==================== uart_tx_flat
[src/rtl/uart_pkg.sv]
// Shared UART definitions. The transmitter uses them now and the receiver will reuse them.
package uart_pkg;

  // Data bits in each frame. Wider FIFO words are truncated to this width.
  localparam int unsigned UART_DATA_BITS = 8;

  // Transmitter frame sequencing.
  typedef enum logic [2:0] {
    IDLE,
    LOAD,
    START,
    DATA,
    STOP
  } tx_state_t;

endpackage

[src/rtl/uart_if.sv]
// Link between the TX FIFO read port and the UART transmitter, plus the serial line.
interface uart_if
  import uart_pkg::*;
#(
  parameter int unsigned DATA_WIDTH = 8
);

  logic [DATA_WIDTH-1:0] i_fifo_data;   // FIFO data_out
  logic                  i_fifo_empty;  // FIFO empty_out
  logic                  o_fifo_read;   // FIFO read_en_in, one-cycle pop
  logic                  o_tx;          // serial line, idle high
  logic                  o_busy;        // frame in progress

  // Transmitter side.
  modport master (
    input  i_fifo_data,
    input  i_fifo_empty,
    output o_fifo_read,
    output o_tx,
    output o_busy
  );

  // FIFO / board side.
  modport slave (
    output i_fifo_data,
    output i_fifo_empty,
    input  o_fifo_read,
    input  o_tx,
    input  o_busy
  );

endinterface

[src/rtl/uart_baud_gen.sv]
// Bit-period timer: counts 0..CLKS_PER_BIT-1, wraps, and flags the wrap cycle.
module uart_baud_gen
  import uart_pkg::*;
#(
  parameter int unsigned CLKS_PER_BIT = 868
) (
  input  logic i_clk,
  input  logic i_rst,
  input  logic i_clear,
  output logic o_tick
);

  localparam int unsigned CntW = (CLKS_PER_BIT > 1) ? $clog2(CLKS_PER_BIT) : 1;
  localparam logic [CntW-1:0] CntMax = CntW'(CLKS_PER_BIT - 1);

  logic [CntW-1:0] cnt_q, cnt_d;

  // The last count of a bit period is the bit boundary.
  assign o_tick = (cnt_q == CntMax);

  // Next count: wrap at the boundary, or restart when a frame is being loaded.
  always_comb begin
    cnt_d = cnt_q + CntW'(1);
    if (i_clear || o_tick) begin
      cnt_d = '0;
    end
  end

  // Counter register.
  always_ff @(posedge i_clk or posedge i_rst) begin
    if (i_rst) begin
      cnt_q <= '0;
    end else begin
      cnt_q <= cnt_d;
    end
  end

endmodule

[src/rtl/uart_tx.sv]
// UART transmitter: pops words from the TX FIFO and sends each low byte as an
// 8N1 / 8N2 frame (start, 8 data bits LSB first, STOP_BITS stop bits).
module uart_tx
  import uart_pkg::*;
#(
  parameter int unsigned DATA_WIDTH   = 8,
  parameter int unsigned CLKS_PER_BIT = 868,
  parameter int unsigned STOP_BITS    = 1
) (
  input logic    i_clk,
  input logic    i_rst,
  uart_if.master bus
);

  localparam logic [2:0] LastData = 3'(UART_DATA_BITS - 1);
  localparam logic [2:0] LastStop = 3'(STOP_BITS - 1);

  tx_state_t                 state_q, state_d;
  logic [UART_DATA_BITS-1:0] shift_q, shift_d;
  logic [2:0]                idx_q, idx_d;
  logic                      tx_q, tx_d;
  logic                      fifo_read;
  logic                      tick;
  logic                      baud_clear;

  logic [DATA_WIDTH-1:0]     word;
  logic                      unused_word;

  assign word        = bus.i_fifo_data;
  // Only the low byte is sent; the rest of the word is deliberately dropped.
  assign unused_word = ^word;

  // Restart the bit timer so the start bit gets a full period.
  assign baud_clear = (state_q == LOAD);

  uart_baud_gen #(
    .CLKS_PER_BIT(CLKS_PER_BIT)
  ) u_baud_gen (
    .i_clk  (i_clk),
    .i_rst  (i_rst),
    .i_clear(baud_clear),
    .o_tick (tick)
  );

  // Frame sequencing: next state, shift register, bit index and FIFO pop.
  always_comb begin
    state_d   = state_q;
    shift_d   = shift_q;
    idx_d     = idx_q;
    fifo_read = 1'b0;
    unique case (state_q)
      IDLE: begin
        if (!bus.i_fifo_empty) begin
          fifo_read = 1'b1;
          state_d   = LOAD;
        end
      end
      LOAD: begin
        // The popped word is on the FIFO output during this cycle.
        shift_d = word[UART_DATA_BITS-1:0];
        idx_d   = '0;
        state_d = START;
      end
      START: begin
        if (tick) begin
          idx_d   = '0;
          state_d = DATA;
        end
      end
      DATA: begin
        if (tick) begin
          shift_d = shift_q >> 1;
          if (idx_q == LastData) begin
            idx_d   = '0;
            state_d = STOP;
          end else begin
            idx_d = idx_q + 3'd1;
          end
        end
      end
      STOP: begin
        // The index counts stop-bit periods here.
        if (tick) begin
          if (idx_q == LastStop) begin
            idx_d   = '0;
            state_d = IDLE;
          end else begin
            idx_d = idx_q + 3'd1;
          end
        end
      end
      default: begin
        state_d = IDLE;
      end
    endcase
  end

  // Line level for the next cycle, registered so the pin never glitches.
  always_comb begin
    tx_d = 1'b1;
    unique case (state_d)
      START:   tx_d = 1'b0;
      DATA:    tx_d = shift_d[0];
      default: tx_d = 1'b1;
    endcase
  end

  // State registers; reset drives the line idle immediately.
  always_ff @(posedge i_clk or posedge i_rst) begin
    if (i_rst) begin
      state_q <= IDLE;
      shift_q <= '0;
      idx_q   <= '0;
      tx_q    <= 1'b1;
    end else begin
      state_q <= state_d;
      shift_q <= shift_d;
      idx_q   <= idx_d;
      tx_q    <= tx_d;
    end
  end

  assign bus.o_tx        = tx_q;
  assign bus.o_fifo_read = fifo_read;
  // Busy covers the pop cycle so the FIFO side sees no gap before LOAD.
  assign bus.o_busy      = (state_q != IDLE) || fifo_read;

endmodule

[src/flat_wrapper.sv]
// flat-port wrapper written by rule: the top's interface ports become plain ports
module uart_tx_flat import uart_pkg::*;
#(
  parameter int unsigned DATA_WIDTH   = 8,
  parameter int unsigned CLKS_PER_BIT = 868,
  parameter int unsigned STOP_BITS    = 1
)
  (i_clk, i_rst, bus_i_fifo_data, bus_i_fifo_empty, bus_o_fifo_read, bus_o_tx, bus_o_busy);
  uart_if #(.DATA_WIDTH(DATA_WIDTH)) bus_i ();
  input logic i_clk;
  input logic i_rst;
  input wire logic [$bits(bus_i.i_fifo_data)-1:0] bus_i_fifo_data;
  input wire logic [$bits(bus_i.i_fifo_empty)-1:0] bus_i_fifo_empty;
  output wire logic [$bits(bus_i.o_fifo_read)-1:0] bus_o_fifo_read;
  output wire logic [$bits(bus_i.o_tx)-1:0] bus_o_tx;
  output wire logic [$bits(bus_i.o_busy)-1:0] bus_o_busy;
  assign bus_i.i_fifo_data = bus_i_fifo_data;
  assign bus_i.i_fifo_empty = bus_i_fifo_empty;
  assign bus_o_fifo_read = bus_i.o_fifo_read;
  assign bus_o_tx = bus_i.o_tx;
  assign bus_o_busy = bus_i.o_busy;
  uart_tx #(.DATA_WIDTH(DATA_WIDTH), .CLKS_PER_BIT(CLKS_PER_BIT), .STOP_BITS(STOP_BITS)) u_core (.i_clk(i_clk), .i_rst(i_rst), .bus(bus_i));
endmodule
[config.mk]
export PLATFORM = sky130hd
export DESIGN_NAME = uart_tx_flat
export DESIGN_NICKNAME = d
export VERILOG_FILES = /design/src/rtl/uart_pkg.sv /design/src/rtl/uart_if.sv /design/src/rtl/uart_baud_gen.sv /design/src/rtl/uart_tx.sv /design/src/flat_wrapper.sv
export SDC_FILE = /design/constraint.sdc
export NUM_CORES = 1
export LEC_CHECK = 0
export ABC_AREA = 1
export CAP_MARGIN = 20
export CORE_UTILIZATION = 53
export CTS_CLUSTER_DIAMETER = 120
export CTS_CLUSTER_SIZE = 28
export DETAILED_ROUTE_END_ITERATION = 6
export PLACE_DENSITY = 0.79
export SETUP_SLACK_MARGIN = 0.15
export SYNTH_ARGS = -nofsm -noshare
export SYNTH_HDL_FRONTEND = slang
export SYNTH_HIERARCHICAL = 1
export SYNTH_SLANG_ARGS = --single-unit
[constraint.sdc]
create_clock -name i_clk -period 2.5 [get_ports i_clk]
set_clock_uncertainty 0.2 [all_clocks]
set_input_delay 0.5 -clock i_clk [delete_from_list [all_inputs] [get_ports i_clk]]
set_output_delay 0.5 -clock i_clk [all_outputs]
set_load 0.02 [all_outputs]
uart_tx_flat, cell classes on the final placement:
(10 px per um) Fill, decap, tap and diode cells in grey.
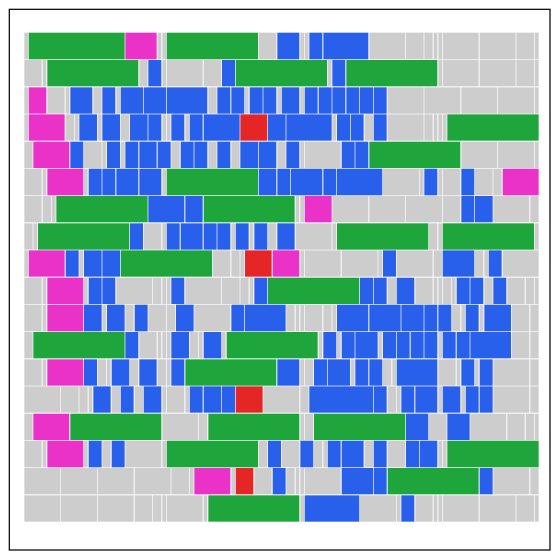
Key: red = clock drivers and dummy loads [cells 4, share of their area 1.8%]; green = sequential cells [cells 25, share of their area 40%]; magenta = remaining buffers and delay cells [cells 15, share of their area 8.9%]; blue = remaining logic cells [cells 154, share of their area 49%]

==> notes.md <==
The run has ended; figures from its reports follow.

The flow ran to the end, and the final reports show no timing, DRC or antenna violations. The peak ir drop on the vdd network came out at 0.731 mV. The number of library cell types mapped by synthesis is 27. For this design, the slowest cell found on the critical path is clkdlybuf4s50_1. The first global-routing pass estimated 4.53 mm of wire. The clock buffer and inverter area fraction after layout came out at 1.72%. Checking max transition, the worst relative margin is 60.9%.

Per the layout area report, the sequential fraction of cell area is 39.1%. The library cells used most frequently in the layout, excluding fill and tap cells, are 57 x nand2_1, 24 x dfrtp_1, 21 x inv_1. The number of antenna violations at the first check in global routing is 0. The registers reported with the highest flop counts are u_core/u_baud_gen/cnt_q (10), u_core/shift_q (8).

The switching part of the total is 42.5%. The total number of vias is 1196. According to the floorplan log, the row count is 18. The dominant register cell in the synthesized netlist is dfrtp_1. The static leakage power came out at 0.759 nW. The effective utilization at floorplan came out at 56.6%. Among all cell classes, the greatest summed area belongs to multi-input combinational cells.

Counting instances in the post-synthesis netlist gives the leading cell types as 57 x nand2_1, 24 x dfrtp_1, 21 x inv_1. The number of DRC markers after the initial detailed-route iteration came out at 25. The tally of clock buffers in the finished layout is 3.

The global-route congestion overflow total is 0. Before antenna repair, the detailed router went through 4 iterations. The flip-flop count of the largest register, all copies and words added came out at 10. The number of global-route vias before repair came out at 1144.

The portion of netlist area occupied by mux cells came out at 0%. The hold slack came out at 0.263 ns. The routed design shows a via density per instance of 5.25. TritonCTS built the clock tree.

==================== logic_pod_readback
**config.mk**
```make
export PLATFORM = sky130hd
export DESIGN_NAME = logic_pod_readback
export DESIGN_NICKNAME = d
export VERILOG_FILES = /design/src/rtl/logic_pod_readback.sv
export SDC_FILE = /design/constraint.sdc
export NUM_CORES = 2
export LEC_CHECK = 0
export CAP_MARGIN = 20
export CORE_MARGIN = 10
export CORE_UTILIZATION = 40
export DETAILED_ROUTE_END_ITERATION = 12
export SLEW_MARGIN = 20
export SYNTH_ARGS = -nofsm -noshare
export SYNTH_HDL_FRONTEND = slang
export SYNTH_SLANG_ARGS = --single-unit
```
**constraint.sdc**
```tcl
create_clock -name clk_ram -period 22.8 [get_ports clk_ram]
set_clock_uncertainty 0.1 [all_clocks]
set_input_delay 2.28 -clock clk_ram [delete_from_list [all_inputs] [get_ports clk_ram]]
set_output_delay 2.28 -clock clk_ram [all_outputs]
set_load 0.01 [all_outputs]
```
**src/rtl/logic_pod_readback.sv**
```systemverilog
// Logic-analyser pod readback: streams word_count 128-bit words out of DRAM through a credit-limited FIFO.
// Optional XOR-fold checksum of delivered words is built only when LA_READBACK_CHECKSUM_EN is defined.
module logic_pod_readback #(
    parameter int FIFO_DEPTH  = 16,
    parameter int ADDR_STRIDE = 16
) (
    input  logic         clk_ram,
    input  logic         rst_n,
    input  logic         start,
    input  logic         abort,
    input  logic [28:0]  base_addr,
    input  logic [23:0]  word_count,
    output logic         busy,
    output logic         done,
    output logic         aborted,
    input  logic         ram_ready,
    output logic         ram_rd_en,
    output logic         ram_rd_valid,
    output logic [28:0]  ram_rd_addr,
    input  logic         ram_rd_ack,
    input  logic         ram_rd_data_valid,
    input  logic [127:0] ram_rd_data,
    output logic         out_valid,
    output logic [127:0] out_data,
    input  logic         out_ready,
    output logic [31:0]  checksum
);
    localparam int AW = $clog2(FIFO_DEPTH);
    localparam int CW = AW + 1;

    localparam logic [2:0] S_IDLE     = 3'd0;
    localparam logic [2:0] S_WAIT_RAM = 3'd1;
    localparam logic [2:0] S_ISSUE    = 3'd2;
    localparam logic [2:0] S_DRAIN    = 3'd3;
    localparam logic [2:0] S_FLUSH    = 3'd4;

    logic [2:0]    r_state;
    logic [28:0]   r_addr;
    logic [23:0]   r_issue_left;
    logic [23:0]   r_xfer_left;
    logic [CW-1:0] r_outstanding;
    logic [CW-1:0] r_fifo_count;
    logic [AW-1:0] r_wr_ptr;
    logic [AW-1:0] r_rd_ptr;
    logic [127:0]  r_mem [FIFO_DEPTH];
    logic          r_done;
    logic          r_aborted;

    logic w_start_acc;
    logic w_abort_acc;
    logic w_active;
    logic w_credit;
    logic w_issue;
    logic w_ret;
    logic w_push;
    logic w_pop;

    assign w_start_acc = start && (r_state == S_IDLE);
    assign w_abort_acc = abort && ((r_state == S_WAIT_RAM) || (r_state == S_ISSUE) || (r_state == S_DRAIN));
    assign w_active    = (r_state == S_ISSUE) || (r_state == S_DRAIN);
    // Reads in flight plus words already buffered may never exceed the FIFO, so returns always fit.
    assign w_credit    = ({1'b0, r_outstanding} + {1'b0, r_fifo_count}) < (CW + 1)'(FIFO_DEPTH);
    assign w_issue     = ram_rd_valid && ram_rd_ack;
    assign w_ret       = ram_rd_data_valid && (w_active || (r_state == S_FLUSH));
    assign w_push      = ram_rd_data_valid && w_active && !w_abort_acc;
    assign w_pop       = out_valid && out_ready;

    assign busy         = (r_state != S_IDLE);
    assign done         = r_done;
    assign aborted      = r_aborted;
    assign ram_rd_en    = (r_state == S_WAIT_RAM) || (r_state == S_ISSUE);
    assign ram_rd_valid = (r_state == S_ISSUE) && w_credit;
    assign ram_rd_addr  = r_addr;
    assign out_valid    = (r_fifo_count != '0);
    assign out_data     = r_mem[r_rd_ptr];

    always_ff @(posedge clk_ram) begin
        if (!rst_n) begin
            r_state       <= S_IDLE;
            r_addr        <= '0;
            r_issue_left  <= '0;
            r_xfer_left   <= '0;
            r_outstanding <= '0;
            r_fifo_count  <= '0;
            r_wr_ptr      <= '0;
            r_rd_ptr      <= '0;
            r_done        <= 1'b0;
            r_aborted     <= 1'b0;
        end else begin
            r_done    <= 1'b0;
            r_aborted <= 1'b0;
            case (r_state)
                S_IDLE: begin
                    if (w_start_acc) begin
                        if (word_count == '0) begin
                            r_done <= 1'b1;
                        end else begin
                            r_state      <= S_WAIT_RAM;
                            r_addr       <= base_addr;
                            r_issue_left <= word_count;
                            r_xfer_left  <= word_count;
                        end
                    end
                end
                S_WAIT_RAM: begin
                    if (abort)          r_state <= S_FLUSH;
                    else if (ram_ready) r_state <= S_ISSUE;
                end
                S_ISSUE: begin
                    if (abort)                                r_state <= S_FLUSH;
                    else if (w_issue && r_issue_left == 24'd1) r_state <= S_DRAIN;
                end
                S_DRAIN: begin
                    if (abort) begin
                        r_state <= S_FLUSH;
                    end else if (w_pop && r_xfer_left == 24'd1) begin
                        r_state <= S_IDLE;
                        r_done  <= 1'b1;
                    end
                end
                S_FLUSH: begin
                    if (r_outstanding == '0 && r_fifo_count == '0) begin
                        r_state   <= S_IDLE;
                        r_aborted <= 1'b1;
                    end
                end
                default: r_state <= S_IDLE;
            endcase

            if (w_issue) begin
                r_addr       <= r_addr + 29'(ADDR_STRIDE);
                r_issue_left <= r_issue_left - 24'd1;
            end
            if (w_pop && w_active) r_xfer_left <= r_xfer_left - 24'd1;

            case ({w_issue, w_ret})
                2'b10:   r_outstanding <= r_outstanding + 1'b1;
                2'b01:   r_outstanding <= r_outstanding - 1'b1;
                default: r_outstanding <= r_outstanding;
            endcase

            if (w_abort_acc) begin
                r_fifo_count <= '0;
                r_wr_ptr     <= '0;
                r_rd_ptr     <= '0;
            end else begin
                if (w_push) r_wr_ptr <= r_wr_ptr + 1'b1;
                if (w_pop)  r_rd_ptr <= r_rd_ptr + 1'b1;
                case ({w_push, w_pop})
                    2'b10:   r_fifo_count <= r_fifo_count + 1'b1;
                    2'b01:   r_fifo_count <= r_fifo_count - 1'b1;
                    default: r_fifo_count <= r_fifo_count;
                endcase
            end
        end
    end

    always_ff @(posedge clk_ram) begin
        if (w_push) r_mem[r_wr_ptr] <= ram_rd_data;
    end

`ifdef LA_READBACK_CHECKSUM_EN
    function automatic logic [31:0] fold32(input logic [127:0] d);
        return d[127:96] ^ d[95:64] ^ d[63:32] ^ d[31:0];
    endfunction

    logic [31:0] r_checksum;

    always_ff @(posedge clk_ram) begin
        if (!rst_n)           r_checksum <= '0;
        else if (w_start_acc) r_checksum <= '0;
        else if (w_pop)       r_checksum <= r_checksum ^ fold32(out_data);
    end

    assign checksum = r_checksum;
`else
    assign checksum = 32'd0;
`endif

endmodule

```
==> notes.md <==
The run has ended; figures from its reports follow.

The flow ran to the end, and the final reports show no timing, DRC or antenna violations. The xor and xnor fraction of the mapped netlist area came out at 0.223%. Counting only logic cells after layout, the most numerous master is edfxtp_1.

The antenna diode instance count is 10. The area share of fa/ha/maj cells after synthesis came out at 0.358%. The total die area is 225000 um2.

The number of standard cells reported by yosys is 3599. The type of element capturing the critical path is an output port. The hold slack is 0.353 ns. The destination of the critical timing path is out_data[102]. The post-route core utilization is 47.0%. The top cell type by total area after synthesis is edfxtp_1. Hold analysis lists the worst path endpoint as ram_rd_addr[3]. Summing the areas of all and, or, nand and nor instances in the mapped netlist gives 1.98% of the synthesized area.

The post-synthesis average cell area came out at 22.9 um2. The area share of and-or/or-and cells after synthesis came out at 1.78%. The number of synthesized register bits is 2152.

The area of the core came out at 205000 um2. The share of power burned in combinational logic came out at 3.3%. The total number of vias is 39100. The launch point of the worst min-delay path is recorded as ram_rd_addr[3]. The power density over the cells came out at 84.3 nW/um2. The type recorded for the worst min-delay path is reg -> reg. The headroom to the max-slew limit is 24.2%.
logic_pod_readback, cell classes on the final placement:
(1 px per um) Fill, decap, tap and diode cells in grey.
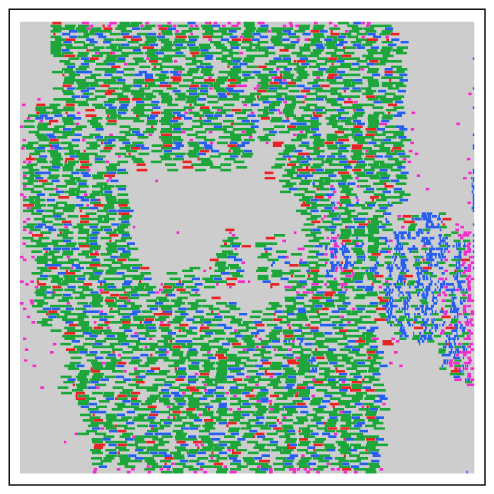
Key: green = sequential cells [cells 2152, share of their area 68%]; magenta = remaining buffers and delay cells [cells 428, share of their area 4.5%]; blue = remaining logic cells [cells 1267, share of their area 20%]; red = clock drivers and dummy loads [cells 403, share of their area 7.6%]

logic_pod_readback, routing congestion map:
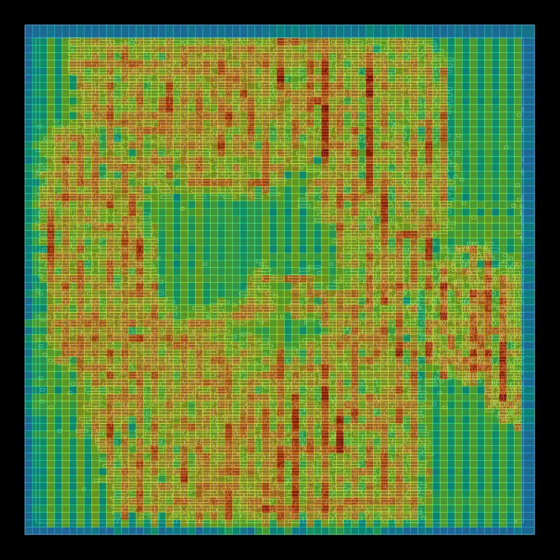
routed length per instance: 28.7 um
global-route track usage on met2: 27.6%
overall global routing resource usage: 17.5%


==================== alu_issue_stage
<file path="src/rtl/alu_issue_stage.sv">
// ID/EX issue stage: decodes the instruction, builds ALU operands and op code, registers them under valid/ready.
// Define FWD_EN to forward EX/MEM and MEM/WB results into the rs/rt operands.
module alu_issue_stage (
  input  logic        clk,
  input  logic        reset,
  input  logic        id_valid,
  output logic        id_ready,
  input  logic [15:0] id_instr,
  input  logic [15:0] rs_data,
  input  logic [15:0] rt_data,
  input  logic        flush,
  input  logic        ex_ready,
  output logic        ex_valid,
  output logic [15:0] ex_inputA,
  output logic [15:0] ex_inputB,
  output logic [2:0]  ex_alu_control,
  output logic [2:0]  ex_rd,
  output logic        ex_reg_write,
  output logic        ex_mem_read,
  output logic        ex_mem_write,
  output logic        ex_branch,
  output logic [15:0] ex_store_data,
  output logic        ex_illegal,
  input  logic        exmem_reg_write,
  input  logic [2:0]  exmem_rd,
  input  logic [15:0] exmem_result,
  input  logic        memwb_reg_write,
  input  logic [2:0]  memwb_rd,
  input  logic [15:0] memwb_result
);

  typedef enum logic [3:0] {
    OP_RTYPE = 4'b0000,
    OP_ADDI  = 4'b0001,
    OP_LW    = 4'b0010,
    OP_SW    = 4'b0011,
    OP_BEQ   = 4'b0100
  } opcode_e;

  typedef enum logic [2:0] {
    ALU_ADD = 3'b000,
    ALU_SUB = 3'b001,
    ALU_AND = 3'b010,
    ALU_OR  = 3'b011,
    ALU_SLT = 3'b100
  } alu_op_e;

  logic [3:0]  op;
  logic [2:0]  rs_idx;
  logic [2:0]  rt_idx;
  logic [2:0]  rd_idx;
  logic [2:0]  funct;
  logic [15:0] imm_ext;

  assign op      = id_instr[15:12];
  assign rs_idx  = id_instr[11:9];
  assign rt_idx  = id_instr[8:6];
  assign rd_idx  = id_instr[5:3];
  assign funct   = id_instr[2:0];
  assign imm_ext = {{10{id_instr[5]}}, id_instr[5:0]};

  logic [15:0] rs_operand;
  logic [15:0] rt_operand;

`ifdef FWD_EN
  // EX/MEM is the younger result, so it wins over MEM/WB.
  always_comb begin
    rs_operand = rs_data;
    if (exmem_reg_write && (exmem_rd != 3'd0) && (exmem_rd == rs_idx)) begin
      rs_operand = exmem_result;
    end else if (memwb_reg_write && (memwb_rd != 3'd0) && (memwb_rd == rs_idx)) begin
      rs_operand = memwb_result;
    end
  end

  always_comb begin
    rt_operand = rt_data;
    if (exmem_reg_write && (exmem_rd != 3'd0) && (exmem_rd == rt_idx)) begin
      rt_operand = exmem_result;
    end else if (memwb_reg_write && (memwb_rd != 3'd0) && (memwb_rd == rt_idx)) begin
      rt_operand = memwb_result;
    end
  end
`else
  logic unused_fwd;
  assign unused_fwd = ^{exmem_reg_write, exmem_rd, exmem_result,
                        memwb_reg_write, memwb_rd, memwb_result};
  assign rs_operand = rs_data;
  assign rt_operand = rt_data;
`endif

  logic [15:0] dec_b;
  logic [2:0]  dec_alu;
  logic [2:0]  dec_rd;
  logic        dec_reg_write;
  logic        dec_mem_read;
  logic        dec_mem_write;
  logic        dec_branch;
  logic        dec_illegal;

  always_comb begin
    dec_b         = rt_operand;
    dec_alu       = ALU_ADD;
    dec_rd        = 3'd0;
    dec_reg_write = 1'b0;
    dec_mem_read  = 1'b0;
    dec_mem_write = 1'b0;
    dec_branch    = 1'b0;
    dec_illegal   = 1'b0;
    case (op)
      OP_RTYPE: begin
        if (funct > ALU_SLT) begin
          dec_illegal = 1'b1;
        end else begin
          dec_alu       = funct;
          dec_rd        = rd_idx;
          dec_reg_write = 1'b1;
        end
      end
      OP_ADDI: begin
        dec_b         = imm_ext;
        dec_rd        = rt_idx;
        dec_reg_write = 1'b1;
      end
      OP_LW: begin
        dec_b         = imm_ext;
        dec_rd        = rt_idx;
        dec_reg_write = 1'b1;
        dec_mem_read  = 1'b1;
      end
      OP_SW: begin
        dec_b         = imm_ext;
        dec_mem_write = 1'b1;
      end
      OP_BEQ: begin
        dec_alu    = ALU_SUB;
        dec_branch = 1'b1;
      end
      default: dec_illegal = 1'b1;
    endcase
    // Writes to r0 are architecturally discarded.
    if (dec_rd == 3'd0) begin
      dec_reg_write = 1'b0;
    end
  end

  logic        valid_q, valid_d;
  logic [15:0] a_q, a_d;
  logic [15:0] b_q, b_d;
  logic [2:0]  alu_q, alu_d;
  logic [2:0]  rd_q, rd_d;
  logic        reg_write_q, reg_write_d;
  logic        mem_read_q, mem_read_d;
  logic        mem_write_q, mem_write_d;
  logic        branch_q, branch_d;
  logic [15:0] store_q, store_d;
  logic        illegal_q, illegal_d;
  logic        transfer;

  assign id_ready = ex_ready | ~valid_q;
  assign transfer = id_valid & id_ready;

  always_comb begin
    valid_d     = valid_q;
    a_d         = a_q;
    b_d         = b_q;
    alu_d       = alu_q;
    rd_d        = rd_q;
    reg_write_d = reg_write_q;
    mem_read_d  = mem_read_q;
    mem_write_d = mem_write_q;
    branch_d    = branch_q;
    store_d     = store_q;
    illegal_d   = illegal_q;
    if (flush) begin
      valid_d     = 1'b0;
      reg_write_d = 1'b0;
      mem_read_d  = 1'b0;
      mem_write_d = 1'b0;
      branch_d    = 1'b0;
      illegal_d   = 1'b0;
    end else if (transfer) begin
      valid_d     = 1'b1;
      a_d         = rs_operand;
      b_d         = dec_b;
      alu_d       = dec_alu;
      rd_d        = dec_rd;
      reg_write_d = dec_reg_write;
      mem_read_d  = dec_mem_read;
      mem_write_d = dec_mem_write;
      branch_d    = dec_branch;
      store_d     = rt_operand;
      illegal_d   = dec_illegal;
    end else if (ex_ready) begin
      valid_d = 1'b0;
    end
  end

  always_ff @(posedge clk or posedge reset) begin
    if (reset) begin
      valid_q     <= 1'b0;
      a_q         <= 16'd0;
      b_q         <= 16'd0;
      alu_q       <= 3'd0;
      rd_q        <= 3'd0;
      reg_write_q <= 1'b0;
      mem_read_q  <= 1'b0;
      mem_write_q <= 1'b0;
      branch_q    <= 1'b0;
      store_q     <= 16'd0;
      illegal_q   <= 1'b0;
    end else begin
      valid_q     <= valid_d;
      a_q         <= a_d;
      b_q         <= b_d;
      alu_q       <= alu_d;
      rd_q        <= rd_d;
      reg_write_q <= reg_write_d;
      mem_read_q  <= mem_read_d;
      mem_write_q <= mem_write_d;
      branch_q    <= branch_d;
      store_q     <= store_d;
      illegal_q   <= illegal_d;
    end
  end

  assign ex_valid       = valid_q;
  assign ex_inputA      = a_q;
  assign ex_inputB      = b_q;
  assign ex_alu_control = alu_q;
  assign ex_rd          = rd_q;
  assign ex_reg_write   = reg_write_q;
  assign ex_mem_read    = mem_read_q;
  assign ex_mem_write   = mem_write_q;
  assign ex_branch      = branch_q;
  assign ex_store_data  = store_q;
  assign ex_illegal     = illegal_q;

endmodule

</file>
<file path="config.mk">
export PLATFORM = sky130hd
export DESIGN_NAME = alu_issue_stage
export DESIGN_NICKNAME = d
export VERILOG_FILES = /design/src/rtl/alu_issue_stage.sv
export SDC_FILE = /design/constraint.sdc
export NUM_CORES = 1
export LEC_CHECK = 0
export CAP_MARGIN = 25
export CORE_AREA = 4 4 90 92
export CTS_CLUSTER_SIZE = 20
export DETAILED_ROUTE_END_ITERATION = 7
export DIE_AREA = 0 0 94 96
export HOLD_SLACK_MARGIN = 0.15
export PLACE_DENSITY_LB_ADDON = 0.1
export SYNTH_ARGS = -nofsm -noshare
export SYNTH_HDL_FRONTEND = slang
export SYNTH_SLANG_ARGS = --single-unit
export TNS_END_PERCENT = 10
</file>
<file path="constraint.sdc">
create_clock -name clk -period 2.8 [get_ports clk]
set_input_delay 0.84 -clock clk [delete_from_list [all_inputs] [get_ports clk]]
set_output_delay 0.84 -clock clk [all_outputs]
set_load 0.005 [all_outputs]
</file>
alu_issue_stage, clock network drawn from the DEF:
(6 px per um)
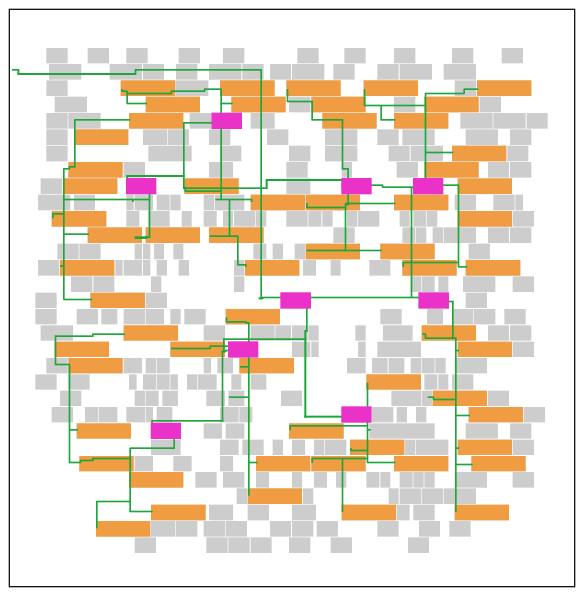
Key: green = clock wires [length 802 um]; orange = flip-flops [count 60]; magenta = clock-net drivers [count 9]
There are 10 routed clock nets.
clock latency on the worst-skew pair: 0.34 ns
Clk pwr share: 31.9%
Setup Skew: 0.00579 ns
Clk power: 0.789 mW

alu_issue_stage, PDN straps and rails:
(4 px per um) Pins as bars on the die edge.
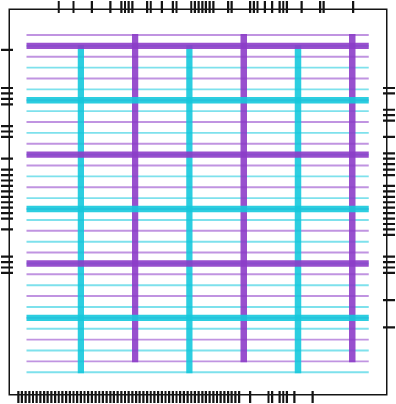
Key: purple = VDD; cyan = VSS
32 met1 rails follow the rows. 6 straps on met5. 154 signal pins sit on the boundary. 6 straps on met4. The core has 31 rows.
core area: 7210 um2
Peak VDD IR: 0.352 mV
vertical die dimension: 96 um
width of the die: 94 um

==> notes.md <==
The run has ended; figures from its reports follow.

The flow ran to the end, and the final reports show no timing, DRC or antenna violations. Data on the critical path arrives at its endpoint at 1.91 ns. Yosys mapped the design onto 35 distinct sky130hd cell types. The required time at the worst-slack endpoint is 1.96 ns. The routed length on met3 came out at 500 um. The count of tool warnings came out at 69. The tally of clock buffers in the finished layout came out at 12. The worst hold endpoint is ex_rd[1].

The portion of netlist area occupied by mux cells came out at 16.7%. Input and output buffers added on the ports amount to 110. The routed length on met2 is 3.59 mm. The area share of buffers outside the clock network is 29.2%. The number of combinational gates with multiple inputs came out at 128. The highest clock rate this design can be run at is 363 MHz. The xor and xnor fraction of the mapped netlist area came out at 0.322%.

The post-detailed-route wirelength per cell is 17.1 um. The cell area after layout came out at 4120 um2. The sequential cell area is 1500 um2.

The placement summary gives the final routability congestion estimate as 0.765. Pins over their slew limit in the final report were tallied at 0. The cell count of the worst reg-to-reg path is 5. The total of endpoints with negative setup slack in the final report is 0. All stages included, the depth of the critical timing path comes to 3. The number of clock buffers inserted by TritonCTS came out at 9. The number of global-route vias before repair was 2200.

==================== bounce_scanner
[config.mk]
export PLATFORM = sky130hd
export DESIGN_NAME = bounce_scanner
export DESIGN_NICKNAME = d
export VERILOG_FILES = /design/src/rtl/bounce_pkg.sv /design/src/rtl/step_prescaler.sv /design/src/rtl/bounce_scanner.sv
export SDC_FILE = /design/constraint.sdc
export NUM_CORES = 1
export LEC_CHECK = 0
export CAP_MARGIN = 0
export CORE_MARGIN = 2
export CORE_UTILIZATION = 50
export CTS_CLUSTER_SIZE = 16
export DETAILED_ROUTE_END_ITERATION = 7
export PLACE_DENSITY = 0.86
export SLEW_MARGIN = 15
export SYNTH_ARGS = -nofsm -noshare
export SYNTH_HDL_FRONTEND = slang
export SYNTH_SLANG_ARGS = --single-unit
[constraint.sdc]
create_clock -name clk -period 1.9 [get_ports clk]
set_input_delay 0.475 -clock clk [delete_from_list [all_inputs] [get_ports clk]]
set_output_delay 0.475 -clock clk [all_outputs]
set_load 0.005 [all_outputs]
[src/rtl/bounce_pkg.sv]
// Shared types and constants for the bounce/wrap position scanner.
package bounce_pkg;

  typedef enum logic [1:0] {
    RIGHT = 2'd0,
    LEFT  = 2'd1,
    DWELL = 2'd2
  } scan_state_t;

  localparam logic MODE_BOUNCE = 1'b0;
  localparam logic MODE_WRAP   = 1'b1;

endpackage

[src/rtl/step_prescaler.sv]
// Step divider: one tick every presc+1 enabled cycles; count clears when disabled.
module step_prescaler #(
  parameter int PRESC_W = 8
) (
  input  logic               clk,
  input  logic               arst,
  input  logic               en,
  input  logic [PRESC_W-1:0] presc,
  output logic               tick
);

  logic [PRESC_W-1:0] cnt;

  assign tick = en && (cnt == presc);

  always_ff @(posedge clk or posedge arst) begin
    if (arst) begin
      cnt <= '0;
    end else if (!en || tick) begin
      cnt <= '0;
    end else begin
      cnt <= cnt + PRESC_W'(1);
    end
  end

endmodule

[src/rtl/bounce_scanner.sv]
// Position scanner between lo and hi: bounces (with optional endpoint dwell) or wraps,
// advancing one step per prescaler tick.
module bounce_scanner #(
  parameter int POS_W   = 3,
  parameter int PRESC_W = 8,
  parameter int DWELL   = 0
) (
  input  logic               clk,
  input  logic               arst,
  input  logic               en,
  input  logic               mode,
  input  logic [POS_W-1:0]   lo,
  input  logic [POS_W-1:0]   hi,
  input  logic [PRESC_W-1:0] presc,
  output logic [POS_W-1:0]   pos,
  output logic               dir,
  output logic               bnd,
  output logic               cfg_err
);
  import bounce_pkg::*;

  // The dwell counter only has to reach DWELL-1.
  localparam int DCNT_W = (DWELL < 2) ? 1 : $clog2(DWELL);
  localparam int DWELL_LAST_I = (DWELL > 0) ? DWELL - 1 : 0;
  localparam logic [DCNT_W-1:0] DWELL_LAST = DCNT_W'(DWELL_LAST_I);
  localparam scan_state_t AFTER_HI = (DWELL > 0) ? bounce_pkg::DWELL : LEFT;
  localparam scan_state_t AFTER_LO = (DWELL > 0) ? bounce_pkg::DWELL : RIGHT;

  logic              tick;
  logic              out_of_range;
  scan_state_t       state, state_nxt;
  logic [POS_W-1:0]  pos_nxt;
  logic              dir_nxt, bnd_nxt;
  logic [DCNT_W-1:0] dcnt, dcnt_nxt;

  step_prescaler #(.PRESC_W(PRESC_W)) u_presc (
    .clk   (clk),
    .arst  (arst),
    .en    (en),
    .presc (presc),
    .tick  (tick)
  );

  assign cfg_err      = (lo >= hi);
  assign out_of_range = (pos < lo) || (pos > hi);

  // Bounds are compared before any increment/decrement, so hi at full scale never overflows.
  always_comb begin
    state_nxt = state;
    pos_nxt   = pos;
    dir_nxt   = dir;
    bnd_nxt   = 1'b0;
    dcnt_nxt  = dcnt;
    if (tick && !cfg_err) begin
      if (out_of_range) begin
        pos_nxt   = lo;
        dir_nxt   = 1'b1;
        state_nxt = RIGHT;
        dcnt_nxt  = '0;
      end else if (mode == MODE_WRAP && state != RIGHT) begin
        dir_nxt   = 1'b1;
        state_nxt = RIGHT;
        dcnt_nxt  = '0;
      end else begin
        case (state)
          RIGHT: begin
            if (pos < hi) begin
              pos_nxt = pos + POS_W'(1);
            end else if (mode == MODE_WRAP) begin
              pos_nxt = lo;
              bnd_nxt = 1'b1;
            end else begin
              dir_nxt   = 1'b0;
              bnd_nxt   = 1'b1;
              state_nxt = AFTER_HI;
            end
          end
          LEFT: begin
            if (pos > lo) begin
              pos_nxt = pos - POS_W'(1);
            end else begin
              dir_nxt   = 1'b1;
              bnd_nxt   = 1'b1;
              state_nxt = AFTER_LO;
            end
          end
          bounce_pkg::DWELL: begin
            if (dcnt == DWELL_LAST) begin
              dcnt_nxt  = '0;
              state_nxt = dir ? RIGHT : LEFT;
            end else begin
              dcnt_nxt = dcnt + DCNT_W'(1);
            end
          end
          default: state_nxt = RIGHT;
        endcase
      end
    end
  end

  always_ff @(posedge clk or posedge arst) begin
    if (arst) begin
      state <= RIGHT;
      pos   <= '0;
      dir   <= 1'b1;
      bnd   <= 1'b0;
      dcnt  <= '0;
    end else begin
      state <= state_nxt;
      pos   <= pos_nxt;
      dir   <= dir_nxt;
      bnd   <= bnd_nxt;
      dcnt  <= dcnt_nxt;
    end
  end

endmodule
bounce_scanner, PDN straps and rails:
(8 px per um) Pins as bars on the die edge.
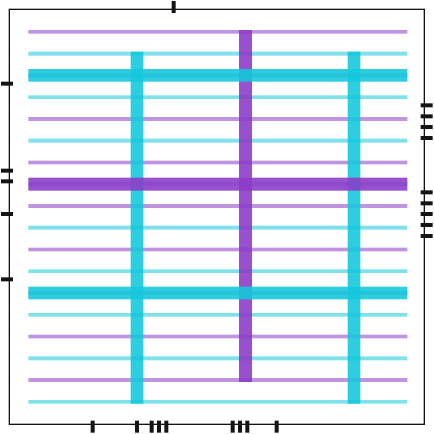
Key: cyan = VSS; purple = VDD
18 met1 rails follow the rows. 3 straps on met5. 24 signal pins sit on the boundary. The core has 17 rows.

==> notes.md <==
The run has ended; figures from its reports follow.

The number of warnings printed during yosys synthesis came out at 0. For the completed layout, the total cell area is recorded as 1900 um2. The synthesis report lists the most area-consuming cells as dfrtp_1 29%, ha_1 13%, xor2_1 11%, inv_1 3.3%, nand3_1 3.1%.

The multi-input combinational cells in the finished layout cover a total of 948 um2. The area-dominant cell class after layout is multi-input combinational cells. The tally of max-capacitance violations is 0.

The critical path in the final layout is reported with a setup slack of -0.0585 ns. The share of final-layout standard cells stronger than drive strength 1 is 44.4%. The number of placed instances, taps included, is 190. The routed length on met2 came out at 2.20 mm.

The flow ran to the end, but the final reports show violations. The number of buffers inserted by post-CTS setup repair came out at 5. The post-route core utilization came out at 86.9%. The total of endpoints with negative setup slack in the final report came out at 3. The checks that failed: negative setup slack. The final clock period utilization by the worst path is 103%. The flop-to-flop setup slack came out at -0.06 ns.

==================== spi_master_regfile
spi_master_regfile, PDN straps and rails:
(1 px per um) Pins as bars on the die edge.
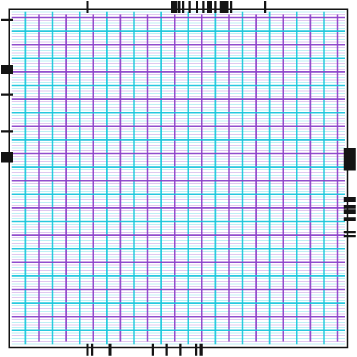
spi_master_regfile, routing congestion map:
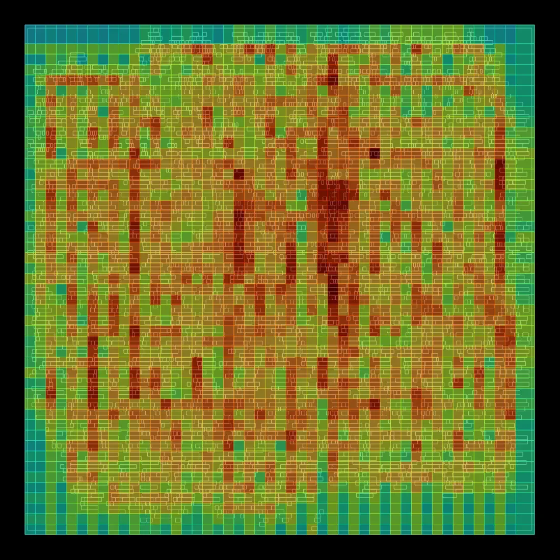
[src/rtl/spi_master_regfile.sv]
// spi_master_regfile
//   CPU-mapped SPI master. A small register bank, accessed with the CPU's
//   MT (write) / MF (read) ctrl codes, drives a full-duplex SPI engine with
//   a programmable mode, clock divider and bit order. It also has a one-deep
//   TX holding buffer, RX valid/overrun flags and an interrupt.
//
//   Register map (word addresses):
//     0 TX   (W)        write starts a frame or fills the holding buffer
//     1 RX   (R)        last received frame; an MF read clears rx_dv
//     2 STAT (R, W1C)   [0] busy [1] rx_dv [2] tx_pend [3] tx_ovr [4] rx_ovr
//     3 CFG  (R/W)      [0] CPHA [1] CPOL [2] lsb_first [3] ie [15:8] div
//     4.. scratch (R/W)
//
// Ports
//   clk       in   system clock, all logic on posedge
//   rst       in   synchronous reset, active-low
//   addr      in   register address
//   wd        in   write data
//   ctrl      in   CtrlMt = write, CtrlMf = read, anything else = idle
//   data_out  out  registered read data, zero on cycles without a read
//   spi_sclk  out  serial clock
//   spi_mosi  out  master-out data
//   spi_miso  in   master-in data, synchronous to clk
//   spi_cs_n  out  chip select, active-low
//   irq       out  rx_dv & CFG.ie
module spi_master_regfile #(
    parameter int unsigned       W_DATA   = 32,
    parameter int unsigned       W_ADDR   = 5,
    parameter int unsigned       W_CTRL   = 2,
    parameter int unsigned       DEF_DIV  = 4,
    parameter int unsigned       DEF_MODE = 0,
    parameter logic [W_CTRL-1:0] CtrlMt   = W_CTRL'(1),
    parameter logic [W_CTRL-1:0] CtrlMf   = W_CTRL'(2)
) (
    input  logic              clk,
    input  logic              rst,
    input  logic [W_ADDR-1:0] addr,
    input  logic [W_DATA-1:0] wd,
    input  logic [W_CTRL-1:0] ctrl,
    output logic [W_DATA-1:0] data_out,
    output logic              spi_sclk,
    output logic              spi_mosi,
    input  logic              spi_miso,
    output logic              spi_cs_n,
    output logic              irq
);

    localparam int unsigned       NumRegs  = 2 ** W_ADDR;
    localparam int unsigned       HalfW    = $clog2(2 * W_DATA);
    localparam logic [HalfW-1:0]  LastHalf = HalfW'(2 * W_DATA - 1);
    localparam logic [1:0]        DefMode  = 2'(DEF_MODE);
    localparam logic [7:0]        DefDiv   = 8'(DEF_DIV);
    // The div field only exists when the CPU word reaches bit 15.
    localparam bit                HasDiv   = (W_DATA >= 16);

    localparam logic [W_ADDR-1:0] AddrTx    = W_ADDR'(0);
    localparam logic [W_ADDR-1:0] AddrRx    = W_ADDR'(1);
    localparam logic [W_ADDR-1:0] AddrStat  = W_ADDR'(2);
    localparam logic [W_ADDR-1:0] AddrCfg   = W_ADDR'(3);
    localparam logic [W_ADDR-1:0] AddrFirst = W_ADDR'(4);

    typedef enum logic [1:0] {StIdle, StSetup, StXfer, StHold} state_e;

    state_e state_q, state_d;

    // Programmed configuration (CPU visible).
    logic             cfg_cpha_q, cfg_cpol_q, cfg_lsb_q, cfg_ie_q;
    logic [7:0]       cfg_div_q;
    // Configuration latched at frame start; used by the engine for the whole frame.
    logic             act_cpha_q, act_cpol_q, act_lsb_q;
    logic [7:0]       act_div_q;

    logic [7:0]       cnt_q;
    logic [HalfW-1:0] half_q;
    logic [W_DATA-1:0] tx_sh_q, rx_sh_q, hold_q, rx_q, data_out_q;
    logic             tx_pend_q, tx_ovr_q, rx_dv_q, rx_ovr_q;
    logic             tx_pend_d, tx_ovr_d, rx_dv_d, rx_ovr_d;
    logic [W_DATA-1:0] hold_d;
    logic [W_DATA-1:0] scratch_q [AddrFirst:NumRegs-1];

    logic        write_en, read_en;
    logic        wr_tx, wr_stat, wr_cfg, rd_rx;
    logic        busy, start_new, start_pend, frame_start;
    logic [7:0]  div_eff;
    logic        phase_end, last_half;
    logic        enter_h0, enter_next, enter_even, enter_odd;
    logic        do_sample, do_shift, hold_entry;
    logic        tx_bit;
    logic [15:0] wd16, cfg16;
    logic [4:0]  stat;
    logic [W_DATA-1:0] rd_data;

    // ------------------------------------------------------------------
    // Decode and engine timing
    // ------------------------------------------------------------------
    assign write_en = (ctrl == CtrlMt);
    assign read_en  = (ctrl == CtrlMf);
    assign wr_tx    = write_en && (addr == AddrTx);
    assign wr_stat  = write_en && (addr == AddrStat);
    assign wr_cfg   = write_en && (addr == AddrCfg);
    assign rd_rx    = read_en && (addr == AddrRx);

    assign start_new   = (state_q == StIdle) && wr_tx && !tx_pend_q;
    assign start_pend  = (state_q == StIdle) && tx_pend_q;
    assign frame_start = start_new || start_pend;

    assign div_eff   = (act_div_q == 8'd0) ? 8'd1 : act_div_q;
    assign phase_end = (cnt_q == div_eff - 8'd1);
    assign last_half = (half_q == LastHalf);

    // Half-period h holds sclk = CPOL ^ ~h[0]: entering an even h is a leading
    // edge, entering an odd h a trailing edge.
    assign enter_h0   = (state_q == StSetup) && phase_end;
    assign enter_next = (state_q == StXfer) && phase_end && !last_half;
    assign enter_even = enter_h0 || (enter_next && half_q[0]);
    assign enter_odd  = enter_next && !half_q[0];
    assign hold_entry = (state_q == StXfer) && phase_end && last_half;

    // CPHA=1 drives bit 0 during h0/h1, so its first leading edge must not shift.
    assign do_sample = act_cpha_q ? enter_odd : enter_even;
    assign do_shift  = act_cpha_q ? (enter_next && half_q[0]) : enter_odd;

    assign tx_bit = act_lsb_q ? tx_sh_q[0] : tx_sh_q[W_DATA-1];

    // ------------------------------------------------------------------
    // FSM: state register
    // ------------------------------------------------------------------
    always_ff @(posedge clk) begin
        if (!rst) begin
            state_q <= StIdle;
        end else begin
            state_q <= state_d;
        end
    end

    // FSM: next state
    always_comb begin
        state_d = state_q;
        unique case (state_q)
            StIdle:  if (frame_start) state_d = StSetup;
            StSetup: if (phase_end) state_d = StXfer;
            StXfer:  if (phase_end && last_half) state_d = StHold;
            StHold:  if (phase_end) state_d = StIdle;
            default: state_d = StIdle;
        endcase
    end

    // FSM: outputs
    always_comb begin
        busy     = 1'b1;
        spi_cs_n = 1'b0;
        spi_sclk = act_cpol_q;
        spi_mosi = tx_bit;
        unique case (state_q)
            StIdle: begin
                busy     = 1'b0;
                spi_cs_n = 1'b1;
                // Idle level follows the programmed CPOL, not the last frame's.
                spi_sclk = cfg_cpol_q;
                spi_mosi = 1'b0;
            end
            StSetup, StHold: spi_sclk = act_cpol_q;
            StXfer:          spi_sclk = act_cpol_q ^ ~half_q[0];
            default: begin
                busy     = 1'b0;
                spi_cs_n = 1'b1;
                spi_sclk = cfg_cpol_q;
                spi_mosi = 1'b0;
            end
        endcase
    end

    assign irq = rx_dv_q && cfg_ie_q;

    // ------------------------------------------------------------------
    // Flag and holding-buffer next state
    // ------------------------------------------------------------------
    always_comb begin
        tx_pend_d = tx_pend_q;
        hold_d    = hold_q;
        if (start_pend) begin
            tx_pend_d = 1'b0;
        end
        // Any TX write that does not start a frame lands in the holding buffer.
        if (wr_tx && !start_new) begin
            hold_d    = wd;
            tx_pend_d = 1'b1;
        end
        // Set wins over a same-edge W1C / read clear.
        tx_ovr_d = (wr_tx && busy && tx_pend_q) || (tx_ovr_q && !(wr_stat && wd[3]));
        rx_ovr_d = (hold_entry && rx_dv_q) || (rx_ovr_q && !(wr_stat && wd[4]));
        rx_dv_d  = hold_entry || (rx_dv_q && !rd_rx);
    end

    // ------------------------------------------------------------------
    // Engine datapath and registers
    // ------------------------------------------------------------------
    always_ff @(posedge clk) begin
        if (!rst) begin
            act_cpha_q <= DefMode[0];
            act_cpol_q <= DefMode[1];
            act_lsb_q  <= 1'b0;
            act_div_q  <= DefDiv;
            cnt_q      <= 8'd0;
            half_q     <= '0;
            tx_sh_q    <= '0;
            rx_sh_q    <= '0;
            rx_q       <= '0;
            hold_q     <= '0;
            tx_pend_q  <= 1'b0;
            tx_ovr_q   <= 1'b0;
            rx_dv_q    <= 1'b0;
            rx_ovr_q   <= 1'b0;
        end else begin
            hold_q    <= hold_d;
            tx_pend_q <= tx_pend_d;
            tx_ovr_q  <= tx_ovr_d;
            rx_dv_q   <= rx_dv_d;
            rx_ovr_q  <= rx_ovr_d;

            if (frame_start) begin
                tx_sh_q    <= start_new ? wd : hold_q;
                rx_sh_q    <= '0;
                act_cpha_q <= cfg_cpha_q;
                act_cpol_q <= cfg_cpol_q;
                act_lsb_q  <= cfg_lsb_q;
                act_div_q  <= cfg_div_q;
            end else begin
                if (do_shift) begin
                    tx_sh_q <= act_lsb_q ? {1'b0, tx_sh_q[W_DATA-1:1]}
                                         : {tx_sh_q[W_DATA-2:0], 1'b0};
                end
                if (do_sample) begin
                    rx_sh_q <= act_lsb_q ? {spi_miso, rx_sh_q[W_DATA-1:1]}
                                         : {rx_sh_q[W_DATA-2:0], spi_miso};
                end
            end

            if (state_q == StIdle || phase_end) begin
                cnt_q <= 8'd0;
            end else begin
                cnt_q <= cnt_q + 8'd1;
            end

            if (enter_h0) begin
                half_q <= '0;
            end else if (enter_next) begin
                half_q <= half_q + HalfW'(1);
            end

            if (hold_entry) begin
                rx_q <= rx_sh_q;
            end
        end
    end

    // ------------------------------------------------------------------
    // CPU-visible CFG and scratch registers
    // ------------------------------------------------------------------
    assign wd16 = 16'(wd);

    always_ff @(posedge clk) begin
        if (!rst) begin
            cfg_cpha_q <= DefMode[0];
            cfg_cpol_q <= DefMode[1];
            cfg_lsb_q  <= 1'b0;
            cfg_ie_q   <= 1'b0;
            cfg_div_q  <= DefDiv;
        end else if (wr_cfg) begin
            cfg_cpha_q <= wd16[0];
            cfg_cpol_q <= wd16[1];
            cfg_lsb_q  <= wd16[2];
            cfg_ie_q   <= wd16[3];
            if (HasDiv) begin
                cfg_div_q <= wd16[15:8];
            end
        end
    end

    always_ff @(posedge clk) begin
        if (!rst) begin
            for (int i = AddrFirst; i < NumRegs; i++) begin
                scratch_q[i] <= '0;
            end
        end else if (write_en && addr >= AddrFirst) begin
            scratch_q[addr] <= wd;
        end
    end

    // ------------------------------------------------------------------
    // Read path
    // ------------------------------------------------------------------
    assign stat  = {rx_ovr_q, tx_ovr_q, tx_pend_q, rx_dv_q, busy};
    assign cfg16 = {cfg_div_q, 4'b0000, cfg_ie_q, cfg_lsb_q, cfg_cpol_q, cfg_cpha_q};

    always_comb begin
        rd_data = '0;
        if (addr == AddrRx) begin
            rd_data = rx_q;
        end else if (addr == AddrStat) begin
            rd_data = W_DATA'(stat);
        end else if (addr == AddrCfg) begin
            rd_data = W_DATA'(cfg16);
        end else if (addr >= AddrFirst) begin
            rd_data = scratch_q[addr];
        end
    end

    always_ff @(posedge clk) begin
        if (!rst) begin
            data_out_q <= '0;
        end else begin
            data_out_q <= read_en ? rd_data : '0;
        end
    end

    assign data_out = data_out_q;

endmodule

[config.mk]
export PLATFORM = sky130hd
export DESIGN_NAME = spi_master_regfile
export DESIGN_NICKNAME = d
export VERILOG_FILES = /design/src/rtl/spi_master_regfile.sv
export SDC_FILE = /design/constraint.sdc
export NUM_CORES = 2
export LEC_CHECK = 0
export CELL_PAD_IN_SITES_DETAIL_PLACEMENT = 0
export CELL_PAD_IN_SITES_GLOBAL_PLACEMENT = 1
export CORE_MARGIN = 1.5
export CORE_UTILIZATION = 45
export CTS_CLUSTER_SIZE = 16
export DETAILED_ROUTE_END_ITERATION = 16
export PLACE_DENSITY_LB_ADDON = 0.1
export RECOVER_POWER = 50
export SLEW_MARGIN = 25
export SYNTH_ARGS = -nofsm -noshare
export SYNTH_HDL_FRONTEND = slang
export SYNTH_SLANG_ARGS = --single-unit
[constraint.sdc]
create_clock -name clk -period 8.2 [get_ports clk]
set_input_delay 1.64 -clock clk [delete_from_list [all_inputs] [get_ports clk]]
set_output_delay 1.64 -clock clk [all_outputs]
set_load 0.02 [all_outputs]
==> notes.md <==
The run has ended; figures from its reports follow.

The clock passes through at most 3 buffers. The post-synthesis average cell area is 13.8 um2. The checks that failed: max-capacitance violations, max-slew violations. The number of standard cells in the final layout excluding fillers is 5161. The number of buffers inserted by post-CTS setup repair is 0.

The maximum net fanout on the critical path is 48. The final max-slew violation count recorded for this run is 395. The number of signal-net buffers in the layout came out at 193. The count of clock tree sinks came out at 1099. The area of combinational cells with multiple inputs came out at 17900 um2. The number of antenna violations at the first check in global routing is 9.

The power density over the cells came out at 225 nW/um2. In the per-layer summary, the met1 wirelength comes to 64.8 mm. Registers take 31000 um2. The flow ran to the end, but the final reports show violations.

The tally of max-capacitance violations is 19. The share of async-settable or async-resettable flops after synthesis is 0%.
About 'PDN straps and rails' of spi_master_regfile:
Key: purple = VDD; cyan = VSS
123 met1 rails follow the rows. 24 straps on met4. 78 signal pins sit on the boundary. The core has 122 rows. 24 straps on met5.

About 'routing congestion map' of spi_master_regfile:
global-route track usage on met2: 43.4%
M3 GR Usage: 3.73%
routed length per instance: 29.5 um
global routing's busiest layer: met2
post-layout util: 51.2%


==================== tap_sequencer
<file path="src/rtl/tap_sequencer_pkg.sv">
// Shared equalizer definitions: sequencer state encoding and default sizing.
package tap_sequencer_pkg;

   localparam int DATA_W_DEFAULT = 16;
   localparam int TAPS_DEFAULT   = 64;

   typedef enum logic {
      ST_IDLE = 1'b0,
      ST_RUN  = 1'b1
   } seq_state_t;

endpackage

</file>
<file path="src/rtl/sample_ring.sv">
// Circular sample history: one write port, one registered read port with write-through
// so a sample written on an edge is visible on the read port after that same edge.
module sample_ring #(
   parameter int DATA_W = 16,
   parameter int TAPS   = 64
) (
   input  logic                    clk,
   input  logic                    rst,
   input  logic                    wr_en,
   input  logic [$clog2(TAPS)-1:0] wr_addr,
   input  logic [DATA_W-1:0]       wr_data,
   input  logic                    rd_en,
   input  logic                    rd_zero,
   input  logic [$clog2(TAPS)-1:0] rd_addr,
   output logic [DATA_W-1:0]       rd_data
);

   logic [DATA_W-1:0] mem [TAPS];

   always_ff @(posedge clk or negedge rst) begin
      if (!rst) begin
         for (int i = 0; i < TAPS; i++) mem[i] <= '0;
      end else if (wr_en) begin
         mem[wr_addr] <= wr_data;
      end
   end

   always_ff @(posedge clk or negedge rst) begin
      if (!rst) begin
         rd_data <= '0;
      end else if (rd_en) begin
         if (rd_zero)
            rd_data <= '0;
         else if (wr_en && (wr_addr == rd_addr))
            rd_data <= wr_data;
         else
            rd_data <= mem[rd_addr];
      end
   end

endmodule

</file>
<file path="src/rtl/tap_sequencer.sv">
// FIR tap sequencer: steps TAPS phases per accepted sample, outputs registered one edge after the step;
// one-deep hold absorbs a sample mid-frame, sample_ready drops while it is full. TAP_SEQUENCER_OVERRUN_EN adds overrun_count.
module tap_sequencer
   import tap_sequencer_pkg::*;
#(
   parameter int DATA_W = DATA_W_DEFAULT,
   parameter int TAPS   = TAPS_DEFAULT
) (
   input  logic                    clk,
   input  logic                    rst,
   input  logic                    clk_enable,
   input  logic [DATA_W-1:0]       sample_in,
   input  logic                    sample_valid,
   output logic                    sample_ready,
   output logic [DATA_W-1:0]       input_mux,
   output logic [$clog2(TAPS)-1:0] tap_index,
   output logic                    phase_0,
   output logic                    phase_63
`ifdef TAP_SEQUENCER_OVERRUN_EN
   ,
   output logic [7:0]              overrun_count
`endif
);

   localparam int             PW   = $clog2(TAPS);
   localparam logic [PW-1:0]  LAST = PW'(TAPS - 1);

   seq_state_t        state, state_n;
   logic [PW-1:0]     wp, wp_n;
   logic [PW-1:0]     phase, phase_n;
   logic [DATA_W-1:0] hold;
   logic              hold_full, hold_full_n, hold_load;
   logic              accept;
   logic              wr_en;
   logic [DATA_W-1:0] wr_data;
   logic              run_n, p0_n, p63_n;
   logic [PW-1:0]     tap_n, rd_addr;

   assign sample_ready = !hold_full;
   assign accept       = clk_enable && sample_valid && !hold_full;

   always_ff @(posedge clk or negedge rst) begin
      if (!rst) begin
         state     <= ST_IDLE;
         wp        <= '0;
         phase     <= '0;
         hold      <= '0;
         hold_full <= 1'b0;
         tap_index <= '0;
         phase_0   <= 1'b0;
         phase_63  <= 1'b0;
      end else if (clk_enable) begin
         state     <= state_n;
         wp        <= wp_n;
         phase     <= phase_n;
         hold_full <= hold_full_n;
         if (hold_load) hold <= sample_in;
         tap_index <= tap_n;
         phase_0   <= p0_n;
         phase_63  <= p63_n;
      end
   end

   always_comb begin
      state_n     = state;
      wp_n        = wp;
      phase_n     = phase;
      hold_full_n = hold_full;
      hold_load   = 1'b0;
      wr_en       = 1'b0;
      wr_data     = sample_in;
      if (clk_enable) begin
         case (state)
            ST_IDLE: begin
               if (accept) begin
                  wr_en   = 1'b1;
                  wp_n    = wp + PW'(1);
                  phase_n = '0;
                  state_n = ST_RUN;
               end
            end
            ST_RUN: begin
               // Frame boundary: a held sample wins; otherwise a fresh offer starts the next frame directly.
               if (phase == LAST) begin
                  phase_n = '0;
                  if (hold_full) begin
                     wr_en       = 1'b1;
                     wr_data     = hold;
                     wp_n        = wp + PW'(1);
                     hold_full_n = 1'b0;
                  end else if (accept) begin
                     wr_en = 1'b1;
                     wp_n  = wp + PW'(1);
                  end else begin
                     state_n = ST_IDLE;
                  end
               end else begin
                  phase_n = phase + PW'(1);
                  if (accept) begin
                     hold_load   = 1'b1;
                     hold_full_n = 1'b1;
                  end
               end
            end
            default: state_n = ST_IDLE;
         endcase
      end
   end

   always_comb begin
      run_n   = (state_n == ST_RUN);
      tap_n   = run_n ? phase_n : '0;
      p0_n    = run_n && (phase_n == '0);
      p63_n   = run_n && (phase_n == LAST);
      rd_addr = wp_n - phase_n;
   end

   sample_ring #(
      .DATA_W (DATA_W),
      .TAPS   (TAPS)
   ) u_ring (
      .clk     (clk),
      .rst     (rst),
      .wr_en   (wr_en),
      .wr_addr (wp_n),
      .wr_data (wr_data),
      .rd_en   (clk_enable),
      .rd_zero (!run_n),
      .rd_addr (rd_addr),
      .rd_data (input_mux)
   );

`ifdef TAP_SEQUENCER_OVERRUN_EN
   always_ff @(posedge clk or negedge rst) begin
      if (!rst)
         overrun_count <= 8'd0;
      else if (clk_enable && sample_valid && hold_full && (overrun_count != 8'hFF))
         overrun_count <= overrun_count + 8'd1;
   end
`endif

endmodule

</file>
<file path="config.mk">
export PLATFORM = sky130hd
export DESIGN_NAME = tap_sequencer
export DESIGN_NICKNAME = d
export VERILOG_FILES = /design/src/rtl/tap_sequencer_pkg.sv /design/src/rtl/sample_ring.sv /design/src/rtl/tap_sequencer.sv
export SDC_FILE = /design/constraint.sdc
export NUM_CORES = 2
export LEC_CHECK = 0
export CAP_MARGIN = 0
export CORE_MARGIN = 1.5
export CORE_UTILIZATION = 60
export CTS_CLUSTER_DIAMETER = 150
export CTS_CLUSTER_SIZE = 10
export DETAILED_ROUTE_END_ITERATION = 16
export GPL_TIMING_DRIVEN = 0
export HOLD_SLACK_MARGIN = 0.12
export PLACE_DENSITY_LB_ADDON = 0.08
export SYNTH_ARGS = -nofsm -noshare
export SYNTH_HDL_FRONTEND = slang
export SYNTH_SLANG_ARGS = --single-unit
export TNS_END_PERCENT = 50
</file>
<file path="constraint.sdc">
create_clock -name clk -period 6.4 [get_ports clk]
set_input_delay 0.64 -clock clk [delete_from_list [all_inputs] [get_ports clk]]
set_output_delay 0.64 -clock clk [all_outputs]
set_load 0.1 [all_outputs]
</file>
==> notes.md <==
The run has ended; figures from its reports follow.

The final-report max-slew violation count is 10. OpenSTA lists the critical path endpoint as u_ring.rd_data[14]. In this run the top signal layer used is met5. The final reports fail on max-capacitance violations, max-slew violations. The count of H-tree levels built during CTS came out at 3. The startpoint-to-endpoint class of the critical path is in -> reg. The clock network fraction of total power came out at 22.1%. The dominant power group in this design is combinational cells.

Per the run summary, max-cap violations total 2. Sequential cells make up 51.2% of the cell area. The global-route congestion overflow total is 0. Warnings raised by the tools during the run amount to 49. The clock-pin slew of the registers on the worst-case setup and hold paths is 0.06 ns. The layout report lists the multi-input gate area as 18900 um2. The library cell used most frequently in the layout, excluding fill and tap cells, is dfrtp_1. The number of well-tap cells placed came out at 1040.

The run finished, with violations left. Dividing total power by cell area gives a power density of 508 nW/um2. The final HPWL from detailed placement is 117 mm.
tap_sequencer, PDN straps and rails:
(1.5 px per um) Pins as bars on the die edge.
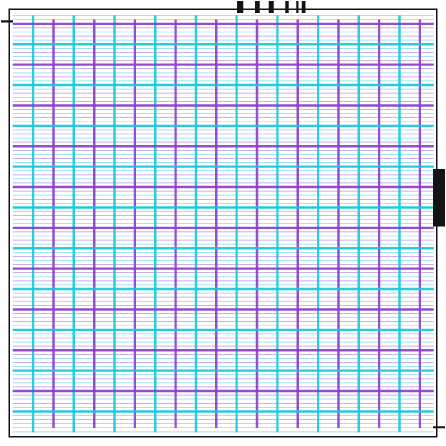
Key: cyan = VSS; purple = VDD
103 met1 rails follow the rows. 45 signal pins sit on the boundary. 20 straps on met5.
width of the die: 284 um
core area: 77800 um2
vertical die dimension: 284 um
Peak VDD IR: 0.525 mV

tap_sequencer, routing congestion map:
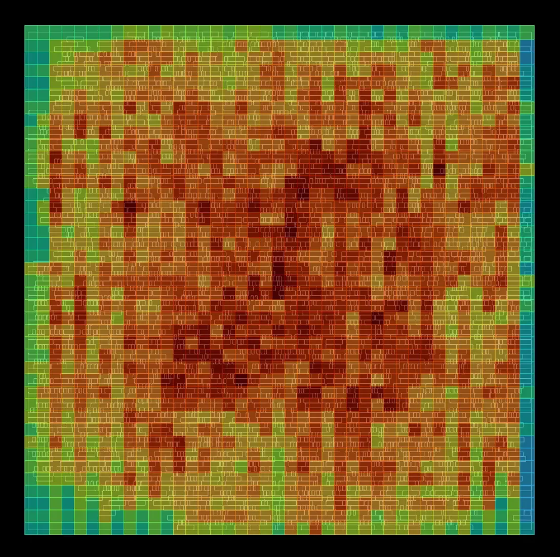
global routing's busiest layer: met2
M3 GR Usage: 12.5%


==================== cyc_ctrl
cyc_ctrl, sequential cells grouped by signal name:
(8 px per um)
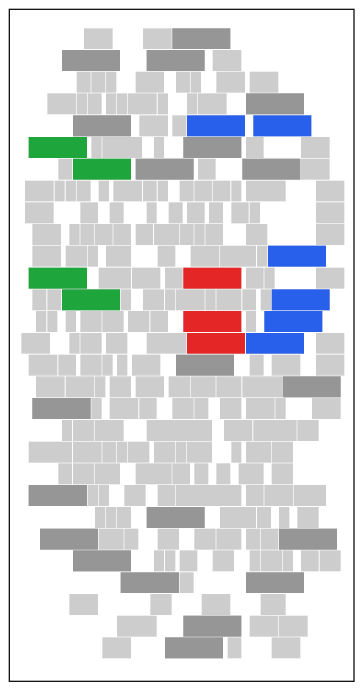
cyc_ctrl, PDN straps and rails:
(6 px per um) Pins as bars on the die edge.
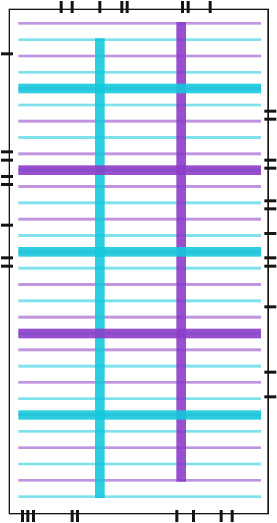
cyc_ctrl, clock network drawn from the DEF:
(10 px per um)
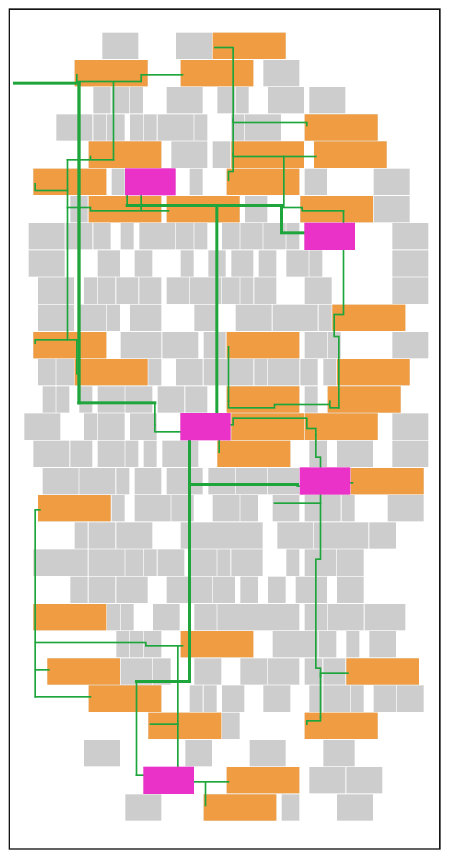
File: src/rtl/cyc_ctrl_pkg.sv
// cyc_ctrl shared definitions: ienb bit indices, chk_i field indices,
// T-state encodings and the machine-cycle to mask-bit helper.
package cyc_ctrl_pkg;

  localparam int DATASIZE = 8;
  localparam int IENBSIZE = 6;
  localparam int INSTSIZE = 17;

  localparam int EN_RRD = 0;
  localparam int EN_RWR = 1;
  localparam int EN_COD = 2;
  localparam int EN_DAT = 3;
  localparam int EN_PC  = 4;
  localparam int EN_PD  = 5;

  localparam int CK_GO6  = 0;
  localparam int CK_HLT  = 2;
  localparam int CK_DIO  = 3;
  localparam int CK_EX   = 4;
  localparam int CK_WR   = 8;
  localparam int CK_CD   = 12;
  localparam int CK_COND = 16;

  typedef enum logic [2:0] {
    S_HALT = 3'd0,
    S_T1   = 3'd1,
    S_T2   = 3'd2,
    S_T3   = 3'd3,
    S_T4   = 3'd4,
    S_T5   = 3'd5,
    S_T6   = 3'd6,
    S_TW   = 3'd7
  } tstate_t;

  function automatic logic [3:0] cyc_bit(
    input logic [2:0] m
  );
    case (m)
      3'd2:    return 4'b0001;
      3'd3:    return 4'b0010;
      3'd4:    return 4'b0100;
      3'd5:    return 4'b1000;
      default: return 4'b0000;
    endcase
  endfunction

endpackage

File: src/rtl/cyc_ctrl_pick.sv
// cyc_pick: lowest-set-bit picker over the pending extra-cycle mask,
// giving the next machine cycle number and whether it is the last one.
module cyc_pick
  import cyc_ctrl_pkg::*;
(
  input  logic [3:0] mask,
  output logic [2:0] num,
  output logic [3:0] oh,
  output logic       last
);

  assign oh   = mask & (~mask + 4'd1);
  assign last = (mask != 4'd0) && ((mask & ~oh) == 4'd0);

  always_comb begin
    num = 3'd1;
    unique case (1'b1)
      oh[0]:   num = 3'd2;
      oh[1]:   num = 3'd3;
      oh[2]:   num = 3'd4;
      oh[3]:   num = 3'd5;
      default: num = 3'd1;
    endcase
  end

endmodule

File: src/rtl/cyc_ctrl.sv
// cyc_ctrl: machine-cycle / T-state sequencer with registered bus strobes.
// Define CYC_CTRL_WAIT_EN to insert TW wait states while ready is low.
module cyc_ctrl
  import cyc_ctrl_pkg::*;
(
  input  logic                clk,
  input  logic                rst,
  input  logic [INSTSIZE-1:0] chk_i,
  input  logic                ready,
  output logic [IENBSIZE-1:0] ienb,
  output logic                ale,
  output logic                rd_,
  output logic                wr_,
  output logic                io_m,
  output logic                halt,
  output logic [2:0]          mcyc,
  output logic [2:0]          tst
);

  tstate_t state, nstate;
  logic    run;
  logic [3:0] pend, npend, wr_q, cd_q;
  logic dio_q, hlt_q, last_q, nlast;
  logic [2:0] nmcyc;
  logic [IENBSIZE-1:0] n_ienb;
  logic n_ale, n_rd, n_wr, n_iom, n_halt;
  logic go_next, drv2, drv3, wait_req;
  logic unused_ok;

`ifdef CYC_CTRL_WAIT_EN
  assign wait_req  = !ready;
  assign unused_ok = ^{chk_i[CK_COND], chk_i[1]};
`else
  assign wait_req  = 1'b0;
  assign unused_ok = ^{chk_i[CK_COND], chk_i[1], ready};
`endif

  // T4 exit latches chk_i, so decisions there use the live fields
  logic is_t4;
  logic [3:0] pend_s, cd_s;
  logic hlt_s, dio_s;
  assign is_t4  = (state == S_T4);
  assign pend_s = is_t4 ? chk_i[CK_EX +: 4] : pend;
  assign cd_s   = is_t4 ? chk_i[CK_CD +: 4] : cd_q;
  assign hlt_s  = is_t4 ? chk_i[CK_HLT] : hlt_q;
  assign dio_s  = is_t4 ? chk_i[CK_DIO] : dio_q;

  logic [2:0] pk_num;
  logic [3:0] pk_oh;
  logic pk_last;

  cyc_pick u_pick (
    .mask (pend_s),
    .num  (pk_num),
    .oh   (pk_oh),
    .last (pk_last)
  );

  logic m1, cur_wr, cur_cd, cur_io;
  assign m1     = (mcyc == 3'd1);
  assign cur_wr = |(wr_q & cyc_bit(mcyc));
  assign cur_cd = |(cd_q & cyc_bit(mcyc));
  assign cur_io = (mcyc == 3'd3) && dio_q;
  assign tst    = state;

  always_comb begin
    nstate  = state;
    nmcyc   = mcyc;
    npend   = pend_s;
    nlast   = last_q;
    n_ienb  = '0;
    n_ale   = 1'b0;
    n_rd    = 1'b1;
    n_wr    = 1'b1;
    n_iom   = 1'b0;
    n_halt  = 1'b0;
    go_next = 1'b0;
    drv2    = 1'b0;
    drv3    = 1'b0;
    if (!run) begin
      nstate = S_T1;
      nmcyc  = 3'd1;
      n_ale  = 1'b1;
    end else begin
      unique case (state)
        S_T1: begin
          nstate = S_T2;
          drv2   = 1'b1;
        end
        S_T2, S_TW: begin
          if (wait_req) begin
            nstate = S_TW;
            drv2   = 1'b1;
          end else begin
            nstate = S_T3;
            drv3   = 1'b1;
          end
        end
        S_T3: begin
          if (m1) begin
            nstate = S_T4;
            n_ienb[EN_RRD] = 1'b1;
            n_ienb[EN_RWR] = (chk_i[CK_EX +: 4] == 4'd0)
                             && !chk_i[CK_HLT];
          end else begin
            go_next = 1'b1;
          end
        end
        S_T4: begin
          if (chk_i[CK_GO6]) nstate = S_T5;
          else go_next = 1'b1;
        end
        S_T5:    nstate = S_T6;
        S_T6:    go_next = 1'b1;
        S_HALT:  n_halt = 1'b1;
        default: nstate = S_T1;
      endcase

      if (drv2) begin
        if (m1) begin
          n_rd = 1'b0;
        end else begin
          n_ienb[EN_PD] = cur_cd;
          n_iom = cur_io;
          if (cur_wr) begin
            n_wr = 1'b0;
            n_ienb[EN_RRD] = 1'b1;
          end else begin
            n_rd = 1'b0;
          end
        end
      end

      if (drv3) begin
        if (m1) begin
          n_rd = 1'b0;
          n_ienb[EN_COD] = 1'b1;
          n_ienb[EN_PC]  = 1'b1;
        end else begin
          n_ienb[EN_PD] = cur_cd;
          n_iom = cur_io;
          if (cur_wr) begin
            n_wr = 1'b0;
            n_ienb[EN_RRD] = 1'b1;
          end else begin
            n_rd = 1'b0;
            n_ienb[EN_DAT] = 1'b1;
            n_ienb[EN_PC]  = !cur_cd;
            n_ienb[EN_RWR] = last_q;
          end
        end
      end

      if (go_next) begin
        if (pend_s == 4'd0) begin
          if (hlt_s) begin
            nstate = S_HALT;
            n_halt = 1'b1;
          end else begin
            nstate = S_T1;
            nmcyc  = 3'd1;
            n_ale  = 1'b1;
          end
        end else begin
          nstate = S_T1;
          nmcyc  = pk_num;
          n_ale  = 1'b1;
          npend  = pend_s & ~pk_oh;
          nlast  = pk_last;
          n_ienb[EN_PD] = |(cd_s & pk_oh);
          n_iom = (pk_num == 3'd3) && dio_s;
        end
      end
    end
  end

  always_ff @(posedge clk) begin
    if (rst) begin
      state  <= S_T1;
      mcyc   <= 3'd1;
      run    <= 1'b0;
      pend   <= '0;
      last_q <= 1'b0;
      wr_q   <= '0;
      cd_q   <= '0;
      dio_q  <= 1'b0;
      hlt_q  <= 1'b0;
      ienb   <= '0;
      ale    <= 1'b0;
      rd_    <= 1'b1;
      wr_    <= 1'b1;
      io_m   <= 1'b0;
      halt   <= 1'b0;
    end else begin
      state  <= nstate;
      mcyc   <= nmcyc;
      run    <= 1'b1;
      pend   <= npend;
      last_q <= nlast;
      ienb   <= n_ienb;
      ale    <= n_ale;
      rd_    <= n_rd;
      wr_    <= n_wr;
      io_m   <= n_iom;
      halt   <= n_halt;
      if (is_t4) begin
        wr_q  <= chk_i[CK_WR +: 4];
        cd_q  <= chk_i[CK_CD +: 4];
        dio_q <= chk_i[CK_DIO];
        hlt_q <= chk_i[CK_HLT];
      end
    end
  end

endmodule

File: config.mk
export PLATFORM = sky130hd
export DESIGN_NAME = cyc_ctrl
export DESIGN_NICKNAME = d
export VERILOG_FILES = /design/src/rtl/cyc_ctrl_pkg.sv /design/src/rtl/cyc_ctrl_pick.sv /design/src/rtl/cyc_ctrl.sv
export SDC_FILE = /design/constraint.sdc
export NUM_CORES = 1
export LEC_CHECK = 0
export CAP_MARGIN = 25
export CORE_ASPECT_RATIO = 2
export CORE_UTILIZATION = 49
export DETAILED_ROUTE_END_ITERATION = 10
export PLACE_DENSITY = 0.78
export SYNTH_ARGS = -nofsm -noshare
export SYNTH_HDL_FRONTEND = slang
export SYNTH_SLANG_ARGS = --single-unit
File: constraint.sdc
create_clock -name clk -period 1.94 [get_ports clk]
set_clock_uncertainty 0.15 [all_clocks]
set_input_delay 0.291 -clock clk [delete_from_list [all_inputs] [get_ports clk]]
set_output_delay 0.291 -clock clk [all_outputs]
set_load 0.005 [all_outputs]
==> notes.md <==
The run has ended; figures from its reports follow.

The run finished with clean final reports. The number of well-tap cells placed is 31. The hold slack came out at 0.308 ns. For this run the top cell type by instance count after synthesis was dfxtp_1. The timing report shows that the slowest cell on the worst path is clkdlybuf4s50_1. The required time at the worst-slack endpoint is 1.50 ns. For hold timing, the worst endpoint is wr_q[1]. In the final layout, flip-flops and latches take up 30.8% of the cell area. The count of tool warnings came out at 29. Setup slack closes at 0.172 ns. The gate count after technology mapping is 189. The tally of buffers added on design ports came out at 33.

The xor and xnor fraction of the mapped netlist area is 1.60%. The path length in cells of the critical path came out at 2. Among cell families on the critical path, the largest total delay comes from buffers and inverters.

The number of combinational gates with multiple inputs came out at 140. The area fraction in and, or, nand and nor cells is 26.5%.
## Picture notes: 'sequential cells grouped by signal name' of cyc_ctrl
Key: green = `cd_q` [flops 4]; red = `mcyc` [flops 3]; blue = `ienb` [flops 6]
Another 20 sequential cells are not coloured.

## Picture notes: 'PDN straps and rails' of cyc_ctrl
Key: purple = VDD; cyan = VSS
30 met1 rails follow the rows. 2 straps on met4. 5 straps on met5.

## Picture notes: 'clock network drawn from the DEF' of cyc_ctrl
Key: magenta = clock-net drivers [count 5]; orange = flip-flops [count 33]; green = clock wires [length 435 um]
There are 6 routed clock nets. Position of the flops: widely spread.
clock latency on the worst-skew pair: 0.29 ns
Clk power: 0.508 mW
Clk pwr share: 37.7%


==================== wreg_writeback_unit
wreg_writeback_unit, PDN straps and rails:
(8 px per um) Pins as bars on the die edge.
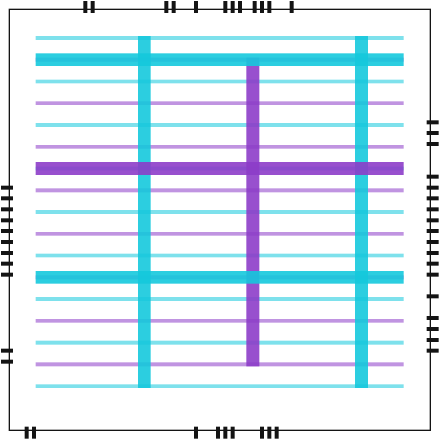
wreg_writeback_unit, clock network drawn from the DEF:
(12 px per um)
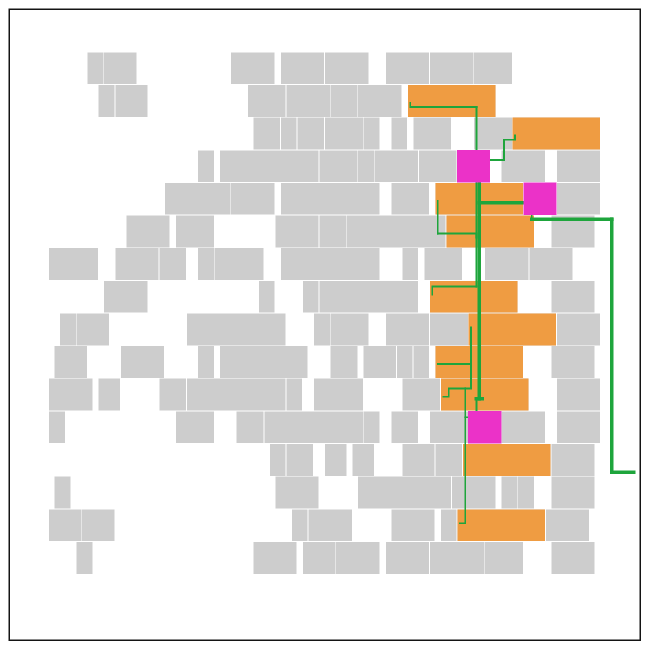
wreg_writeback_unit, cell classes on the final placement:
(10 px per um) Fill, decap, tap and diode cells in grey.
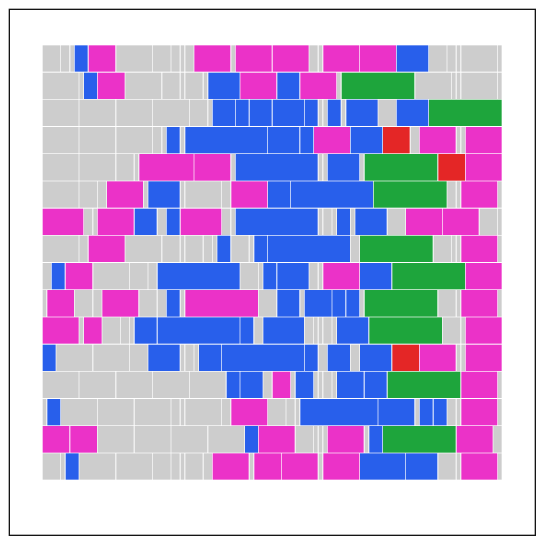
File: src/rtl/wreg_pkg.sv
// Shared definitions for the W-register writeback unit: write-source classes,
// Q-phase encodings and the width of the context-stack occupancy count.
package wreg_pkg;

    typedef enum logic [2:0] {
        NONE  = 3'd0,
        CLRW  = 3'd1,
        ALU_D = 3'd2,
        GPR_D = 3'd3,
        LIT   = 3'd4,
        ALU_W = 3'd5
    } wr_class_e;

    localparam logic [1:0] Q1 = 2'd0;
    localparam logic [1:0] Q2 = 2'd1;
    localparam logic [1:0] Q3 = 2'd2;
    localparam logic [1:0] Q4 = 2'd3;

    localparam int CNT_W = 4;

endpackage

File: src/rtl/wreg_ctx_stack.sv
// LIFO context stack for W. Push, pop and swap arrive already qualified to the Q4
// edge; misuse (push when full, pop/swap when empty) is dropped and sets a sticky flag.
module wreg_ctx_stack
    import wreg_pkg::*;
#(
    parameter int DATA_WIDTH = 8,
    parameter int CTX_DEPTH  = 2
) (
    input  logic                  clk,
    input  logic                  rst_n,
    input  logic                  i_push,
    input  logic                  i_pop,
    input  logic                  i_swap,
    input  logic [DATA_WIDTH-1:0] i_data,
    output logic [DATA_WIDTH-1:0] o_top,
    output logic [CNT_W-1:0]      o_count,
    output logic                  o_err
);

    localparam int IDX_W = (CTX_DEPTH > 1) ? $clog2(CTX_DEPTH) : 1;

    logic [DATA_WIDTH-1:0] r_mem [CTX_DEPTH];
    logic [CNT_W-1:0]      r_count;
    logic                  r_err;
    logic                  w_full;
    logic                  w_empty;
    logic [IDX_W-1:0]      w_top_idx;
    logic [IDX_W-1:0]      w_push_idx;

    assign w_full     = (r_count == CNT_W'(CTX_DEPTH));
    assign w_empty    = (r_count == '0);
    assign w_top_idx  = IDX_W'(r_count - CNT_W'(1));
    assign w_push_idx = IDX_W'(r_count);

    // NOTE: the storage array has no reset; the count decides which entries are live.
    always_ff @(posedge clk) begin
        if (rst_n) begin
            if (i_push && !w_full)
                r_mem[w_push_idx] <= i_data;
            else if (i_swap && !w_empty)
                r_mem[w_top_idx] <= i_data;
        end
    end

    always_ff @(posedge clk) begin
        if (!rst_n) begin
            r_count <= '0;
            r_err   <= 1'b0;
        end else begin
            if (i_push) begin
                if (w_full) r_err   <= 1'b1;
                else        r_count <= r_count + CNT_W'(1);
            end
            if (i_pop) begin
                if (w_empty) r_err   <= 1'b1;
                else         r_count <= r_count - CNT_W'(1);
            end
            // A swap on an empty stack behaves as an empty pop.
            if (i_swap && w_empty)
                r_err <= 1'b1;
        end
    end

    assign o_top   = w_empty ? '0 : r_mem[w_top_idx];
    assign o_count = r_count;
    assign o_err   = r_err;

endmodule

File: src/rtl/wreg_writeback_unit.sv
// W-register writeback with a free-running Q1..Q4 phase counter; W and the context
// stack change only on the edge that ends Q4. Define WREG_CTX_STACK_EN to build the stack in.
module wreg_writeback_unit
    import wreg_pkg::*;
#(
    parameter int DATA_WIDTH = 8,
    parameter int CTX_DEPTH  = 2
) (
    input  logic                  clk,
    input  logic                  rst_n,
    input  logic                  stall,
    input  logic [2:0]            wr_class,
    input  logic                  dest_f,
    input  logic [DATA_WIDTH-1:0] literal,
    input  logic [DATA_WIDTH-1:0] alu_result,
    input  logic [DATA_WIDTH-1:0] gpr_in,
    input  logic                  ctx_save,
    input  logic                  ctx_restore,
    output logic [DATA_WIDTH-1:0] w_out,
    output logic [1:0]            q_phase,
    output logic [3:0]            ctx_count,
    output logic                  ctx_full,
    output logic                  ctx_empty,
    output logic                  ctx_err
);

    logic [1:0]            r_q;
    logic [DATA_WIDTH-1:0] r_w;
    logic [DATA_WIDTH-1:0] w_class_w;
    logic [DATA_WIDTH-1:0] w_w_next;
    logic                  w_q4_edge;

    assign w_q4_edge = (r_q == Q4) && !stall;

    // NOTE: defaulting to the held value first keeps this block free of latches.
    always_comb begin
        w_class_w = r_w;
        case (wr_class_e'(wr_class))
            CLRW:    w_class_w = '0;
            ALU_D:   if (!dest_f) w_class_w = alu_result;
            GPR_D:   if (!dest_f) w_class_w = gpr_in;
            LIT:     w_class_w = literal;
            ALU_W:   w_class_w = alu_result;
            default: w_class_w = r_w;
        endcase
    end

`ifdef WREG_CTX_STACK_EN
    logic [DATA_WIDTH-1:0] w_top;
    logic [3:0]            w_count;
    logic                  w_err;
    logic                  w_push;
    logic                  w_pop;
    logic                  w_swap;

    assign w_push = w_q4_edge &&  ctx_save && !ctx_restore;
    assign w_pop  = w_q4_edge && !ctx_save &&  ctx_restore;
    assign w_swap = w_q4_edge &&  ctx_save &&  ctx_restore;

    // The pushed/swapped value is W before this edge's update.
    wreg_ctx_stack #(
        .DATA_WIDTH (DATA_WIDTH),
        .CTX_DEPTH  (CTX_DEPTH)
    ) u_ctx_stack (
        .clk     (clk),
        .rst_n   (rst_n),
        .i_push  (w_push),
        .i_pop   (w_pop),
        .i_swap  (w_swap),
        .i_data  (r_w),
        .o_top   (w_top),
        .o_count (w_count),
        .o_err   (w_err)
    );

    // A successful restore (alone or as a swap) overrides the class write.
    assign w_w_next  = (ctx_restore && (w_count != 4'd0)) ? w_top : w_class_w;
    assign ctx_count = w_count;
    assign ctx_err   = w_err;
`else
    logic w_unused_ctx;

    assign w_unused_ctx = ctx_save ^ ctx_restore;
    assign w_w_next     = w_class_w;
    assign ctx_count    = 4'd0;
    assign ctx_err      = 1'b0;
`endif

    assign ctx_full  = (ctx_count == 4'(CTX_DEPTH));
    assign ctx_empty = (ctx_count == 4'd0);

    // NOTE: sequential state uses non-blocking assignments so every flop samples pre-edge values.
    always_ff @(posedge clk) begin
        if (!rst_n) begin
            r_q <= Q1;
            r_w <= '0;
        end else if (!stall) begin
            r_q <= r_q + 2'd1;
            if (w_q4_edge)
                r_w <= w_w_next;
        end
    end

    assign w_out   = r_w;
    assign q_phase = r_q;

endmodule
File: config.mk
export PLATFORM = sky130hd
export DESIGN_NAME = wreg_writeback_unit
export DESIGN_NICKNAME = d
export VERILOG_FILES = /design/src/rtl/wreg_pkg.sv /design/src/rtl/wreg_ctx_stack.sv /design/src/rtl/wreg_writeback_unit.sv
export SDC_FILE = /design/constraint.sdc
export NUM_CORES = 1
export LEC_CHECK = 0
export CAP_MARGIN = 20
export CORE_MARGIN = 3
export CORE_UTILIZATION = 40
export CTS_CLUSTER_DIAMETER = 60
export DETAILED_ROUTE_END_ITERATION = 6
export GPL_TIMING_DRIVEN = 0
export PLACE_DENSITY = 0.87
export SLEW_MARGIN = 20
export SYNTH_ARGS = -nofsm -noshare
export SYNTH_HDL_FRONTEND = slang
export SYNTH_HIERARCHICAL = 1
export SYNTH_SLANG_ARGS = --single-unit
File: constraint.sdc
create_clock -name clk -period 1.75 [get_ports clk]
set_input_delay 0.175 -clock clk [delete_from_list [all_inputs] [get_ports clk]]
set_output_delay 0.175 -clock clk [all_outputs]
set_load 0.01 [all_outputs]
==> notes.md <==
The run has ended; figures from its reports follow.

The top cell type by total area after synthesis is dfxtp_1. Summing all placed instances gives a cell area of 1300 um2. STA classifies the critical path endpoint as a flop. The worst setup skew after layout is 0.00570 ns. The number of synthesized register bits came out at 10. Grouping non-sequential cells by family puts the most area in simple AND/OR/NAND/NOR gates.

Across the run, the number of max-cap violations was 0. The logic gate fraction of the total cell area came out at 42.3%. The run finished with clean final reports. The total negative slack for setup checks is 0 ns.

Summing internal, switching and leakage power gives 0.602 mW. Leaving out fill and tap cells, the most frequent cells in the layout are 38 x clkdlybuf4s50_1, 16 x nand2_1, 10 x dfxtp_1. The count of tool warnings came out at 28. Detailed routing placed a total of 158 um of wire on met3. The area fraction in and, or, nand and nor cells is 25.1%. The final-report max-slew violation count is 0.

Summed over all nets, wire length on met2 after detailed routing comes to 960 um.
About 'PDN straps and rails' of wreg_writeback_unit:
Key: cyan = VSS; purple = VDD
17 met1 rails follow the rows. 3 straps on met5. The core has 16 rows. 50 signal pins sit on the boundary.

About 'clock network drawn from the DEF' of wreg_writeback_unit:
Key: magenta = clock-net drivers [count 3]; green = clock wires [length 121 um]; orange = flip-flops [count 10]
There are 4 routed clock nets.
Clk pwr share: 24.6%
clock latency on the worst-skew pair: 0.26 ns

About 'cell classes on the final placement' of wreg_writeback_unit:
Key: blue = remaining logic cells [cells 68, share of their area 44%]; red = clock-net drivers [cells 3, share of their area 1.8%]; magenta = remaining buffers and delay cells [cells 51, share of their area 39%]; green = sequential cells [cells 10, share of their area 16%]
standard-cell row count: 16
core area: 2000 um2
sequential portion of the cell area: 15.2%
post-route cell area: 1320 um2
post-layout util: 65.9%


==================== config_chain_loader
`src/rtl/cfg_loader_pkg.sv`:
```
// ----------------------------------------------------------------------------
// cfg_loader_pkg
//   Shared definitions for the configuration chain loader: the loader FSM
//   state encoding, the default geometry of the target chain, and helper
//   functions that derive counter widths and word counts from that geometry.
//   NUM_WORDS / CNT_W describe the default 32-bit x 96-bit chain. Modules that
//   are parameterised differently call the helpers with their own values.
// ----------------------------------------------------------------------------
package cfg_loader_pkg;

  typedef enum logic [2:0] {
    IDLE,
    CHAIN_RST,
    FETCH,
    SHIFT,
    DONE
  } state_e;

  localparam int unsigned DEF_WORD_W    = 32;
  localparam int unsigned DEF_CHAIN_LEN = 96;

  // Number of host words needed to cover chain_len bits.
  function automatic int unsigned num_words(input int unsigned chain_len,
                                            input int unsigned word_w);
    return (chain_len + word_w - 1) / word_w;
  endfunction

  // Bits needed to hold values 0..max_val; never less than one bit.
  function automatic int unsigned cnt_width(input int unsigned max_val);
    return (max_val < 2) ? 1 : $clog2(max_val + 1);
  endfunction

  localparam int unsigned NUM_WORDS = num_words(DEF_CHAIN_LEN, DEF_WORD_W);
  localparam int unsigned CNT_W     = cnt_width(DEF_CHAIN_LEN);

endpackage

```
`src/rtl/config_chain_loader.sv`:
```
// ----------------------------------------------------------------------------
// config_chain_loader
//   Loads a serial configuration chain from a host word stream. A load first
//   resets every chain cell for RST_CYCLES cycles. It then fetches words and
//   shifts them into the chain LSB first. Exactly CHAIN_LEN shifts are issued
//   per load. Any surplus high bits of the final word are dropped. On the last
//   shift the chain tail must still read 0, because the first bit written has
//   not reached it yet. A nonzero tail sets the sticky echo_err flag.
//
// Ports
//   clk, reset     : clock, asynchronous active-high reset
//   start          : one-cycle load request, honoured only when idle
//   busy, done     : load in progress / one-cycle completion pulse
//   word_valid/ready/data : host word handshake, bit 0 shifted first
//   config_reset   : reset to all chain cells
//   config_in      : serial data into the chain head
//   config_shift   : one chain shift per asserted cycle
//   config_out     : chain tail, used for the echo check
//   echo_err       : sticky echo-check failure, cleared by the next start
// ----------------------------------------------------------------------------
module config_chain_loader
  import cfg_loader_pkg::*;
#(
  parameter int unsigned WORD_W     = DEF_WORD_W,
  parameter int unsigned CHAIN_LEN  = DEF_CHAIN_LEN,
  parameter int unsigned RST_CYCLES = 4
) (
  input  logic              clk,
  input  logic              reset,
  input  logic              start,
  output logic              busy,
  output logic              done,
  input  logic              word_valid,
  output logic              word_ready,
  input  logic [WORD_W-1:0] word_data,
  output logic              config_reset,
  output logic              config_in,
  output logic              config_shift,
  input  logic              config_out,
  output logic              echo_err
);

  localparam int unsigned BIT_CNT_W = cnt_width(CHAIN_LEN);
  localparam int unsigned WRD_CNT_W = cnt_width(WORD_W - 1);
  localparam int unsigned RST_CNT_W = cnt_width(RST_CYCLES - 1);

  localparam logic [BIT_CNT_W-1:0] LAST_CHAIN_BIT = BIT_CNT_W'(CHAIN_LEN - 1);
  localparam logic [WRD_CNT_W-1:0] LAST_WORD_BIT  = WRD_CNT_W'(WORD_W - 1);
  localparam logic [RST_CNT_W-1:0] LAST_RST_CYCLE = RST_CNT_W'(RST_CYCLES - 1);

  state_e               state_q;
  logic [WORD_W-1:0]    shreg_q;
  logic [BIT_CNT_W-1:0] bit_cnt_q;   // index of the chain bit on config_in
  logic [WRD_CNT_W-1:0] wrd_cnt_q;   // index of that bit within its word
  logic [RST_CNT_W-1:0] rst_cnt_q;

  logic busy_q;
  logic done_q;
  logic word_ready_q;
  logic config_reset_q;
  logic config_in_q;
  logic config_shift_q;
  logic echo_err_q;

  logic last_in_chain;
  logic last_in_word;

  assign last_in_chain = (bit_cnt_q == LAST_CHAIN_BIT);
  assign last_in_word  = (wrd_cnt_q == LAST_WORD_BIT);

  // Each output register is loaded on the edge that enters a state. It holds
  // the value for that state, so outputs never glitch and each one matches
  // the state it belongs to.
  // NOTE: every register in this block uses non-blocking assignment, so all
  // next-state terms read pre-edge values regardless of statement order.
  always_ff @(posedge clk or posedge reset) begin
    if (reset) begin
      state_q        <= IDLE;
      shreg_q        <= '0;
      bit_cnt_q      <= '0;
      wrd_cnt_q      <= '0;
      rst_cnt_q      <= '0;
      busy_q         <= 1'b0;
      done_q         <= 1'b0;
      word_ready_q   <= 1'b0;
      // Chain cells are held in reset until the first edge after release.
      config_reset_q <= 1'b1;
      config_in_q    <= 1'b0;
      config_shift_q <= 1'b0;
      echo_err_q     <= 1'b0;
    end else begin
      done_q <= 1'b0;

      case (state_q)
        IDLE: begin
          config_reset_q <= 1'b0;
          if (start) begin
            state_q        <= CHAIN_RST;
            busy_q         <= 1'b1;
            config_reset_q <= 1'b1;
            echo_err_q     <= 1'b0;
            bit_cnt_q      <= '0;
            rst_cnt_q      <= '0;
          end
        end

        CHAIN_RST: begin
          if (rst_cnt_q == LAST_RST_CYCLE) begin
            state_q        <= FETCH;
            config_reset_q <= 1'b0;
            word_ready_q   <= 1'b1;
          end else begin
            rst_cnt_q <= rst_cnt_q + 1'b1;
          end
        end

        FETCH: begin
          // word_ready is high throughout FETCH, so valid alone completes
          // the handshake. Bit 0 goes straight to config_in.
          if (word_valid) begin
            state_q        <= SHIFT;
            word_ready_q   <= 1'b0;
            config_shift_q <= 1'b1;
            config_in_q    <= word_data[0];
            shreg_q        <= word_data >> 1;
            wrd_cnt_q      <= '0;
          end
        end

        SHIFT: begin
          bit_cnt_q <= bit_cnt_q + 1'b1;
          // The tail still shows the reset value on the final shift.
          if (last_in_chain && config_out) begin
            echo_err_q <= 1'b1;
          end
          if (last_in_chain) begin
            // Any bits still in shreg_q belong past the chain end and are dropped.
            state_q        <= DONE;
            config_shift_q <= 1'b0;
            config_in_q    <= 1'b0;
            done_q         <= 1'b1;
          end else if (last_in_word) begin
            state_q        <= FETCH;
            config_shift_q <= 1'b0;
            config_in_q    <= 1'b0;
            word_ready_q   <= 1'b1;
          end else begin
            config_in_q <= shreg_q[0];
            shreg_q     <= shreg_q >> 1;
            wrd_cnt_q   <= wrd_cnt_q + 1'b1;
          end
        end

        DONE: begin
          state_q <= IDLE;
          busy_q  <= 1'b0;
        end

        default: begin
          state_q <= IDLE;
        end
      endcase
    end
  end

  assign busy         = busy_q;
  assign done         = done_q;
  assign word_ready   = word_ready_q;
  assign config_reset = config_reset_q;
  assign config_in    = config_in_q;
  assign config_shift = config_shift_q;
  assign echo_err     = echo_err_q;

endmodule

```
`config.mk`:
```
export PLATFORM = sky130hd
export DESIGN_NAME = config_chain_loader
export DESIGN_NICKNAME = d
export VERILOG_FILES = /design/src/rtl/cfg_loader_pkg.sv /design/src/rtl/config_chain_loader.sv
export SDC_FILE = /design/constraint.sdc
export NUM_CORES = 1
export LEC_CHECK = 0
export CAP_MARGIN = 20
export CORE_MARGIN = 3
export CORE_UTILIZATION = 25
export DETAILED_ROUTE_END_ITERATION = 6
export PLACE_DENSITY_LB_ADDON = 0.12
export SYNTH_ARGS = -nofsm -noshare
export SYNTH_HDL_FRONTEND = slang
export SYNTH_SLANG_ARGS = --single-unit
export TNS_END_PERCENT = 30
```
`constraint.sdc`:
```
create_clock -name clk -period 2.3 [get_ports clk]
set_input_delay 0.46 -clock clk [delete_from_list [all_inputs] [get_ports clk]]
set_output_delay 0.46 -clock clk [all_outputs]
set_load 0.01 [all_outputs]
```
config_chain_loader, clock network drawn from the DEF:
(4 px per um)
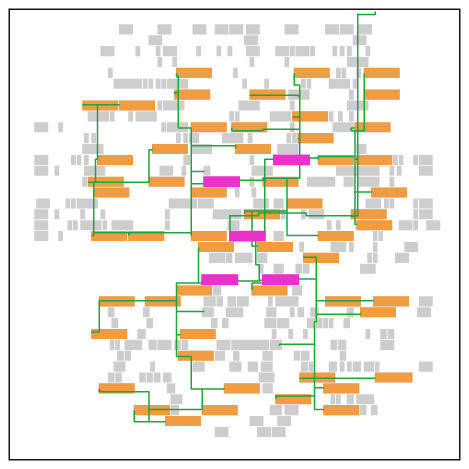
Key: magenta = clock-net drivers [count 5]; green = clock wires [length 768 um]; orange = flip-flops [count 55]
There are 6 routed clock nets.

config_chain_loader, routing congestion map:
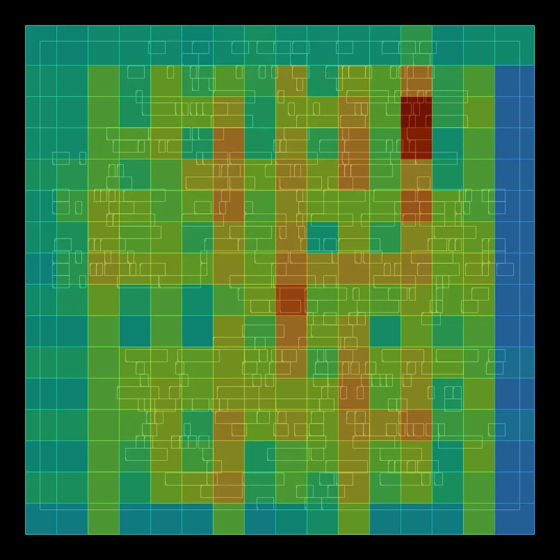
post-layout util: 33.4%
M3 GR Usage: 2.16%
global routing's busiest layer: met2
routed length per instance: 13.2 um

config_chain_loader, cell classes on the final placement:
(4 px per um) Fill, decap, tap and diode cells in grey.
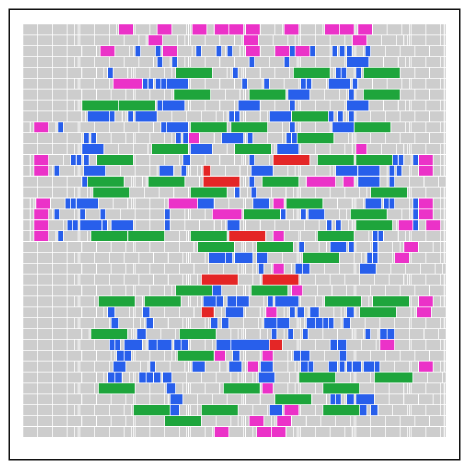
Key: green = sequential cells [cells 55, share of their area 40%]; blue = remaining logic cells [cells 211, share of their area 39%]; red = clock drivers and dummy loads [cells 8, share of their area 4.2%]; magenta = remaining buffers and delay cells [cells 59, share of their area 17%]
post-route cell area: 3650 um2
sequential portion of the cell area: 37.7%

==> notes.md <==
The run has ended; figures from its reports follow.

The highest-count logic cell in the final layout is nand2_1. Signal nets in the final route climb as high as met4. The layout overhead on the synthesized area came out at 29.2%. The run finished with clean final reports. The pin closest to its max-slew limit shows a slew of 0.530 ns. Looking at the clock tree report, the root buffer type is clkbuf_16. The total combinational power came out at 2.38 mW. The layout report lists the combined flip-flop and latch area as 1380 um2.

The sequential power reported by the tool is 1.73 mW. The final HPWL from detailed placement came out at 4.22 mm. The hold slack is 0.407 ns. The area taken by multi-input combinational cells is reported as 1330 um2. The number of synthesized register bits came out at 55. In this run the critical register-to-register path is launched from wrd_cnt_q[0]. The static leakage power is 1.74 nW. The average instance in the mapped netlist occupies 10.0 um2. The number of signal-net buffers in the layout is 59.

The clock-pin slew of the registers on the worst-case setup and hold paths is 0.08 ns. The maximum net fanout on the critical path is 15. The number of buffers inserted by post-CTS setup repair is 0.

The share of final-layout standard cells stronger than drive strength 1 came out at 18.6%. The site row count came out at 38. The total negative slack for setup checks is 0 ns. The least setup slack across all paths after layout is 0.192 ns.

==================== fetch_unit
fetch_unit, PDN straps and rails:
(2 px per um) Pins as bars on the die edge.
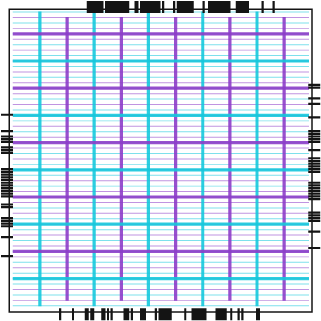
fetch_unit, sequential cells grouped by signal name:
(3 px per um)
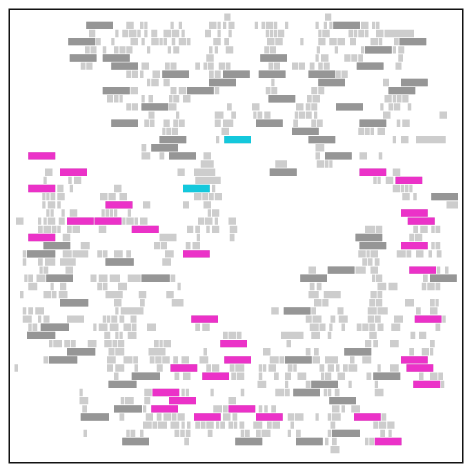
fetch_unit, clock network drawn from the DEF:
(4 px per um)
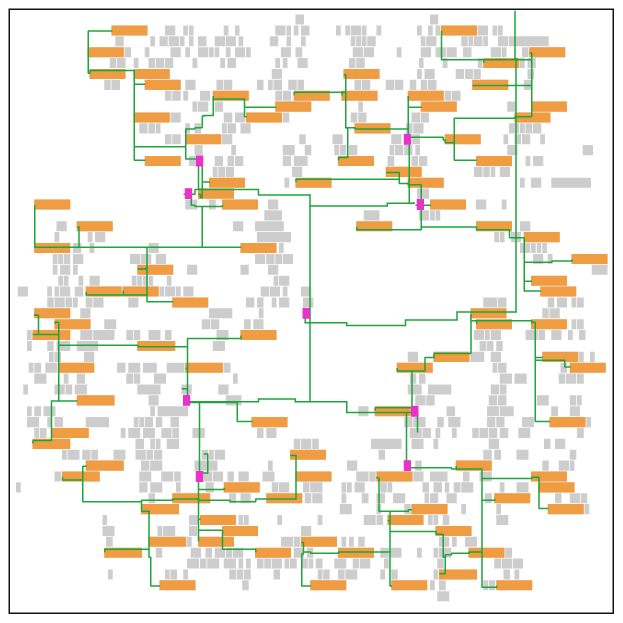
### src/rtl/cpu_types_pkg.sv
// Shared CPU types: the machine word, the fetch FSM states and the HALT encoding.
package cpu_types_pkg;

    typedef logic [31:0] word_t;

    // Fetch stage states: requesting from icache, holding a stalled word, stopped on HALT
    typedef enum logic [1:0] {
        REQ    = 2'd0,
        HOLD   = 2'd1,
        HALTED = 2'd2
    } fetch_state_t;

    localparam word_t HALT_INSTR = 32'hFFFF_FFFF;

    // PC advance; 32-bit modulo, so 32'hFFFF_FFFC wraps to 0
    function automatic word_t pc_plus4(input word_t pc);
        return pc + 32'd4;
    endfunction

endpackage

### src/rtl/fetch_holdreg.sv
// Holds one fetched {instr, pc_4} pair while the IF/ID register is stalled.
// clear takes priority over load.
module fetch_holdreg
    import cpu_types_pkg::*;
(
    input  logic  CLK,
    input  logic  nRST,
    input  logic  load,
    input  logic  clear,
    input  word_t instr_in,
    input  word_t pc_4_in,
    output word_t instr,
    output word_t pc_4
);

    // Buffer register: async reset, clear wins over load
    always_ff @(posedge CLK or negedge nRST) begin
        if (!nRST) begin
            instr <= '0;
            pc_4  <= '0;
        end else if (clear) begin
            instr <= '0;
            pc_4  <= '0;
        end else if (load) begin
            instr <= instr_in;
            pc_4  <= pc_4_in;
        end
    end

endmodule

### src/rtl/fetch_unit.sv
// Instruction fetch stage: owns the PC, requests words from the icache and
// delivers {instr, pc+4} with valid_out into IF/ID. Optional performance
// counters are built when FETCH_PERFCNT_EN is defined.
//
// Handshake: a word transfers into IF/ID on any cycle where valid_out=1 and
// stall=0; while stall=1 with valid_out=1 the outputs are held stable.
// redirect overrides everything and suppresses valid_out for that cycle.
module fetch_unit
    import cpu_types_pkg::*;
#(
    parameter word_t PC_RESET  = 32'h0000_0000,
    parameter word_t HALT_WORD = HALT_INSTR
) (
    input  logic         CLK,
    input  logic         nRST,
    input  logic         ihit,
    input  word_t        iload,
    output logic         iREN,
    output word_t        iaddr,
    input  logic         stall,
    input  logic         redirect,
    input  word_t        redirect_addr,
    output word_t        instr_out,
    output word_t        pc_4_out,
    output logic         valid_out,
    output logic         halted,
`ifdef FETCH_PERFCNT_EN
    output logic [31:0]  fetch_count,
    output logic [31:0]  stall_count,
`endif
    output fetch_state_t state_dbg
);

    fetch_state_t state, state_n;
    word_t        pc, pc_n;
    word_t        hold_instr, hold_pc_4;
    logic         hold_load, hold_clear;
    logic         iren_c, valid_c, halted_c;
    word_t        instr_c, pc_4_c;

    fetch_holdreg u_holdreg (
        .CLK      (CLK),
        .nRST     (nRST),
        .load     (hold_load),
        .clear    (hold_clear),
        .instr_in (iload),
        .pc_4_in  (pc_plus4(pc)),
        .instr    (hold_instr),
        .pc_4     (hold_pc_4)
    );

    // State and PC registers
    always_ff @(posedge CLK or negedge nRST) begin
        if (!nRST) begin
            state <= REQ;
            pc    <= PC_RESET;
        end else begin
            state <= state_n;
            pc    <= pc_n;
        end
    end

    // Next-state, PC update and stage outputs; redirect overrides at the end
    always_comb begin
        state_n    = state;
        pc_n       = pc;
        hold_load  = 1'b0;
        hold_clear = 1'b0;
        iren_c     = 1'b0;
        valid_c    = 1'b0;
        halted_c   = 1'b0;
        instr_c    = '0;
        pc_4_c     = '0;
        case (state)
            REQ: begin
                iren_c = 1'b1;
                if (ihit && !redirect) begin
                    valid_c = 1'b1;
                    instr_c = iload;
                    pc_4_c  = pc_plus4(pc);
                    if (!stall) begin
                        pc_n = pc_plus4(pc);
                        if (iload == HALT_WORD) state_n = HALTED;
                    end else begin
                        hold_load = 1'b1;
                        state_n   = HOLD;
                    end
                end
            end
            HOLD: begin
                if (!redirect) begin
                    valid_c = 1'b1;
                    instr_c = hold_instr;
                    pc_4_c  = hold_pc_4;
                    if (!stall) begin
                        pc_n    = pc_plus4(pc);
                        state_n = (hold_instr == HALT_WORD) ? HALTED : REQ;
                    end
                end
            end
            HALTED: begin
                halted_c = 1'b1;
            end
            default: begin
                state_n = REQ;
            end
        endcase
        if (redirect) begin
            pc_n       = redirect_addr;
            state_n    = REQ;
            hold_load  = 1'b0;
            hold_clear = 1'b1;
        end
    end

    // Outputs are forced low while reset is held, including the icache request
    assign iREN      = iren_c & nRST;
    assign valid_out = valid_c & nRST;
    assign iaddr     = pc;
    assign instr_out = valid_out ? instr_c : '0;
    assign pc_4_out  = valid_out ? pc_4_c  : '0;
    assign halted    = halted_c;
    assign state_dbg = state;

`ifdef FETCH_PERFCNT_EN
    // Transfer and stall counters; both stop moving once fetch is halted
    always_ff @(posedge CLK or negedge nRST) begin
        if (!nRST) begin
            fetch_count <= '0;
            stall_count <= '0;
        end else begin
            if (valid_out && !stall) fetch_count <= fetch_count + 32'd1;
            if (state == HOLD)       stall_count <= stall_count + 32'd1;
        end
    end
`endif

endmodule

### config.mk
export PLATFORM = sky130hd
export DESIGN_NAME = fetch_unit
export DESIGN_NICKNAME = d
export VERILOG_FILES = /design/src/rtl/cpu_types_pkg.sv /design/src/rtl/fetch_holdreg.sv /design/src/rtl/fetch_unit.sv
export SDC_FILE = /design/constraint.sdc
export NUM_CORES = 1
export LEC_CHECK = 0
export CORE_UTILIZATION = 27
export CTS_BUF_LIST = sky130_fd_sc_hd__clkbuf_2
export DETAILED_ROUTE_END_ITERATION = 8
export DONT_BUFFER_PORTS = 1
export PLACE_DENSITY_LB_ADDON = 0.15
export SLEW_MARGIN = 20
export SYNTH_ARGS = -nofsm -noshare
export SYNTH_HDL_FRONTEND = slang
export SYNTH_SLANG_ARGS = --single-unit
### constraint.sdc
create_clock -name CLK -period 3.8 [get_ports CLK]
set_clock_uncertainty 0.1 [all_clocks]
set_input_delay 1.14 -clock CLK [delete_from_list [all_inputs] [get_ports CLK]]
set_output_delay 1.14 -clock CLK [all_outputs]
set_load 0.005 [all_outputs]
==> notes.md <==
The run has ended; figures from its reports follow.

The synthesis run shows multiplexers occupying 0.881% of the cell area. STA classifies the critical path endpoint as an output port. In this run, CTS created clock tree buffers numbering 9. The layout overhead on the synthesized area came out at 10.5%. Of the cells placed in the final design, the portion with a size suffix greater than 1 is 12.2%. Per the detail_route report, DRC violations left total 0. The final hold violation count recorded for this run is 0. Hold timing on the final database bottoms out at a slack of 0.206 ns. Per the layout area report, the sequential fraction of cell area is 37.5%. The report lists the number of standard-cell rows as 54. The cell with the largest stage delay on the worst path is dfrtp_1.

The slew at the pin closest to its max-slew limit came out at 1.03 ns. The share of async-settable or async-resettable flops after synthesis is 100%. The count of H-tree levels built during CTS came out at 3. The area share of and-or/or-and cells after synthesis came out at 14.9%. The non-clock inverters instantiated in the layout total 2.

Sequential cells account for 60.0% of the total power. The run finished with clean final reports.
## Picture notes: 'PDN straps and rails' of fetch_unit
Key: cyan = VSS; purple = VDD
The core has 54 rows. 10 straps on met5. 10 straps on met4.
core area: 21800 um2
width of the die: 151 um
vertical die dimension: 151 um

## Picture notes: 'sequential cells grouped by signal name' of fetch_unit
Key: cyan = `state_dbg` [flops 2]; magenta = `u_holdreg.pc_4` [flops 32]

## Picture notes: 'clock network drawn from the DEF' of fetch_unit
Key: magenta = clock-net drivers [count 9]; green = clock wires [length 1550 um]; orange = flip-flops [count 98]
Position of the flops: widely spread.
clock latency on the worst-skew pair: 0.62 ns
Clk pwr share: 24.3%
Clk power: 0.498 mW


==================== nthband_reconstructor
nthband_reconstructor, routing congestion map:
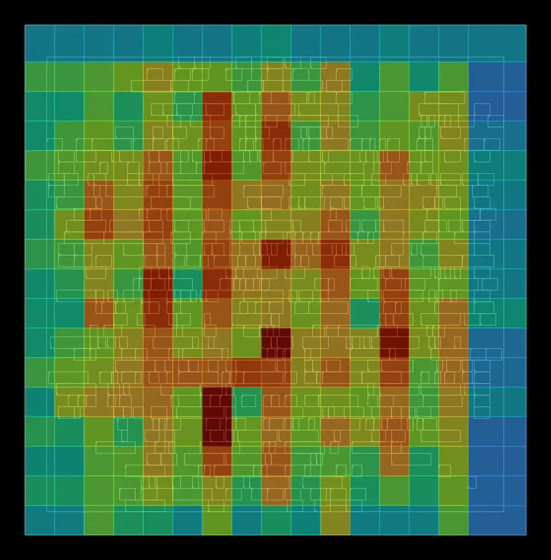
nthband_reconstructor, PDN straps and rails:
(3 px per um) Pins as bars on the die edge.
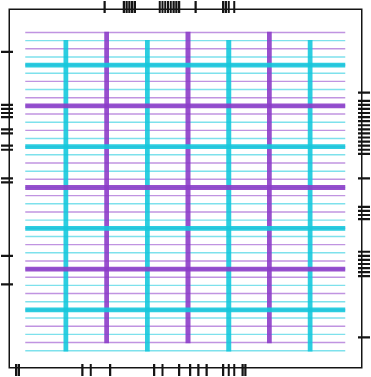
nthband_reconstructor, sequential cells grouped by signal name:
(4 px per um)
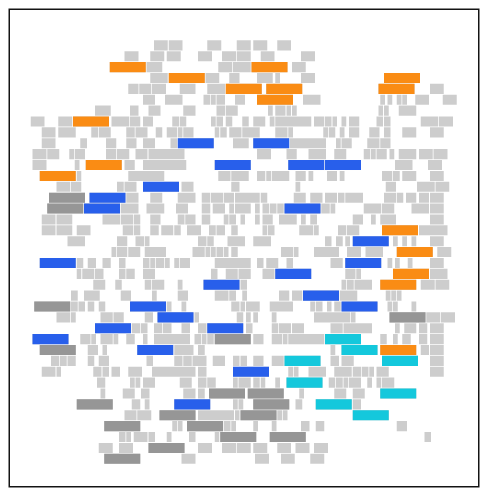
--- src/rtl/nthband_reconstructor.sv ---
// rtl/nthband_reconstructor.sv - joins prediction/residual streams into xhat samples and per-block xhat means
// Optional saturation of the reconstructed sample: NTHBAND_RECONSTRUCTOR_CLAMP_EN
module nthband_reconstructor #(
    parameter int DATA_WIDTH     = 16,
    parameter int BLOCK_SIZE_LOG = 8
) (
    input  logic                    clk,
    input  logic                    rst,

    input  logic                    prediction_valid,
    output logic                    prediction_ready,
    input  logic [DATA_WIDTH:0]     prediction_data,

    input  logic                    error_valid,
    output logic                    error_ready,
    input  logic [DATA_WIDTH:0]     error_data,

    output logic                    xhat_valid,
    input  logic                    xhat_ready,
    output logic [DATA_WIDTH-1:0]   xhat_data,

    output logic                    xhatmean_valid,
    input  logic                    xhatmean_ready,
    output logic [DATA_WIDTH-1:0]   xhatmean_data
);

    localparam int SUM_W = DATA_WIDTH + 2;
    localparam int ACC_W = DATA_WIDTH + BLOCK_SIZE_LOG;

    logic [BLOCK_SIZE_LOG-1:0] sample_cnt;
    logic [ACC_W-1:0]          acc;
    logic signed [SUM_W-1:0]   sum;
    logic [DATA_WIDTH-1:0]     xhat_next;
    logic [ACC_W-1:0]          acc_sum;
    logic                      last_sample;
    logic                      sample_free;
    logic                      mean_free;
    logic                      can_accept;
    logic                      accept;

    // Both operands are sign-extended by one bit so the add can never overflow.
    assign sum = $signed({prediction_data[DATA_WIDTH], prediction_data})
               + $signed({error_data[DATA_WIDTH], error_data});

`ifdef NTHBAND_RECONSTRUCTOR_CLAMP_EN
    always_comb begin
        xhat_next = sum[DATA_WIDTH-1:0];
        if (sum[SUM_W-1]) begin
            xhat_next = '0;
        end else if (sum[DATA_WIDTH]) begin
            xhat_next = '1;
        end
    end
`else
    logic sum_hi_unused;
    assign sum_hi_unused = ^sum[SUM_W-1:DATA_WIDTH];
    assign xhat_next     = sum[DATA_WIDTH-1:0];
`endif

    assign last_sample = (sample_cnt == {BLOCK_SIZE_LOG{1'b1}});
    assign sample_free = !xhat_valid || xhat_ready;
    assign mean_free   = !xhatmean_valid || xhatmean_ready;

    // The closing sample of a block also needs room in the mean register.
    assign can_accept = rst && sample_free && (!last_sample || mean_free);

    assign accept           = prediction_valid && error_valid && can_accept;
    assign prediction_ready = can_accept && error_valid;
    assign error_ready      = can_accept && prediction_valid;

    assign acc_sum = acc + {{BLOCK_SIZE_LOG{1'b0}}, xhat_next};

    always_ff @(posedge clk or negedge rst) begin
        if (!rst) begin
            xhat_valid     <= 1'b0;
            xhat_data      <= '0;
            xhatmean_valid <= 1'b0;
            xhatmean_data  <= '0;
            sample_cnt     <= '0;
            acc            <= '0;
        end else begin
            if (accept) begin
                xhat_valid <= 1'b1;
                xhat_data  <= xhat_next;
                sample_cnt <= sample_cnt + 1'b1;
            end else if (xhat_ready) begin
                xhat_valid <= 1'b0;
            end

            if (accept && last_sample) begin
                xhatmean_valid <= 1'b1;
                xhatmean_data  <= acc_sum[ACC_W-1:BLOCK_SIZE_LOG];
                acc            <= '0;
            end else begin
                if (xhatmean_ready) begin
                    xhatmean_valid <= 1'b0;
                end
                if (accept) begin
                    acc <= acc_sum;
                end
            end
        end
    end

endmodule

--- config.mk ---
export PLATFORM = sky130hd
export DESIGN_NAME = nthband_reconstructor
export DESIGN_NICKNAME = d
export VERILOG_FILES = /design/src/rtl/nthband_reconstructor.sv
export SDC_FILE = /design/constraint.sdc
export NUM_CORES = 1
export LEC_CHECK = 0
export CAP_MARGIN = 0
export CORE_AREA = 5 5 112 114
export CTS_CLUSTER_DIAMETER = 50
export DETAILED_ROUTE_END_ITERATION = 10
export DIE_AREA = 0 0 117 119
export SLEW_MARGIN = 20
export SYNTH_ARGS = -nofsm -noshare
export SYNTH_HDL_FRONTEND = slang
export SYNTH_SLANG_ARGS = --single-unit
--- constraint.sdc ---
create_clock -name clk -period 6.1 [get_ports clk]
set_input_delay 0.61 -clock clk [delete_from_list [all_inputs] [get_ports clk]]
set_output_delay 0.61 -clock clk [all_outputs]
set_load 0.1 [all_outputs]
==> notes.md <==
The run has ended; figures from its reports follow.

The flow ran to the end, and the final reports show no timing, DRC or antenna violations. The antenna violation net count after detailed routing came out at 0. According to the dpl log, the detail-placed design has an HPWL of 8.42 mm. The run reported a max-capacitance violation count of 0.

The peak ir drop on the vdd network is 0.195 mV. The flop-to-flop setup slack is 3.03 ns. The number of hold buffers added after cts is 0. The die is 117 um wide. The gate count after technology mapping came out at 501. The detailed placer reported the number of placed instances as 697.

In the per-layer summary, the met1 wirelength comes to 5.37 mm. The clock latency on the worst-skew pair is 0.33 ns. The maximum root-to-sink buffer count is 2. The count of nets after finishing is 639. The analysis attributes to cell leakage a power of 2.45 nW. The power density over the cells came out at 453 nW/um2.

Excluding fillers, the count of instances in the completed layout stands at 713. Of all cell types, the one taking the most synthesized area is dfrtp_1. The filler cells instantiated in the layout total 1089. The timing report attributes the biggest portion of critical-path delay to AND-OR/OR-AND gates.

The die outline height is 119 um. The pre-CTS setup slack came out at 1.05 ns. After layout, the worst setup slack is 1.38 ns. The number of warnings printed during yosys synthesis is 0. The number of well-tap cells placed is 143.

The clock network power is 0.576 mW. Detailed-route iteration 0 reported a violation count of 217. The number of antenna diodes in the final layout is 0. Buffers added to address setup during post-CTS repair amount to 0.
Notes on 'routing congestion map' of nthband_reconstructor above:
overall global routing resource usage: 17.2%
met1 track demand over resource: 22.4%
post-layout util: 50.0%
routed length per instance: 16.2 um

Notes on 'PDN straps and rails' of nthband_reconstructor above:
Key: purple = VDD; cyan = VSS
7 straps on met5. The core has 39 rows. 40 met1 rails follow the rows. 7 straps on met4.

Notes on 'sequential cells grouped by signal name' of nthband_reconstructor above:
Key: orange = `xhat_data` [flops 16]; blue = `acc` [flops 24]; cyan = `sample_cnt` [flops 8, where bottom right]
Another 18 sequential cells are not coloured.


==================== tblink_rpc_cmdproc_q_flat
tblink_rpc_cmdproc_q_flat, sequential cells grouped by signal name:
(3 px per um)
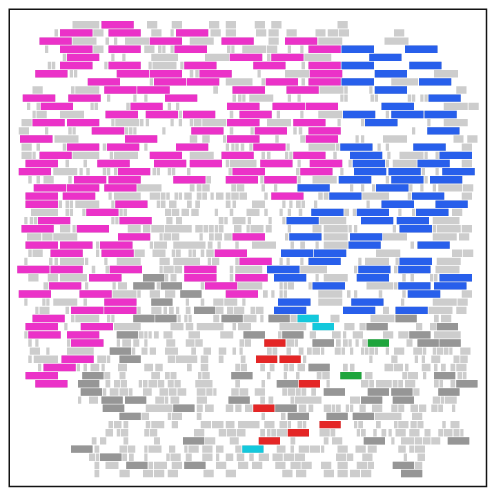
==> src/rtl/tblink_rpc_cmdproc_pkg.sv <==
// Shared types and constants for the tblink RPC command processor.
package tblink_rpc_cmdproc_pkg;

    typedef enum logic [1:0] {
        RX_CMD   = 2'd0,
        RX_SZ    = 2'd1,
        RX_PARAM = 2'd2
    } rx_state_e;

    typedef enum logic [1:0] {
        TX_IDLE = 2'd0,
        TX_CMD  = 2'd1,
        TX_SZ   = 2'd2,
        TX_RSP  = 2'd3
    } tx_state_e;

    // Byte offsets of the packet header within a slot's header store.
    localparam bit HDR_CMD = 1'b0;
    localparam bit HDR_SZ  = 1'b1;

    // Limit a requested byte count to what the response register can hold.
    function automatic logic [7:0] clamp_sz(input logic [7:0] sz, input logic [7:0] max_sz);
        return (sz > max_sz) ? max_sz : sz;
    endfunction

endpackage

==> src/rtl/tblink_rpc_cmdproc_q_if.sv <==
// Byte-stream handshake bundle: tipo carries packets in, tipi carries responses out.
interface tblink_rpc_cmdproc_q_if;

    logic [7:0] tipo_dat;
    logic       tipo_valid;
    logic       tipo_ready;
    logic [7:0] tipi_dat;
    logic       tipi_valid;
    logic       tipi_ready;

    // Host side: produces commands, consumes responses.
    modport master (
        output tipo_dat,
        output tipo_valid,
        input  tipo_ready,
        input  tipi_dat,
        input  tipi_valid,
        output tipi_ready
    );

    // Command processor side.
    modport slave (
        input  tipo_dat,
        input  tipo_valid,
        output tipo_ready,
        output tipi_dat,
        output tipi_valid,
        input  tipi_ready
    );

endinterface

==> src/rtl/tblink_rpc_cmdproc_rsp_tx.sv <==
// Response serializer: captures a retired command's response and streams
// {cmd, n, rsp bytes LSB first} out on the tipi handshake.
module tblink_rpc_cmdproc_rsp_tx
    import tblink_rpc_cmdproc_pkg::*;
#(
    parameter int unsigned CMD_IN_RSP_SZ = 1
) (
    input  logic                       uclock,
    input  logic                       reset,
    input  logic                       retire,
    input  logic [7:0]                 ret_cmd,
    input  logic [CMD_IN_RSP_SZ*8-1:0] cmd_in_rsp,
    input  logic [7:0]                 cmd_in_rsp_sz,
    output logic                       cmd_in_rsp_rdy,
    output logic [7:0]                 tipi_dat,
    output logic                       tipi_valid,
    input  logic                       tipi_ready
);

    tx_state_e                  tx_state;
    logic [CMD_IN_RSP_SZ*8-1:0] cap_rsp;
    logic [7:0]                 cap_n;
    logic [7:0]                 rem;
    logic                       tx_xfer;

    assign tx_xfer = tipi_valid && tipi_ready;

    // TX FSM: capture on retire, then advance one byte per accepted transfer.
    always_ff @(posedge uclock) begin
        if (!reset) begin
            tx_state       <= TX_IDLE;
            cap_rsp        <= '0;
            cap_n          <= '0;
            rem            <= '0;
            tipi_dat       <= '0;
            tipi_valid     <= 1'b0;
            cmd_in_rsp_rdy <= 1'b1;
        end else begin
            case (tx_state)
                TX_IDLE: begin
                    if (retire) begin
                        cap_rsp        <= cmd_in_rsp;
                        cap_n          <= clamp_sz(cmd_in_rsp_sz, 8'(CMD_IN_RSP_SZ));
                        cmd_in_rsp_rdy <= 1'b0;
                        tipi_valid     <= 1'b1;
                        tipi_dat       <= ret_cmd;
                        tx_state       <= TX_CMD;
                    end
                end
                TX_CMD: begin
                    if (tx_xfer) begin
                        tipi_dat <= cap_n;
                        tx_state <= TX_SZ;
                    end
                end
                TX_SZ: begin
                    if (tx_xfer) begin
                        if (cap_n == 8'd0) begin
                            tipi_valid     <= 1'b0;
                            tipi_dat       <= '0;
                            cmd_in_rsp_rdy <= 1'b1;
                            tx_state       <= TX_IDLE;
                        end else begin
                            tipi_dat <= cap_rsp[7:0];
                            cap_rsp  <= cap_rsp >> 8;
                            rem      <= cap_n - 8'd1;
                            tx_state <= TX_RSP;
                        end
                    end
                end
                TX_RSP: begin
                    if (tx_xfer) begin
                        if (rem == 8'd0) begin
                            tipi_valid     <= 1'b0;
                            tipi_dat       <= '0;
                            cmd_in_rsp_rdy <= 1'b1;
                            tx_state       <= TX_IDLE;
                        end else begin
                            tipi_dat <= cap_rsp[7:0];
                            cap_rsp  <= cap_rsp >> 8;
                            rem      <= rem - 8'd1;
                        end
                    end
                end
                default: tx_state <= TX_IDLE;
            endcase
        end
    end

endmodule

==> src/rtl/tblink_rpc_cmdproc_q.sv <==
// Command processor queue: parses inbound {cmd, sz, params} packets into a
// ring of flop slots, exposes the head slot to the consumer and returns the
// consumer's responses through the serializer sub-module.
module tblink_rpc_cmdproc_q
    import tblink_rpc_cmdproc_pkg::*;
#(
    parameter int unsigned  CMD_IN_PARAMS_SZ = 4,
    parameter int unsigned  CMD_IN_RSP_SZ    = 1,
    parameter int unsigned  DEPTH            = 4,
    localparam int unsigned PTR_W            = $clog2(DEPTH) + 1
) (
    input  logic                          uclock,
    input  logic                          reset,
    tblink_rpc_cmdproc_q_if.slave         tp,
    output logic [7:0]                    cmd_in,
    output logic [7:0]                    cmd_in_sz,
    output logic [CMD_IN_PARAMS_SZ*8-1:0] cmd_in_params,
    output logic [PTR_W-1:0]              cmd_in_put_i,
    input  logic [PTR_W-1:0]              cmd_in_get_i,
    input  logic [CMD_IN_RSP_SZ*8-1:0]    cmd_in_rsp,
    input  logic [7:0]                    cmd_in_rsp_sz,
    output logic                          cmd_in_rsp_rdy,
    output logic [7:0]                    err_cnt
);

    localparam int unsigned IDX_W = PTR_W - 1;

    rx_state_e                     rx_state;
    logic [PTR_W-1:0]              put_i;
    logic [PTR_W-1:0]              get_q;
    logic [7:0]                    rx_sz;
    logic [7:0]                    rx_k;
    logic [7:0]                    err_q;
    logic [7:0]                    slot_hdr    [DEPTH][2];
    logic [CMD_IN_PARAMS_SZ*8-1:0] slot_params [DEPTH];
    logic [IDX_W-1:0]              put_idx;
    logic [IDX_W-1:0]              get_idx;
    logic [IDX_W-1:0]              ret_idx;
    logic                          full;
    logic                          rx_xfer;
    logic                          retire;

    assign put_idx = put_i[IDX_W-1:0];
    assign get_idx = cmd_in_get_i[IDX_W-1:0];
    assign ret_idx = get_q[IDX_W-1:0];

    assign full          = (put_i ^ cmd_in_get_i) == {1'b1, {(PTR_W-1){1'b0}}};
    assign tp.tipo_ready = !((rx_state == RX_CMD) && full);
    assign rx_xfer       = tp.tipo_valid && tp.tipo_ready;

    // A retire is any change of the consumer pointer since the previous edge.
    assign retire = (cmd_in_get_i != get_q);

    assign cmd_in        = slot_hdr[get_idx][HDR_CMD];
    assign cmd_in_sz     = slot_hdr[get_idx][HDR_SZ];
    assign cmd_in_params = slot_params[get_idx];
    assign cmd_in_put_i  = put_i;
    assign err_cnt       = err_q;

    // Track the consumer pointer so a retire can be detected and the retired slot located.
    always_ff @(posedge uclock) begin
        if (!reset) begin
            get_q <= '0;
        end else begin
            get_q <= cmd_in_get_i;
        end
    end

    // RX FSM: header/param parsing into slot put_i, commit advances put_i.
    always_ff @(posedge uclock) begin
        if (!reset) begin
            rx_state <= RX_CMD;
            put_i    <= '0;
            rx_sz    <= '0;
            rx_k     <= '0;
            err_q    <= '0;
            for (int unsigned s = 0; s < DEPTH; s++) begin
                slot_hdr[s][HDR_CMD] <= '0;
                slot_hdr[s][HDR_SZ]  <= '0;
                slot_params[s]       <= '0;
            end
        end else if (rx_xfer) begin
            case (rx_state)
                RX_CMD: begin
                    // Parameters are cleared up front so unreceived bytes read zero.
                    slot_hdr[put_idx][HDR_CMD] <= tp.tipo_dat;
                    slot_params[put_idx]       <= '0;
                    rx_state                   <= RX_SZ;
                end
                RX_SZ: begin
                    slot_hdr[put_idx][HDR_SZ] <= tp.tipo_dat;
                    rx_sz                     <= tp.tipo_dat;
                    rx_k                      <= '0;
                    if (tp.tipo_dat == 8'd0) begin
                        put_i    <= put_i + PTR_W'(1);
                        rx_state <= RX_CMD;
                    end else begin
                        rx_state <= RX_PARAM;
                    end
                end
                RX_PARAM: begin
                    for (int unsigned b = 0; b < CMD_IN_PARAMS_SZ; b++) begin
                        if (rx_k == 8'(b)) begin
                            slot_params[put_idx][8*b +: 8] <= tp.tipo_dat;
                        end
                    end
                    rx_k <= rx_k + 8'd1;
                    if (rx_k == rx_sz - 8'd1) begin
                        put_i    <= put_i + PTR_W'(1);
                        rx_state <= RX_CMD;
                        if ((rx_sz > 8'(CMD_IN_PARAMS_SZ)) && (err_q != 8'hFF)) begin
                            err_q <= err_q + 8'd1;
                        end
                    end
                end
                default: rx_state <= RX_CMD;
            endcase
        end
    end

    tblink_rpc_cmdproc_rsp_tx #(
        .CMD_IN_RSP_SZ(CMD_IN_RSP_SZ)
    ) u_rsp_tx (
        .uclock         (uclock),
        .reset          (reset),
        .retire         (retire),
        .ret_cmd        (slot_hdr[ret_idx][HDR_CMD]),
        .cmd_in_rsp     (cmd_in_rsp),
        .cmd_in_rsp_sz  (cmd_in_rsp_sz),
        .cmd_in_rsp_rdy (cmd_in_rsp_rdy),
        .tipi_dat       (tp.tipi_dat),
        .tipi_valid     (tp.tipi_valid),
        .tipi_ready     (tp.tipi_ready)
    );

endmodule

==> src/flat_wrapper.sv <==
// flat-port wrapper written by rule: the top's interface ports become plain ports
module tblink_rpc_cmdproc_q_flat import tblink_rpc_cmdproc_pkg::*;
#(
    parameter int unsigned  CMD_IN_PARAMS_SZ = 4,
    parameter int unsigned  CMD_IN_RSP_SZ    = 1,
    parameter int unsigned  DEPTH            = 4,
    localparam int unsigned PTR_W            = $clog2(DEPTH) + 1
)
  (uclock, reset, cmd_in, cmd_in_sz, cmd_in_params, cmd_in_put_i, cmd_in_get_i, cmd_in_rsp, cmd_in_rsp_sz, cmd_in_rsp_rdy, err_cnt, tp_tipo_dat, tp_tipo_valid, tp_tipo_ready, tp_tipi_dat, tp_tipi_valid, tp_tipi_ready);
  tblink_rpc_cmdproc_q_if tp_i ();
  input  logic uclock;
  input  logic reset;
  output logic [7:0] cmd_in;
  output logic [7:0] cmd_in_sz;
  output logic [CMD_IN_PARAMS_SZ*8-1:0] cmd_in_params;
  output logic [PTR_W-1:0] cmd_in_put_i;
  input  logic [PTR_W-1:0] cmd_in_get_i;
  input  logic [CMD_IN_RSP_SZ*8-1:0] cmd_in_rsp;
  input  logic [7:0] cmd_in_rsp_sz;
  output logic cmd_in_rsp_rdy;
  output logic [7:0] err_cnt;
  input wire logic [$bits(tp_i.tipo_dat)-1:0] tp_tipo_dat;
  input wire logic [$bits(tp_i.tipo_valid)-1:0] tp_tipo_valid;
  output wire logic [$bits(tp_i.tipo_ready)-1:0] tp_tipo_ready;
  output wire logic [$bits(tp_i.tipi_dat)-1:0] tp_tipi_dat;
  output wire logic [$bits(tp_i.tipi_valid)-1:0] tp_tipi_valid;
  input wire logic [$bits(tp_i.tipi_ready)-1:0] tp_tipi_ready;
  assign tp_i.tipo_dat = tp_tipo_dat;
  assign tp_i.tipo_valid = tp_tipo_valid;
  assign tp_tipo_ready = tp_i.tipo_ready;
  assign tp_tipi_dat = tp_i.tipi_dat;
  assign tp_tipi_valid = tp_i.tipi_valid;
  assign tp_i.tipi_ready = tp_tipi_ready;
  tblink_rpc_cmdproc_q #(.CMD_IN_PARAMS_SZ(CMD_IN_PARAMS_SZ), .CMD_IN_RSP_SZ(CMD_IN_RSP_SZ), .DEPTH(DEPTH)) u_core (.uclock(uclock), .reset(reset), .tp(tp_i), .cmd_in(cmd_in), .cmd_in_sz(cmd_in_sz), .cmd_in_params(cmd_in_params), .cmd_in_put_i(cmd_in_put_i), .cmd_in_get_i(cmd_in_get_i), .cmd_in_rsp(cmd_in_rsp), .cmd_in_rsp_sz(cmd_in_rsp_sz), .cmd_in_rsp_rdy(cmd_in_rsp_rdy), .err_cnt(err_cnt));
endmodule
==> config.mk <==
export PLATFORM = sky130hd
export DESIGN_NAME = tblink_rpc_cmdproc_q_flat
export DESIGN_NICKNAME = d
export VERILOG_FILES = /design/src/rtl/tblink_rpc_cmdproc_pkg.sv /design/src/rtl/tblink_rpc_cmdproc_q_if.sv /design/src/rtl/tblink_rpc_cmdproc_rsp_tx.sv /design/src/rtl/tblink_rpc_cmdproc_q.sv /design/src/flat_wrapper.sv
export SDC_FILE = /design/constraint.sdc
export NUM_CORES = 1
export LEC_CHECK = 0
export ABC_CLOCK_PERIOD_IN_PS = 4800
export CORE_MARGIN = 2
export CORE_UTILIZATION = 50
export DETAILED_ROUTE_END_ITERATION = 6
export PLACE_DENSITY_LB_ADDON = 0.08
export SYNTH_ARGS = -nofsm -noshare
export SYNTH_HDL_FRONTEND = slang
export SYNTH_SLANG_ARGS = --single-unit
==> constraint.sdc <==
create_clock -name uclock -period 4.8 [get_ports uclock]
set_clock_uncertainty 0.05 [all_clocks]
set_input_delay 0.96 -clock uclock [delete_from_list [all_inputs] [get_ports uclock]]
set_output_delay 0.96 -clock uclock [all_outputs]
set_load 0.02 [all_outputs]
==> notes.md <==
The run has ended; figures from its reports follow.

The final critical path takes up 78.6% of the cycle. Entering global routing, the biggest net connects 51 pins. The number of combinational gates with multiple inputs came out at 625. The post-synthesis average cell area came out at 12.0 um2. The post-route core utilization is 60.3%. The placed instances occupy a cell area of 13300 um2. The number of clock buffers inserted by TritonCTS is 27. The clock network power is 1.95 mW. The overall track demand over capacity in global routing is 23.6%. The number of standard cells reported by yosys is 998.

The class occupying the most area after layout is reported as sequential cells. In the final report, the number of hold violations comes to 0. The summed standard-cell area reported by yosys came out at 12000 um2. Per the timing report, the most critical flop-to-flop path originates at u_core.u_rsp_tx.tx_state[0]. The switching part of the total is 25.1%. The run finished with clean final reports.
About 'sequential cells grouped by signal name' of tblink_rpc_cmdproc_q_flat:
Key: cyan = `u_core.get_q` [flops 3]; green = `u_core.u_rsp_tx.tx_state` [flops 2]; blue = `u_core.slot_hdr` [flops 64]; red = `u_core.u_rsp_tx.cap_rsp` [flops 8, where bottom middle]; magenta = `u_core.slot_params` [flops 128]
Another 55 sequential cells are not coloured.


==================== conva1_controller
==> config.mk <==
export PLATFORM = sky130hd
export DESIGN_NAME = conva1_controller
export DESIGN_NICKNAME = d
export VERILOG_FILES = /design/src/rtl/conva1_ctrl_pkg.sv /design/src/rtl/conva1_ctrl_delay.sv /design/src/rtl/conva1_controller.sv
export SDC_FILE = /design/constraint.sdc
export NUM_CORES = 1
export LEC_CHECK = 0
export ABC_AREA = 0
export CAP_MARGIN = 20
export CORE_MARGIN = 5
export CORE_UTILIZATION = 45
export CTS_CLUSTER_SIZE = 30
export DETAILED_ROUTE_END_ITERATION = 8
export GPL_TIMING_DRIVEN = 0
export HOLD_SLACK_MARGIN = 0.1
export PLACE_DENSITY_LB_ADDON = 0.1
export SYNTH_ARGS = -nofsm -noshare
export SYNTH_HDL_FRONTEND = slang
export SYNTH_SLANG_ARGS = --single-unit
==> constraint.sdc <==
create_clock -name clk -period 4.63 [get_ports clk]
set_input_delay 0.926 -clock clk [delete_from_list [all_inputs] [get_ports clk]]
set_output_delay 0.926 -clock clk [all_outputs]
set_load 0.02 [all_outputs]
==> src/rtl/conva1_ctrl_pkg.sv <==
// Shared types and derived-size helpers for the conv layer 1 controller.
package conva1_ctrl_pkg;

   typedef enum logic [2:0] {
      ST_IDLE,
      ST_LOAD_W,
      ST_STREAM,
      ST_DRAIN,
      ST_DONE
   } state_t;

   function automatic int ifm_size_next(input int ifm_size, input int kernal_size);
      return ifm_size - kernal_size + 1;
   endfunction

   // Address width for n entries, never narrower than one bit.
   function automatic int addr_w(input int n);
      return (n > 1) ? $clog2(n) : 1;
   endfunction

endpackage

==> src/rtl/conva1_ctrl_delay.sv <==
// Fixed-depth shift register with async clear; aligns strobes and their side data.
module conva1_ctrl_delay #(
   parameter int DEPTH = 1,
   parameter int WIDTH = 1
) (
   input  logic             clk,
   input  logic             reset,
   input  logic [WIDTH-1:0] d,
   output logic [WIDTH-1:0] q
);

   logic [WIDTH-1:0] stage [DEPTH];

   always_ff @(posedge clk or posedge reset) begin
      if (reset) begin
         for (int unsigned i = 0; i < DEPTH; i++) stage[i] <= '0;
      end else begin
         stage[0] <= d;
         for (int unsigned i = 1; i < DEPTH; i++) stage[i] <= stage[i-1];
      end
   end

   assign q = stage[DEPTH-1];

endmodule

==> src/rtl/conva1_controller.sv <==
// Per-filter weight load / IFM stream sequencer for conv layer 1.
// Optional `perf_cycles` busy-cycle counter when CONVA1_CTRL_PERF_EN is defined.
module conva1_controller
   import conva1_ctrl_pkg::*;
#(
   parameter int IFM_SIZE          = 32,
   parameter int KERNAL_SIZE       = 5,
   parameter int NUMBER_OF_FILTERS = 6,
   parameter int CONV_LATENCY      = 3,
   localparam int IFM_SIZE_NEXT         = ifm_size_next(IFM_SIZE, KERNAL_SIZE),
   localparam int ADDRESS_SIZE_IFM      = addr_w(IFM_SIZE * IFM_SIZE),
   localparam int ADDRESS_SIZE_NEXT_IFM = addr_w(IFM_SIZE_NEXT * IFM_SIZE_NEXT),
   localparam int ADDRESS_SIZE_WM       = addr_w(KERNAL_SIZE * KERNAL_SIZE * NUMBER_OF_FILTERS),
   localparam int SEL_W                 = addr_w(NUMBER_OF_FILTERS)
) (
   input  logic                             clk,
   input  logic                             reset,
   input  logic                             start,
   output logic                             busy,
   output logic                             done,
   output logic                             wm_enable_read,
   output logic [ADDRESS_SIZE_WM-1:0]       wm_address,
   output logic                             wm_fifo_enable,
   output logic                             ifm_read_enable,
   output logic [ADDRESS_SIZE_IFM-1:0]      ifm_address,
   output logic                             fifo_enable,
   output logic                             conv_enable,
   output logic                             ofm_write_enable,
   output logic [ADDRESS_SIZE_NEXT_IFM-1:0] ofm_address,
   output logic [SEL_W-1:0]                 ofm_select
`ifdef CONVA1_CTRL_PERF_EN
   ,
   output logic [31:0]                      perf_cycles
`endif
);

   localparam int CNT_W = ADDRESS_SIZE_IFM + 1;
   localparam int POS_W = addr_w(IFM_SIZE);

   localparam logic [CNT_W-1:0]           LOAD_LAST   = CNT_W'(KERNAL_SIZE * KERNAL_SIZE - 1);
   localparam logic [CNT_W-1:0]           STREAM_LAST = CNT_W'(IFM_SIZE * IFM_SIZE - 1);
   localparam logic [CNT_W-1:0]           DRAIN_LAST  = CNT_W'(1 + CONV_LATENCY);
   localparam logic [POS_W-1:0]           POS_LAST    = POS_W'(IFM_SIZE - 1);
   localparam logic [POS_W-1:0]           WIN_FIRST   = POS_W'(KERNAL_SIZE - 1);
   localparam logic [SEL_W-1:0]           F_LAST      = SEL_W'(NUMBER_OF_FILTERS - 1);
   localparam logic [ADDRESS_SIZE_WM-1:0] K2          = ADDRESS_SIZE_WM'(KERNAL_SIZE * KERNAL_SIZE);

   state_t                           state, next_state;
   logic [CNT_W-1:0]                 cnt;
   logic [POS_W-1:0]                 row, col;
   logic [SEL_W-1:0]                 f;
   logic [ADDRESS_SIZE_WM-1:0]       wm_base;
   logic [ADDRESS_SIZE_NEXT_IFM-1:0] conv_addr;
   logic                             window_valid;

   always_comb begin
      next_state      = state;
      busy            = 1'b0;
      done            = 1'b0;
      wm_enable_read  = 1'b0;
      wm_address      = '0;
      ifm_read_enable = 1'b0;
      ifm_address     = '0;
      window_valid    = 1'b0;
      case (state)
         ST_IDLE: if (start) next_state = ST_LOAD_W;
         ST_LOAD_W: begin
            busy           = 1'b1;
            wm_enable_read = 1'b1;
            wm_address     = wm_base + ADDRESS_SIZE_WM'(cnt);
            if (cnt == LOAD_LAST) next_state = ST_STREAM;
         end
         ST_STREAM: begin
            busy            = 1'b1;
            ifm_read_enable = 1'b1;
            ifm_address     = ADDRESS_SIZE_IFM'(cnt);
            window_valid    = (row >= WIN_FIRST) && (col >= WIN_FIRST);
            if (cnt == STREAM_LAST) next_state = ST_DRAIN;
         end
         ST_DRAIN: begin
            busy = 1'b1;
            if (cnt == DRAIN_LAST) next_state = (f == F_LAST) ? ST_DONE : ST_LOAD_W;
         end
         ST_DONE: begin
            done       = 1'b1;
            next_state = ST_IDLE;
         end
         default: next_state = ST_IDLE;
      endcase
   end

   always_ff @(posedge clk or posedge reset) begin
      if (reset) begin
         state     <= ST_IDLE;
         cnt       <= '0;
         row       <= '0;
         col       <= '0;
         f         <= '0;
         wm_base   <= '0;
         conv_addr <= '0;
      end else begin
         state <= next_state;
         // Phase counter restarts on every state change, including DRAIN -> LOAD_W.
         if (next_state != state || state == ST_IDLE) cnt <= '0;
         else cnt <= cnt + CNT_W'(1);

         if (state == ST_STREAM) begin
            if (col == POS_LAST) begin
               col <= '0;
               row <= row + POS_W'(1);
            end else begin
               col <= col + POS_W'(1);
            end
         end else begin
            row <= '0;
            col <= '0;
         end

         if (state == ST_IDLE && start) begin
            f       <= '0;
            wm_base <= '0;
         end else if (state == ST_DRAIN && next_state == ST_LOAD_W) begin
            f       <= f + SEL_W'(1);
            wm_base <= wm_base + K2;
         end

         if (state == ST_LOAD_W) conv_addr <= '0;
         else if (conv_enable) conv_addr <= conv_addr + ADDRESS_SIZE_NEXT_IFM'(1);
      end
   end

   conva1_ctrl_delay #(.DEPTH(1), .WIDTH(2)) u_mem_align (
      .clk   (clk),
      .reset (reset),
      .d     ({wm_enable_read, ifm_read_enable}),
      .q     ({wm_fifo_enable, fifo_enable})
   );

   // Read cycle -> FIFO shift -> convolve: validity trails the read by two cycles.
   conva1_ctrl_delay #(.DEPTH(2), .WIDTH(1)) u_window (
      .clk   (clk),
      .reset (reset),
      .d     (window_valid),
      .q     (conv_enable)
   );

   conva1_ctrl_delay #(.DEPTH(CONV_LATENCY), .WIDTH(1 + ADDRESS_SIZE_NEXT_IFM + SEL_W)) u_write (
      .clk   (clk),
      .reset (reset),
      .d     ({conv_enable, conv_addr, f}),
      .q     ({ofm_write_enable, ofm_address, ofm_select})
   );

`ifdef CONVA1_CTRL_PERF_EN
   always_ff @(posedge clk or posedge reset) begin
      if (reset) perf_cycles <= '0;
      else if (state == ST_IDLE && start) perf_cycles <= '0;
      else if (busy) perf_cycles <= perf_cycles + 32'd1;
   end
`else
   // Build without the busy-cycle counter.
`endif

endmodule

==> notes.md <==
The run has ended; figures from its reports follow.

The power density over the cells came out at 283 nW/um2. On met3, the global router reports a usage of 4.81%. The layout has 10 clock buffers. The required time at the worst-slack endpoint came out at 3.70 ns. The sum of buffers and inverters on the critical path is 1. The gate count after technology mapping came out at 361. The number of synthesized register bits is 91. In this run the worst setup path terminates at wm_address[6]. The flow ran to the end, and the final reports show no timing, DRC or antenna violations. The count of tool warnings came out at 32. The cell count of the worst reg-to-reg path came out at 7. Looking at the power breakdown, sequential logic takes 58.2% of the total.

For reference, the top logic cell family by area is simple AND/OR/NAND/NOR gates. The placed instance area is 4620 um2. In the synthesized netlist, mux cells make up 1.24% of the area.

Max-slew check failures listed in the final report amount to 0. The pre-CTS setup slack is 1.25 ns. Combinational logic burns 1.4% of the power. The number of signal-net buffers in the layout came out at 69. Walking the worst path, the cells encountered are ha_1 > fa_1 > a21oi_1 > o21ai_0 > mux2i_1 > a311o_2 > clkdlybuf4s50_1. Clock tree synthesis selected as its root buffer the cell clkbuf_8.

The number of standard cells in the final layout excluding fillers came out at 527.
conva1_controller, clock network drawn from the DEF:
(6 px per um)
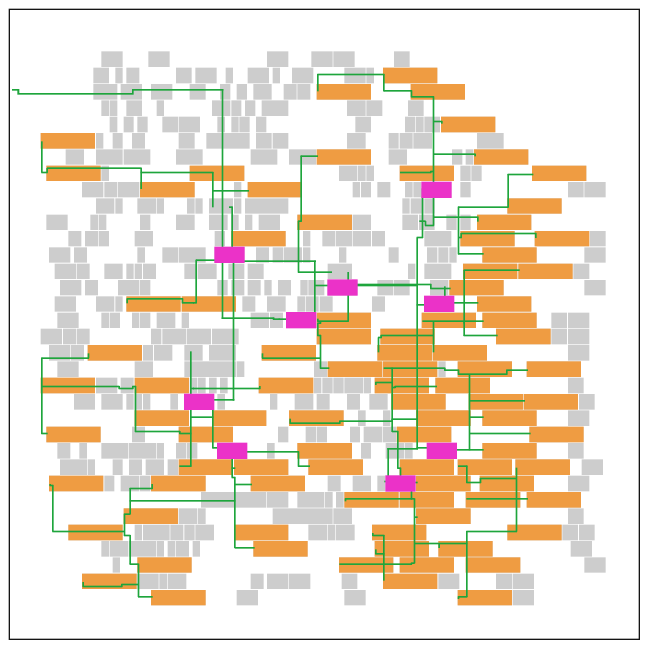
Key: green = clock wires [length 1020 um]; magenta = clock-net drivers [count 9]; orange = flip-flops [count 91]
There are 10 routed clock nets.
Setup Skew: 0.0147 ns
clock latency on the worst-skew pair: 0.35 ns
Clk pwr share: 40.4%
Clk power: 0.552 mW

conva1_controller, sequential cells grouped by signal name:
(4 px per um)
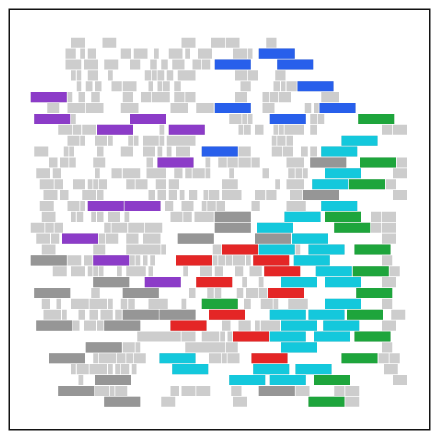
Key: red = `conv_addr` [flops 10]; purple = `cnt` [flops 11]; green = `u_write.q` [flops 14]; cyan = `u_write.stage` [flops 28]; blue = `wm_base` [flops 8]
Another 20 sequential cells are not coloured.
sequential standard cell area: 2280 um2
post-layout util: 55.3%
seq pwr: 0.794 mW
sequential portion of the cell area: 47.2%


==================== fuzz_equiv_monitor
fuzz_equiv_monitor, sequential cells grouped by signal name:
(1.5 px per um)
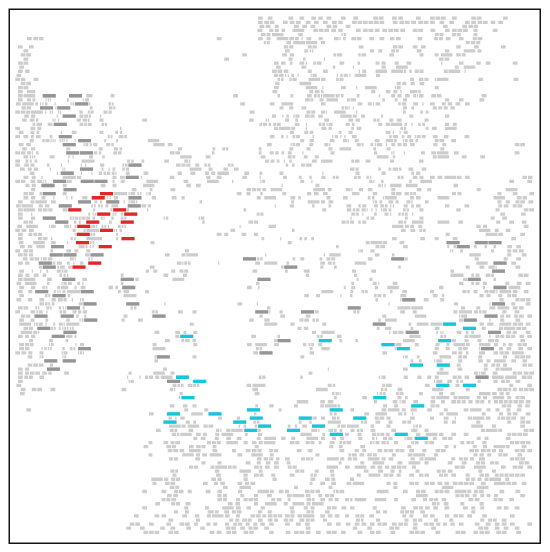
fuzz_equiv_monitor, PDN straps and rails:
(1 px per um) Pins as bars on the die edge.
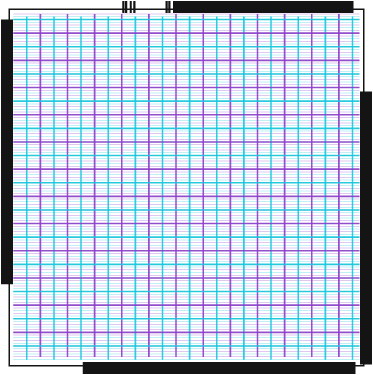
<file path="src/rtl/fuzz_equiv_pkg.sv">
// Shared types and helpers for the fuzz equivalence monitor.
//   state_t      : monitor FSM states
//   DEFAULT_POLY : default MISR feedback polynomial
//   fold()       : XOR of the misr_w-bit slices of a bus; the top slice is zero-padded
package fuzz_equiv_pkg;

  typedef enum logic [1:0] {IDLE, RUN, DONE} state_t;

  localparam logic [31:0] DEFAULT_POLY = 32'h04C11DB7;

  // Upper bounds for fold(): buses up to 512 bits, signatures up to 64 bits.
  localparam int unsigned FOLD_MAX_IN  = 512;
  localparam int unsigned FOLD_MAX_OUT = 64;

  // Bit i of y lands in bit (i mod misr_w), which is the same as XORing the slices.
  function automatic logic [FOLD_MAX_OUT-1:0] fold(input logic [FOLD_MAX_IN-1:0] y,
                                                   input int unsigned width,
                                                   input int unsigned misr_w);
    logic [FOLD_MAX_OUT-1:0] r;
    r = '0;
    for (int unsigned i = 0; i < FOLD_MAX_IN; i++) begin
      if (i < width) r[6'(i % misr_w)] = r[6'(i % misr_w)] ^ y[9'(i)];
    end
    return r;
  endfunction

endpackage

</file>
<file path="src/rtl/fuzz_misr.sv">
// Multiple-input signature register compacting one WIDTH-bit bus per enabled cycle.
//   clk, rst : clock, async active-high reset (sig <= SEED)
//   clear    : synchronous reload of SEED (has priority over en)
//   en       : fold din into the signature this cycle
//   din      : bus being compacted
//   sig      : current signature
module fuzz_misr
  import fuzz_equiv_pkg::*;
#(
  parameter int unsigned       WIDTH  = 386,
  parameter int unsigned       MISR_W = 32,
  parameter logic [MISR_W-1:0] POLY   = MISR_W'(DEFAULT_POLY),
  parameter logic [MISR_W-1:0] SEED   = '0
) (
  input  logic              clk,
  input  logic              rst,
  input  logic              clear,
  input  logic              en,
  input  logic [WIDTH-1:0]  din,
  output logic [MISR_W-1:0] sig
);

  logic [MISR_W-1:0] fold_c;

  always_comb fold_c = MISR_W'(fold(FOLD_MAX_IN'(din), WIDTH, MISR_W));

  // Galois-style shift with polynomial feedback from the MSB, then inject the folded sample.
  always_ff @(posedge clk or posedge rst) begin
    if (rst)        sig <= SEED;
    else if (clear) sig <= SEED;
    else if (en)    sig <= (sig << 1) ^ (sig[MISR_W-1] ? POLY : '0) ^ fold_c;
  end

endmodule

</file>
<file path="src/rtl/fuzz_equiv_monitor.sv">
// Run-time equivalence monitor: compacts y_a / y_b into MISR signatures over a
// programmed run and counts exact per-cycle mismatches.
//   clk, rst      : clock, async active-high reset
//   start,run_len : run request and its sample count (run_len==0 goes straight to DONE)
//   y_a, y_b      : reference and synthesised outputs
//   busy, done    : state flags (RUN / DONE)
//   mismatch      : some sample differed in the current/last run
//   first_bad     : 0-based index of the first differing sample
//   mis_count     : number of differing samples, saturating
//   sig_a, sig_b  : signatures of y_a and y_b
module fuzz_equiv_monitor
  import fuzz_equiv_pkg::*;
#(
  parameter int unsigned       WIDTH  = 386,
  parameter int unsigned       CNT_W  = 16,
  parameter int unsigned       MISR_W = 32,
  parameter logic [MISR_W-1:0] POLY   = MISR_W'(DEFAULT_POLY),
  parameter logic [MISR_W-1:0] SEED   = '0
) (
  input  logic              clk,
  input  logic              rst,
  input  logic              start,
  input  logic [CNT_W-1:0]  run_len,
  input  logic [WIDTH-1:0]  y_a,
  input  logic [WIDTH-1:0]  y_b,
  output logic              busy,
  output logic              done,
  output logic              mismatch,
  output logic [CNT_W-1:0]  first_bad,
  output logic [CNT_W-1:0]  mis_count,
  output logic [MISR_W-1:0] sig_a,
  output logic [MISR_W-1:0] sig_b
);

  state_t           state;
  logic [CNT_W-1:0] run_len_q;
  logic [CNT_W-1:0] idx;
  logic             accept_c;
  logic             sample_c;
  logic             neq_c;

  always_comb begin
    accept_c = start && (state != RUN);
    sample_c = (state == RUN);
    neq_c    = (y_a != y_b);
  end

  fuzz_misr #(.WIDTH(WIDTH), .MISR_W(MISR_W), .POLY(POLY), .SEED(SEED)) u_misr_a (
    .clk(clk), .rst(rst), .clear(accept_c), .en(sample_c), .din(y_a), .sig(sig_a)
  );

  fuzz_misr #(.WIDTH(WIDTH), .MISR_W(MISR_W), .POLY(POLY), .SEED(SEED)) u_misr_b (
    .clk(clk), .rst(rst), .clear(accept_c), .en(sample_c), .din(y_b), .sig(sig_b)
  );

  // Control FSM with counters; start is only honoured outside RUN.
  always_ff @(posedge clk or posedge rst) begin
    if (rst) begin
      state     <= IDLE;
      busy      <= 1'b0;
      done      <= 1'b0;
      mismatch  <= 1'b0;
      first_bad <= '0;
      mis_count <= '0;
      run_len_q <= '0;
      idx       <= '0;
    end else begin
      case (state)
        IDLE, DONE: begin
          if (start) begin
            run_len_q <= run_len;
            idx       <= '0;
            mismatch  <= 1'b0;
            first_bad <= '0;
            mis_count <= '0;
            if (run_len != '0) begin
              state <= RUN;
              busy  <= 1'b1;
              done  <= 1'b0;
            end else begin
              state <= DONE;
              busy  <= 1'b0;
              done  <= 1'b1;
            end
          end
        end
        RUN: begin
          if (neq_c) begin
            if (mis_count != '1) mis_count <= mis_count + CNT_W'(1);
            if (!mismatch) begin
              first_bad <= idx;
              mismatch  <= 1'b1;
            end
          end
          idx <= idx + CNT_W'(1);
          if (idx == run_len_q - CNT_W'(1)) begin
            state <= DONE;
            busy  <= 1'b0;
            done  <= 1'b1;
          end
        end
        default: begin
          state <= IDLE;
          busy  <= 1'b0;
          done  <= 1'b0;
        end
      endcase
    end
  end

endmodule

</file>
<file path="config.mk">
export PLATFORM = sky130hd
export DESIGN_NAME = fuzz_equiv_monitor
export DESIGN_NICKNAME = d
export VERILOG_FILES = /design/src/rtl/fuzz_equiv_pkg.sv /design/src/rtl/fuzz_misr.sv /design/src/rtl/fuzz_equiv_monitor.sv
export SDC_FILE = /design/constraint.sdc
export NUM_CORES = 1
export LEC_CHECK = 0
export CORE_AREA = 3 3 350 352
export DETAILED_ROUTE_END_ITERATION = 8
export DIE_AREA = 0 0 353 355
export SLEW_MARGIN = 20
export SYNTH_ARGS = -nofsm -noshare
export SYNTH_HDL_FRONTEND = slang
export SYNTH_HIERARCHICAL = 1
export SYNTH_SLANG_ARGS = --single-unit
</file>
<file path="constraint.sdc">
create_clock -name clk -period 7.98 [get_ports clk]
set_clock_uncertainty 0.05 [all_clocks]
set_input_delay 1.197 -clock clk [delete_from_list [all_inputs] [get_ports clk]]
set_output_delay 1.197 -clock clk [all_outputs]
set_load 0.05 [all_outputs]
</file>
==> notes.md <==
The run has ended; figures from its reports follow.

The post-detailed-route wirelength per cell came out at 41.4 um. The headroom to the max-slew limit is 10.8%. The net count after synthesis is 2750. The xor and xnor fraction of the mapped netlist area came out at 53.4%. The net switching power in the latest report is 3.73 mW. The post-route minimum period is 5.73 ns. The non-clock inverter total of the final layout is 120. Routing resource usage on met1 recorded by global route was 34.9%. The routed length on met3 came out at 17.1 mm.

The final HPWL from detailed placement is 172 mm. The die outline height is 355 um. The antenna diode instance count came out at 54. The total die area came out at 125000 um2. The routing usage on met3 came out at 9.46%. The flow ran to the end, and the final reports show no timing, DRC or antenna violations. The count of placed standard cells including taps is 4440. The tally of buffers added on design ports came out at 889.

The cell area after layout is 30600 um2. The least setup slack across all paths after layout came out at 2.25 ns. The sequential cell count is 131. The slew at the pin closest to its max-slew limit came out at 1.33 ns.

The worst setup path is of the in -> reg kind. The static leakage power came out at 12.0 nW. The share of final-layout standard cells stronger than drive strength 1 is 4.02%. For this run, the leading register cell type out of synthesis is dfrtp_1. The beginning of the worst hold path is run_len_q[15]. The total power came out at 7.54 mW.
## Picture notes: 'sequential cells grouped by signal name' of fuzz_equiv_monitor
Key: cyan = `u_misr_b/sig` [flops 32]; red = `idx` [flops 16, where left middle]
Another 83 sequential cells are not coloured.
sequential portion of the cell area: 10.7%
sequential standard cell area: 3280 um2
post-layout util: 25.6%
seq pwr: 1.42 mW

## Picture notes: 'PDN straps and rails' of fuzz_equiv_monitor
Key: cyan = VSS; purple = VDD
890 signal pins sit on the boundary. 128 met1 rails follow the rows. The core has 127 rows. 25 straps on met4.
core area: 120000 um2
Peak VDD IR: 0.177 mV


==================== uart_rx
--- src/rtl/uart_rx_pkg.sv ---
// Shared definitions for the UART receive path.
// Contents: receiver FSM state encoding, oversampling constants and the
// tick-counter reload helper used by the baud tick generator.
package uart_rx_pkg;

  typedef enum logic [2:0] {
    ST_IDLE,
    ST_START,
    ST_DATA,
    ST_STOP,
    ST_WAIT_HI
  } rx_state_t;

  localparam int OVERSAMPLE = 16;
  localparam int MID_SAMPLE = 7;
  localparam int CHAR_TICKS = 160;

  // A divisor of 0 behaves as 1, so the counter reloads with 0 and ticks every cycle.
  function automatic logic [15:0] reload_value(input logic [15:0] divisor);
    return (divisor == 16'd0) ? 16'd0 : divisor - 16'd1;
  endfunction

endpackage

--- src/rtl/uart_rx_fifo.sv ---
// Synchronous receive FIFO with registered show-ahead head and entry count.
// Ports:
//   clk, rst  : clock, asynchronous active-high reset
//   push/wdata: write request and byte
//   pop       : read request (ignored when empty)
//   rdata     : head entry, valid the cycle after a push/pop; 0 when empty
//   count     : entries held
//   overflow  : push refused because the FIFO was full and not popping
module uart_rx_fifo #(
  parameter int DEPTH = 16,
  parameter int AW    = $clog2(DEPTH)
) (
  input  logic          clk,
  input  logic          rst,
  input  logic          push,
  input  logic [7:0]    wdata,
  input  logic          pop,
  output logic [7:0]    rdata,
  output logic [AW:0]   count,
  output logic          overflow
);

  logic [7:0]    mem [DEPTH];
  logic [AW-1:0] wr_ptr;
  logic [AW-1:0] rd_ptr;
  logic [AW-1:0] rd_ptr_n;
  logic [AW:0]   count_n;
  logic          empty;
  logic          full;
  logic          do_push;
  logic          do_pop;

  assign empty    = (count == '0);
  assign full     = (count == (AW+1)'(DEPTH));
  assign do_pop   = pop && !empty;
  // A full FIFO still accepts a byte when the head leaves in the same cycle.
  assign do_push  = push && (!full || do_pop);
  assign overflow = push && !do_push;
  assign rd_ptr_n = do_pop ? rd_ptr + 1'b1 : rd_ptr;

  always_comb begin
    count_n = count;
    case ({do_push, do_pop})
      2'b10:   count_n = count + 1'b1;
      2'b01:   count_n = count - 1'b1;
      default: count_n = count;
    endcase
  end

  always_ff @(posedge clk) begin
    if (do_push) mem[wr_ptr] <= wdata;
  end

  always_ff @(posedge clk or posedge rst) begin
    if (rst) begin
      wr_ptr <= '0;
      rd_ptr <= '0;
      count  <= '0;
      rdata  <= '0;
    end else begin
      if (do_push) wr_ptr <= wr_ptr + 1'b1;
      rd_ptr <= rd_ptr_n;
      count  <= count_n;
      // The new head may be the byte being written this cycle (bypass the array).
      if (count_n == '0)
        rdata <= '0;
      else if (do_push && (rd_ptr_n == wr_ptr))
        rdata <= wdata;
      else
        rdata <= mem[rd_ptr_n];
    end
  end

endmodule

--- src/rtl/uart_rx.sv ---
// UART receiver: 16x oversampled 8N1 deframer feeding a show-ahead FIFO.
// Ports:
//   clk, rst   : clock, asynchronous active-high reset
//   rxd        : asynchronous serial input
//   divisor    : clk cycles per 16x tick (0 acts as 1)
//   rd_stb     : pop FIFO head;  clr_err : clear sticky error flags
//   rd_data    : FIFO head (0 when empty); rx_avail : FIFO non-empty
//   fifo_count : entries held
//   overrun, frame_err, brk : sticky status flags
//   rx_irq     : FIFO level reached or idle timeout
//   rts        : flow control, 1 = peer may send
module uart_rx
  import uart_rx_pkg::*;
#(
  parameter int FIFO_DEPTH = 16,
  parameter int IRQ_LEVEL  = 8,
  parameter int TIMEOUT_CH = 4,
  parameter int CW         = $clog2(FIFO_DEPTH) + 1
) (
  input  logic          clk,
  input  logic          rst,
  input  logic          rxd,
  input  logic [15:0]   divisor,
  input  logic          rd_stb,
  input  logic          clr_err,
  output logic [7:0]    rd_data,
  output logic          rx_avail,
  output logic [CW-1:0] fifo_count,
  output logic          overrun,
  output logic          frame_err,
  output logic          brk,
  output logic          rx_irq,
  output logic          rts
);

  localparam int TO_LIMIT = TIMEOUT_CH * CHAR_TICKS;

  logic [1:0]  sync_q;
  logic        line;
  logic [15:0] tick_cnt;
  logic        tick;
  rx_state_t   state, state_n;
  logic [3:0]  sc, sc_n;
  logic [2:0]  bit_idx, bit_n;
  logic [7:0]  shift, shift_n;
  logic        push_n, frame_n, brk_n;
  logic        push_q, frame_q, brk_q;
  logic        overflow;
  logic        pop_eff;
  logic [15:0] to_cnt;
  logic        timeout;

  // Stage: input synchroniser, preset to the idle (marking) level.
  always_ff @(posedge clk or posedge rst) begin
    if (rst) sync_q <= 2'b11;
    else     sync_q <= {sync_q[0], rxd};
  end
  assign line = sync_q[1];

  // Stage: 16x tick generator; a new divisor is picked up on the next reload.
  assign tick = (tick_cnt == 16'd0);
  always_ff @(posedge clk or posedge rst) begin
    if (rst)       tick_cnt <= 16'd0;
    else if (tick) tick_cnt <= reload_value(divisor);
    else           tick_cnt <= tick_cnt - 1'b1;
  end

  // Stage: deframing FSM, advancing only on ticks.
  always_comb begin
    state_n = state;
    sc_n    = sc;
    bit_n   = bit_idx;
    shift_n = shift;
    push_n  = 1'b0;
    frame_n = 1'b0;
    brk_n   = 1'b0;
    if (tick) begin
      case (state)
        ST_IDLE: begin
          if (!line) begin
            state_n = ST_START;
            sc_n    = 4'd0;
          end
        end
        ST_START: begin
          if (sc == 4'(MID_SAMPLE)) begin
            if (line) begin
              state_n = ST_IDLE;
            end else begin
              sc_n    = 4'd0;
              bit_n   = 3'd0;
              state_n = ST_DATA;
            end
          end else begin
            sc_n = sc + 1'b1;
          end
        end
        ST_DATA: begin
          if (sc == 4'(OVERSAMPLE - 1)) begin
            shift_n = {line, shift[7:1]};
            sc_n    = 4'd0;
            if (bit_idx == 3'd7) state_n = ST_STOP;
            else                 bit_n   = bit_idx + 1'b1;
          end else begin
            sc_n = sc + 1'b1;
          end
        end
        ST_STOP: begin
          if (sc == 4'(OVERSAMPLE - 1)) begin
            if (line) begin
              push_n  = 1'b1;
              state_n = ST_IDLE;
            end else if (shift != 8'd0) begin
              push_n  = 1'b1;
              frame_n = 1'b1;
              state_n = ST_IDLE;
            end else begin
              // All-zero character with a low stop bit is a break: hold off
              // new starts until the line returns to marking.
              brk_n   = 1'b1;
              state_n = ST_WAIT_HI;
            end
          end else begin
            sc_n = sc + 1'b1;
          end
        end
        ST_WAIT_HI: begin
          if (line) state_n = ST_IDLE;
        end
        default: state_n = ST_IDLE;
      endcase
    end
  end

  always_ff @(posedge clk or posedge rst) begin
    if (rst) begin
      state   <= ST_IDLE;
      sc      <= 4'd0;
      bit_idx <= 3'd0;
      push_q  <= 1'b0;
      frame_q <= 1'b0;
      brk_q   <= 1'b0;
    end else begin
      state   <= state_n;
      sc      <= sc_n;
      bit_idx <= bit_n;
      push_q  <= push_n;
      frame_q <= frame_n;
      brk_q   <= brk_n;
    end
  end

  always_ff @(posedge clk) begin
    shift <= shift_n;
  end

  // Stage: FIFO push, one cycle after the stop-bit sample.
  uart_rx_fifo #(.DEPTH(FIFO_DEPTH)) u_fifo (
    .clk      (clk),
    .rst      (rst),
    .push     (push_q),
    .wdata    (shift),
    .pop      (rd_stb),
    .rdata    (rd_data),
    .count    (fifo_count),
    .overflow (overflow)
  );

  assign rx_avail = (fifo_count != '0);
  assign pop_eff  = rd_stb && rx_avail;

  // Stage: sticky flags; a new event outranks a simultaneous clear.
  always_ff @(posedge clk or posedge rst) begin
    if (rst) begin
      overrun   <= 1'b0;
      frame_err <= 1'b0;
      brk       <= 1'b0;
    end else begin
      if (overflow)     overrun <= 1'b1;
      else if (clr_err) overrun <= 1'b0;
      if (frame_q)      frame_err <= 1'b1;
      else if (clr_err) frame_err <= 1'b0;
      if (brk_q)        brk <= 1'b1;
      else if (clr_err) brk <= 1'b0;
    end
  end

  // Stage: idle timeout; the counter saturates at the limit and holds there.
  always_ff @(posedge clk or posedge rst) begin
    if (rst)
      to_cnt <= 16'd0;
    else if (push_q || pop_eff || !rx_avail)
      to_cnt <= 16'd0;
    else if (tick && (to_cnt != 16'(TO_LIMIT)))
      to_cnt <= to_cnt + 1'b1;
  end
  assign timeout = rx_avail && (to_cnt == 16'(TO_LIMIT));
  assign rx_irq  = (fifo_count >= CW'(IRQ_LEVEL)) || timeout;

  // Stage: flow control with hysteresis between the two thresholds.
  always_ff @(posedge clk or posedge rst) begin
    if (rst)
      rts <= 1'b1;
    else if (fifo_count >= CW'(FIFO_DEPTH - 4))
      rts <= 1'b0;
    else if (fifo_count <= CW'(FIFO_DEPTH / 2))
      rts <= 1'b1;
  end

endmodule

--- config.mk ---
export PLATFORM = sky130hd
export DESIGN_NAME = uart_rx
export DESIGN_NICKNAME = d
export VERILOG_FILES = /design/src/rtl/uart_rx_pkg.sv /design/src/rtl/uart_rx_fifo.sv /design/src/rtl/uart_rx.sv
export SDC_FILE = /design/constraint.sdc
export NUM_CORES = 1
export LEC_CHECK = 0
export ABC_AREA = 1
export CORE_MARGIN = 1
export CORE_UTILIZATION = 55
export CTS_CLUSTER_DIAMETER = 50
export DETAILED_ROUTE_END_ITERATION = 6
export PLACE_DENSITY_LB_ADDON = 0.05
export SYNTH_ARGS = -nofsm -noshare
export SYNTH_HDL_FRONTEND = slang
export SYNTH_SLANG_ARGS = --single-unit
--- constraint.sdc ---
create_clock -name clk -period 4.6 [get_ports clk]
set_clock_uncertainty 0.15 [all_clocks]
set_input_delay 0.92 -clock clk [delete_from_list [all_inputs] [get_ports clk]]
set_output_delay 0.92 -clock clk [all_outputs]
set_load 0.01 [all_outputs]
uart_rx, routing congestion map:
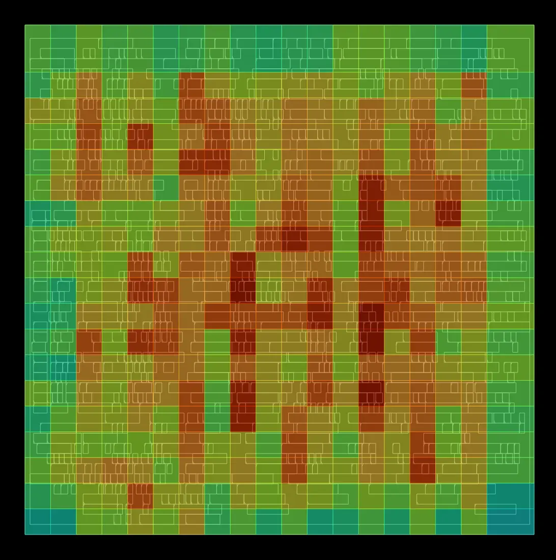
global-route track usage on met2: 43.3%
global routing's busiest layer: met2
M3 GR Usage: 3.44%
post-layout util: 64.8%
routed length per instance: 17.6 um

uart_rx, sequential cells grouped by signal name:
(3 px per um)
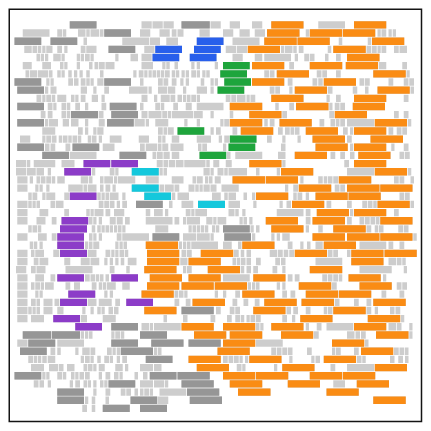
Key: cyan = `u_fifo.rd_ptr` [flops 4]; green = `u_fifo.rdata` [flops 8, where top middle]; orange = `u_fifo.mem` [flops 128]; blue = `u_fifo.count` [flops 5, where top middle]; purple = `tick_cnt` [flops 16]
Another 47 sequential cells are not coloured.
seq pwr: 2.15 mW
sequential portion of the cell area: 51.8%
sequential standard cell area: 5890 um2

==> notes.md <==
The run has ended; figures from its reports follow.

The run finished with clean final reports. The filler cells instantiated in the layout total 1409. The power density over the cells is 504 nW/um2. The count of tool warnings came out at 31. The total of endpoints with negative setup slack in the final report came out at 0. The beginning of the worst hold path is sync_q[0].

The site row count is 48. For this run, the top clock speed supported by timing is 293 MHz. The path with the worst hold slack has its endpoint at sync_q[1]. The die outline height is 137 um. 40 I/O pins were placed. The launch point of the worst path is to_cnt[0]. Summed over all failing endpoints, the final setup total negative slack is 0 ns. The capture instance of the worst register-to-register path is u_fifo.rdata[2]. The number of DRC markers after the initial detailed-route iteration is 500. The number of nets in the synthesized netlist is 1053. After detailed routing, the number of remaining DRC violations is 0.
uart_rx, clock network drawn from the DEF:
(4 px per um)
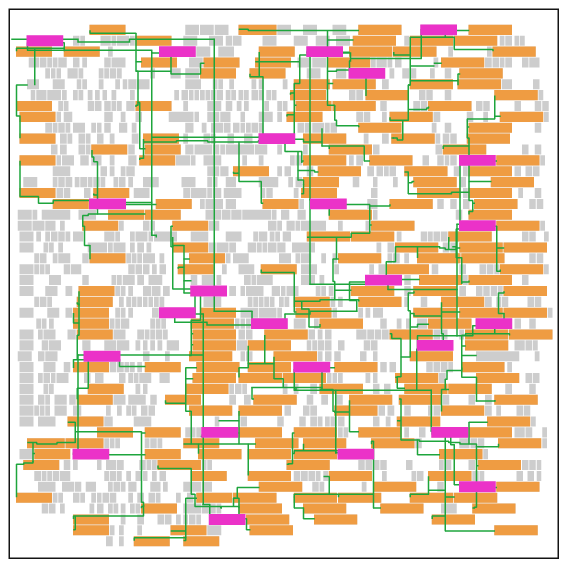
Key: magenta = clock-net drivers [count 24]; green = clock wires [length 2460 um]; orange = flip-flops [count 208]
Position of the flops: widely spread.
clock latency on the worst-skew pair: 0.52 ns
Clk power: 1.82 mW
Clk pwr share: 31.8%


==================== out_dec_scan
$ cat src/rtl/out_dec_pkg.sv
// out_dec_pkg
//   Shared definitions for the out_dec_scan display stage: controller state
//   encoding, conversion length, digit-field boundaries and the 7-segment
//   code table with its decode helper.
package out_dec_pkg;

  typedef enum logic [1:0] {
    ST_IDLE   = 2'd0,
    ST_CONV   = 2'd1,
    ST_COMMIT = 2'd2
  } state_e;

  // Both converters run for the width of the wider input.
  localparam int SHIFT_CYCLES = 16;

  // Least-significant digit position of each display field.
  localparam int LEFT_LSD  = 3;
  localparam int RIGHT_LSD = 0;

  // Segment codes {dp,g,f,e,d,c,b,a} for 0..9; entry 0 sits in the low byte.
  localparam logic [9:0][7:0] SEG_TABLE = {
    8'h6F, 8'h7F, 8'h07, 8'h7D, 8'h6D, 8'h66, 8'h4F, 8'h5B, 8'h06, 8'h3F
  };
  localparam logic [7:0] SEG_BLANK = 8'h00;
  localparam logic [7:0] SEG_DP    = 8'h80;

  function automatic logic [7:0] seg_decode(input logic [3:0] d);
    if (d <= 4'd9) return SEG_TABLE[d];
    return SEG_BLANK;
  endfunction

endpackage

$ cat src/rtl/out_dec_scan_bcd_seq_conv.sv
// bcd_seq_conv
//   Sequential double-dabble binary-to-BCD converter, one bit per shift.
//   Ports:
//     clock, reset  - clock and synchronous active-high reset
//     load          - capture bin_in and clear the BCD accumulator
//     shift         - one add-3/shift step, binary consumed MSB-first
//     bin_in        - unsigned binary value (WIDTH bits)
//     bcd_out       - DIGITS packed BCD nibbles, digit 0 in the low nibble
//   SHIFTS >= WIDTH widens the internal shift register with leading zeros so a
//   narrow converter can run the same number of steps as a wide one; leading
//   zero bits leave an all-zero accumulator unchanged.
module bcd_seq_conv #(
  parameter int WIDTH  = 16,
  parameter int DIGITS = 5,
  parameter int SHIFTS = WIDTH
) (
  input  logic                  clock,
  input  logic                  reset,
  input  logic                  load,
  input  logic                  shift,
  input  logic [WIDTH-1:0]      bin_in,
  output logic [4*DIGITS-1:0]   bcd_out
);

  logic [SHIFTS-1:0]   sr_q;
  logic [4*DIGITS-1:0] bcd_q;
  logic [4*DIGITS-1:0] bcd_adj;

  // Add 3 to every nibble >= 5 so the following doubling carries correctly.
  always_comb begin
    bcd_adj = '0;
    for (int d = 0; d < DIGITS; d++) begin
      if (bcd_q[4*d +: 4] >= 4'd5) bcd_adj[4*d +: 4] = bcd_q[4*d +: 4] + 4'd3;
      else                         bcd_adj[4*d +: 4] = bcd_q[4*d +: 4];
    end
  end

  always_ff @(posedge clock) begin
    if (reset) begin
      sr_q  <= '0;
      bcd_q <= '0;
    end else if (load) begin
      sr_q  <= SHIFTS'(bin_in);
      bcd_q <= '0;
    end else if (shift) begin
      bcd_q <= {bcd_adj[4*DIGITS-2:0], sr_q[SHIFTS-1]};
      sr_q  <= {sr_q[SHIFTS-2:0], 1'b0};
    end
  end

  assign bcd_out = bcd_q;

endmodule

$ cat src/rtl/out_dec_scan.sv
// out_dec_scan
//   Display stage behind the processor: converts outval1 (16 bit) and
//   outval2[7:0] to decimal and scans them onto an 8-digit multiplexed
//   7-segment display (digits 7..3 = outval1, digits 2..0 = outval2[7:0]).
//   Ports:
//     clock, reset      - clock and synchronous active-high reset
//     outval1, outval2  - values to show (outval2[15:8] ignored)
//     outsel            - digit whose decimal point is lit
//     outdisplay        - one-cycle update strobe
//     busy              - conversion in progress
//     seg               - registered segment drive {dp,g,f,e,d,c,b,a}
//     seg_sel           - registered one-hot digit select
//   A strobe arriving mid-conversion is held in a one-deep pending slot
//   (latest wins) and started right after the current commit.
module out_dec_scan
  import out_dec_pkg::*;
#(
  parameter int SCAN_DIV = 1024,
  parameter bit BLANK_LZ = 1'b1
) (
  input  logic        clock,
  input  logic        reset,
  input  logic [15:0] outval1,
  input  logic [15:0] outval2,
  input  logic [2:0]  outsel,
  input  logic        outdisplay,
  output logic        busy,
  output logic [7:0]  seg,
  output logic [7:0]  seg_sel
);

  localparam int PW = (SCAN_DIV > 2) ? $clog2(SCAN_DIV) : 1;

  state_e           state_q, state_d;
  logic [3:0]       cnt_q, cnt_d;
  logic             pend_q, pend_d;
  logic [15:0]      pv1_q, pv1_d;
  logic [7:0]       pv2_q, pv2_d;
  logic [2:0]       psel_q, psel_d;
  logic [2:0]       csel_q, csel_d;
  logic             dp_en_q;
  logic [2:0]       dp_pos_q;
  logic [7:0][3:0]  disp_q;
  logic [PW-1:0]    presc_q, presc_d;
  logic [2:0]       idx_q, idx_d;
  logic [7:0]       seg_q, seg_d;
  logic [7:0]       seg_sel_q, seg_sel_d;

  logic             conv_load, conv_shift, commit;
  logic [15:0]      ld_v1;
  logic [7:0]       ld_v2;
  logic [2:0]       ld_sel;
  logic [19:0]      bcd1;
  logic [11:0]      bcd2;
  logic [7:0]       blank;

  logic unused_ok;
  assign unused_ok = ^outval2[15:8];

  bcd_seq_conv #(.WIDTH(16), .DIGITS(5), .SHIFTS(SHIFT_CYCLES)) u_conv_left (
    .clock   (clock),
    .reset   (reset),
    .load    (conv_load),
    .shift   (conv_shift),
    .bin_in  (ld_v1),
    .bcd_out (bcd1)
  );

  bcd_seq_conv #(.WIDTH(8), .DIGITS(3), .SHIFTS(SHIFT_CYCLES)) u_conv_right (
    .clock   (clock),
    .reset   (reset),
    .load    (conv_load),
    .shift   (conv_shift),
    .bin_in  (ld_v2),
    .bcd_out (bcd2)
  );

  always_comb begin
    state_d    = state_q;
    cnt_d      = cnt_q;
    pend_d     = pend_q;
    pv1_d      = pv1_q;
    pv2_d      = pv2_q;
    psel_d     = psel_q;
    csel_d     = csel_q;
    conv_load  = 1'b0;
    conv_shift = 1'b0;
    commit     = 1'b0;
    ld_v1      = outval1;
    ld_v2      = outval2[7:0];
    ld_sel     = outsel;
    unique case (state_q)
      ST_IDLE: begin
        if (outdisplay) begin
          conv_load = 1'b1;
          state_d   = ST_CONV;
          cnt_d     = '0;
        end
      end
      ST_CONV: begin
        conv_shift = 1'b1;
        cnt_d      = cnt_q + 4'd1;
        if (cnt_q == 4'(SHIFT_CYCLES - 1)) state_d = ST_COMMIT;
        if (outdisplay) begin
          pend_d = 1'b1;
          pv1_d  = outval1;
          pv2_d  = outval2[7:0];
          psel_d = outsel;
        end
      end
      ST_COMMIT: begin
        commit = 1'b1;
        // A live strobe on the commit edge supersedes the pending request.
        if (outdisplay) begin
          conv_load = 1'b1;
          pend_d    = 1'b0;
          state_d   = ST_CONV;
          cnt_d     = '0;
        end else if (pend_q) begin
          ld_v1     = pv1_q;
          ld_v2     = pv2_q;
          ld_sel    = psel_q;
          conv_load = 1'b1;
          pend_d    = 1'b0;
          state_d   = ST_CONV;
          cnt_d     = '0;
        end else begin
          state_d   = ST_IDLE;
        end
      end
      default: state_d = ST_IDLE;
    endcase
    if (conv_load) csel_d = ld_sel;
  end

  // Leading-zero blanking: walk each field from its top digit down; the
  // field's LSD always shows.
  always_comb begin
    logic run;
    run   = 1'b0;
    blank = '0;
    for (int i = 7; i >= 0; i--) begin
      if (i == 7 || i == LEFT_LSD - 1) run = BLANK_LZ;
      run = run && (disp_q[i] == 4'd0);
      blank[i] = run && (i != LEFT_LSD) && (i != RIGHT_LSD);
    end
  end

  always_comb begin
    presc_d = presc_q + PW'(1);
    idx_d   = idx_q;
    if (presc_q == PW'(SCAN_DIV - 1)) begin
      presc_d = '0;
      idx_d   = idx_q + 3'd1;
    end
    seg_sel_d = 8'h01 << idx_d;
    seg_d     = blank[idx_d] ? SEG_BLANK : seg_decode(disp_q[idx_d]);
    if (dp_en_q && (dp_pos_q == idx_d)) seg_d = seg_d | SEG_DP;
  end

  always_ff @(posedge clock) begin
    if (reset) begin
      state_q   <= ST_IDLE;
      cnt_q     <= '0;
      pend_q    <= 1'b0;
      pv1_q     <= '0;
      pv2_q     <= '0;
      psel_q    <= '0;
      csel_q    <= '0;
      dp_en_q   <= 1'b0;
      dp_pos_q  <= '0;
      disp_q    <= '0;
      presc_q   <= '0;
      idx_q     <= '0;
      seg_q     <= 8'h3F;
      seg_sel_q <= 8'h01;
    end else begin
      state_q   <= state_d;
      cnt_q     <= cnt_d;
      pend_q    <= pend_d;
      pv1_q     <= pv1_d;
      pv2_q     <= pv2_d;
      psel_q    <= psel_d;
      csel_q    <= csel_d;
      presc_q   <= presc_d;
      idx_q     <= idx_d;
      seg_q     <= seg_d;
      seg_sel_q <= seg_sel_d;
      if (commit) begin
        for (int d = 0; d < 5; d++) disp_q[LEFT_LSD + d]  <= bcd1[4*d +: 4];
        for (int d = 0; d < 3; d++) disp_q[RIGHT_LSD + d] <= bcd2[4*d +: 4];
        dp_en_q  <= 1'b1;
        dp_pos_q <= csel_q;
      end
    end
  end

  assign busy    = (state_q != ST_IDLE);
  assign seg     = seg_q;
  assign seg_sel = seg_sel_q;

endmodule

$ cat config.mk
export PLATFORM = sky130hd
export DESIGN_NAME = out_dec_scan
export DESIGN_NICKNAME = d
export VERILOG_FILES = /design/src/rtl/out_dec_pkg.sv /design/src/rtl/out_dec_scan_bcd_seq_conv.sv /design/src/rtl/out_dec_scan.sv
export SDC_FILE = /design/constraint.sdc
export NUM_CORES = 1
export LEC_CHECK = 0
export CORE_MARGIN = 1.5
export CORE_UTILIZATION = 24
export CTS_CLUSTER_SIZE = 10
export DETAILED_ROUTE_END_ITERATION = 8
export PLACE_DENSITY = 0.4
export SLEW_MARGIN = 20
export SYNTH_ARGS = -nofsm -noshare
export SYNTH_HDL_FRONTEND = slang
export SYNTH_SLANG_ARGS = --single-unit
export TNS_END_PERCENT = 20
$ cat constraint.sdc
create_clock -name clock -period 7.2 [get_ports clock]
set_input_delay 1.8 -clock clock [delete_from_list [all_inputs] [get_ports clock]]
set_output_delay 1.8 -clock clock [all_outputs]
set_load 0.01 [all_outputs]
out_dec_scan, sequential cells grouped by signal name:
(2 px per um)
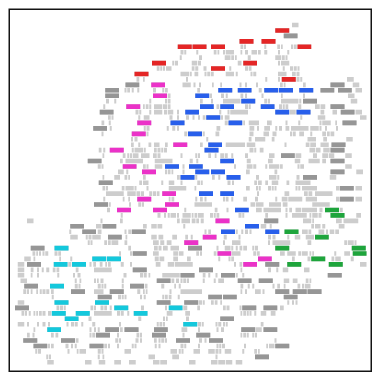
Key: cyan = `u_conv_left.sr_q` [flops 16, where bottom left]; green = `presc_q` [flops 10]; magenta = `u_conv_left.bcd_out` [flops 20, where middle]; red = `u_conv_right.bcd_out` [flops 12]; blue = `disp_q` [flops 32]
sequential standard cell area: 3320 um2
post-layout util: 29.0%
sequential portion of the cell area: 37.3%
seq pwr: 0.956 mW

==> notes.md <==
The run has ended; figures from its reports follow.

The flow ran to the end, but the final reports show violations. The checks that failed: design-rule violations. STA classifies the critical path endpoint as a flop. The area of combinational cells with multiple inputs came out at 3910 um2. For this run, the final setup violation count is recorded as 0. The critical path goes through ha_1 > nand2b_1 > nor4_1 > nor2_1 > o21ai_0 > nor3_1 > o21a_1 > a221oi_2 > ha_1 > inv_1 > or3_1 > a21o_1. For this run, design rule violations remaining after detail routing come to 1.

The peak ir drop on the vdd network came out at 0.167 mV. The number of buffers inserted by post-CTS setup repair came out at 0. The number of antenna violations at the first check in global routing came to 0.

The number of standard cells in the final layout excluding fillers came out at 1392. The number of filler cells placed in the layout came out at 3410. The placement stage leaves a total instance area of 8350 um2.

The top routing layer in use is met4. The synthesized netlist devotes 26.6% of its cell area to simple gates. After routing, the total negative slack on setup checks comes to 0 ns.

STA reports the tightest min-delay check as being of type reg -> reg. The critical path is of the reg -> reg type. Of the cells placed in the final design, the portion with a size suffix greater than 1 is 7.23%.

==================== fifo_wr_arbiter
File: src/rtl/fifo_arb_pkg.sv
// Shared types and helpers for the FIFO write-port arbiter.
// Latency: n/a (declarations only).
// Backpressure: n/a (declarations only).
package fifo_arb_pkg;

  typedef enum logic {
    IDLE  = 1'b0,
    BURST = 1'b1
  } state_t;

  // Owner index is a fixed 3 bits so NREQ up to 8 fits without resizing ports.
  localparam int OWNER_W = 3;

  // Bits needed to hold a burst count in 0..maxburst (ceil(log2(maxburst+1))).
  function automatic int cnt_width(input int maxburst);
    int w;
    w = 1;
    for (int i = 1; i < 31; i++) begin
      if ((1 << i) <= maxburst) w = i + 1;
    end
    return w;
  endfunction

endpackage

File: src/rtl/fifo_wr_arbiter_rr_pick.sv
// Round-robin winner search: first set req at or above ptr, wrapping at NREQ.
// Latency: purely combinational.
// Backpressure: none; consumer decides when the winner is taken.
module rr_pick
  import fifo_arb_pkg::*;
#(
  parameter int NREQ = 4
) (
  input  logic [NREQ-1:0]    req,
  input  logic [OWNER_W-1:0] ptr,
  output logic               any,
  output logic [OWNER_W-1:0] winner
);

  logic [2*NREQ-1:0] dbl;
  logic [2*NREQ-1:0] masked;
  logic              found;

  // Double the request vector, mask off everything below ptr in the low copy,
  // then take the lowest set bit; the upper copy provides the wrap-around.
  always_comb begin
    dbl    = {req, req};
    masked = '0;
    found  = 1'b0;
    winner = '0;
    for (int i = 0; i < 2 * NREQ; i++) begin
      masked[i] = dbl[i] & ((i >= NREQ) || (i >= int'(ptr)));
    end
    for (int i = 0; i < 2 * NREQ; i++) begin
      if (masked[i] && !found) begin
        found  = 1'b1;
        winner = OWNER_W'(i % NREQ);
      end
    end
    any = |req;
  end

endmodule

File: src/rtl/fifo_wr_arbiter.sv
// Round-robin burst arbiter sharing one FIFO write port among NREQ requesters.
// Latency: first write 1 cycle after req from idle; 0-cycle handover between owners.
// Backpressure: full stalls the owner (count and owner hold, no timeout).
module fifo_wr_arbiter
  import fifo_arb_pkg::*;
#(
  parameter int NREQ     = 4,
  parameter int M        = 7,
  parameter int MAXBURST = 4
) (
  input  logic                  clk,
  input  logic                  reset,
  input  logic [NREQ-1:0]       req,
  input  logic [NREQ*(M+1)-1:0] din_all,
  input  logic                  full,
  output logic                  w_en,
  output logic [M:0]            din,
  output logic [NREQ-1:0]       gnt,
  output logic [OWNER_W-1:0]    owner,
  output logic                  busy
);

  localparam int CNT_W = cnt_width(MAXBURST);

  state_t             state, state_nxt;
  logic [OWNER_W-1:0] owner_q, owner_nxt;
  logic [OWNER_W-1:0] ptr_q, ptr_nxt;
  logic [CNT_W-1:0]   cnt_q, cnt_nxt;
  logic [OWNER_W-1:0] next_after;
  logic [OWNER_W-1:0] pick_ptr;
  logic               pick_any;
  logic [OWNER_W-1:0] pick_winner;
  logic               owner_req;
  logic [M:0]         owner_dat;
  logic [NREQ-1:0]    owner_onehot;
  logic               burst_end;

  // Pointer one past the current owner, wrapping at NREQ.
  assign next_after = (owner_q == OWNER_W'(NREQ - 1)) ? '0 : owner_q + OWNER_W'(1);

  // In BURST the search must already start after the owner so the handover
  // decision is ready in the same cycle as the burst end.
  assign pick_ptr = (state == BURST) ? next_after : ptr_q;

  rr_pick #(
    .NREQ (NREQ)
  ) u_rr_pick (
    .req    (req),
    .ptr    (pick_ptr),
    .any    (pick_any),
    .winner (pick_winner)
  );

  // Select the owner's request bit, data slice and one-hot grant pattern.
  always_comb begin
    owner_req    = 1'b0;
    owner_dat    = '0;
    owner_onehot = '0;
    for (int i = 0; i < NREQ; i++) begin
      if (owner_q == OWNER_W'(i)) begin
        owner_req       = req[i];
        owner_dat       = din_all[i*(M+1) +: (M+1)];
        owner_onehot[i] = 1'b1;
      end
    end
  end

  // State register; reset aborts any burst and restarts priority at requester 0.
  always_ff @(posedge clk or negedge reset) begin
    if (!reset) begin
      state   <= IDLE;
      owner_q <= '0;
      ptr_q   <= '0;
      cnt_q   <= '0;
    end else begin
      state   <= state_nxt;
      owner_q <= owner_nxt;
      ptr_q   <= ptr_nxt;
      cnt_q   <= cnt_nxt;
    end
  end

  // Next-state and write-port outputs.
  always_comb begin
    state_nxt = state;
    owner_nxt = owner_q;
    ptr_nxt   = ptr_q;
    cnt_nxt   = cnt_q;
    w_en      = 1'b0;
    burst_end = 1'b0;
    case (state)
      IDLE: begin
        if (pick_any) begin
          state_nxt = BURST;
          owner_nxt = pick_winner;
          cnt_nxt   = '0;
        end
      end
      BURST: begin
        w_en = owner_req & ~full;
        if (w_en) cnt_nxt = cnt_q + CNT_W'(1);
        // A stalled write at the boundary does not count, so the burst lives on.
        burst_end = (w_en && (cnt_q == CNT_W'(MAXBURST - 1))) || !owner_req;
        if (burst_end) begin
          ptr_nxt = next_after;
          cnt_nxt = '0;
          if (pick_any) begin
            owner_nxt = pick_winner;
          end else begin
            state_nxt = IDLE;
            owner_nxt = '0;
          end
        end
      end
      default: begin
        state_nxt = IDLE;
      end
    endcase
    din  = w_en ? owner_dat : '0;
    gnt  = w_en ? owner_onehot : '0;
  end

  assign owner = owner_q;
  assign busy  = (state == BURST);

endmodule

File: config.mk
export PLATFORM = sky130hd
export DESIGN_NAME = fifo_wr_arbiter
export DESIGN_NICKNAME = d
export VERILOG_FILES = /design/src/rtl/fifo_arb_pkg.sv /design/src/rtl/fifo_wr_arbiter_rr_pick.sv /design/src/rtl/fifo_wr_arbiter.sv
export SDC_FILE = /design/constraint.sdc
export NUM_CORES = 1
export LEC_CHECK = 0
export ABC_CLOCK_PERIOD_IN_PS = 2950
export CORE_ASPECT_RATIO = 1.5
export CORE_MARGIN = 5
export CORE_UTILIZATION = 37
export DETAILED_ROUTE_END_ITERATION = 6
export GPL_TIMING_DRIVEN = 0
export PLACE_DENSITY_LB_ADDON = 0.05
export SLEW_MARGIN = 20
export SYNTH_ARGS = -nofsm -noshare
export SYNTH_HDL_FRONTEND = slang
export SYNTH_SLANG_ARGS = --single-unit
File: constraint.sdc
create_clock -name clk -period 2.95 [get_ports clk]
set_clock_uncertainty 0.2 [all_clocks]
set_input_delay 0.4425 -clock clk [delete_from_list [all_inputs] [get_ports clk]]
set_output_delay 0.4425 -clock clk [all_outputs]
set_load 0.01 [all_outputs]
==> notes.md <==
The run has ended; figures from its reports follow.

The longest individual stage delay on the worst path came out at 0.56 ns. The share of final-layout standard cells stronger than drive strength 1 is 24.9%. The area share of and-or/or-and cells after synthesis is 34.5%.

The area of the core is 2420 um2. The overall track demand over capacity in global routing came out at 17.4%. The logic gate fraction of the total cell area came out at 42.9%. The count of instances resized after the clock tree is built is 48. Note, the detailed placer reported a final HPWL of 2.42 mm. The clock tree from TritonCTS is done.

The global-route congestion overflow total is 0. The clock buffer and inverter area fraction after layout came out at 1.43%. For this run, the register share of the synthesized area comes to 21.7%. The run finished with clean final reports. The tally of buffers added on design ports is 54.

In the setup report, the worst path falls into the class in -> out. The cell family contributing the most delay on the critical path is buffers and inverters. The total negative slack for setup checks is 0 ns.

The global routing report lists met3 layer usage as 4.16%. The detailed-route wire length came out at 3.06 mm. The pin count of the biggest net entering global routing came out at 11. The capture instance of the worst register-to-register path is ptr_q[0]. Sorting the Yosys area breakdown by cell type puts at the top dfrtp_1. The type of element capturing the critical path is an output port. The number of buffers and inverters on the critical path is 3.
fifo_wr_arbiter, clock network drawn from the DEF:
(8 px per um)
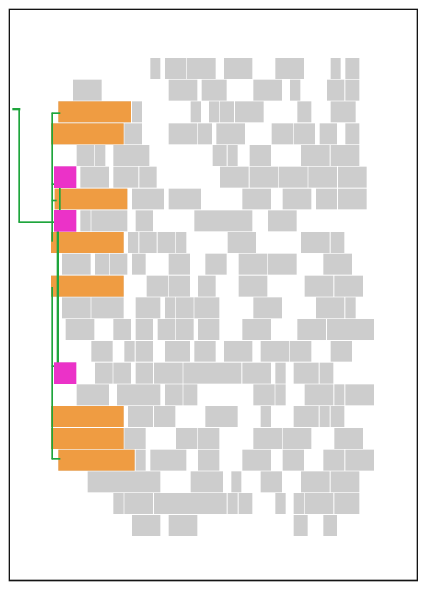
Key: green = clock wires [length 87.8 um]; magenta = clock-net drivers [count 3]; orange = flip-flops [count 8]
There are 4 routed clock nets.


==================== iir8_requant
**config.mk**
```make
export PLATFORM = sky130hd
export DESIGN_NAME = iir8_requant
export DESIGN_NICKNAME = d
export VERILOG_FILES = /design/src/rtl/iir8_requant.sv
export SDC_FILE = /design/constraint.sdc
export NUM_CORES = 2
export LEC_CHECK = 0
export CELL_PAD_IN_SITES_DETAIL_PLACEMENT = 1
export CELL_PAD_IN_SITES_GLOBAL_PLACEMENT = 1
export CORE_AREA = 2 2 276 278
export DETAILED_ROUTE_END_ITERATION = 10
export DIE_AREA = 0 0 278 280
export GPL_TIMING_DRIVEN = 0
export PLACE_DENSITY_LB_ADDON = 0.1
export SYNTH_ARGS = -nofsm -noshare
export SYNTH_HDL_FRONTEND = slang
export SYNTH_SLANG_ARGS = --single-unit
```
**constraint.sdc**
```tcl
create_clock -name clk -period 6.5 [get_ports clk]
set_input_delay 1.3 -clock clk [delete_from_list [all_inputs] [get_ports clk]]
set_output_delay 1.3 -clock clk [all_outputs]
set_load 0.02 [all_outputs]
```
**src/rtl/iir8_requant.sv**
```systemverilog
// 8-lane requantizer: round-half-up arithmetic shift, saturate to NOUTBITS, and
// per-window saturation counting with the shift held constant across each window.
module iir8_requant #(
    parameter int NSAMP         = 8,
    parameter int NINBITS       = 24,
    parameter int NOUTBITS      = 12,
    parameter int SHIFT_DEFAULT = 10,
    parameter int WINDOW_LOG2   = 20,
    parameter int CNT_BITS      = 16
) (
    input  logic                        clk,
    input  logic                        rst,
    input  logic [NSAMP*NINBITS-1:0]    din,
    input  logic                        din_valid,
    input  logic [4:0]                  shift_in,
    input  logic                        shift_wr,
    output logic [NSAMP*NOUTBITS-1:0]   dout,
    output logic                        dout_valid,
    output logic [CNT_BITS-1:0]         sat_count,
    output logic                        sat_count_valid,
    output logic [4:0]                  shift_active
);
    localparam int SW = NINBITS + 1;
    localparam int PW = $clog2(NSAMP + 1);
    localparam logic signed [SW-1:0] OMAX = SW'(2**(NOUTBITS-1) - 1);
    localparam logic signed [SW-1:0] OMIN = ~OMAX;

    logic [4:0]             pend_q, act_q, wr_val;
    logic [WINDOW_LOG2-1:0] win_q;
    logic                   last_in;

    assign wr_val  = (shift_in > 5'd23) ? 5'd23 : shift_in;
    assign last_in = din_valid && (win_q == '1);

    // A write landing on the boundary cycle bypasses pending straight into active.
    always_ff @(posedge clk) begin
        if (rst) begin
            pend_q <= 5'(SHIFT_DEFAULT);
            act_q  <= 5'(SHIFT_DEFAULT);
            win_q  <= '0;
        end else begin
            if (shift_wr)  pend_q <= wr_val;
            if (last_in)   act_q  <= shift_wr ? wr_val : pend_q;
            if (din_valid) win_q  <= win_q + 1'b1;
        end
    end

    // Stage 1: add rounding constant at full precision
    logic [SW-1:0]             rnd;
    logic [NSAMP-1:0][SW-1:0]  sum_d, sum_q;
    logic [4:0]                s1_sh_q;
    logic                      s1_vld_q, s1_last_q;

    assign rnd = (act_q == 5'd0) ? '0 : (SW'(1) << (act_q - 5'd1));

    // Stage 2: shift and clip
    logic [NSAMP-1:0][NOUTBITS-1:0] out_d;
    logic [NSAMP-1:0]               flag_d;

    for (genvar k = 0; k < NSAMP; k++) begin : g_lane
        logic signed [SW-1:0] y;
        logic                 hi, lo;
        assign sum_d[k] = {din[NINBITS*k+NINBITS-1], din[NINBITS*k +: NINBITS]} + rnd;
        assign y        = $signed(sum_q[k]) >>> s1_sh_q;
        assign hi       = y > OMAX;
        assign lo       = y < OMIN;
        assign flag_d[k] = hi | lo;
        assign out_d[k]  = hi ? OMAX[NOUTBITS-1:0] : (lo ? OMIN[NOUTBITS-1:0] : y[NOUTBITS-1:0]);
    end

    logic [PW-1:0]       pop_d;
    logic [CNT_BITS:0]   acc_sum;
    logic [CNT_BITS-1:0] acc_q, acc_sat, sat_count_q;
    logic [NSAMP-1:0][NOUTBITS-1:0] dout_q;
    logic                dout_valid_q, sat_valid_q;

    always_comb begin
        pop_d = '0;
        for (int i = 0; i < NSAMP; i++) pop_d = pop_d + PW'(flag_d[i]);
    end

    assign acc_sum = {1'b0, acc_q} + (CNT_BITS+1)'(pop_d);
    assign acc_sat = acc_sum[CNT_BITS] ? '1 : acc_sum[CNT_BITS-1:0];

    always_ff @(posedge clk) begin
        sum_q   <= sum_d;
        s1_sh_q <= act_q;
    end

    always_ff @(posedge clk) begin
        if (rst) begin
            s1_vld_q     <= 1'b0;
            s1_last_q    <= 1'b0;
            dout_q       <= '0;
            dout_valid_q <= 1'b0;
            sat_valid_q  <= 1'b0;
            sat_count_q  <= '0;
            acc_q        <= '0;
        end else begin
            s1_vld_q     <= din_valid;
            s1_last_q    <= last_in;
            dout_valid_q <= s1_vld_q;
            sat_valid_q  <= s1_vld_q && s1_last_q;
            if (s1_vld_q) begin
                dout_q <= out_d;
                acc_q  <= s1_last_q ? '0 : acc_sat;
                if (s1_last_q) sat_count_q <= acc_sat;
            end
        end
    end

    assign dout            = dout_q;
    assign dout_valid      = dout_valid_q;
    assign sat_count       = sat_count_q;
    assign sat_count_valid = sat_valid_q;
    assign shift_active    = act_q;
endmodule

```
iir8_requant, routing congestion map:
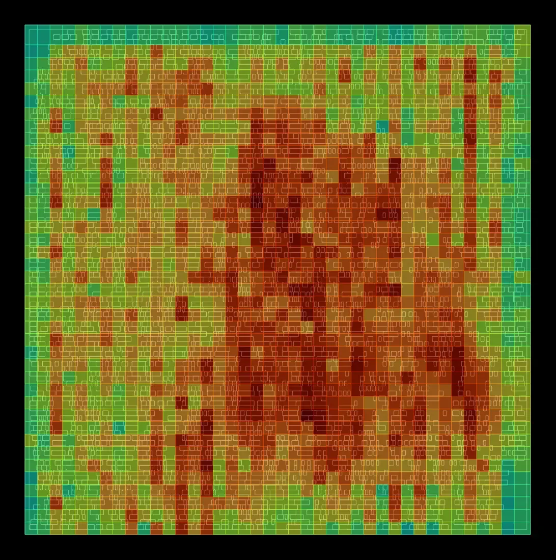
global routing's busiest layer: met2
M3 GR Usage: 6.84%
routed length per instance: 30.1 um

iir8_requant, cell classes on the final placement:
(1.5 px per um) Fill, decap, tap and diode cells in grey.
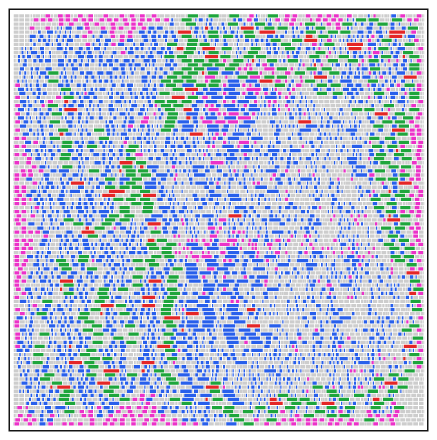
Key: magenta = remaining buffers and delay cells [cells 589, share of their area 14%]; blue = remaining logic cells [cells 2901, share of their area 61%]; green = sequential cells [cells 367, share of their area 21%]; red = clock drivers and dummy loads [cells 80, share of their area 4.3%]
post-layout util: 48.9%
standard-cell row count: 101

==> notes.md <==
The run has ended; figures from its reports follow.

The run finished, with violations left. The checks that failed: max-capacitance violations, max-slew violations. In the post-synthesis netlist, the biggest area contributors are dfxtp_1 25%, mux4_2 11%, ha_1 8.4%, a21oi_1 5.2%, nand2_1 4.7%.

The routed length on met3 came out at 14.3 mm. During synthesis, Yosys emitted a total of 0 warnings. The post-route minimum period came out at 6.31 ns. The flop-to-flop setup slack is 0.19 ns.

The destination of the critical timing path is acc_q[6]. Per report_power, the top consumer among the power groups is the clock network. The static leakage power came out at 15.6 nW. The flip-flop count of the largest register, all copies and words added came out at 200. The first-pass GRT wire length came out at 210 mm.

Per the layout area report, the register area comes to 7350 um2. The final-report max-slew violation count is 9. Summing all placed instances gives a cell area of 34200 um2. The number of standard cells in the final layout excluding fillers came out at 4916. Entering global routing, the biggest net connects 20 pins. Across all hold checks on the routed design, the worst slack comes to 0.376 ns.

The clock buffer and inverter area fraction after layout came out at 4.14%. The number of global-route vias before repair was 29800. For hold timing, the worst endpoint is s1_sh_q[1].

The critical path startpoint category is a flop. The cell depth of the worst hold path came out at 0. The prevailing logic family in the synthesized netlist is AND-OR/OR-AND gates. The library cells used most frequently in the layout, excluding fill and tap cells, are 373 x nand2_1, 366 x dfxtp_1, 326 x nor2_1. The number of nets handed over by synthesis was 3887. The cell count of the worst reg-to-reg path is 26. By area, the class that comes first in the final layout consists of multi-input combinational cells. The tally of max-capacitance violations is 1.

==================== ysyx_041461_div
File: config.mk
export PLATFORM = sky130hd
export DESIGN_NAME = ysyx_041461_div
export DESIGN_NICKNAME = d
export VERILOG_FILES = /design/src/rtl/ysyx_041461_div_pkg.sv /design/src/rtl/ysyx_041461_div_step.sv /design/src/rtl/ysyx_041461_div.sv
export SDC_FILE = /design/constraint.sdc
export NUM_CORES = 2
export LEC_CHECK = 0
export ABC_AREA = 0
export CAP_MARGIN = 40
export CORE_UTILIZATION = 45
export DETAILED_ROUTE_END_ITERATION = 10
export PLACE_DENSITY = 0.7
export SLEW_MARGIN = 5
export SYNTH_ARGS = -nofsm -noshare
export SYNTH_HDL_FRONTEND = slang
export SYNTH_SLANG_ARGS = --single-unit
File: constraint.sdc
create_clock -name clk -period 10.1 [get_ports clk]
set_input_delay 1.01 -clock clk [delete_from_list [all_inputs] [get_ports clk]]
set_output_delay 1.01 -clock clk [all_outputs]
set_load 0.01 [all_outputs]
File: src/rtl/ysyx_041461_div_pkg.sv
// Shared definitions for the iterative restoring divider: FSM state
// encodings and the iteration counts for 64-bit and word operations.
package ysyx_041461_div_pkg;

    typedef enum logic [2:0] {
        DIV_IDLE = 3'd0,
        DIV_PREP = 3'd1,
        DIV_CALC = 3'd2,
        DIV_FIX  = 3'd3,
        DIV_DONE = 3'd4
    } div_state_e;

    localparam int DIV_N64 = 64;
    localparam int DIV_N32 = 32;

endpackage

File: src/rtl/ysyx_041461_div_step.sv
// One restoring-division step: trial-subtract the divisor from the
// shifted partial remainder and keep the difference when it does not borrow.
module ysyx_041461_div_step #(
    parameter int XLEN = 64
) (
    input  logic [XLEN:0]   part_i,
    input  logic [XLEN-1:0] divisor_i,
    output logic [XLEN-1:0] rem_o,
    output logic            qbit_o
);

    logic [XLEN+1:0] diff;
    logic            step_unused;

    // Subtract on N+1 bits plus a borrow bit; a clear borrow means quotient bit 1.
    assign diff   = {1'b0, part_i} - {2'b00, divisor_i};
    assign qbit_o = ~diff[XLEN+1];
    // Whenever no borrow occurs the difference is below the divisor, so its top bit is zero.
    assign rem_o  = qbit_o ? diff[XLEN-1:0] : part_i[XLEN-1:0];
    assign step_unused = diff[XLEN];

endmodule

File: src/rtl/ysyx_041461_div.sv
// Iterative radix-2 restoring divider for RV64M DIV/DIVU/REM/REMU and the
// W variants. One quotient bit per cycle; divide-by-zero and signed overflow
// skip the iteration.
//
// Handshake: an operation is accepted on a rising edge where DIV_valid_in is
// high, DIV_ready is high (state IDLE) and DIV_flush is low. Operands are
// sampled only on that edge. DIV_valid_out is a one-cycle pulse in DONE and
// DIV_quotient/DIV_remainder are valid in that cycle (they hold afterwards).
module ysyx_041461_div
    import ysyx_041461_div_pkg::*;
#(
    parameter int XLEN = 64
) (
    input  logic            clk,
    input  logic            rst,
    input  logic            DIV_valid_in,
    input  logic            DIV_signed,
    input  logic            DIV_word,
    input  logic [XLEN-1:0] DIV_dividend,
    input  logic [XLEN-1:0] DIV_divisor,
    input  logic            DIV_flush,
    output logic            DIV_ready,
    output logic            DIV_valid_out,
    output logic [XLEN-1:0] DIV_quotient,
    output logic [XLEN-1:0] DIV_remainder,
    output div_state_e      DIV_state_o
);

    localparam int CW = $clog2(XLEN + 1);

    div_state_e      state_q;
    logic [CW-1:0]   cnt_q;
    logic            signed_q, word_q;
    logic [XLEN-1:0] dvd_q, dvs_q;
    logic [XLEN-1:0] quo_q, rem_q, abs_dvs_q;
    logic            neg_quo_q, neg_rem_q;
    logic [XLEN-1:0] quotient_q, remainder_q;
    logic            valid_q;

    logic [XLEN-1:0] eff_dvd_d, eff_dvs_d, abs_dvd_d, abs_dvs_d, most_neg_d;
    logic            sign_dvd_d, sign_dvs_d, dvs_zero_d, ovf_d;
    logic [XLEN-1:0] fix_quo_d, fix_rem_d;
    logic [XLEN-1:0] step_rem;
    logic            step_qbit;

    function automatic logic [XLEN-1:0] sext32(input logic [31:0] v);
        return {{(XLEN-32){v[31]}}, v};
    endfunction

    // Operand preparation: effective operands, signs, magnitudes and early-exit detection.
    always_comb begin
        eff_dvd_d = dvd_q;
        eff_dvs_d = dvs_q;
        if (word_q) begin
            eff_dvd_d = signed_q ? sext32(dvd_q[31:0]) : {{(XLEN-32){1'b0}}, dvd_q[31:0]};
            eff_dvs_d = signed_q ? sext32(dvs_q[31:0]) : {{(XLEN-32){1'b0}}, dvs_q[31:0]};
        end
        sign_dvd_d = signed_q & eff_dvd_d[XLEN-1];
        sign_dvs_d = signed_q & eff_dvs_d[XLEN-1];
        abs_dvd_d  = sign_dvd_d ? -eff_dvd_d : eff_dvd_d;
        abs_dvs_d  = sign_dvs_d ? -eff_dvs_d : eff_dvs_d;
        most_neg_d = word_q ? sext32(32'h8000_0000) : {1'b1, {(XLEN-1){1'b0}}};
        dvs_zero_d = (eff_dvs_d == '0);
        ovf_d      = signed_q && (eff_dvs_d == '1) && (eff_dvd_d == most_neg_d);
    end

    // Sign fix-up and word-mode sign extension of the raw results.
    always_comb begin
        fix_quo_d = neg_quo_q ? -quo_q : quo_q;
        fix_rem_d = neg_rem_q ? -rem_q : rem_q;
        if (word_q) begin
            fix_quo_d = sext32(fix_quo_d[31:0]);
            fix_rem_d = sext32(fix_rem_d[31:0]);
        end
    end

    ysyx_041461_div_step #(.XLEN(XLEN)) u_step (
        .part_i    ({rem_q, quo_q[XLEN-1]}),
        .divisor_i (abs_dvs_q),
        .rem_o     (step_rem),
        .qbit_o    (step_qbit)
    );

    // Control FSM together with the datapath and output registers.
    always_ff @(posedge clk) begin
        if (rst) begin
            state_q     <= DIV_IDLE;
            cnt_q       <= '0;
            signed_q    <= 1'b0;
            word_q      <= 1'b0;
            dvd_q       <= '0;
            dvs_q       <= '0;
            quo_q       <= '0;
            rem_q       <= '0;
            abs_dvs_q   <= '0;
            neg_quo_q   <= 1'b0;
            neg_rem_q   <= 1'b0;
            quotient_q  <= '0;
            remainder_q <= '0;
            valid_q     <= 1'b0;
        end else begin
            valid_q <= 1'b0;
            if (DIV_flush && state_q != DIV_IDLE) begin
                state_q <= DIV_IDLE;
            end else begin
                case (state_q)
                    DIV_IDLE: begin
                        if (DIV_valid_in && !DIV_flush) begin
                            signed_q <= DIV_signed;
                            word_q   <= DIV_word;
                            dvd_q    <= DIV_dividend;
                            dvs_q    <= DIV_divisor;
                            state_q  <= DIV_PREP;
                        end
                    end
                    DIV_PREP: begin
                        // Early exits preload the final raw results and reuse FIX
                        // for word sign extension, keeping their latency at two edges.
                        neg_quo_q <= 1'b0;
                        neg_rem_q <= 1'b0;
                        if (dvs_zero_d) begin
                            quo_q   <= '1;
                            rem_q   <= eff_dvd_d;
                            state_q <= DIV_FIX;
                        end else if (ovf_d) begin
                            quo_q   <= eff_dvd_d;
                            rem_q   <= '0;
                            state_q <= DIV_FIX;
                        end else begin
                            neg_quo_q <= sign_dvd_d ^ sign_dvs_d;
                            neg_rem_q <= sign_dvd_d;
                            abs_dvs_q <= abs_dvs_d;
                            // Word dividends are moved to the top so the shift-out bit is always the MSB.
                            quo_q     <= word_q ? (abs_dvd_d << (XLEN - 32)) : abs_dvd_d;
                            rem_q     <= '0;
                            cnt_q     <= word_q ? CW'(DIV_N32) : CW'(XLEN);
                            state_q   <= DIV_CALC;
                        end
                    end
                    DIV_CALC: begin
                        rem_q <= step_rem;
                        quo_q <= {quo_q[XLEN-2:0], step_qbit};
                        cnt_q <= cnt_q - 1'b1;
                        if (cnt_q == CW'(1)) begin
                            state_q <= DIV_FIX;
                        end
                    end
                    DIV_FIX: begin
                        quotient_q  <= fix_quo_d;
                        remainder_q <= fix_rem_d;
                        valid_q     <= 1'b1;
                        state_q     <= DIV_DONE;
                    end
                    DIV_DONE: begin
                        state_q <= DIV_IDLE;
                    end
                    default: begin
                        state_q <= DIV_IDLE;
                    end
                endcase
            end
        end
    end

    assign DIV_ready     = (state_q == DIV_IDLE);
    assign DIV_valid_out = valid_q;
    assign DIV_quotient  = quotient_q;
    assign DIV_remainder = remainder_q;
    assign DIV_state_o   = state_q;

endmodule

ysyx_041461_div, routing congestion map:
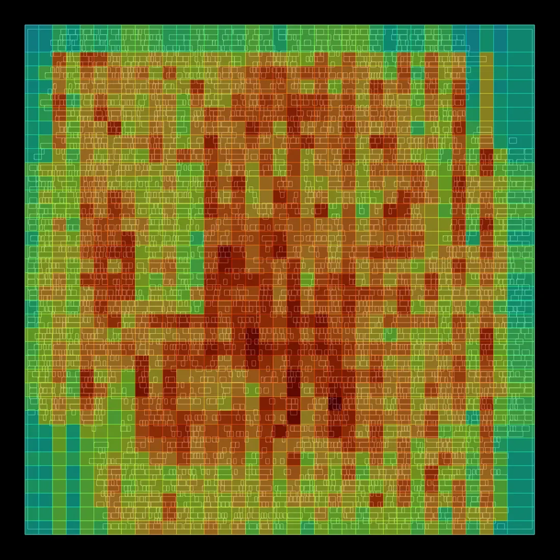
met1 track demand over resource: 48.9%
post-layout util: 53.2%
global routing's busiest layer: met1
routed length per instance: 23.2 um

ysyx_041461_div, cell classes on the final placement:
(2 px per um) Fill, decap, tap and diode cells in grey.
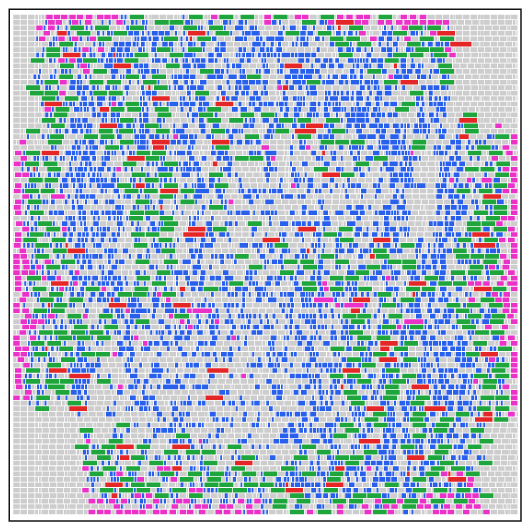
Key: blue = remaining logic cells [cells 3136, share of their area 56%]; red = clock drivers and dummy loads [cells 93, share of their area 5.4%]; magenta = remaining buffers and delay cells [cells 318, share of their area 9.7%]; green = sequential cells [cells 463, share of their area 28%]

==> notes.md <==
The run has ended; figures from its reports follow.

The critical path in this run is classified as reg -> reg. STA classifies the critical path endpoint as a flop. The number of clock buffers inserted by TritonCTS is 50.

The number of warnings printed during yosys synthesis is 0. The antenna diode instance count is 1. The synthesized design spends more area on one cell type than any other, namely dfxtp_1. The total die area came out at 65100 um2.

The total negative slack for setup checks came out at 0 ns. Looking at the clock tree report, the root buffer type is clkbuf_16. According to the tapcell log, the count of inserted taps is 846.

The flow ran to the end, and the final reports show no timing, DRC or antenna violations. The top cell type by area accounts for 32.2% of the synthesized area. After legalization and detailed placement, the total HPWL measured 85.0 mm.

The startpoint identified for the worst hold timing path is DIV_quotient[39]. The cell with the largest stage delay on the worst path is a2111oi_0. The horizontal die dimension came out at 255 um.
ysyx_041461_div, clock network drawn from the DEF:
(2 px per um)
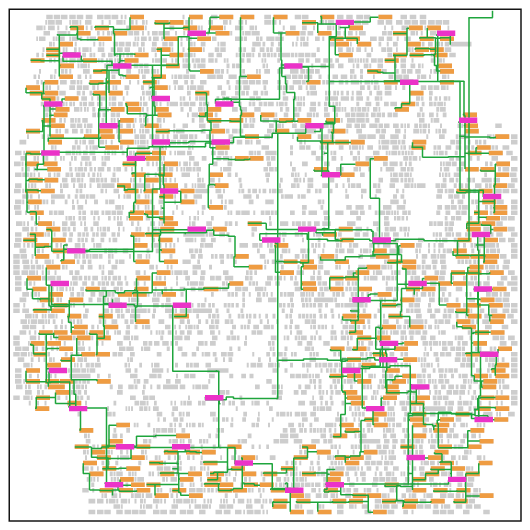
Key: green = clock wires [length 6450 um]; orange = flip-flops [count 463]; magenta = clock-net drivers [count 50]
There are 51 routed clock nets.


==================== oam_dma_ctrl
oam_dma_ctrl, routing congestion map:
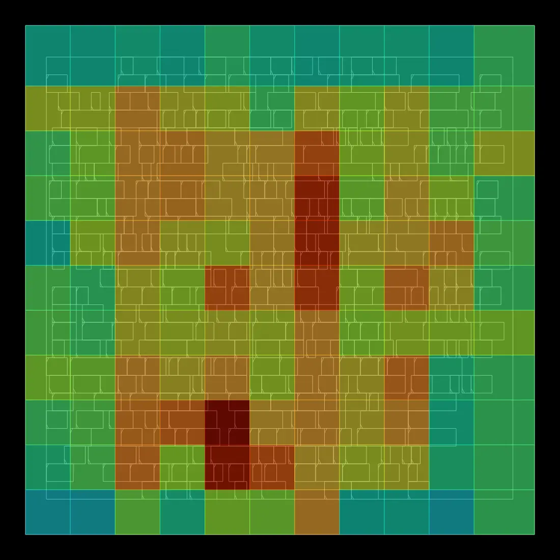
oam_dma_ctrl, sequential cells grouped by signal name:
(6 px per um)
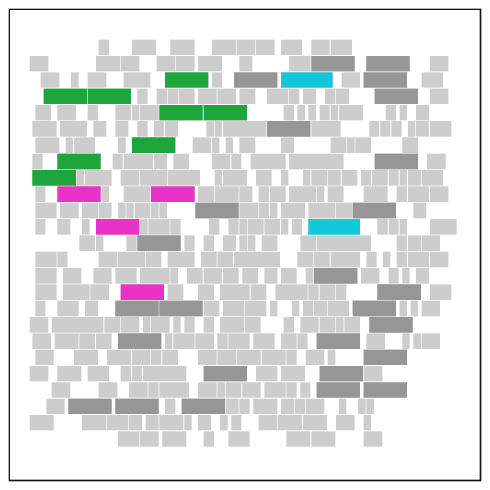
## config.mk

```make
export PLATFORM = sky130hd
export DESIGN_NAME = oam_dma_ctrl
export DESIGN_NICKNAME = d
export VERILOG_FILES = /design/src/rtl/oam_dma_ctrl.sv
export SDC_FILE = /design/constraint.sdc
export NUM_CORES = 1
export LEC_CHECK = 0
export CORE_MARGIN = 3
export CORE_UTILIZATION = 41
export DETAILED_ROUTE_END_ITERATION = 16
export PLACE_DENSITY = 0.75
export SLEW_MARGIN = 20
export SYNTH_ARGS = -nofsm -noshare
export SYNTH_HDL_FRONTEND = slang
export SYNTH_SLANG_ARGS = --single-unit
```

## constraint.sdc

```tcl
create_clock -name clk -period 1.9 [get_ports clk]
set_input_delay 0.38 -clock clk [delete_from_list [all_inputs] [get_ports clk]]
set_output_delay 0.38 -clock clk [all_outputs]
set_load 0.01 [all_outputs]
```

## src/rtl/oam_dma_ctrl.sv

```systemverilog
// OAM DMA controller: copies LEN bytes from {src,8'h00} into OAM after a write
// to the DMA register. Drives a single bus-master port, one beat at a time.
module oam_dma_ctrl #(
  parameter logic [15:0] REG_ADDR    = 16'hFF46,
  parameter logic [15:0] OAM_BASE    = 16'hFE00,
  parameter int          LEN         = 160,
  parameter int          START_DELAY = 1
) (
  input  logic        clk,
  input  logic        reset,
  input  logic        reg_wr,
  input  logic        reg_rd,
  input  logic [15:0] reg_addr,
  input  logic [7:0]  reg_wdata,
  output logic [7:0]  reg_rdata,
  output logic        m_req,
  output logic        m_we,
  output logic [15:0] m_addr,
  output logic [7:0]  m_wdata,
  input  logic [7:0]  m_rdata,
  input  logic        m_ack,
  output logic        dma_active,
  output logic        dma_done
);

  typedef enum logic [1:0] {IDLE, DELAY, RD, WR} state_t;

  localparam logic [7:0] LAST_IDX    = 8'(LEN - 1);
  localparam logic [3:0] DELAY_INIT  = 4'(START_DELAY);
  localparam state_t     START_STATE = (START_DELAY == 0) ? RD : DELAY;

  state_t      state_q, state_d;
  logic [3:0]  cnt_q, cnt_d;
  logic [7:0]  idx_q, idx_d;
  logic [7:0]  src_q, src_d;
  logic [7:0]  run_src_q, run_src_d;
  logic [7:0]  data_q, data_d;
  logic        pend_q, pend_d;
  logic        done_q, done_d;
  logic        trig;
  logic        restart;

  // Echo RAM pages (E0..FF) fold back onto work RAM (C0..DF).
  function automatic logic [7:0] eff_src(input logic [7:0] s);
    return (s >= 8'hE0) ? (s & 8'hDF) : s;
  endfunction

  assign trig = reg_wr && (reg_addr == REG_ADDR);

  always_ff @(posedge clk) begin
    if (reset) begin
      state_q   <= IDLE;
      cnt_q     <= '0;
      idx_q     <= '0;
      src_q     <= '0;
      run_src_q <= '0;
      data_q    <= '0;
      pend_q    <= 1'b0;
      done_q    <= 1'b0;
    end else begin
      state_q   <= state_d;
      cnt_q     <= cnt_d;
      idx_q     <= idx_d;
      src_q     <= src_d;
      run_src_q <= run_src_d;
      data_q    <= data_d;
      pend_q    <= pend_d;
      done_q    <= done_d;
    end
  end

  always_comb begin
    state_d   = state_q;
    cnt_d     = cnt_q;
    idx_d     = idx_q;
    run_src_d = run_src_q;
    data_d    = data_q;
    pend_d    = pend_q;
    done_d    = 1'b0;
    restart   = 1'b0;
    src_d     = trig ? reg_wdata : src_q;

    case (state_q)
      IDLE: begin
        if (trig) restart = 1'b1;
      end
      DELAY: begin
        if (trig) begin
          restart = 1'b1;
        end else if (cnt_q == 4'd0) begin
          state_d = RD;
        end else begin
          cnt_d = cnt_q - 4'd1;
        end
      end
      RD: begin
        if (m_ack) begin
          data_d = m_rdata;
          if (trig || pend_q) restart = 1'b1;
          else                state_d = WR;
        end else if (trig) begin
          pend_d = 1'b1;
        end
      end
      WR: begin
        // A retrigger seen during the beat (or on its ack) beats completion.
        if (m_ack) begin
          if (trig || pend_q) begin
            restart = 1'b1;
          end else if (idx_q == LAST_IDX) begin
            state_d = IDLE;
            done_d  = 1'b1;
          end else begin
            idx_d   = idx_q + 8'd1;
            state_d = RD;
          end
        end else if (trig) begin
          pend_d = 1'b1;
        end
      end
      default: state_d = IDLE;
    endcase

    if (restart) begin
      state_d   = START_STATE;
      cnt_d     = DELAY_INIT;
      idx_d     = 8'd0;
      pend_d    = 1'b0;
      run_src_d = eff_src(src_d);
    end
  end

  always_comb begin
    m_req      = 1'b0;
    m_we       = 1'b0;
    m_addr     = 16'h0000;
    m_wdata    = 8'h00;
    dma_active = (state_q != IDLE);
    dma_done   = done_q;
    reg_rdata  = (reg_rd && (reg_addr == REG_ADDR)) ? src_q : 8'h00;
    case (state_q)
      RD: begin
        m_req  = 1'b1;
        m_addr = {run_src_q, 8'h00} + {8'h00, idx_q};
      end
      WR: begin
        m_req   = 1'b1;
        m_we    = 1'b1;
        m_addr  = OAM_BASE + {8'h00, idx_q};
        m_wdata = data_q;
      end
      default: ;
    endcase
  end

endmodule
```

==> notes.md <==
The run has ended; figures from its reports follow.

The post-route minimum period is 1.86 ns. The path length in cells of the critical path is 6. The placement summary gives the final routability congestion estimate as 0.867. The highest-power group is registers. The routed length on met2 is 3.32 mm. The sequential logic power is 0.920 mW. The top cell type in the final layout, fill and taps aside, is buf_4. The pre-CTS setup slack came out at -0.631 ns. In the final layout, non-clock buffers account for 31.4% of the cell area.

The longest individual stage delay on the worst path came out at 0.29 ns. Per the timing report, the most critical flop-to-flop path finishes at state_q[1]. The cell-internal power is 1.62 mW. Counting flops with a built-in enable in the synthesized netlist gives 0. The pin count of the biggest net entering global routing came out at 18.

The power density over the cells came out at 673 nW/um2. Once synthesis finished, the tally of register bits stood at 40. The startpoint-to-endpoint class of the critical path is in -> out.

The die outline height is 78.3 um. The run finished with clean final reports. The number of global-route vias before repair is 2309.

The DRC violations left is 0. Setup repair after global routing could not meet its margin everywhere. The sequential cell count is 40. The upper clock frequency limit came out at 539 MHz. The critical path's top delay family is simple AND/OR/NAND/NOR gates. The required time at the worst-slack endpoint came out at 1.52 ns.

The synthesis report gives the async set-or-reset register share as 0%. The number of standard cells in the final layout excluding fillers is 441. Per the repair_timing log after CTS, setup buffers inserted total 13.
Notes on 'routing congestion map' of oam_dma_ctrl above:
post-layout util: 71.0%
routed length per instance: 14.8 um
global-route track usage on met2: 38.2%
M3 GR Usage: 5.50%
global routing's busiest layer: met2

Notes on 'sequential cells grouped by signal name' of oam_dma_ctrl above:
Key: green = `idx_q` [flops 8, where top left]; cyan = `state_q` [flops 2]; magenta = `cnt_q` [flops 4, where left middle]


==================== tm1638_scheduler
tm1638_scheduler, routing congestion map:
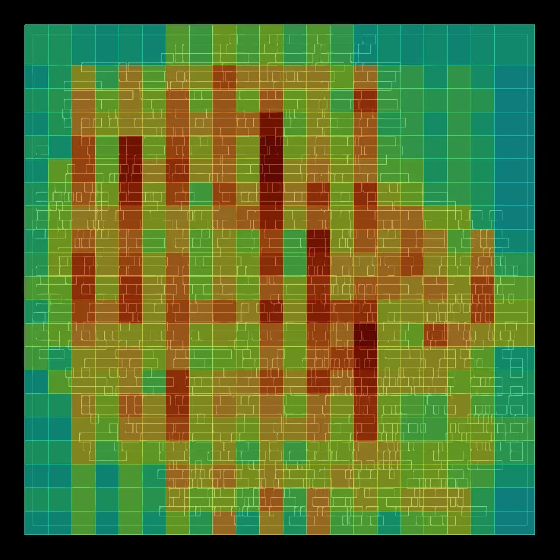
tm1638_scheduler, cell classes on the final placement:
(3 px per um) Fill, decap, tap and diode cells in grey.
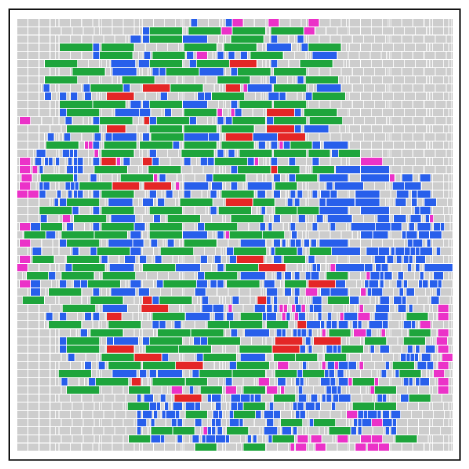
tm1638_scheduler, clock network drawn from the DEF:
(4 px per um)
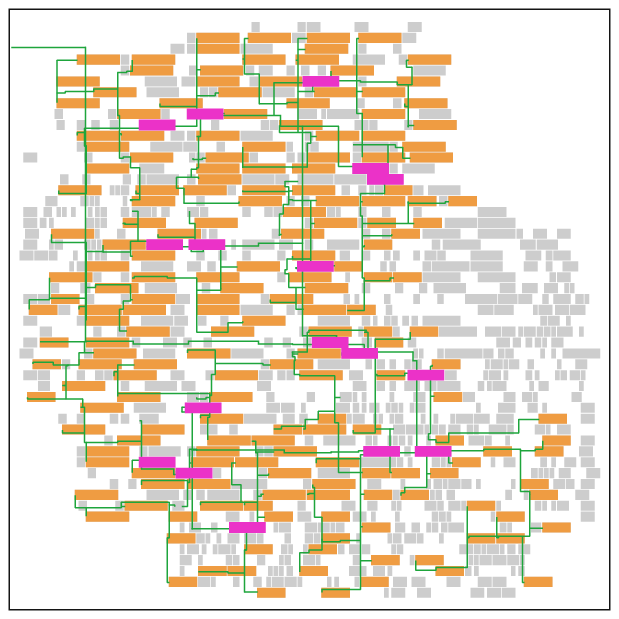
## src/rtl/tm1638_scheduler.sv

```systemverilog
// Refresh/poll scheduler for a TM1638 front panel: streams dirty shadow bytes
// to the serial driver one at a time and interleaves periodic key scans.
module tm1638_scheduler #(
    parameter int unsigned POLL_PERIOD = 50000
) (
    input  logic       CLK_IN,
    input  logic       RST_IN,
    input  logic       BUF_WE,
    input  logic [3:0] BUF_ADDR,
    input  logic [7:0] BUF_DATA,
    output logic [7:0] KEYS,
    output logic       KEY_EVENT,
    output logic       BUSY,
    input  logic       DRV_READY,
    output logic       DRV_WRITE,
    output logic       DRV_READ,
    output logic [3:0] DRV_ADDR,
    output logic [7:0] DRV_DATA,
    input  logic [7:0] DRV_RDATA
);

    typedef enum logic [2:0] {
        S_IDLE,
        S_WR_REQ,
        S_WR_BUSY,
        S_RD_REQ,
        S_RD_BUSY
    } state_t;

    localparam logic [15:0] LP_TIMER_LAST = 16'(POLL_PERIOD - 1);

    state_t      r_state;
    logic [7:0]  r_shadow [16];
    logic [15:0] r_dirty;
    logic [3:0]  r_ptr;
    logic [15:0] r_timer;
    logic        r_poll_pending;
    logic [7:0]  r_keys;
    logic        r_key_event;
    logic        r_drv_write;
    logic        r_drv_read;
    logic [3:0]  r_drv_addr;
    logic [7:0]  r_drv_data;

    logic [31:0] w_dirty_dbl;
    logic [15:0] w_dirty_rot;
    logic [3:0]  w_offset;
    logic [3:0]  w_sel;
    logic        w_any_dirty;
    logic        w_issue_wr;
    logic        w_wrap;
    logic [15:0] w_dirty_set;
    logic [15:0] w_dirty_clr;

    // Rotate the dirty mask so bit 0 is the scan pointer; the lowest set bit
    // of the rotated mask is then the next entry in round-robin order.
    // NOTE: every always_comb output gets a default before the loop so no
    // path leaves it unassigned and no latch is inferred.
    always_comb begin
        w_dirty_dbl = {r_dirty, r_dirty} >> r_ptr;
        w_dirty_rot = w_dirty_dbl[15:0];
        w_offset    = 4'd0;
        for (int i = 15; i >= 0; i--) begin
            if (w_dirty_rot[i]) begin
                w_offset = 4'(i);
            end
        end
        w_sel = r_ptr + w_offset;
    end

    assign w_any_dirty = |r_dirty;
    assign w_issue_wr  = (r_state == S_IDLE) && DRV_READY && !r_poll_pending && w_any_dirty;
    assign w_wrap      = (r_timer == LP_TIMER_LAST);
    assign w_dirty_set = BUF_WE ? (16'h0001 << BUF_ADDR) : 16'h0000;
    assign w_dirty_clr = w_issue_wr ? (16'h0001 << w_sel) : 16'h0000;

    // NOTE: the shadow is a small flop array and is reset on purpose so the
    // forced post-reset flush blanks the display; a RAM-backed store would not be.
    // NOTE: all state below uses non-blocking assignments so every register
    // samples the pre-edge values, independent of statement order.
    always_ff @(posedge CLK_IN) begin
        if (RST_IN) begin
            r_state        <= S_IDLE;
            for (int i = 0; i < 16; i++) begin
                r_shadow[i] <= 8'h00;
            end
            r_dirty        <= 16'hFFFF;
            r_ptr          <= 4'd0;
            r_timer        <= 16'd0;
            r_poll_pending <= 1'b0;
            r_keys         <= 8'h00;
            r_key_event    <= 1'b0;
            r_drv_write    <= 1'b0;
            r_drv_read     <= 1'b0;
            r_drv_addr     <= 4'd0;
            r_drv_data     <= 8'h00;
        end else begin
            r_timer <= w_wrap ? 16'd0 : r_timer + 16'd1;
            // A wrap that lands while a poll is still pending is simply lost.
            if (r_state == S_RD_REQ && r_poll_pending) begin
                r_poll_pending <= 1'b0;
            end else if (w_wrap) begin
                r_poll_pending <= 1'b1;
            end

            if (BUF_WE) begin
                r_shadow[BUF_ADDR] <= BUF_DATA;
            end
            // Set is OR-ed after the clear so a same-cycle host write re-arms the entry.
            r_dirty     <= (r_dirty & ~w_dirty_clr) | w_dirty_set;
            r_key_event <= 1'b0;

            case (r_state)
                S_IDLE: begin
                    if (DRV_READY && r_poll_pending) begin
                        r_drv_read <= 1'b1;
                        r_state    <= S_RD_REQ;
                    end else if (w_issue_wr) begin
                        r_drv_addr  <= w_sel;
                        r_drv_data  <= r_shadow[w_sel];
                        r_ptr       <= w_sel + 4'd1;
                        r_drv_write <= 1'b1;
                        r_state     <= S_WR_REQ;
                    end
                end
                S_WR_REQ: begin
                    if (!DRV_READY) begin
                        r_drv_write <= 1'b0;
                        r_state     <= S_WR_BUSY;
                    end
                end
                S_WR_BUSY: begin
                    if (DRV_READY) begin
                        r_state <= S_IDLE;
                    end
                end
                S_RD_REQ: begin
                    if (!DRV_READY) begin
                        r_drv_read <= 1'b0;
                        r_state    <= S_RD_BUSY;
                    end
                end
                S_RD_BUSY: begin
                    if (DRV_READY) begin
                        r_keys      <= DRV_RDATA;
                        r_key_event <= (DRV_RDATA != r_keys);
                        r_state     <= S_IDLE;
                    end
                end
                default: r_state <= S_IDLE;
            endcase
        end
    end

    assign KEYS      = r_keys;
    assign KEY_EVENT = r_key_event;
    assign BUSY      = (r_state != S_IDLE) || w_any_dirty;
    assign DRV_WRITE = r_drv_write;
    assign DRV_READ  = r_drv_read;
    assign DRV_ADDR  = r_drv_addr;
    assign DRV_DATA  = r_drv_data;

endmodule

```

## config.mk

```make
export PLATFORM = sky130hd
export DESIGN_NAME = tm1638_scheduler
export DESIGN_NICKNAME = d
export VERILOG_FILES = /design/src/rtl/tm1638_scheduler.sv
export SDC_FILE = /design/constraint.sdc
export NUM_CORES = 1
export LEC_CHECK = 0
export CAP_MARGIN = 20
export CORE_MARGIN = 2
export CORE_UTILIZATION = 45
export CTS_CLUSTER_DIAMETER = 150
export DETAILED_ROUTE_END_ITERATION = 8
export GPL_ROUTABILITY_DRIVEN = 0
export GPL_TIMING_DRIVEN = 0
export PLACE_DENSITY = 0.64
export SYNTH_ARGS = -nofsm -noshare
export SYNTH_HDL_FRONTEND = slang
export SYNTH_SLANG_ARGS = --single-unit
```

## constraint.sdc

```tcl
create_clock -name CLK_IN -period 6.34 [get_ports CLK_IN]
set_input_delay 1.268 -clock CLK_IN [delete_from_list [all_inputs] [get_ports CLK_IN]]
set_output_delay 1.268 -clock CLK_IN [all_outputs]
set_load 0.02 [all_outputs]
```

==> notes.md <==
The run has ended; figures from its reports follow.

The static leakage power came out at 3.80 nW. The layout has 24 clock buffers. The clock network power came out at 1.13 mW.

The horizontal die dimension is 150 um. The antenna diode instance count came out at 0. The post-route minimum period is 5.91 ns.

The total combinational power is 0.549 mW. The number of signal-net buffers in the layout is 89. TritonCTS reports the number of clock sinks as 191. The clock reaches the later pin of the worst-skew pair after 0.44 ns.

The detailed-route wire length is 23.0 mm. The maximum root-to-sink buffer count came out at 2. The xor and xnor fraction of the mapped netlist area came out at 2.64%. The sequential cell area came out at 5100 um2. The flop-to-flop setup slack came out at 0.43 ns. The run finished with clean final reports.

The largest cell class by area is sequential cells. The number of warnings printed during yosys synthesis is 0. The arrival time of the worst setup path came out at 6.24 ns. TritonCTS built the clock tree.

The iteration tally of the first detailed-router pass came out at 5. The synthesized netlist was found by Yosys to have 777 cells. The area share of and-or/or-and cells after synthesis came out at 5.36%.

The area share of buffers outside the clock network is 6.09%. The fraction of met2 tracks used by global routing is 35.9%. For reference, the critical path cell chain is buf_6 > clkbuf_1 > mux4_2 > mux2i_1 > nor2b_1 > a211oi_1 > o32a_1 > o2111ai_1 > a41oi_1 > a211oi_1 > ha_1 > clkbuf_1 > clkbuf_1 > mux4_2 > mux2i_1 > mux2i_1 > a22o_1. OpenSTA, run right after detailed placement, puts the worst setup slack at 0.437 ns. After synthesis, flip-flops and latches occupy 53.4% of the total area. The path length in cells of the critical path came out at 17.

There are 191 flip-flops and latches.
Notes on 'routing congestion map' of tm1638_scheduler above:
post-layout util: 52.6%
global routing's busiest layer: met2

Notes on 'cell classes on the final placement' of tm1638_scheduler above:
Key: magenta = remaining buffers and delay cells [cells 89, share of their area 6.3%]; blue = remaining logic cells [cells 545, share of their area 40%]; red = clock drivers and dummy loads [cells 32, share of their area 6.0%]; green = sequential cells [cells 191, share of their area 48%]

Notes on 'clock network drawn from the DEF' of tm1638_scheduler above:
Key: green = clock wires [length 2250 um]; orange = flip-flops [count 191]; magenta = clock-net drivers [count 17]
There are 18 routed clock nets.


==================== fios_host_feeder
fios_host_feeder, routing congestion map:
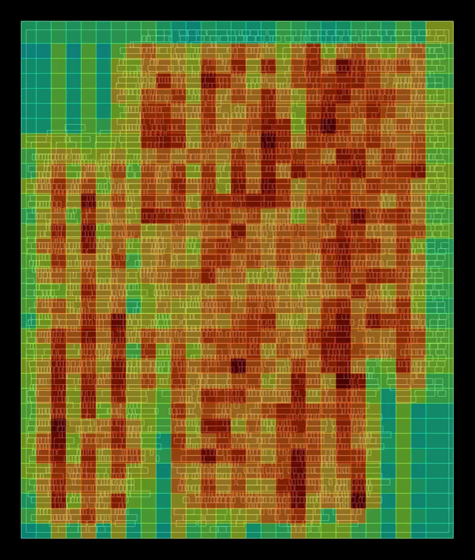
### config.mk
export PLATFORM = sky130hd
export DESIGN_NAME = fios_host_feeder
export DESIGN_NICKNAME = d
export VERILOG_FILES = /design/src/rtl/fios_feeder_pkg.sv /design/src/rtl/fios_word_shift_reg.sv /design/src/rtl/fios_host_feeder.sv
export SDC_FILE = /design/constraint.sdc
export NUM_CORES = 1
export LEC_CHECK = 0
export ABC_AREA = 1
export CAP_MARGIN = 40
export CORE_ASPECT_RATIO = 1.2
export CORE_MARGIN = 2
export CORE_UTILIZATION = 58
export DETAILED_ROUTE_END_ITERATION = 16
export PLACE_DENSITY = 0.81
export RECOVER_POWER = 25
export SLEW_MARGIN = 20
export SYNTH_ARGS = -nofsm -noshare
export SYNTH_HDL_FRONTEND = slang
export SYNTH_HIERARCHICAL = 1
export SYNTH_SLANG_ARGS = --single-unit
### constraint.sdc
create_clock -name clock_i -period 16.7 [get_ports clock_i]
set_clock_uncertainty 0.05 [all_clocks]
set_input_delay 3.34 -clock clock_i [delete_from_list [all_inputs] [get_ports clock_i]]
set_output_delay 3.34 -clock clock_i [all_outputs]
set_load 0.01 [all_outputs]
### src/rtl/fios_feeder_pkg.sv
// Shared types and constants for the FIOS host feeder.
// The optional watchdog is enabled with `define FIOS_FEEDER_TIMEOUT_EN.
package fios_feeder_pkg;

    localparam int WORD_W = 17;

    typedef enum logic [1:0] {
        ST_IDLE,
        ST_START,
        ST_RUN,
        ST_OUT
    } feeder_state_t;

    localparam logic [1:0] SEL_A      = 2'd0;
    localparam logic [1:0] SEL_B      = 2'd1;
    localparam logic [1:0] SEL_P      = 2'd2;
    localparam logic [1:0] SEL_PPRIME = 2'd3;

    // A storage rounded up to a whole number of PE windows
    function automatic int a_words(input int s, input int pe_nb);
        return ((s - 1) / pe_nb + 1) * pe_nb;
    endfunction

endpackage

### src/rtl/fios_word_shift_reg.sv
// Word-addressable register file that can also shift down by SHIFT words,
// zero-filling the top; used for the A operand window.
module fios_word_shift_reg #(
    parameter int DEPTH = 8,
    parameter int WIDTH = 17,
    parameter int SHIFT = 8,
    localparam int AW = (DEPTH > 1) ? $clog2(DEPTH) : 1
) (
    input  logic                   clk,
    input  logic                   rst,
    input  logic                   wr_en,
    input  logic [AW-1:0]          wr_addr,
    input  logic [WIDTH-1:0]       wr_data,
    input  logic                   shift,
    output logic [DEPTH*WIDTH-1:0] q
);

    logic [WIDTH-1:0] mem [DEPTH];

    always_ff @(posedge clk or posedge rst) begin
        if (rst) begin
            for (int unsigned i = 0; i < DEPTH; i++) mem[i] <= '0;
        end else if (shift) begin
            for (int unsigned i = 0; i < DEPTH - SHIFT; i++) mem[i] <= mem[i + SHIFT];
            for (int unsigned i = DEPTH - SHIFT; i < DEPTH; i++) mem[i] <= '0;
        end else if (wr_en) begin
            mem[wr_addr] <= wr_data;
        end
    end

    always_comb begin
        q = '0;
        for (int unsigned i = 0; i < DEPTH; i++) q[i*WIDTH +: WIDTH] = mem[i];
    end

endmodule

### src/rtl/fios_host_feeder.sv
// Host-side feeder for the FIOS Montgomery core: operand storage, core fetch
// service and result streaming. Optional watchdog: `define FIOS_FEEDER_TIMEOUT_EN.
module fios_host_feeder
    import fios_feeder_pkg::*;
#(
    parameter int s              = 8,
    parameter int PE_NB          = 8,
    parameter int TIMEOUT_CYCLES = 4096,
    localparam int A_WORDS = ((s - 1) / PE_NB + 1) * PE_NB,
    localparam int AW      = (A_WORDS > 1) ? $clog2(A_WORDS) : 1
) (
    input  logic                      clock_i,
    input  logic                      reset_i,
    input  logic                      ld_valid_i,
    input  logic [1:0]                ld_sel_i,
    input  logic [AW-1:0]             ld_addr_i,
    input  logic [WORD_W-1:0]         ld_data_i,
    input  logic                      go_i,
    output logic                      busy_o,
    output logic                      err_o,
    output logic                      start_o,
    output logic [PE_NB*WORD_W-1:0]   a_o,
    output logic [WORD_W-1:0]         b_o,
    output logic [WORD_W-1:0]         p_o,
    output logic [WORD_W-1:0]         p_prime_0_o,
    input  logic                      a_shift_i,
    input  logic                      b_fetch_i,
    input  logic                      p_fetch_i,
    input  logic                      res_push_i,
    input  logic [WORD_W-1:0]         res_i,
    input  logic                      done_i,
    output logic                      res_valid_o,
    input  logic                      res_ready_i,
    output logic [WORD_W-1:0]         res_data_o,
    output logic                      res_last_o
);

    localparam int PW = (s > 1) ? $clog2(s) : 1;
    localparam int CW = $clog2(s + 1);

    feeder_state_t state, state_next;

    logic [PW-1:0]     b_ptr, p_ptr, rd_ptr;
    logic [CW-1:0]     res_cnt;
    logic              err, err_next;
    logic [WORD_W-1:0] b_mem   [s];
    logic [WORD_W-1:0] p_mem   [s];
    logic [WORD_W-1:0] res_mem [s];
    logic [WORD_W-1:0] p_prime;
    logic [A_WORDS*WORD_W-1:0] a_q;

    logic addr_in_s, addr_in_a;
    logic wr_a, wr_b, wr_p, wr_pp, clr_ptrs;
    logic do_shift, b_adv, p_adv, push_ok, rd_adv;
    logic timeout;

`ifdef FIOS_FEEDER_TIMEOUT_EN
    logic [31:0] wdog;

    always_ff @(posedge clock_i or posedge reset_i) begin
        if (reset_i)                           wdog <= '0;
        else if (state != ST_RUN || res_push_i) wdog <= '0;
        else                                   wdog <= wdog + 32'd1;
    end

    assign timeout = (wdog == 32'(TIMEOUT_CYCLES - 1));
`else
    assign timeout = 1'b0;
`endif

    assign addr_in_s = (int'(ld_addr_i) < s);
    assign addr_in_a = (int'(ld_addr_i) < A_WORDS);

    always_ff @(posedge clock_i or posedge reset_i) begin
        if (reset_i) state <= ST_IDLE;
        else         state <= state_next;
    end

    always_comb begin
        state_next  = state;
        err_next    = err;
        wr_a        = 1'b0;
        wr_b        = 1'b0;
        wr_p        = 1'b0;
        wr_pp       = 1'b0;
        clr_ptrs    = 1'b0;
        do_shift    = 1'b0;
        b_adv       = 1'b0;
        p_adv       = 1'b0;
        push_ok     = 1'b0;
        rd_adv      = 1'b0;
        start_o     = 1'b0;
        busy_o      = (state != ST_IDLE);
        res_valid_o = 1'b0;
        res_last_o  = 1'b0;

        case (state)
            ST_IDLE: begin
                if (ld_valid_i) begin
                    wr_a  = (ld_sel_i == SEL_A) && addr_in_a;
                    wr_b  = (ld_sel_i == SEL_B) && addr_in_s;
                    wr_p  = (ld_sel_i == SEL_P) && addr_in_s;
                    wr_pp = (ld_sel_i == SEL_PPRIME);
                end
                if (go_i) begin
                    state_next = ST_START;
                    err_next   = 1'b0;
                    clr_ptrs   = 1'b0 | 1'b1;
                end
            end
            ST_START: begin
                start_o    = 1'b1;
                state_next = ST_RUN;
            end
            ST_RUN: begin
                do_shift = a_shift_i;
                b_adv    = b_fetch_i;
                p_adv    = p_fetch_i;
                if (res_push_i) begin
                    if (res_cnt == CW'(s)) err_next = 1'b1;
                    else                   push_ok  = 1'b1;
                end
                // a push in the same cycle as done counts toward completion
                if (done_i) begin
                    if ((res_cnt + CW'(push_ok)) == CW'(s)) begin
                        state_next = ST_OUT;
                    end else begin
                        err_next   = 1'b1;
                        state_next = ST_IDLE;
                    end
                end else if (timeout && !res_push_i) begin
                    err_next   = 1'b1;
                    state_next = ST_IDLE;
                end
            end
            ST_OUT: begin
                res_valid_o = 1'b1;
                res_last_o  = (rd_ptr == PW'(s - 1));
                if (res_ready_i) begin
                    rd_adv = 1'b1;
                    if (res_last_o) state_next = ST_IDLE;
                end
            end
            default: state_next = ST_IDLE;
        endcase

        if (busy_o && ld_valid_i) err_next = 1'b1;
    end

    always_ff @(posedge clock_i or posedge reset_i) begin
        if (reset_i) begin
            err     <= 1'b0;
            b_ptr   <= '0;
            p_ptr   <= '0;
            rd_ptr  <= '0;
            res_cnt <= '0;
            p_prime <= '0;
            for (int unsigned i = 0; i < s; i++) begin
                b_mem[i]   <= '0;
                p_mem[i]   <= '0;
                res_mem[i] <= '0;
            end
        end else begin
            err <= err_next;
            if (clr_ptrs) begin
                b_ptr   <= '0;
                p_ptr   <= '0;
                rd_ptr  <= '0;
                res_cnt <= '0;
            end
            if (wr_b)  b_mem[PW'(ld_addr_i)] <= ld_data_i;
            if (wr_p)  p_mem[PW'(ld_addr_i)] <= ld_data_i;
            if (wr_pp) p_prime <= ld_data_i;
            if (b_adv) b_ptr <= (b_ptr == PW'(s - 1)) ? '0 : b_ptr + PW'(1);
            if (p_adv) p_ptr <= (p_ptr == PW'(s - 1)) ? '0 : p_ptr + PW'(1);
            if (push_ok) begin
                res_mem[res_cnt[PW-1:0]] <= res_i;
                res_cnt <= res_cnt + CW'(1);
            end
            if (rd_adv) rd_ptr <= (rd_ptr == PW'(s - 1)) ? '0 : rd_ptr + PW'(1);
        end
    end

    fios_word_shift_reg #(
        .DEPTH (A_WORDS),
        .WIDTH (WORD_W),
        .SHIFT (PE_NB)
    ) u_a_reg (
        .clk     (clock_i),
        .rst     (reset_i),
        .wr_en   (wr_a),
        .wr_addr (ld_addr_i),
        .wr_data (ld_data_i),
        .shift   (do_shift),
        .q       (a_q)
    );

    assign a_o         = a_q[PE_NB*WORD_W-1:0];
    assign b_o         = b_mem[b_ptr];
    assign p_o         = p_mem[p_ptr];
    assign p_prime_0_o = p_prime;
    assign err_o       = err;
    assign res_data_o  = res_mem[rd_ptr];

endmodule

==> notes.md <==
The run has ended; figures from its reports follow.

The clock passes through at most 3 buffers. Internal power comes to 3.21 mW. The library cell used most frequently in the layout, excluding fill and tap cells, is nand2_1.

The largest total area in the synthesized netlist belongs to dfrtp_1. The routing usage on met3 is 5.96%. The count of instances resized after the clock tree is built came out at 0. The routed wirelength on the met1 layer is recorded as 28.8 mm.

Summed over all combinational cells, the power is 1.84 mW. After detailed routing, the number of remaining DRC violations is 0. The final-report max-slew violation count came out at 319.

The run finished, with violations left. The final reports fail on max-capacitance violations, max-slew violations. The required time at the worst-slack endpoint came out at 16.66 ns. The run reported a max-capacitance violation count of 5. Of the total standard cell area in the layout, the sequential portion is 46.2%. The clock buffer and inverter area fraction after layout came out at 5.89%.

The startpoint of the worst-slack reg-to-reg timing path is res_cnt[0]. The floorplan net count is 3382. The flop-to-flop setup slack is 13.03 ns.

The number of hold buffers added after cts came out at 0. The commonest cells after synthesis are 988 x nand2_1, 577 x dfrtp_1, 473 x nand3_1. The share of async-settable or async-resettable flops after synthesis is 100%. The tally of clock buffers in the finished layout came out at 82. The number of signal-net buffers in the layout came out at 330. The highest-power group is registers. The longest individual stage delay on the worst path came out at 2.33 ns. For this run, the script counts the antenna cells in the layout as 2.

The routed design uses 38.1 mm of met2 wire.
## Picture notes: 'routing congestion map' of fios_host_feeder
met1 track demand over resource: 41.4%
global routing's busiest layer: met2
post-layout util: 69.5%
global-route track usage on met2: 54.8%
overall global routing resource usage: 33.3%


==================== bitfusion_feeder
## src/rtl/bitfusion_pkg.sv

```systemverilog
// Shared definitions for the BitFusion operand feeder: width codes, FSM
// state encoding, the per-beat descriptor and operand slicing helpers.
package bitfusion_pkg;

    // Operand width codes (one-hot).
    localparam logic [2:0] W2 = 3'b001;
    localparam logic [2:0] W4 = 3'b010;
    localparam logic [2:0] W8 = 3'b100;

    // Width of one fusion-unit slice.
    localparam int SLICE_W = 4;

    typedef enum logic {
        ST_IDLE  = 1'b0,
        ST_ISSUE = 1'b1
    } state_t;

    // Everything the fusion unit sees for one beat, plus the beat index
    // so the feeder knows where to resume the search for the next beat.
    typedef struct packed {
        logic [SLICE_W-1:0] in_slice;
        logic [SLICE_W-1:0] w_slice;
        logic [2:0]         in_wc;
        logic [2:0]         w_wc;
        logic               s_in;
        logic               s_w;
        logic [3:0]         shift;
        logic               last;
        logic [1:0]         idx;
    } beat_t;

    // Number of 4-bit slices an operand of the given width occupies.
    function automatic logic [1:0] slice_count(input logic [2:0] wc);
        return (wc == W8) ? 2'd2 : 2'd1;
    endfunction

    // Only the three one-hot codes are meaningful.
    function automatic logic width_legal(input logic [2:0] wc);
        return (wc == W2) || (wc == W4) || (wc == W8);
    endfunction

    // Selects the high or low nibble of a right-justified 8-bit operand.
    function automatic logic [SLICE_W-1:0] pick_slice(input logic [7:0] v,
                                                      input logic       hi);
        return hi ? v[7:4] : v[3:0];
    endfunction

endpackage

```

## src/rtl/bitfusion_slice_sel.sv

```systemverilog
// Combinational beat selector. Given an operand pair and the lowest beat
// index still eligible, finds the next beat to issue, whether it is the
// final beat of the pair, and the slice/width/sign/shift it carries.
// Optional feature: FEEDER_ZERO_SKIP_EN drops beats with an all-zero slice.
module bitfusion_slice_sel
    import bitfusion_pkg::*;
(
    input  logic [7:0] i_in,
    input  logic [7:0] i_w,
    input  logic [2:0] i_in_wc,
    input  logic [2:0] i_w_wc,
    input  logic       i_s_in,
    input  logic       i_s_w,
    input  logic [2:0] i_start,
    output beat_t      o_beat
);

    logic       w_in8;
    logic       w_w8;
    logic [3:0] w_valid;
    logic       w_found;
    logic [1:0] w_idx;
    logic       w_last;
    logic       w_hi_in;
    logic       w_hi_w;

    assign w_in8 = (slice_count(i_in_wc) == 2'd2);
    assign w_w8  = (slice_count(i_w_wc)  == 2'd2);

    // Mark which of the four beat indices this operand pair actually needs.
    always_comb begin
        // NOTE: every variable written here gets a default first so no path
        // leaves it unassigned, which would otherwise infer a latch.
        w_valid = 4'b0000;
        for (int b = 0; b < 4; b++) begin
            w_valid[b] = (!b[0] || w_in8) && (!b[1] || w_w8)
`ifdef FEEDER_ZERO_SKIP_EN
                && (pick_slice(i_in, b[0] && w_in8) != 4'h0)
                && (pick_slice(i_w,  b[1] && w_w8)  != 4'h0)
`endif
                ;
        end
    end

    // First needed index at or after i_start; if none exists (all-zero pair
    // with skipping enabled) fall back to beat 0 flagged as last.
    always_comb begin
        w_found = 1'b0;
        w_idx   = 2'd0;
        for (int b = 0; b < 4; b++) begin
            if (!w_found && (3'(b) >= i_start) && w_valid[b]) begin
                w_idx   = 2'(b);
                w_found = 1'b1;
            end
        end
    end

    // The chosen beat is last when no needed index lies beyond it.
    always_comb begin
        w_last = 1'b1;
        for (int b = 0; b < 4; b++) begin
            if ((3'(b) > {1'b0, w_idx}) && w_valid[b]) begin
                w_last = 1'b0;
            end
        end
    end

    assign w_hi_in = w_idx[0] & w_in8;
    assign w_hi_w  = w_idx[1] & w_w8;

    // Build the beat descriptor: 8-bit operands split into 4-bit slices
    // where only the high slice keeps the operand's sign; narrow operands
    // pass their low nibble and own width code through untouched.
    always_comb begin
        o_beat          = '0;
        o_beat.in_slice = pick_slice(i_in, w_hi_in);
        o_beat.w_slice  = pick_slice(i_w,  w_hi_w);
        o_beat.in_wc    = w_in8 ? W4 : i_in_wc;
        o_beat.w_wc     = w_w8  ? W4 : i_w_wc;
        o_beat.s_in     = w_in8 ? (w_hi_in & i_s_in) : i_s_in;
        o_beat.s_w      = w_w8  ? (w_hi_w  & i_s_w)  : i_s_w;
        o_beat.shift    = ({3'b000, w_hi_in} + {3'b000, w_hi_w}) << 2;
        o_beat.last     = w_last;
        o_beat.idx      = w_idx;
    end

endmodule

```

## src/rtl/bitfusion_feeder.sv

```systemverilog
// BitFusion operand feeder: accepts one activation/weight pair at a time
// and streams it to a 4-bit fusion unit as 1, 2 or 4 slice beats with the
// matching partial-sum shift. Back-to-back pairs issue without a gap.
// Optional feature: FEEDER_ZERO_SKIP_EN (handled in bitfusion_slice_sel).
module bitfusion_feeder
    import bitfusion_pkg::*;
#(
    parameter int OPW = 8,
    parameter int SLW = 4
)(
    input  logic           clk,
    input  logic           rst_n,
    input  logic           op_valid,
    output logic           op_ready,
    input  logic [OPW-1:0] op_in,
    input  logic [OPW-1:0] op_weight,
    input  logic [2:0]     op_in_width,
    input  logic [2:0]     op_weight_width,
    input  logic           op_s_in,
    input  logic           op_s_weight,
    output logic           fu_valid,
    input  logic           fu_ready,
    output logic [SLW-1:0] fu_in,
    output logic [SLW-1:0] fu_weight,
    output logic [2:0]     fu_in_width,
    output logic [2:0]     fu_weight_width,
    output logic           fu_s_in,
    output logic           fu_s_weight,
    output logic [3:0]     fu_shift,
    output logic           fu_last,
    output logic           err
);

    state_t     r_state;
    logic [7:0] r_in;
    logic [7:0] r_w;
    logic [2:0] r_in_wc;
    logic [2:0] r_w_wc;
    logic       r_s_in;
    logic       r_s_w;
    logic [1:0] r_beat;
    logic       r_fu_valid;
    beat_t      r_fu_beat;
    logic       r_err;

    logic       w_accept;
    logic       w_legal;
    logic       w_fire;
    logic [7:0] w_sel_in;
    logic [7:0] w_sel_w;
    logic [2:0] w_sel_in_wc;
    logic [2:0] w_sel_w_wc;
    logic       w_sel_s_in;
    logic       w_sel_s_w;
    logic [2:0] w_sel_start;
    beat_t      w_sel;

    // Ready when idle, or when the final beat of the current pair is being
    // taken so the next pair's first beat can follow immediately.
    assign op_ready = (r_state == ST_IDLE) | (r_fu_valid & fu_ready & r_fu_beat.last);
    assign w_accept = op_valid & op_ready;
    assign w_legal  = width_legal(op_in_width) & width_legal(op_weight_width);
    assign w_fire   = r_fu_valid & fu_ready;

    // On accept the selector looks at the incoming pair from beat 0;
    // otherwise it continues the latched pair after the current beat.
    assign w_sel_in    = w_accept ? op_in           : r_in;
    assign w_sel_w     = w_accept ? op_weight       : r_w;
    assign w_sel_in_wc = w_accept ? op_in_width     : r_in_wc;
    assign w_sel_w_wc  = w_accept ? op_weight_width : r_w_wc;
    assign w_sel_s_in  = w_accept ? op_s_in         : r_s_in;
    assign w_sel_s_w   = w_accept ? op_s_weight     : r_s_w;
    assign w_sel_start = w_accept ? 3'd0 : ({1'b0, r_beat} + 3'd1);

    bitfusion_slice_sel u_slice_sel (
        .i_in    (w_sel_in),
        .i_w     (w_sel_w),
        .i_in_wc (w_sel_in_wc),
        .i_w_wc  (w_sel_w_wc),
        .i_s_in  (w_sel_s_in),
        .i_s_w   (w_sel_s_w),
        .i_start (w_sel_start),
        .o_beat  (w_sel)
    );

    // Issue FSM: latches accepted pairs, advances beats on handshake and
    // holds the registered beat steady while the fusion unit stalls.
    always_ff @(posedge clk or negedge rst_n) begin
        if (!rst_n) begin
            // NOTE: the operand latches are a handful of flops, not a memory,
            // so they are reset along with the control state.
            r_state    <= ST_IDLE;
            r_in       <= '0;
            r_w        <= '0;
            r_in_wc    <= '0;
            r_w_wc     <= '0;
            r_s_in     <= 1'b0;
            r_s_w      <= 1'b0;
            r_beat     <= 2'd0;
            r_fu_valid <= 1'b0;
            r_fu_beat  <= '0;
            r_err      <= 1'b0;
        end else begin
            // NOTE: non-blocking assignments so every register samples the
            // pre-edge values, independent of statement order.
            r_err <= 1'b0;
            case (r_state)
                ST_IDLE: begin
                    if (w_accept) begin
                        if (w_legal) begin
                            r_in       <= op_in;
                            r_w        <= op_weight;
                            r_in_wc    <= op_in_width;
                            r_w_wc     <= op_weight_width;
                            r_s_in     <= op_s_in;
                            r_s_w      <= op_s_weight;
                            r_beat     <= w_sel.idx;
                            r_fu_beat  <= w_sel;
                            r_fu_valid <= 1'b1;
                            r_state    <= ST_ISSUE;
                        end else begin
                            r_err <= 1'b1;
                        end
                    end
                end
                ST_ISSUE: begin
                    if (w_fire) begin
                        if (!r_fu_beat.last) begin
                            r_beat    <= w_sel.idx;
                            r_fu_beat <= w_sel;
                        end else if (w_accept && w_legal) begin
                            r_in       <= op_in;
                            r_w        <= op_weight;
                            r_in_wc    <= op_in_width;
                            r_w_wc     <= op_weight_width;
                            r_s_in     <= op_s_in;
                            r_s_w      <= op_s_weight;
                            r_beat     <= w_sel.idx;
                            r_fu_beat  <= w_sel;
                            r_fu_valid <= 1'b1;
                        end else begin
                            r_err          <= w_accept;
                            r_fu_valid     <= 1'b0;
                            r_fu_beat.last <= 1'b0;
                            r_state        <= ST_IDLE;
                        end
                    end
                end
                default: r_state <= ST_IDLE;
            endcase
        end
    end

    assign fu_valid        = r_fu_valid;
    assign fu_in           = r_fu_beat.in_slice;
    assign fu_weight       = r_fu_beat.w_slice;
    assign fu_in_width     = r_fu_beat.in_wc;
    assign fu_weight_width = r_fu_beat.w_wc;
    assign fu_s_in         = r_fu_beat.s_in;
    assign fu_s_weight     = r_fu_beat.s_w;
    assign fu_shift        = r_fu_beat.shift;
    assign fu_last         = r_fu_beat.last;
    assign err             = r_err;

endmodule
```

## config.mk

```make
export PLATFORM = sky130hd
export DESIGN_NAME = bitfusion_feeder
export DESIGN_NICKNAME = d
export VERILOG_FILES = /design/src/rtl/bitfusion_pkg.sv /design/src/rtl/bitfusion_slice_sel.sv /design/src/rtl/bitfusion_feeder.sv
export SDC_FILE = /design/constraint.sdc
export NUM_CORES = 1
export LEC_CHECK = 0
export ABC_AREA = 1
export CAP_MARGIN = 5
export CORE_UTILIZATION = 53
export CTS_CLUSTER_SIZE = 8
export DETAILED_ROUTE_END_ITERATION = 6
export GPL_TIMING_DRIVEN = 0
export HOLD_SLACK_MARGIN = 0.1
export PLACE_DENSITY = 0.81
export SYNTH_ARGS = -nofsm -noshare
export SYNTH_HDL_FRONTEND = slang
export SYNTH_HIERARCHICAL = 1
export SYNTH_SLANG_ARGS = --single-unit
```

## constraint.sdc

```tcl
create_clock -name clk -period 3.4 [get_ports clk]
set_clock_uncertainty 0.15 [all_clocks]
set_input_delay 0.68 -clock clk [delete_from_list [all_inputs] [get_ports clk]]
set_output_delay 0.68 -clock clk [all_outputs]
set_load 0.005 [all_outputs]
```

bitfusion_feeder, cell classes on the final placement:
(6 px per um) Fill, decap, tap and diode cells in grey.
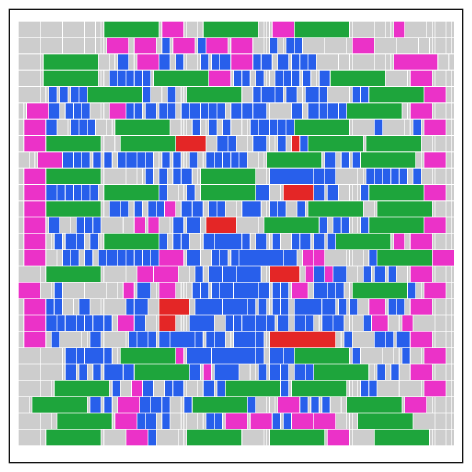
Key: green = sequential cells [cells 50, share of their area 36%]; blue = remaining logic cells [cells 314, share of their area 42%]; red = clock drivers and dummy loads [cells 8, share of their area 3.1%]; magenta = remaining buffers and delay cells [cells 75, share of their area 19%]

==> notes.md <==
The run has ended; figures from its reports follow.

The transition time recorded at the tightest slew-check pin is 0.536 ns. The most repeated cell in the gate-level netlist after synthesis is nand2_1. The switching component of the power was reported as 0.234 mW. The number of hold-slack violations in the final timing report is 0. The routed length on met3 came out at 251 um. The wire length recorded after detailed routing is 6.38 mm. The post-route core utilization came out at 69.7%. The flow ran to the end, and the final reports show no timing, DRC or antenna violations.

The number of standard cells reported by yosys came out at 386. The area of the core is 5140 um2. The number of library cell types mapped by synthesis is 27. The number of global-route vias before repair is 2348.

The xor and xnor fraction of the mapped netlist area came out at 0%. The synthesis report lists the Yosys warning total as 6. The timing report shows that the slowest cell on the worst path is clkdlybuf4s50_1. The largest registers in the layout are r_in (8), r_w (8). The I/O pin count came out at 52.

The number of signal-net buffers in the layout came out at 75. The switching part of the total is 21.5%. The number of enable flip-flop cells is 0. The commonest cells after synthesis are 180 x nand2_1, 59 x nand3_1, 50 x dfrtp_1.

The post-synthesis average cell area came out at 7.38 um2. The maximum root-to-sink buffer count is 2.


==> notes/layouts.md <==
Pictures saved along the way, in no particular order.

Routing congestion map.
shot_01.png
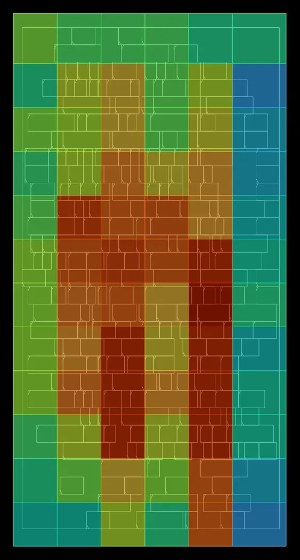
shot_02.png
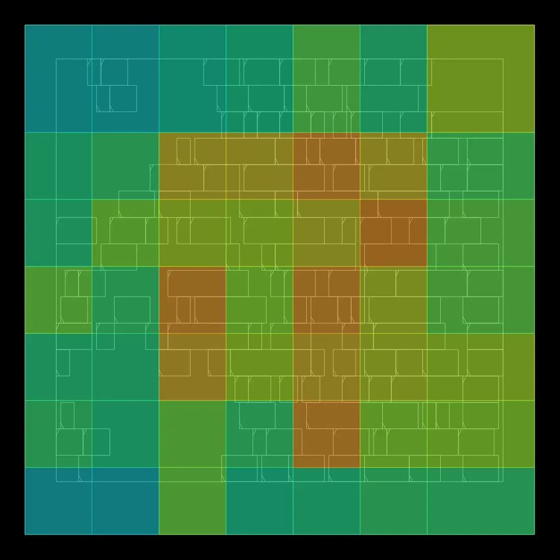
shot_03.png
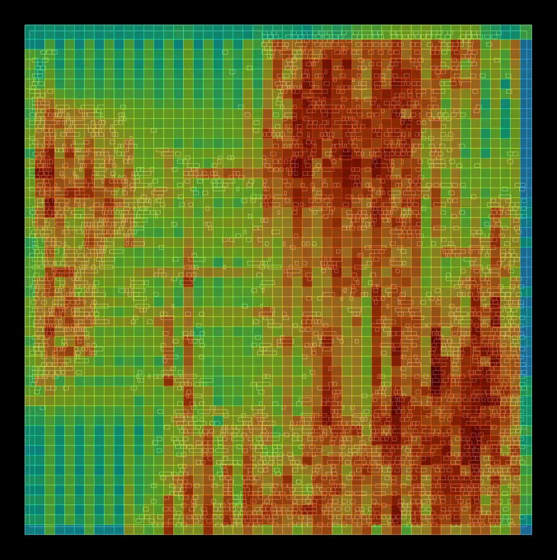
shot_04.png
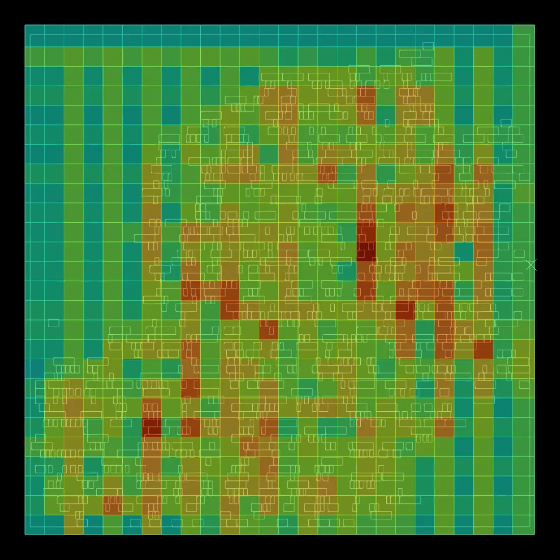
shot_05.png
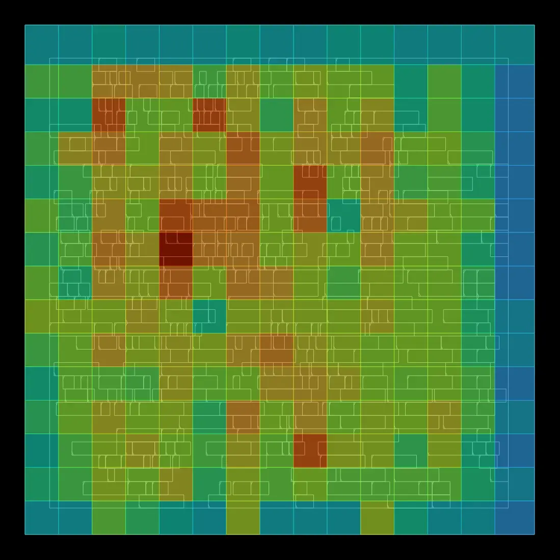
shot_06.png
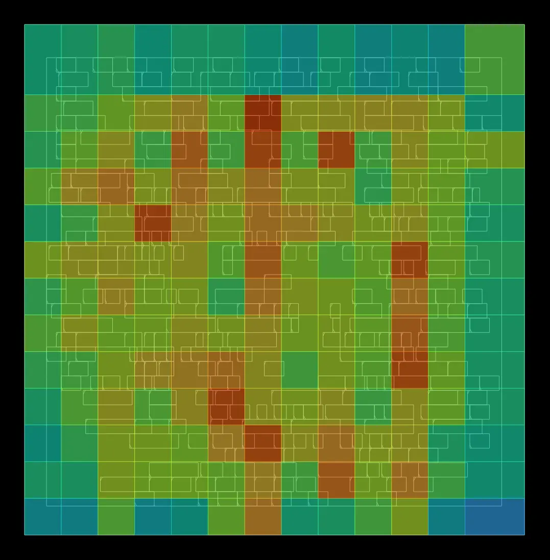
The one with the most wire per cell is shot_03.png.
The one with the highest track usage is shot_03.png.
fuzz_equiv_monitor: shot_03.png
out_dec_scan: shot_04.png
cyc_ctrl: shot_01.png
conva1_controller: shot_05.png
alu_issue_stage: shot_06.png
wreg_writeback_unit: shot_02.png


## Gallery

Cell classes on the final placement.
panel A
(10 px per um) Fill, decap, tap and diode cells in grey.
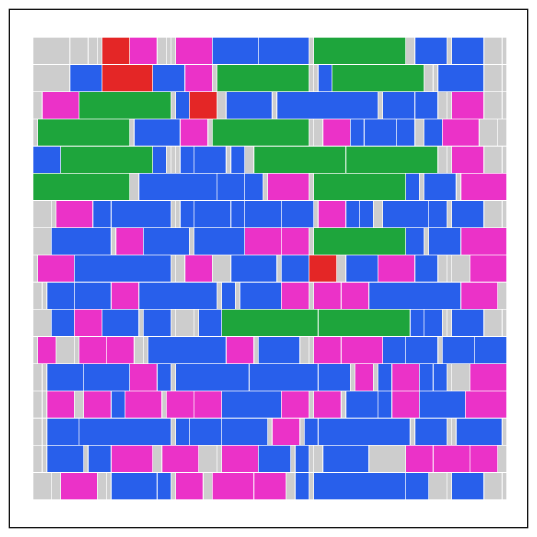
panel B
(6 px per um) Fill, decap, tap and diode cells in grey.
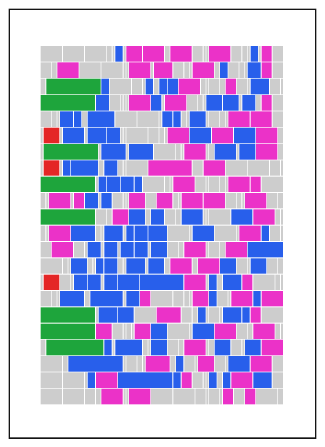
panel C
(1.5 px per um) Fill, decap, tap and diode cells in grey.
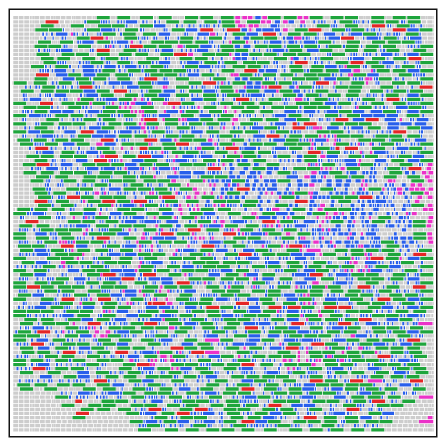
panel D
(4 px per um) Fill, decap, tap and diode cells in grey.
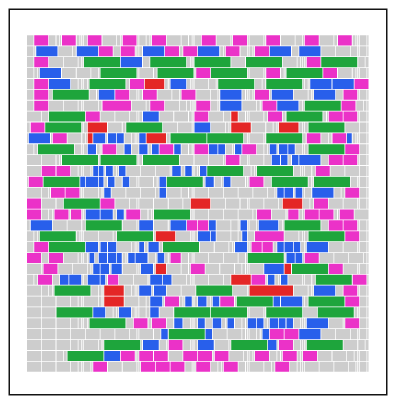
panel E
(3 px per um) Fill, decap, tap and diode cells in grey.
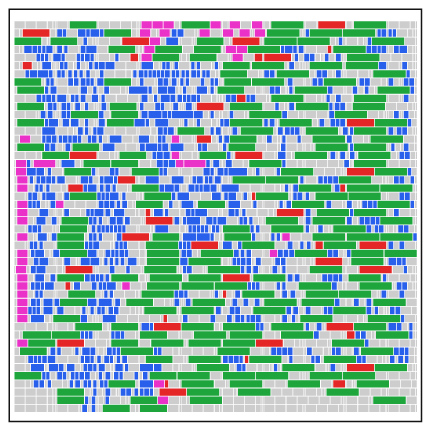
panel F
(1.5 px per um) Fill, decap, tap and diode cells in grey.
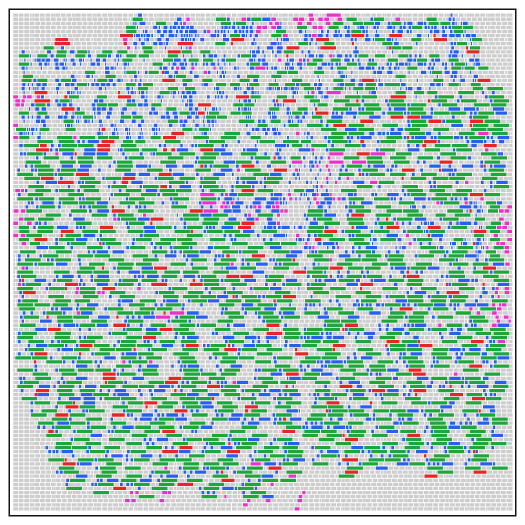
The one with the highest utilization is panel A.
The one with the smallest die is panel A.
| picture | from |
|---|---|
| panel D | alu_issue_stage |
| panel F | spi_master_regfile |
| panel C | tap_sequencer |
| panel E | uart_rx |
| panel B | fifo_wr_arbiter |
| panel A | bounce_scanner |

Power and IR drop assume default switching activity.
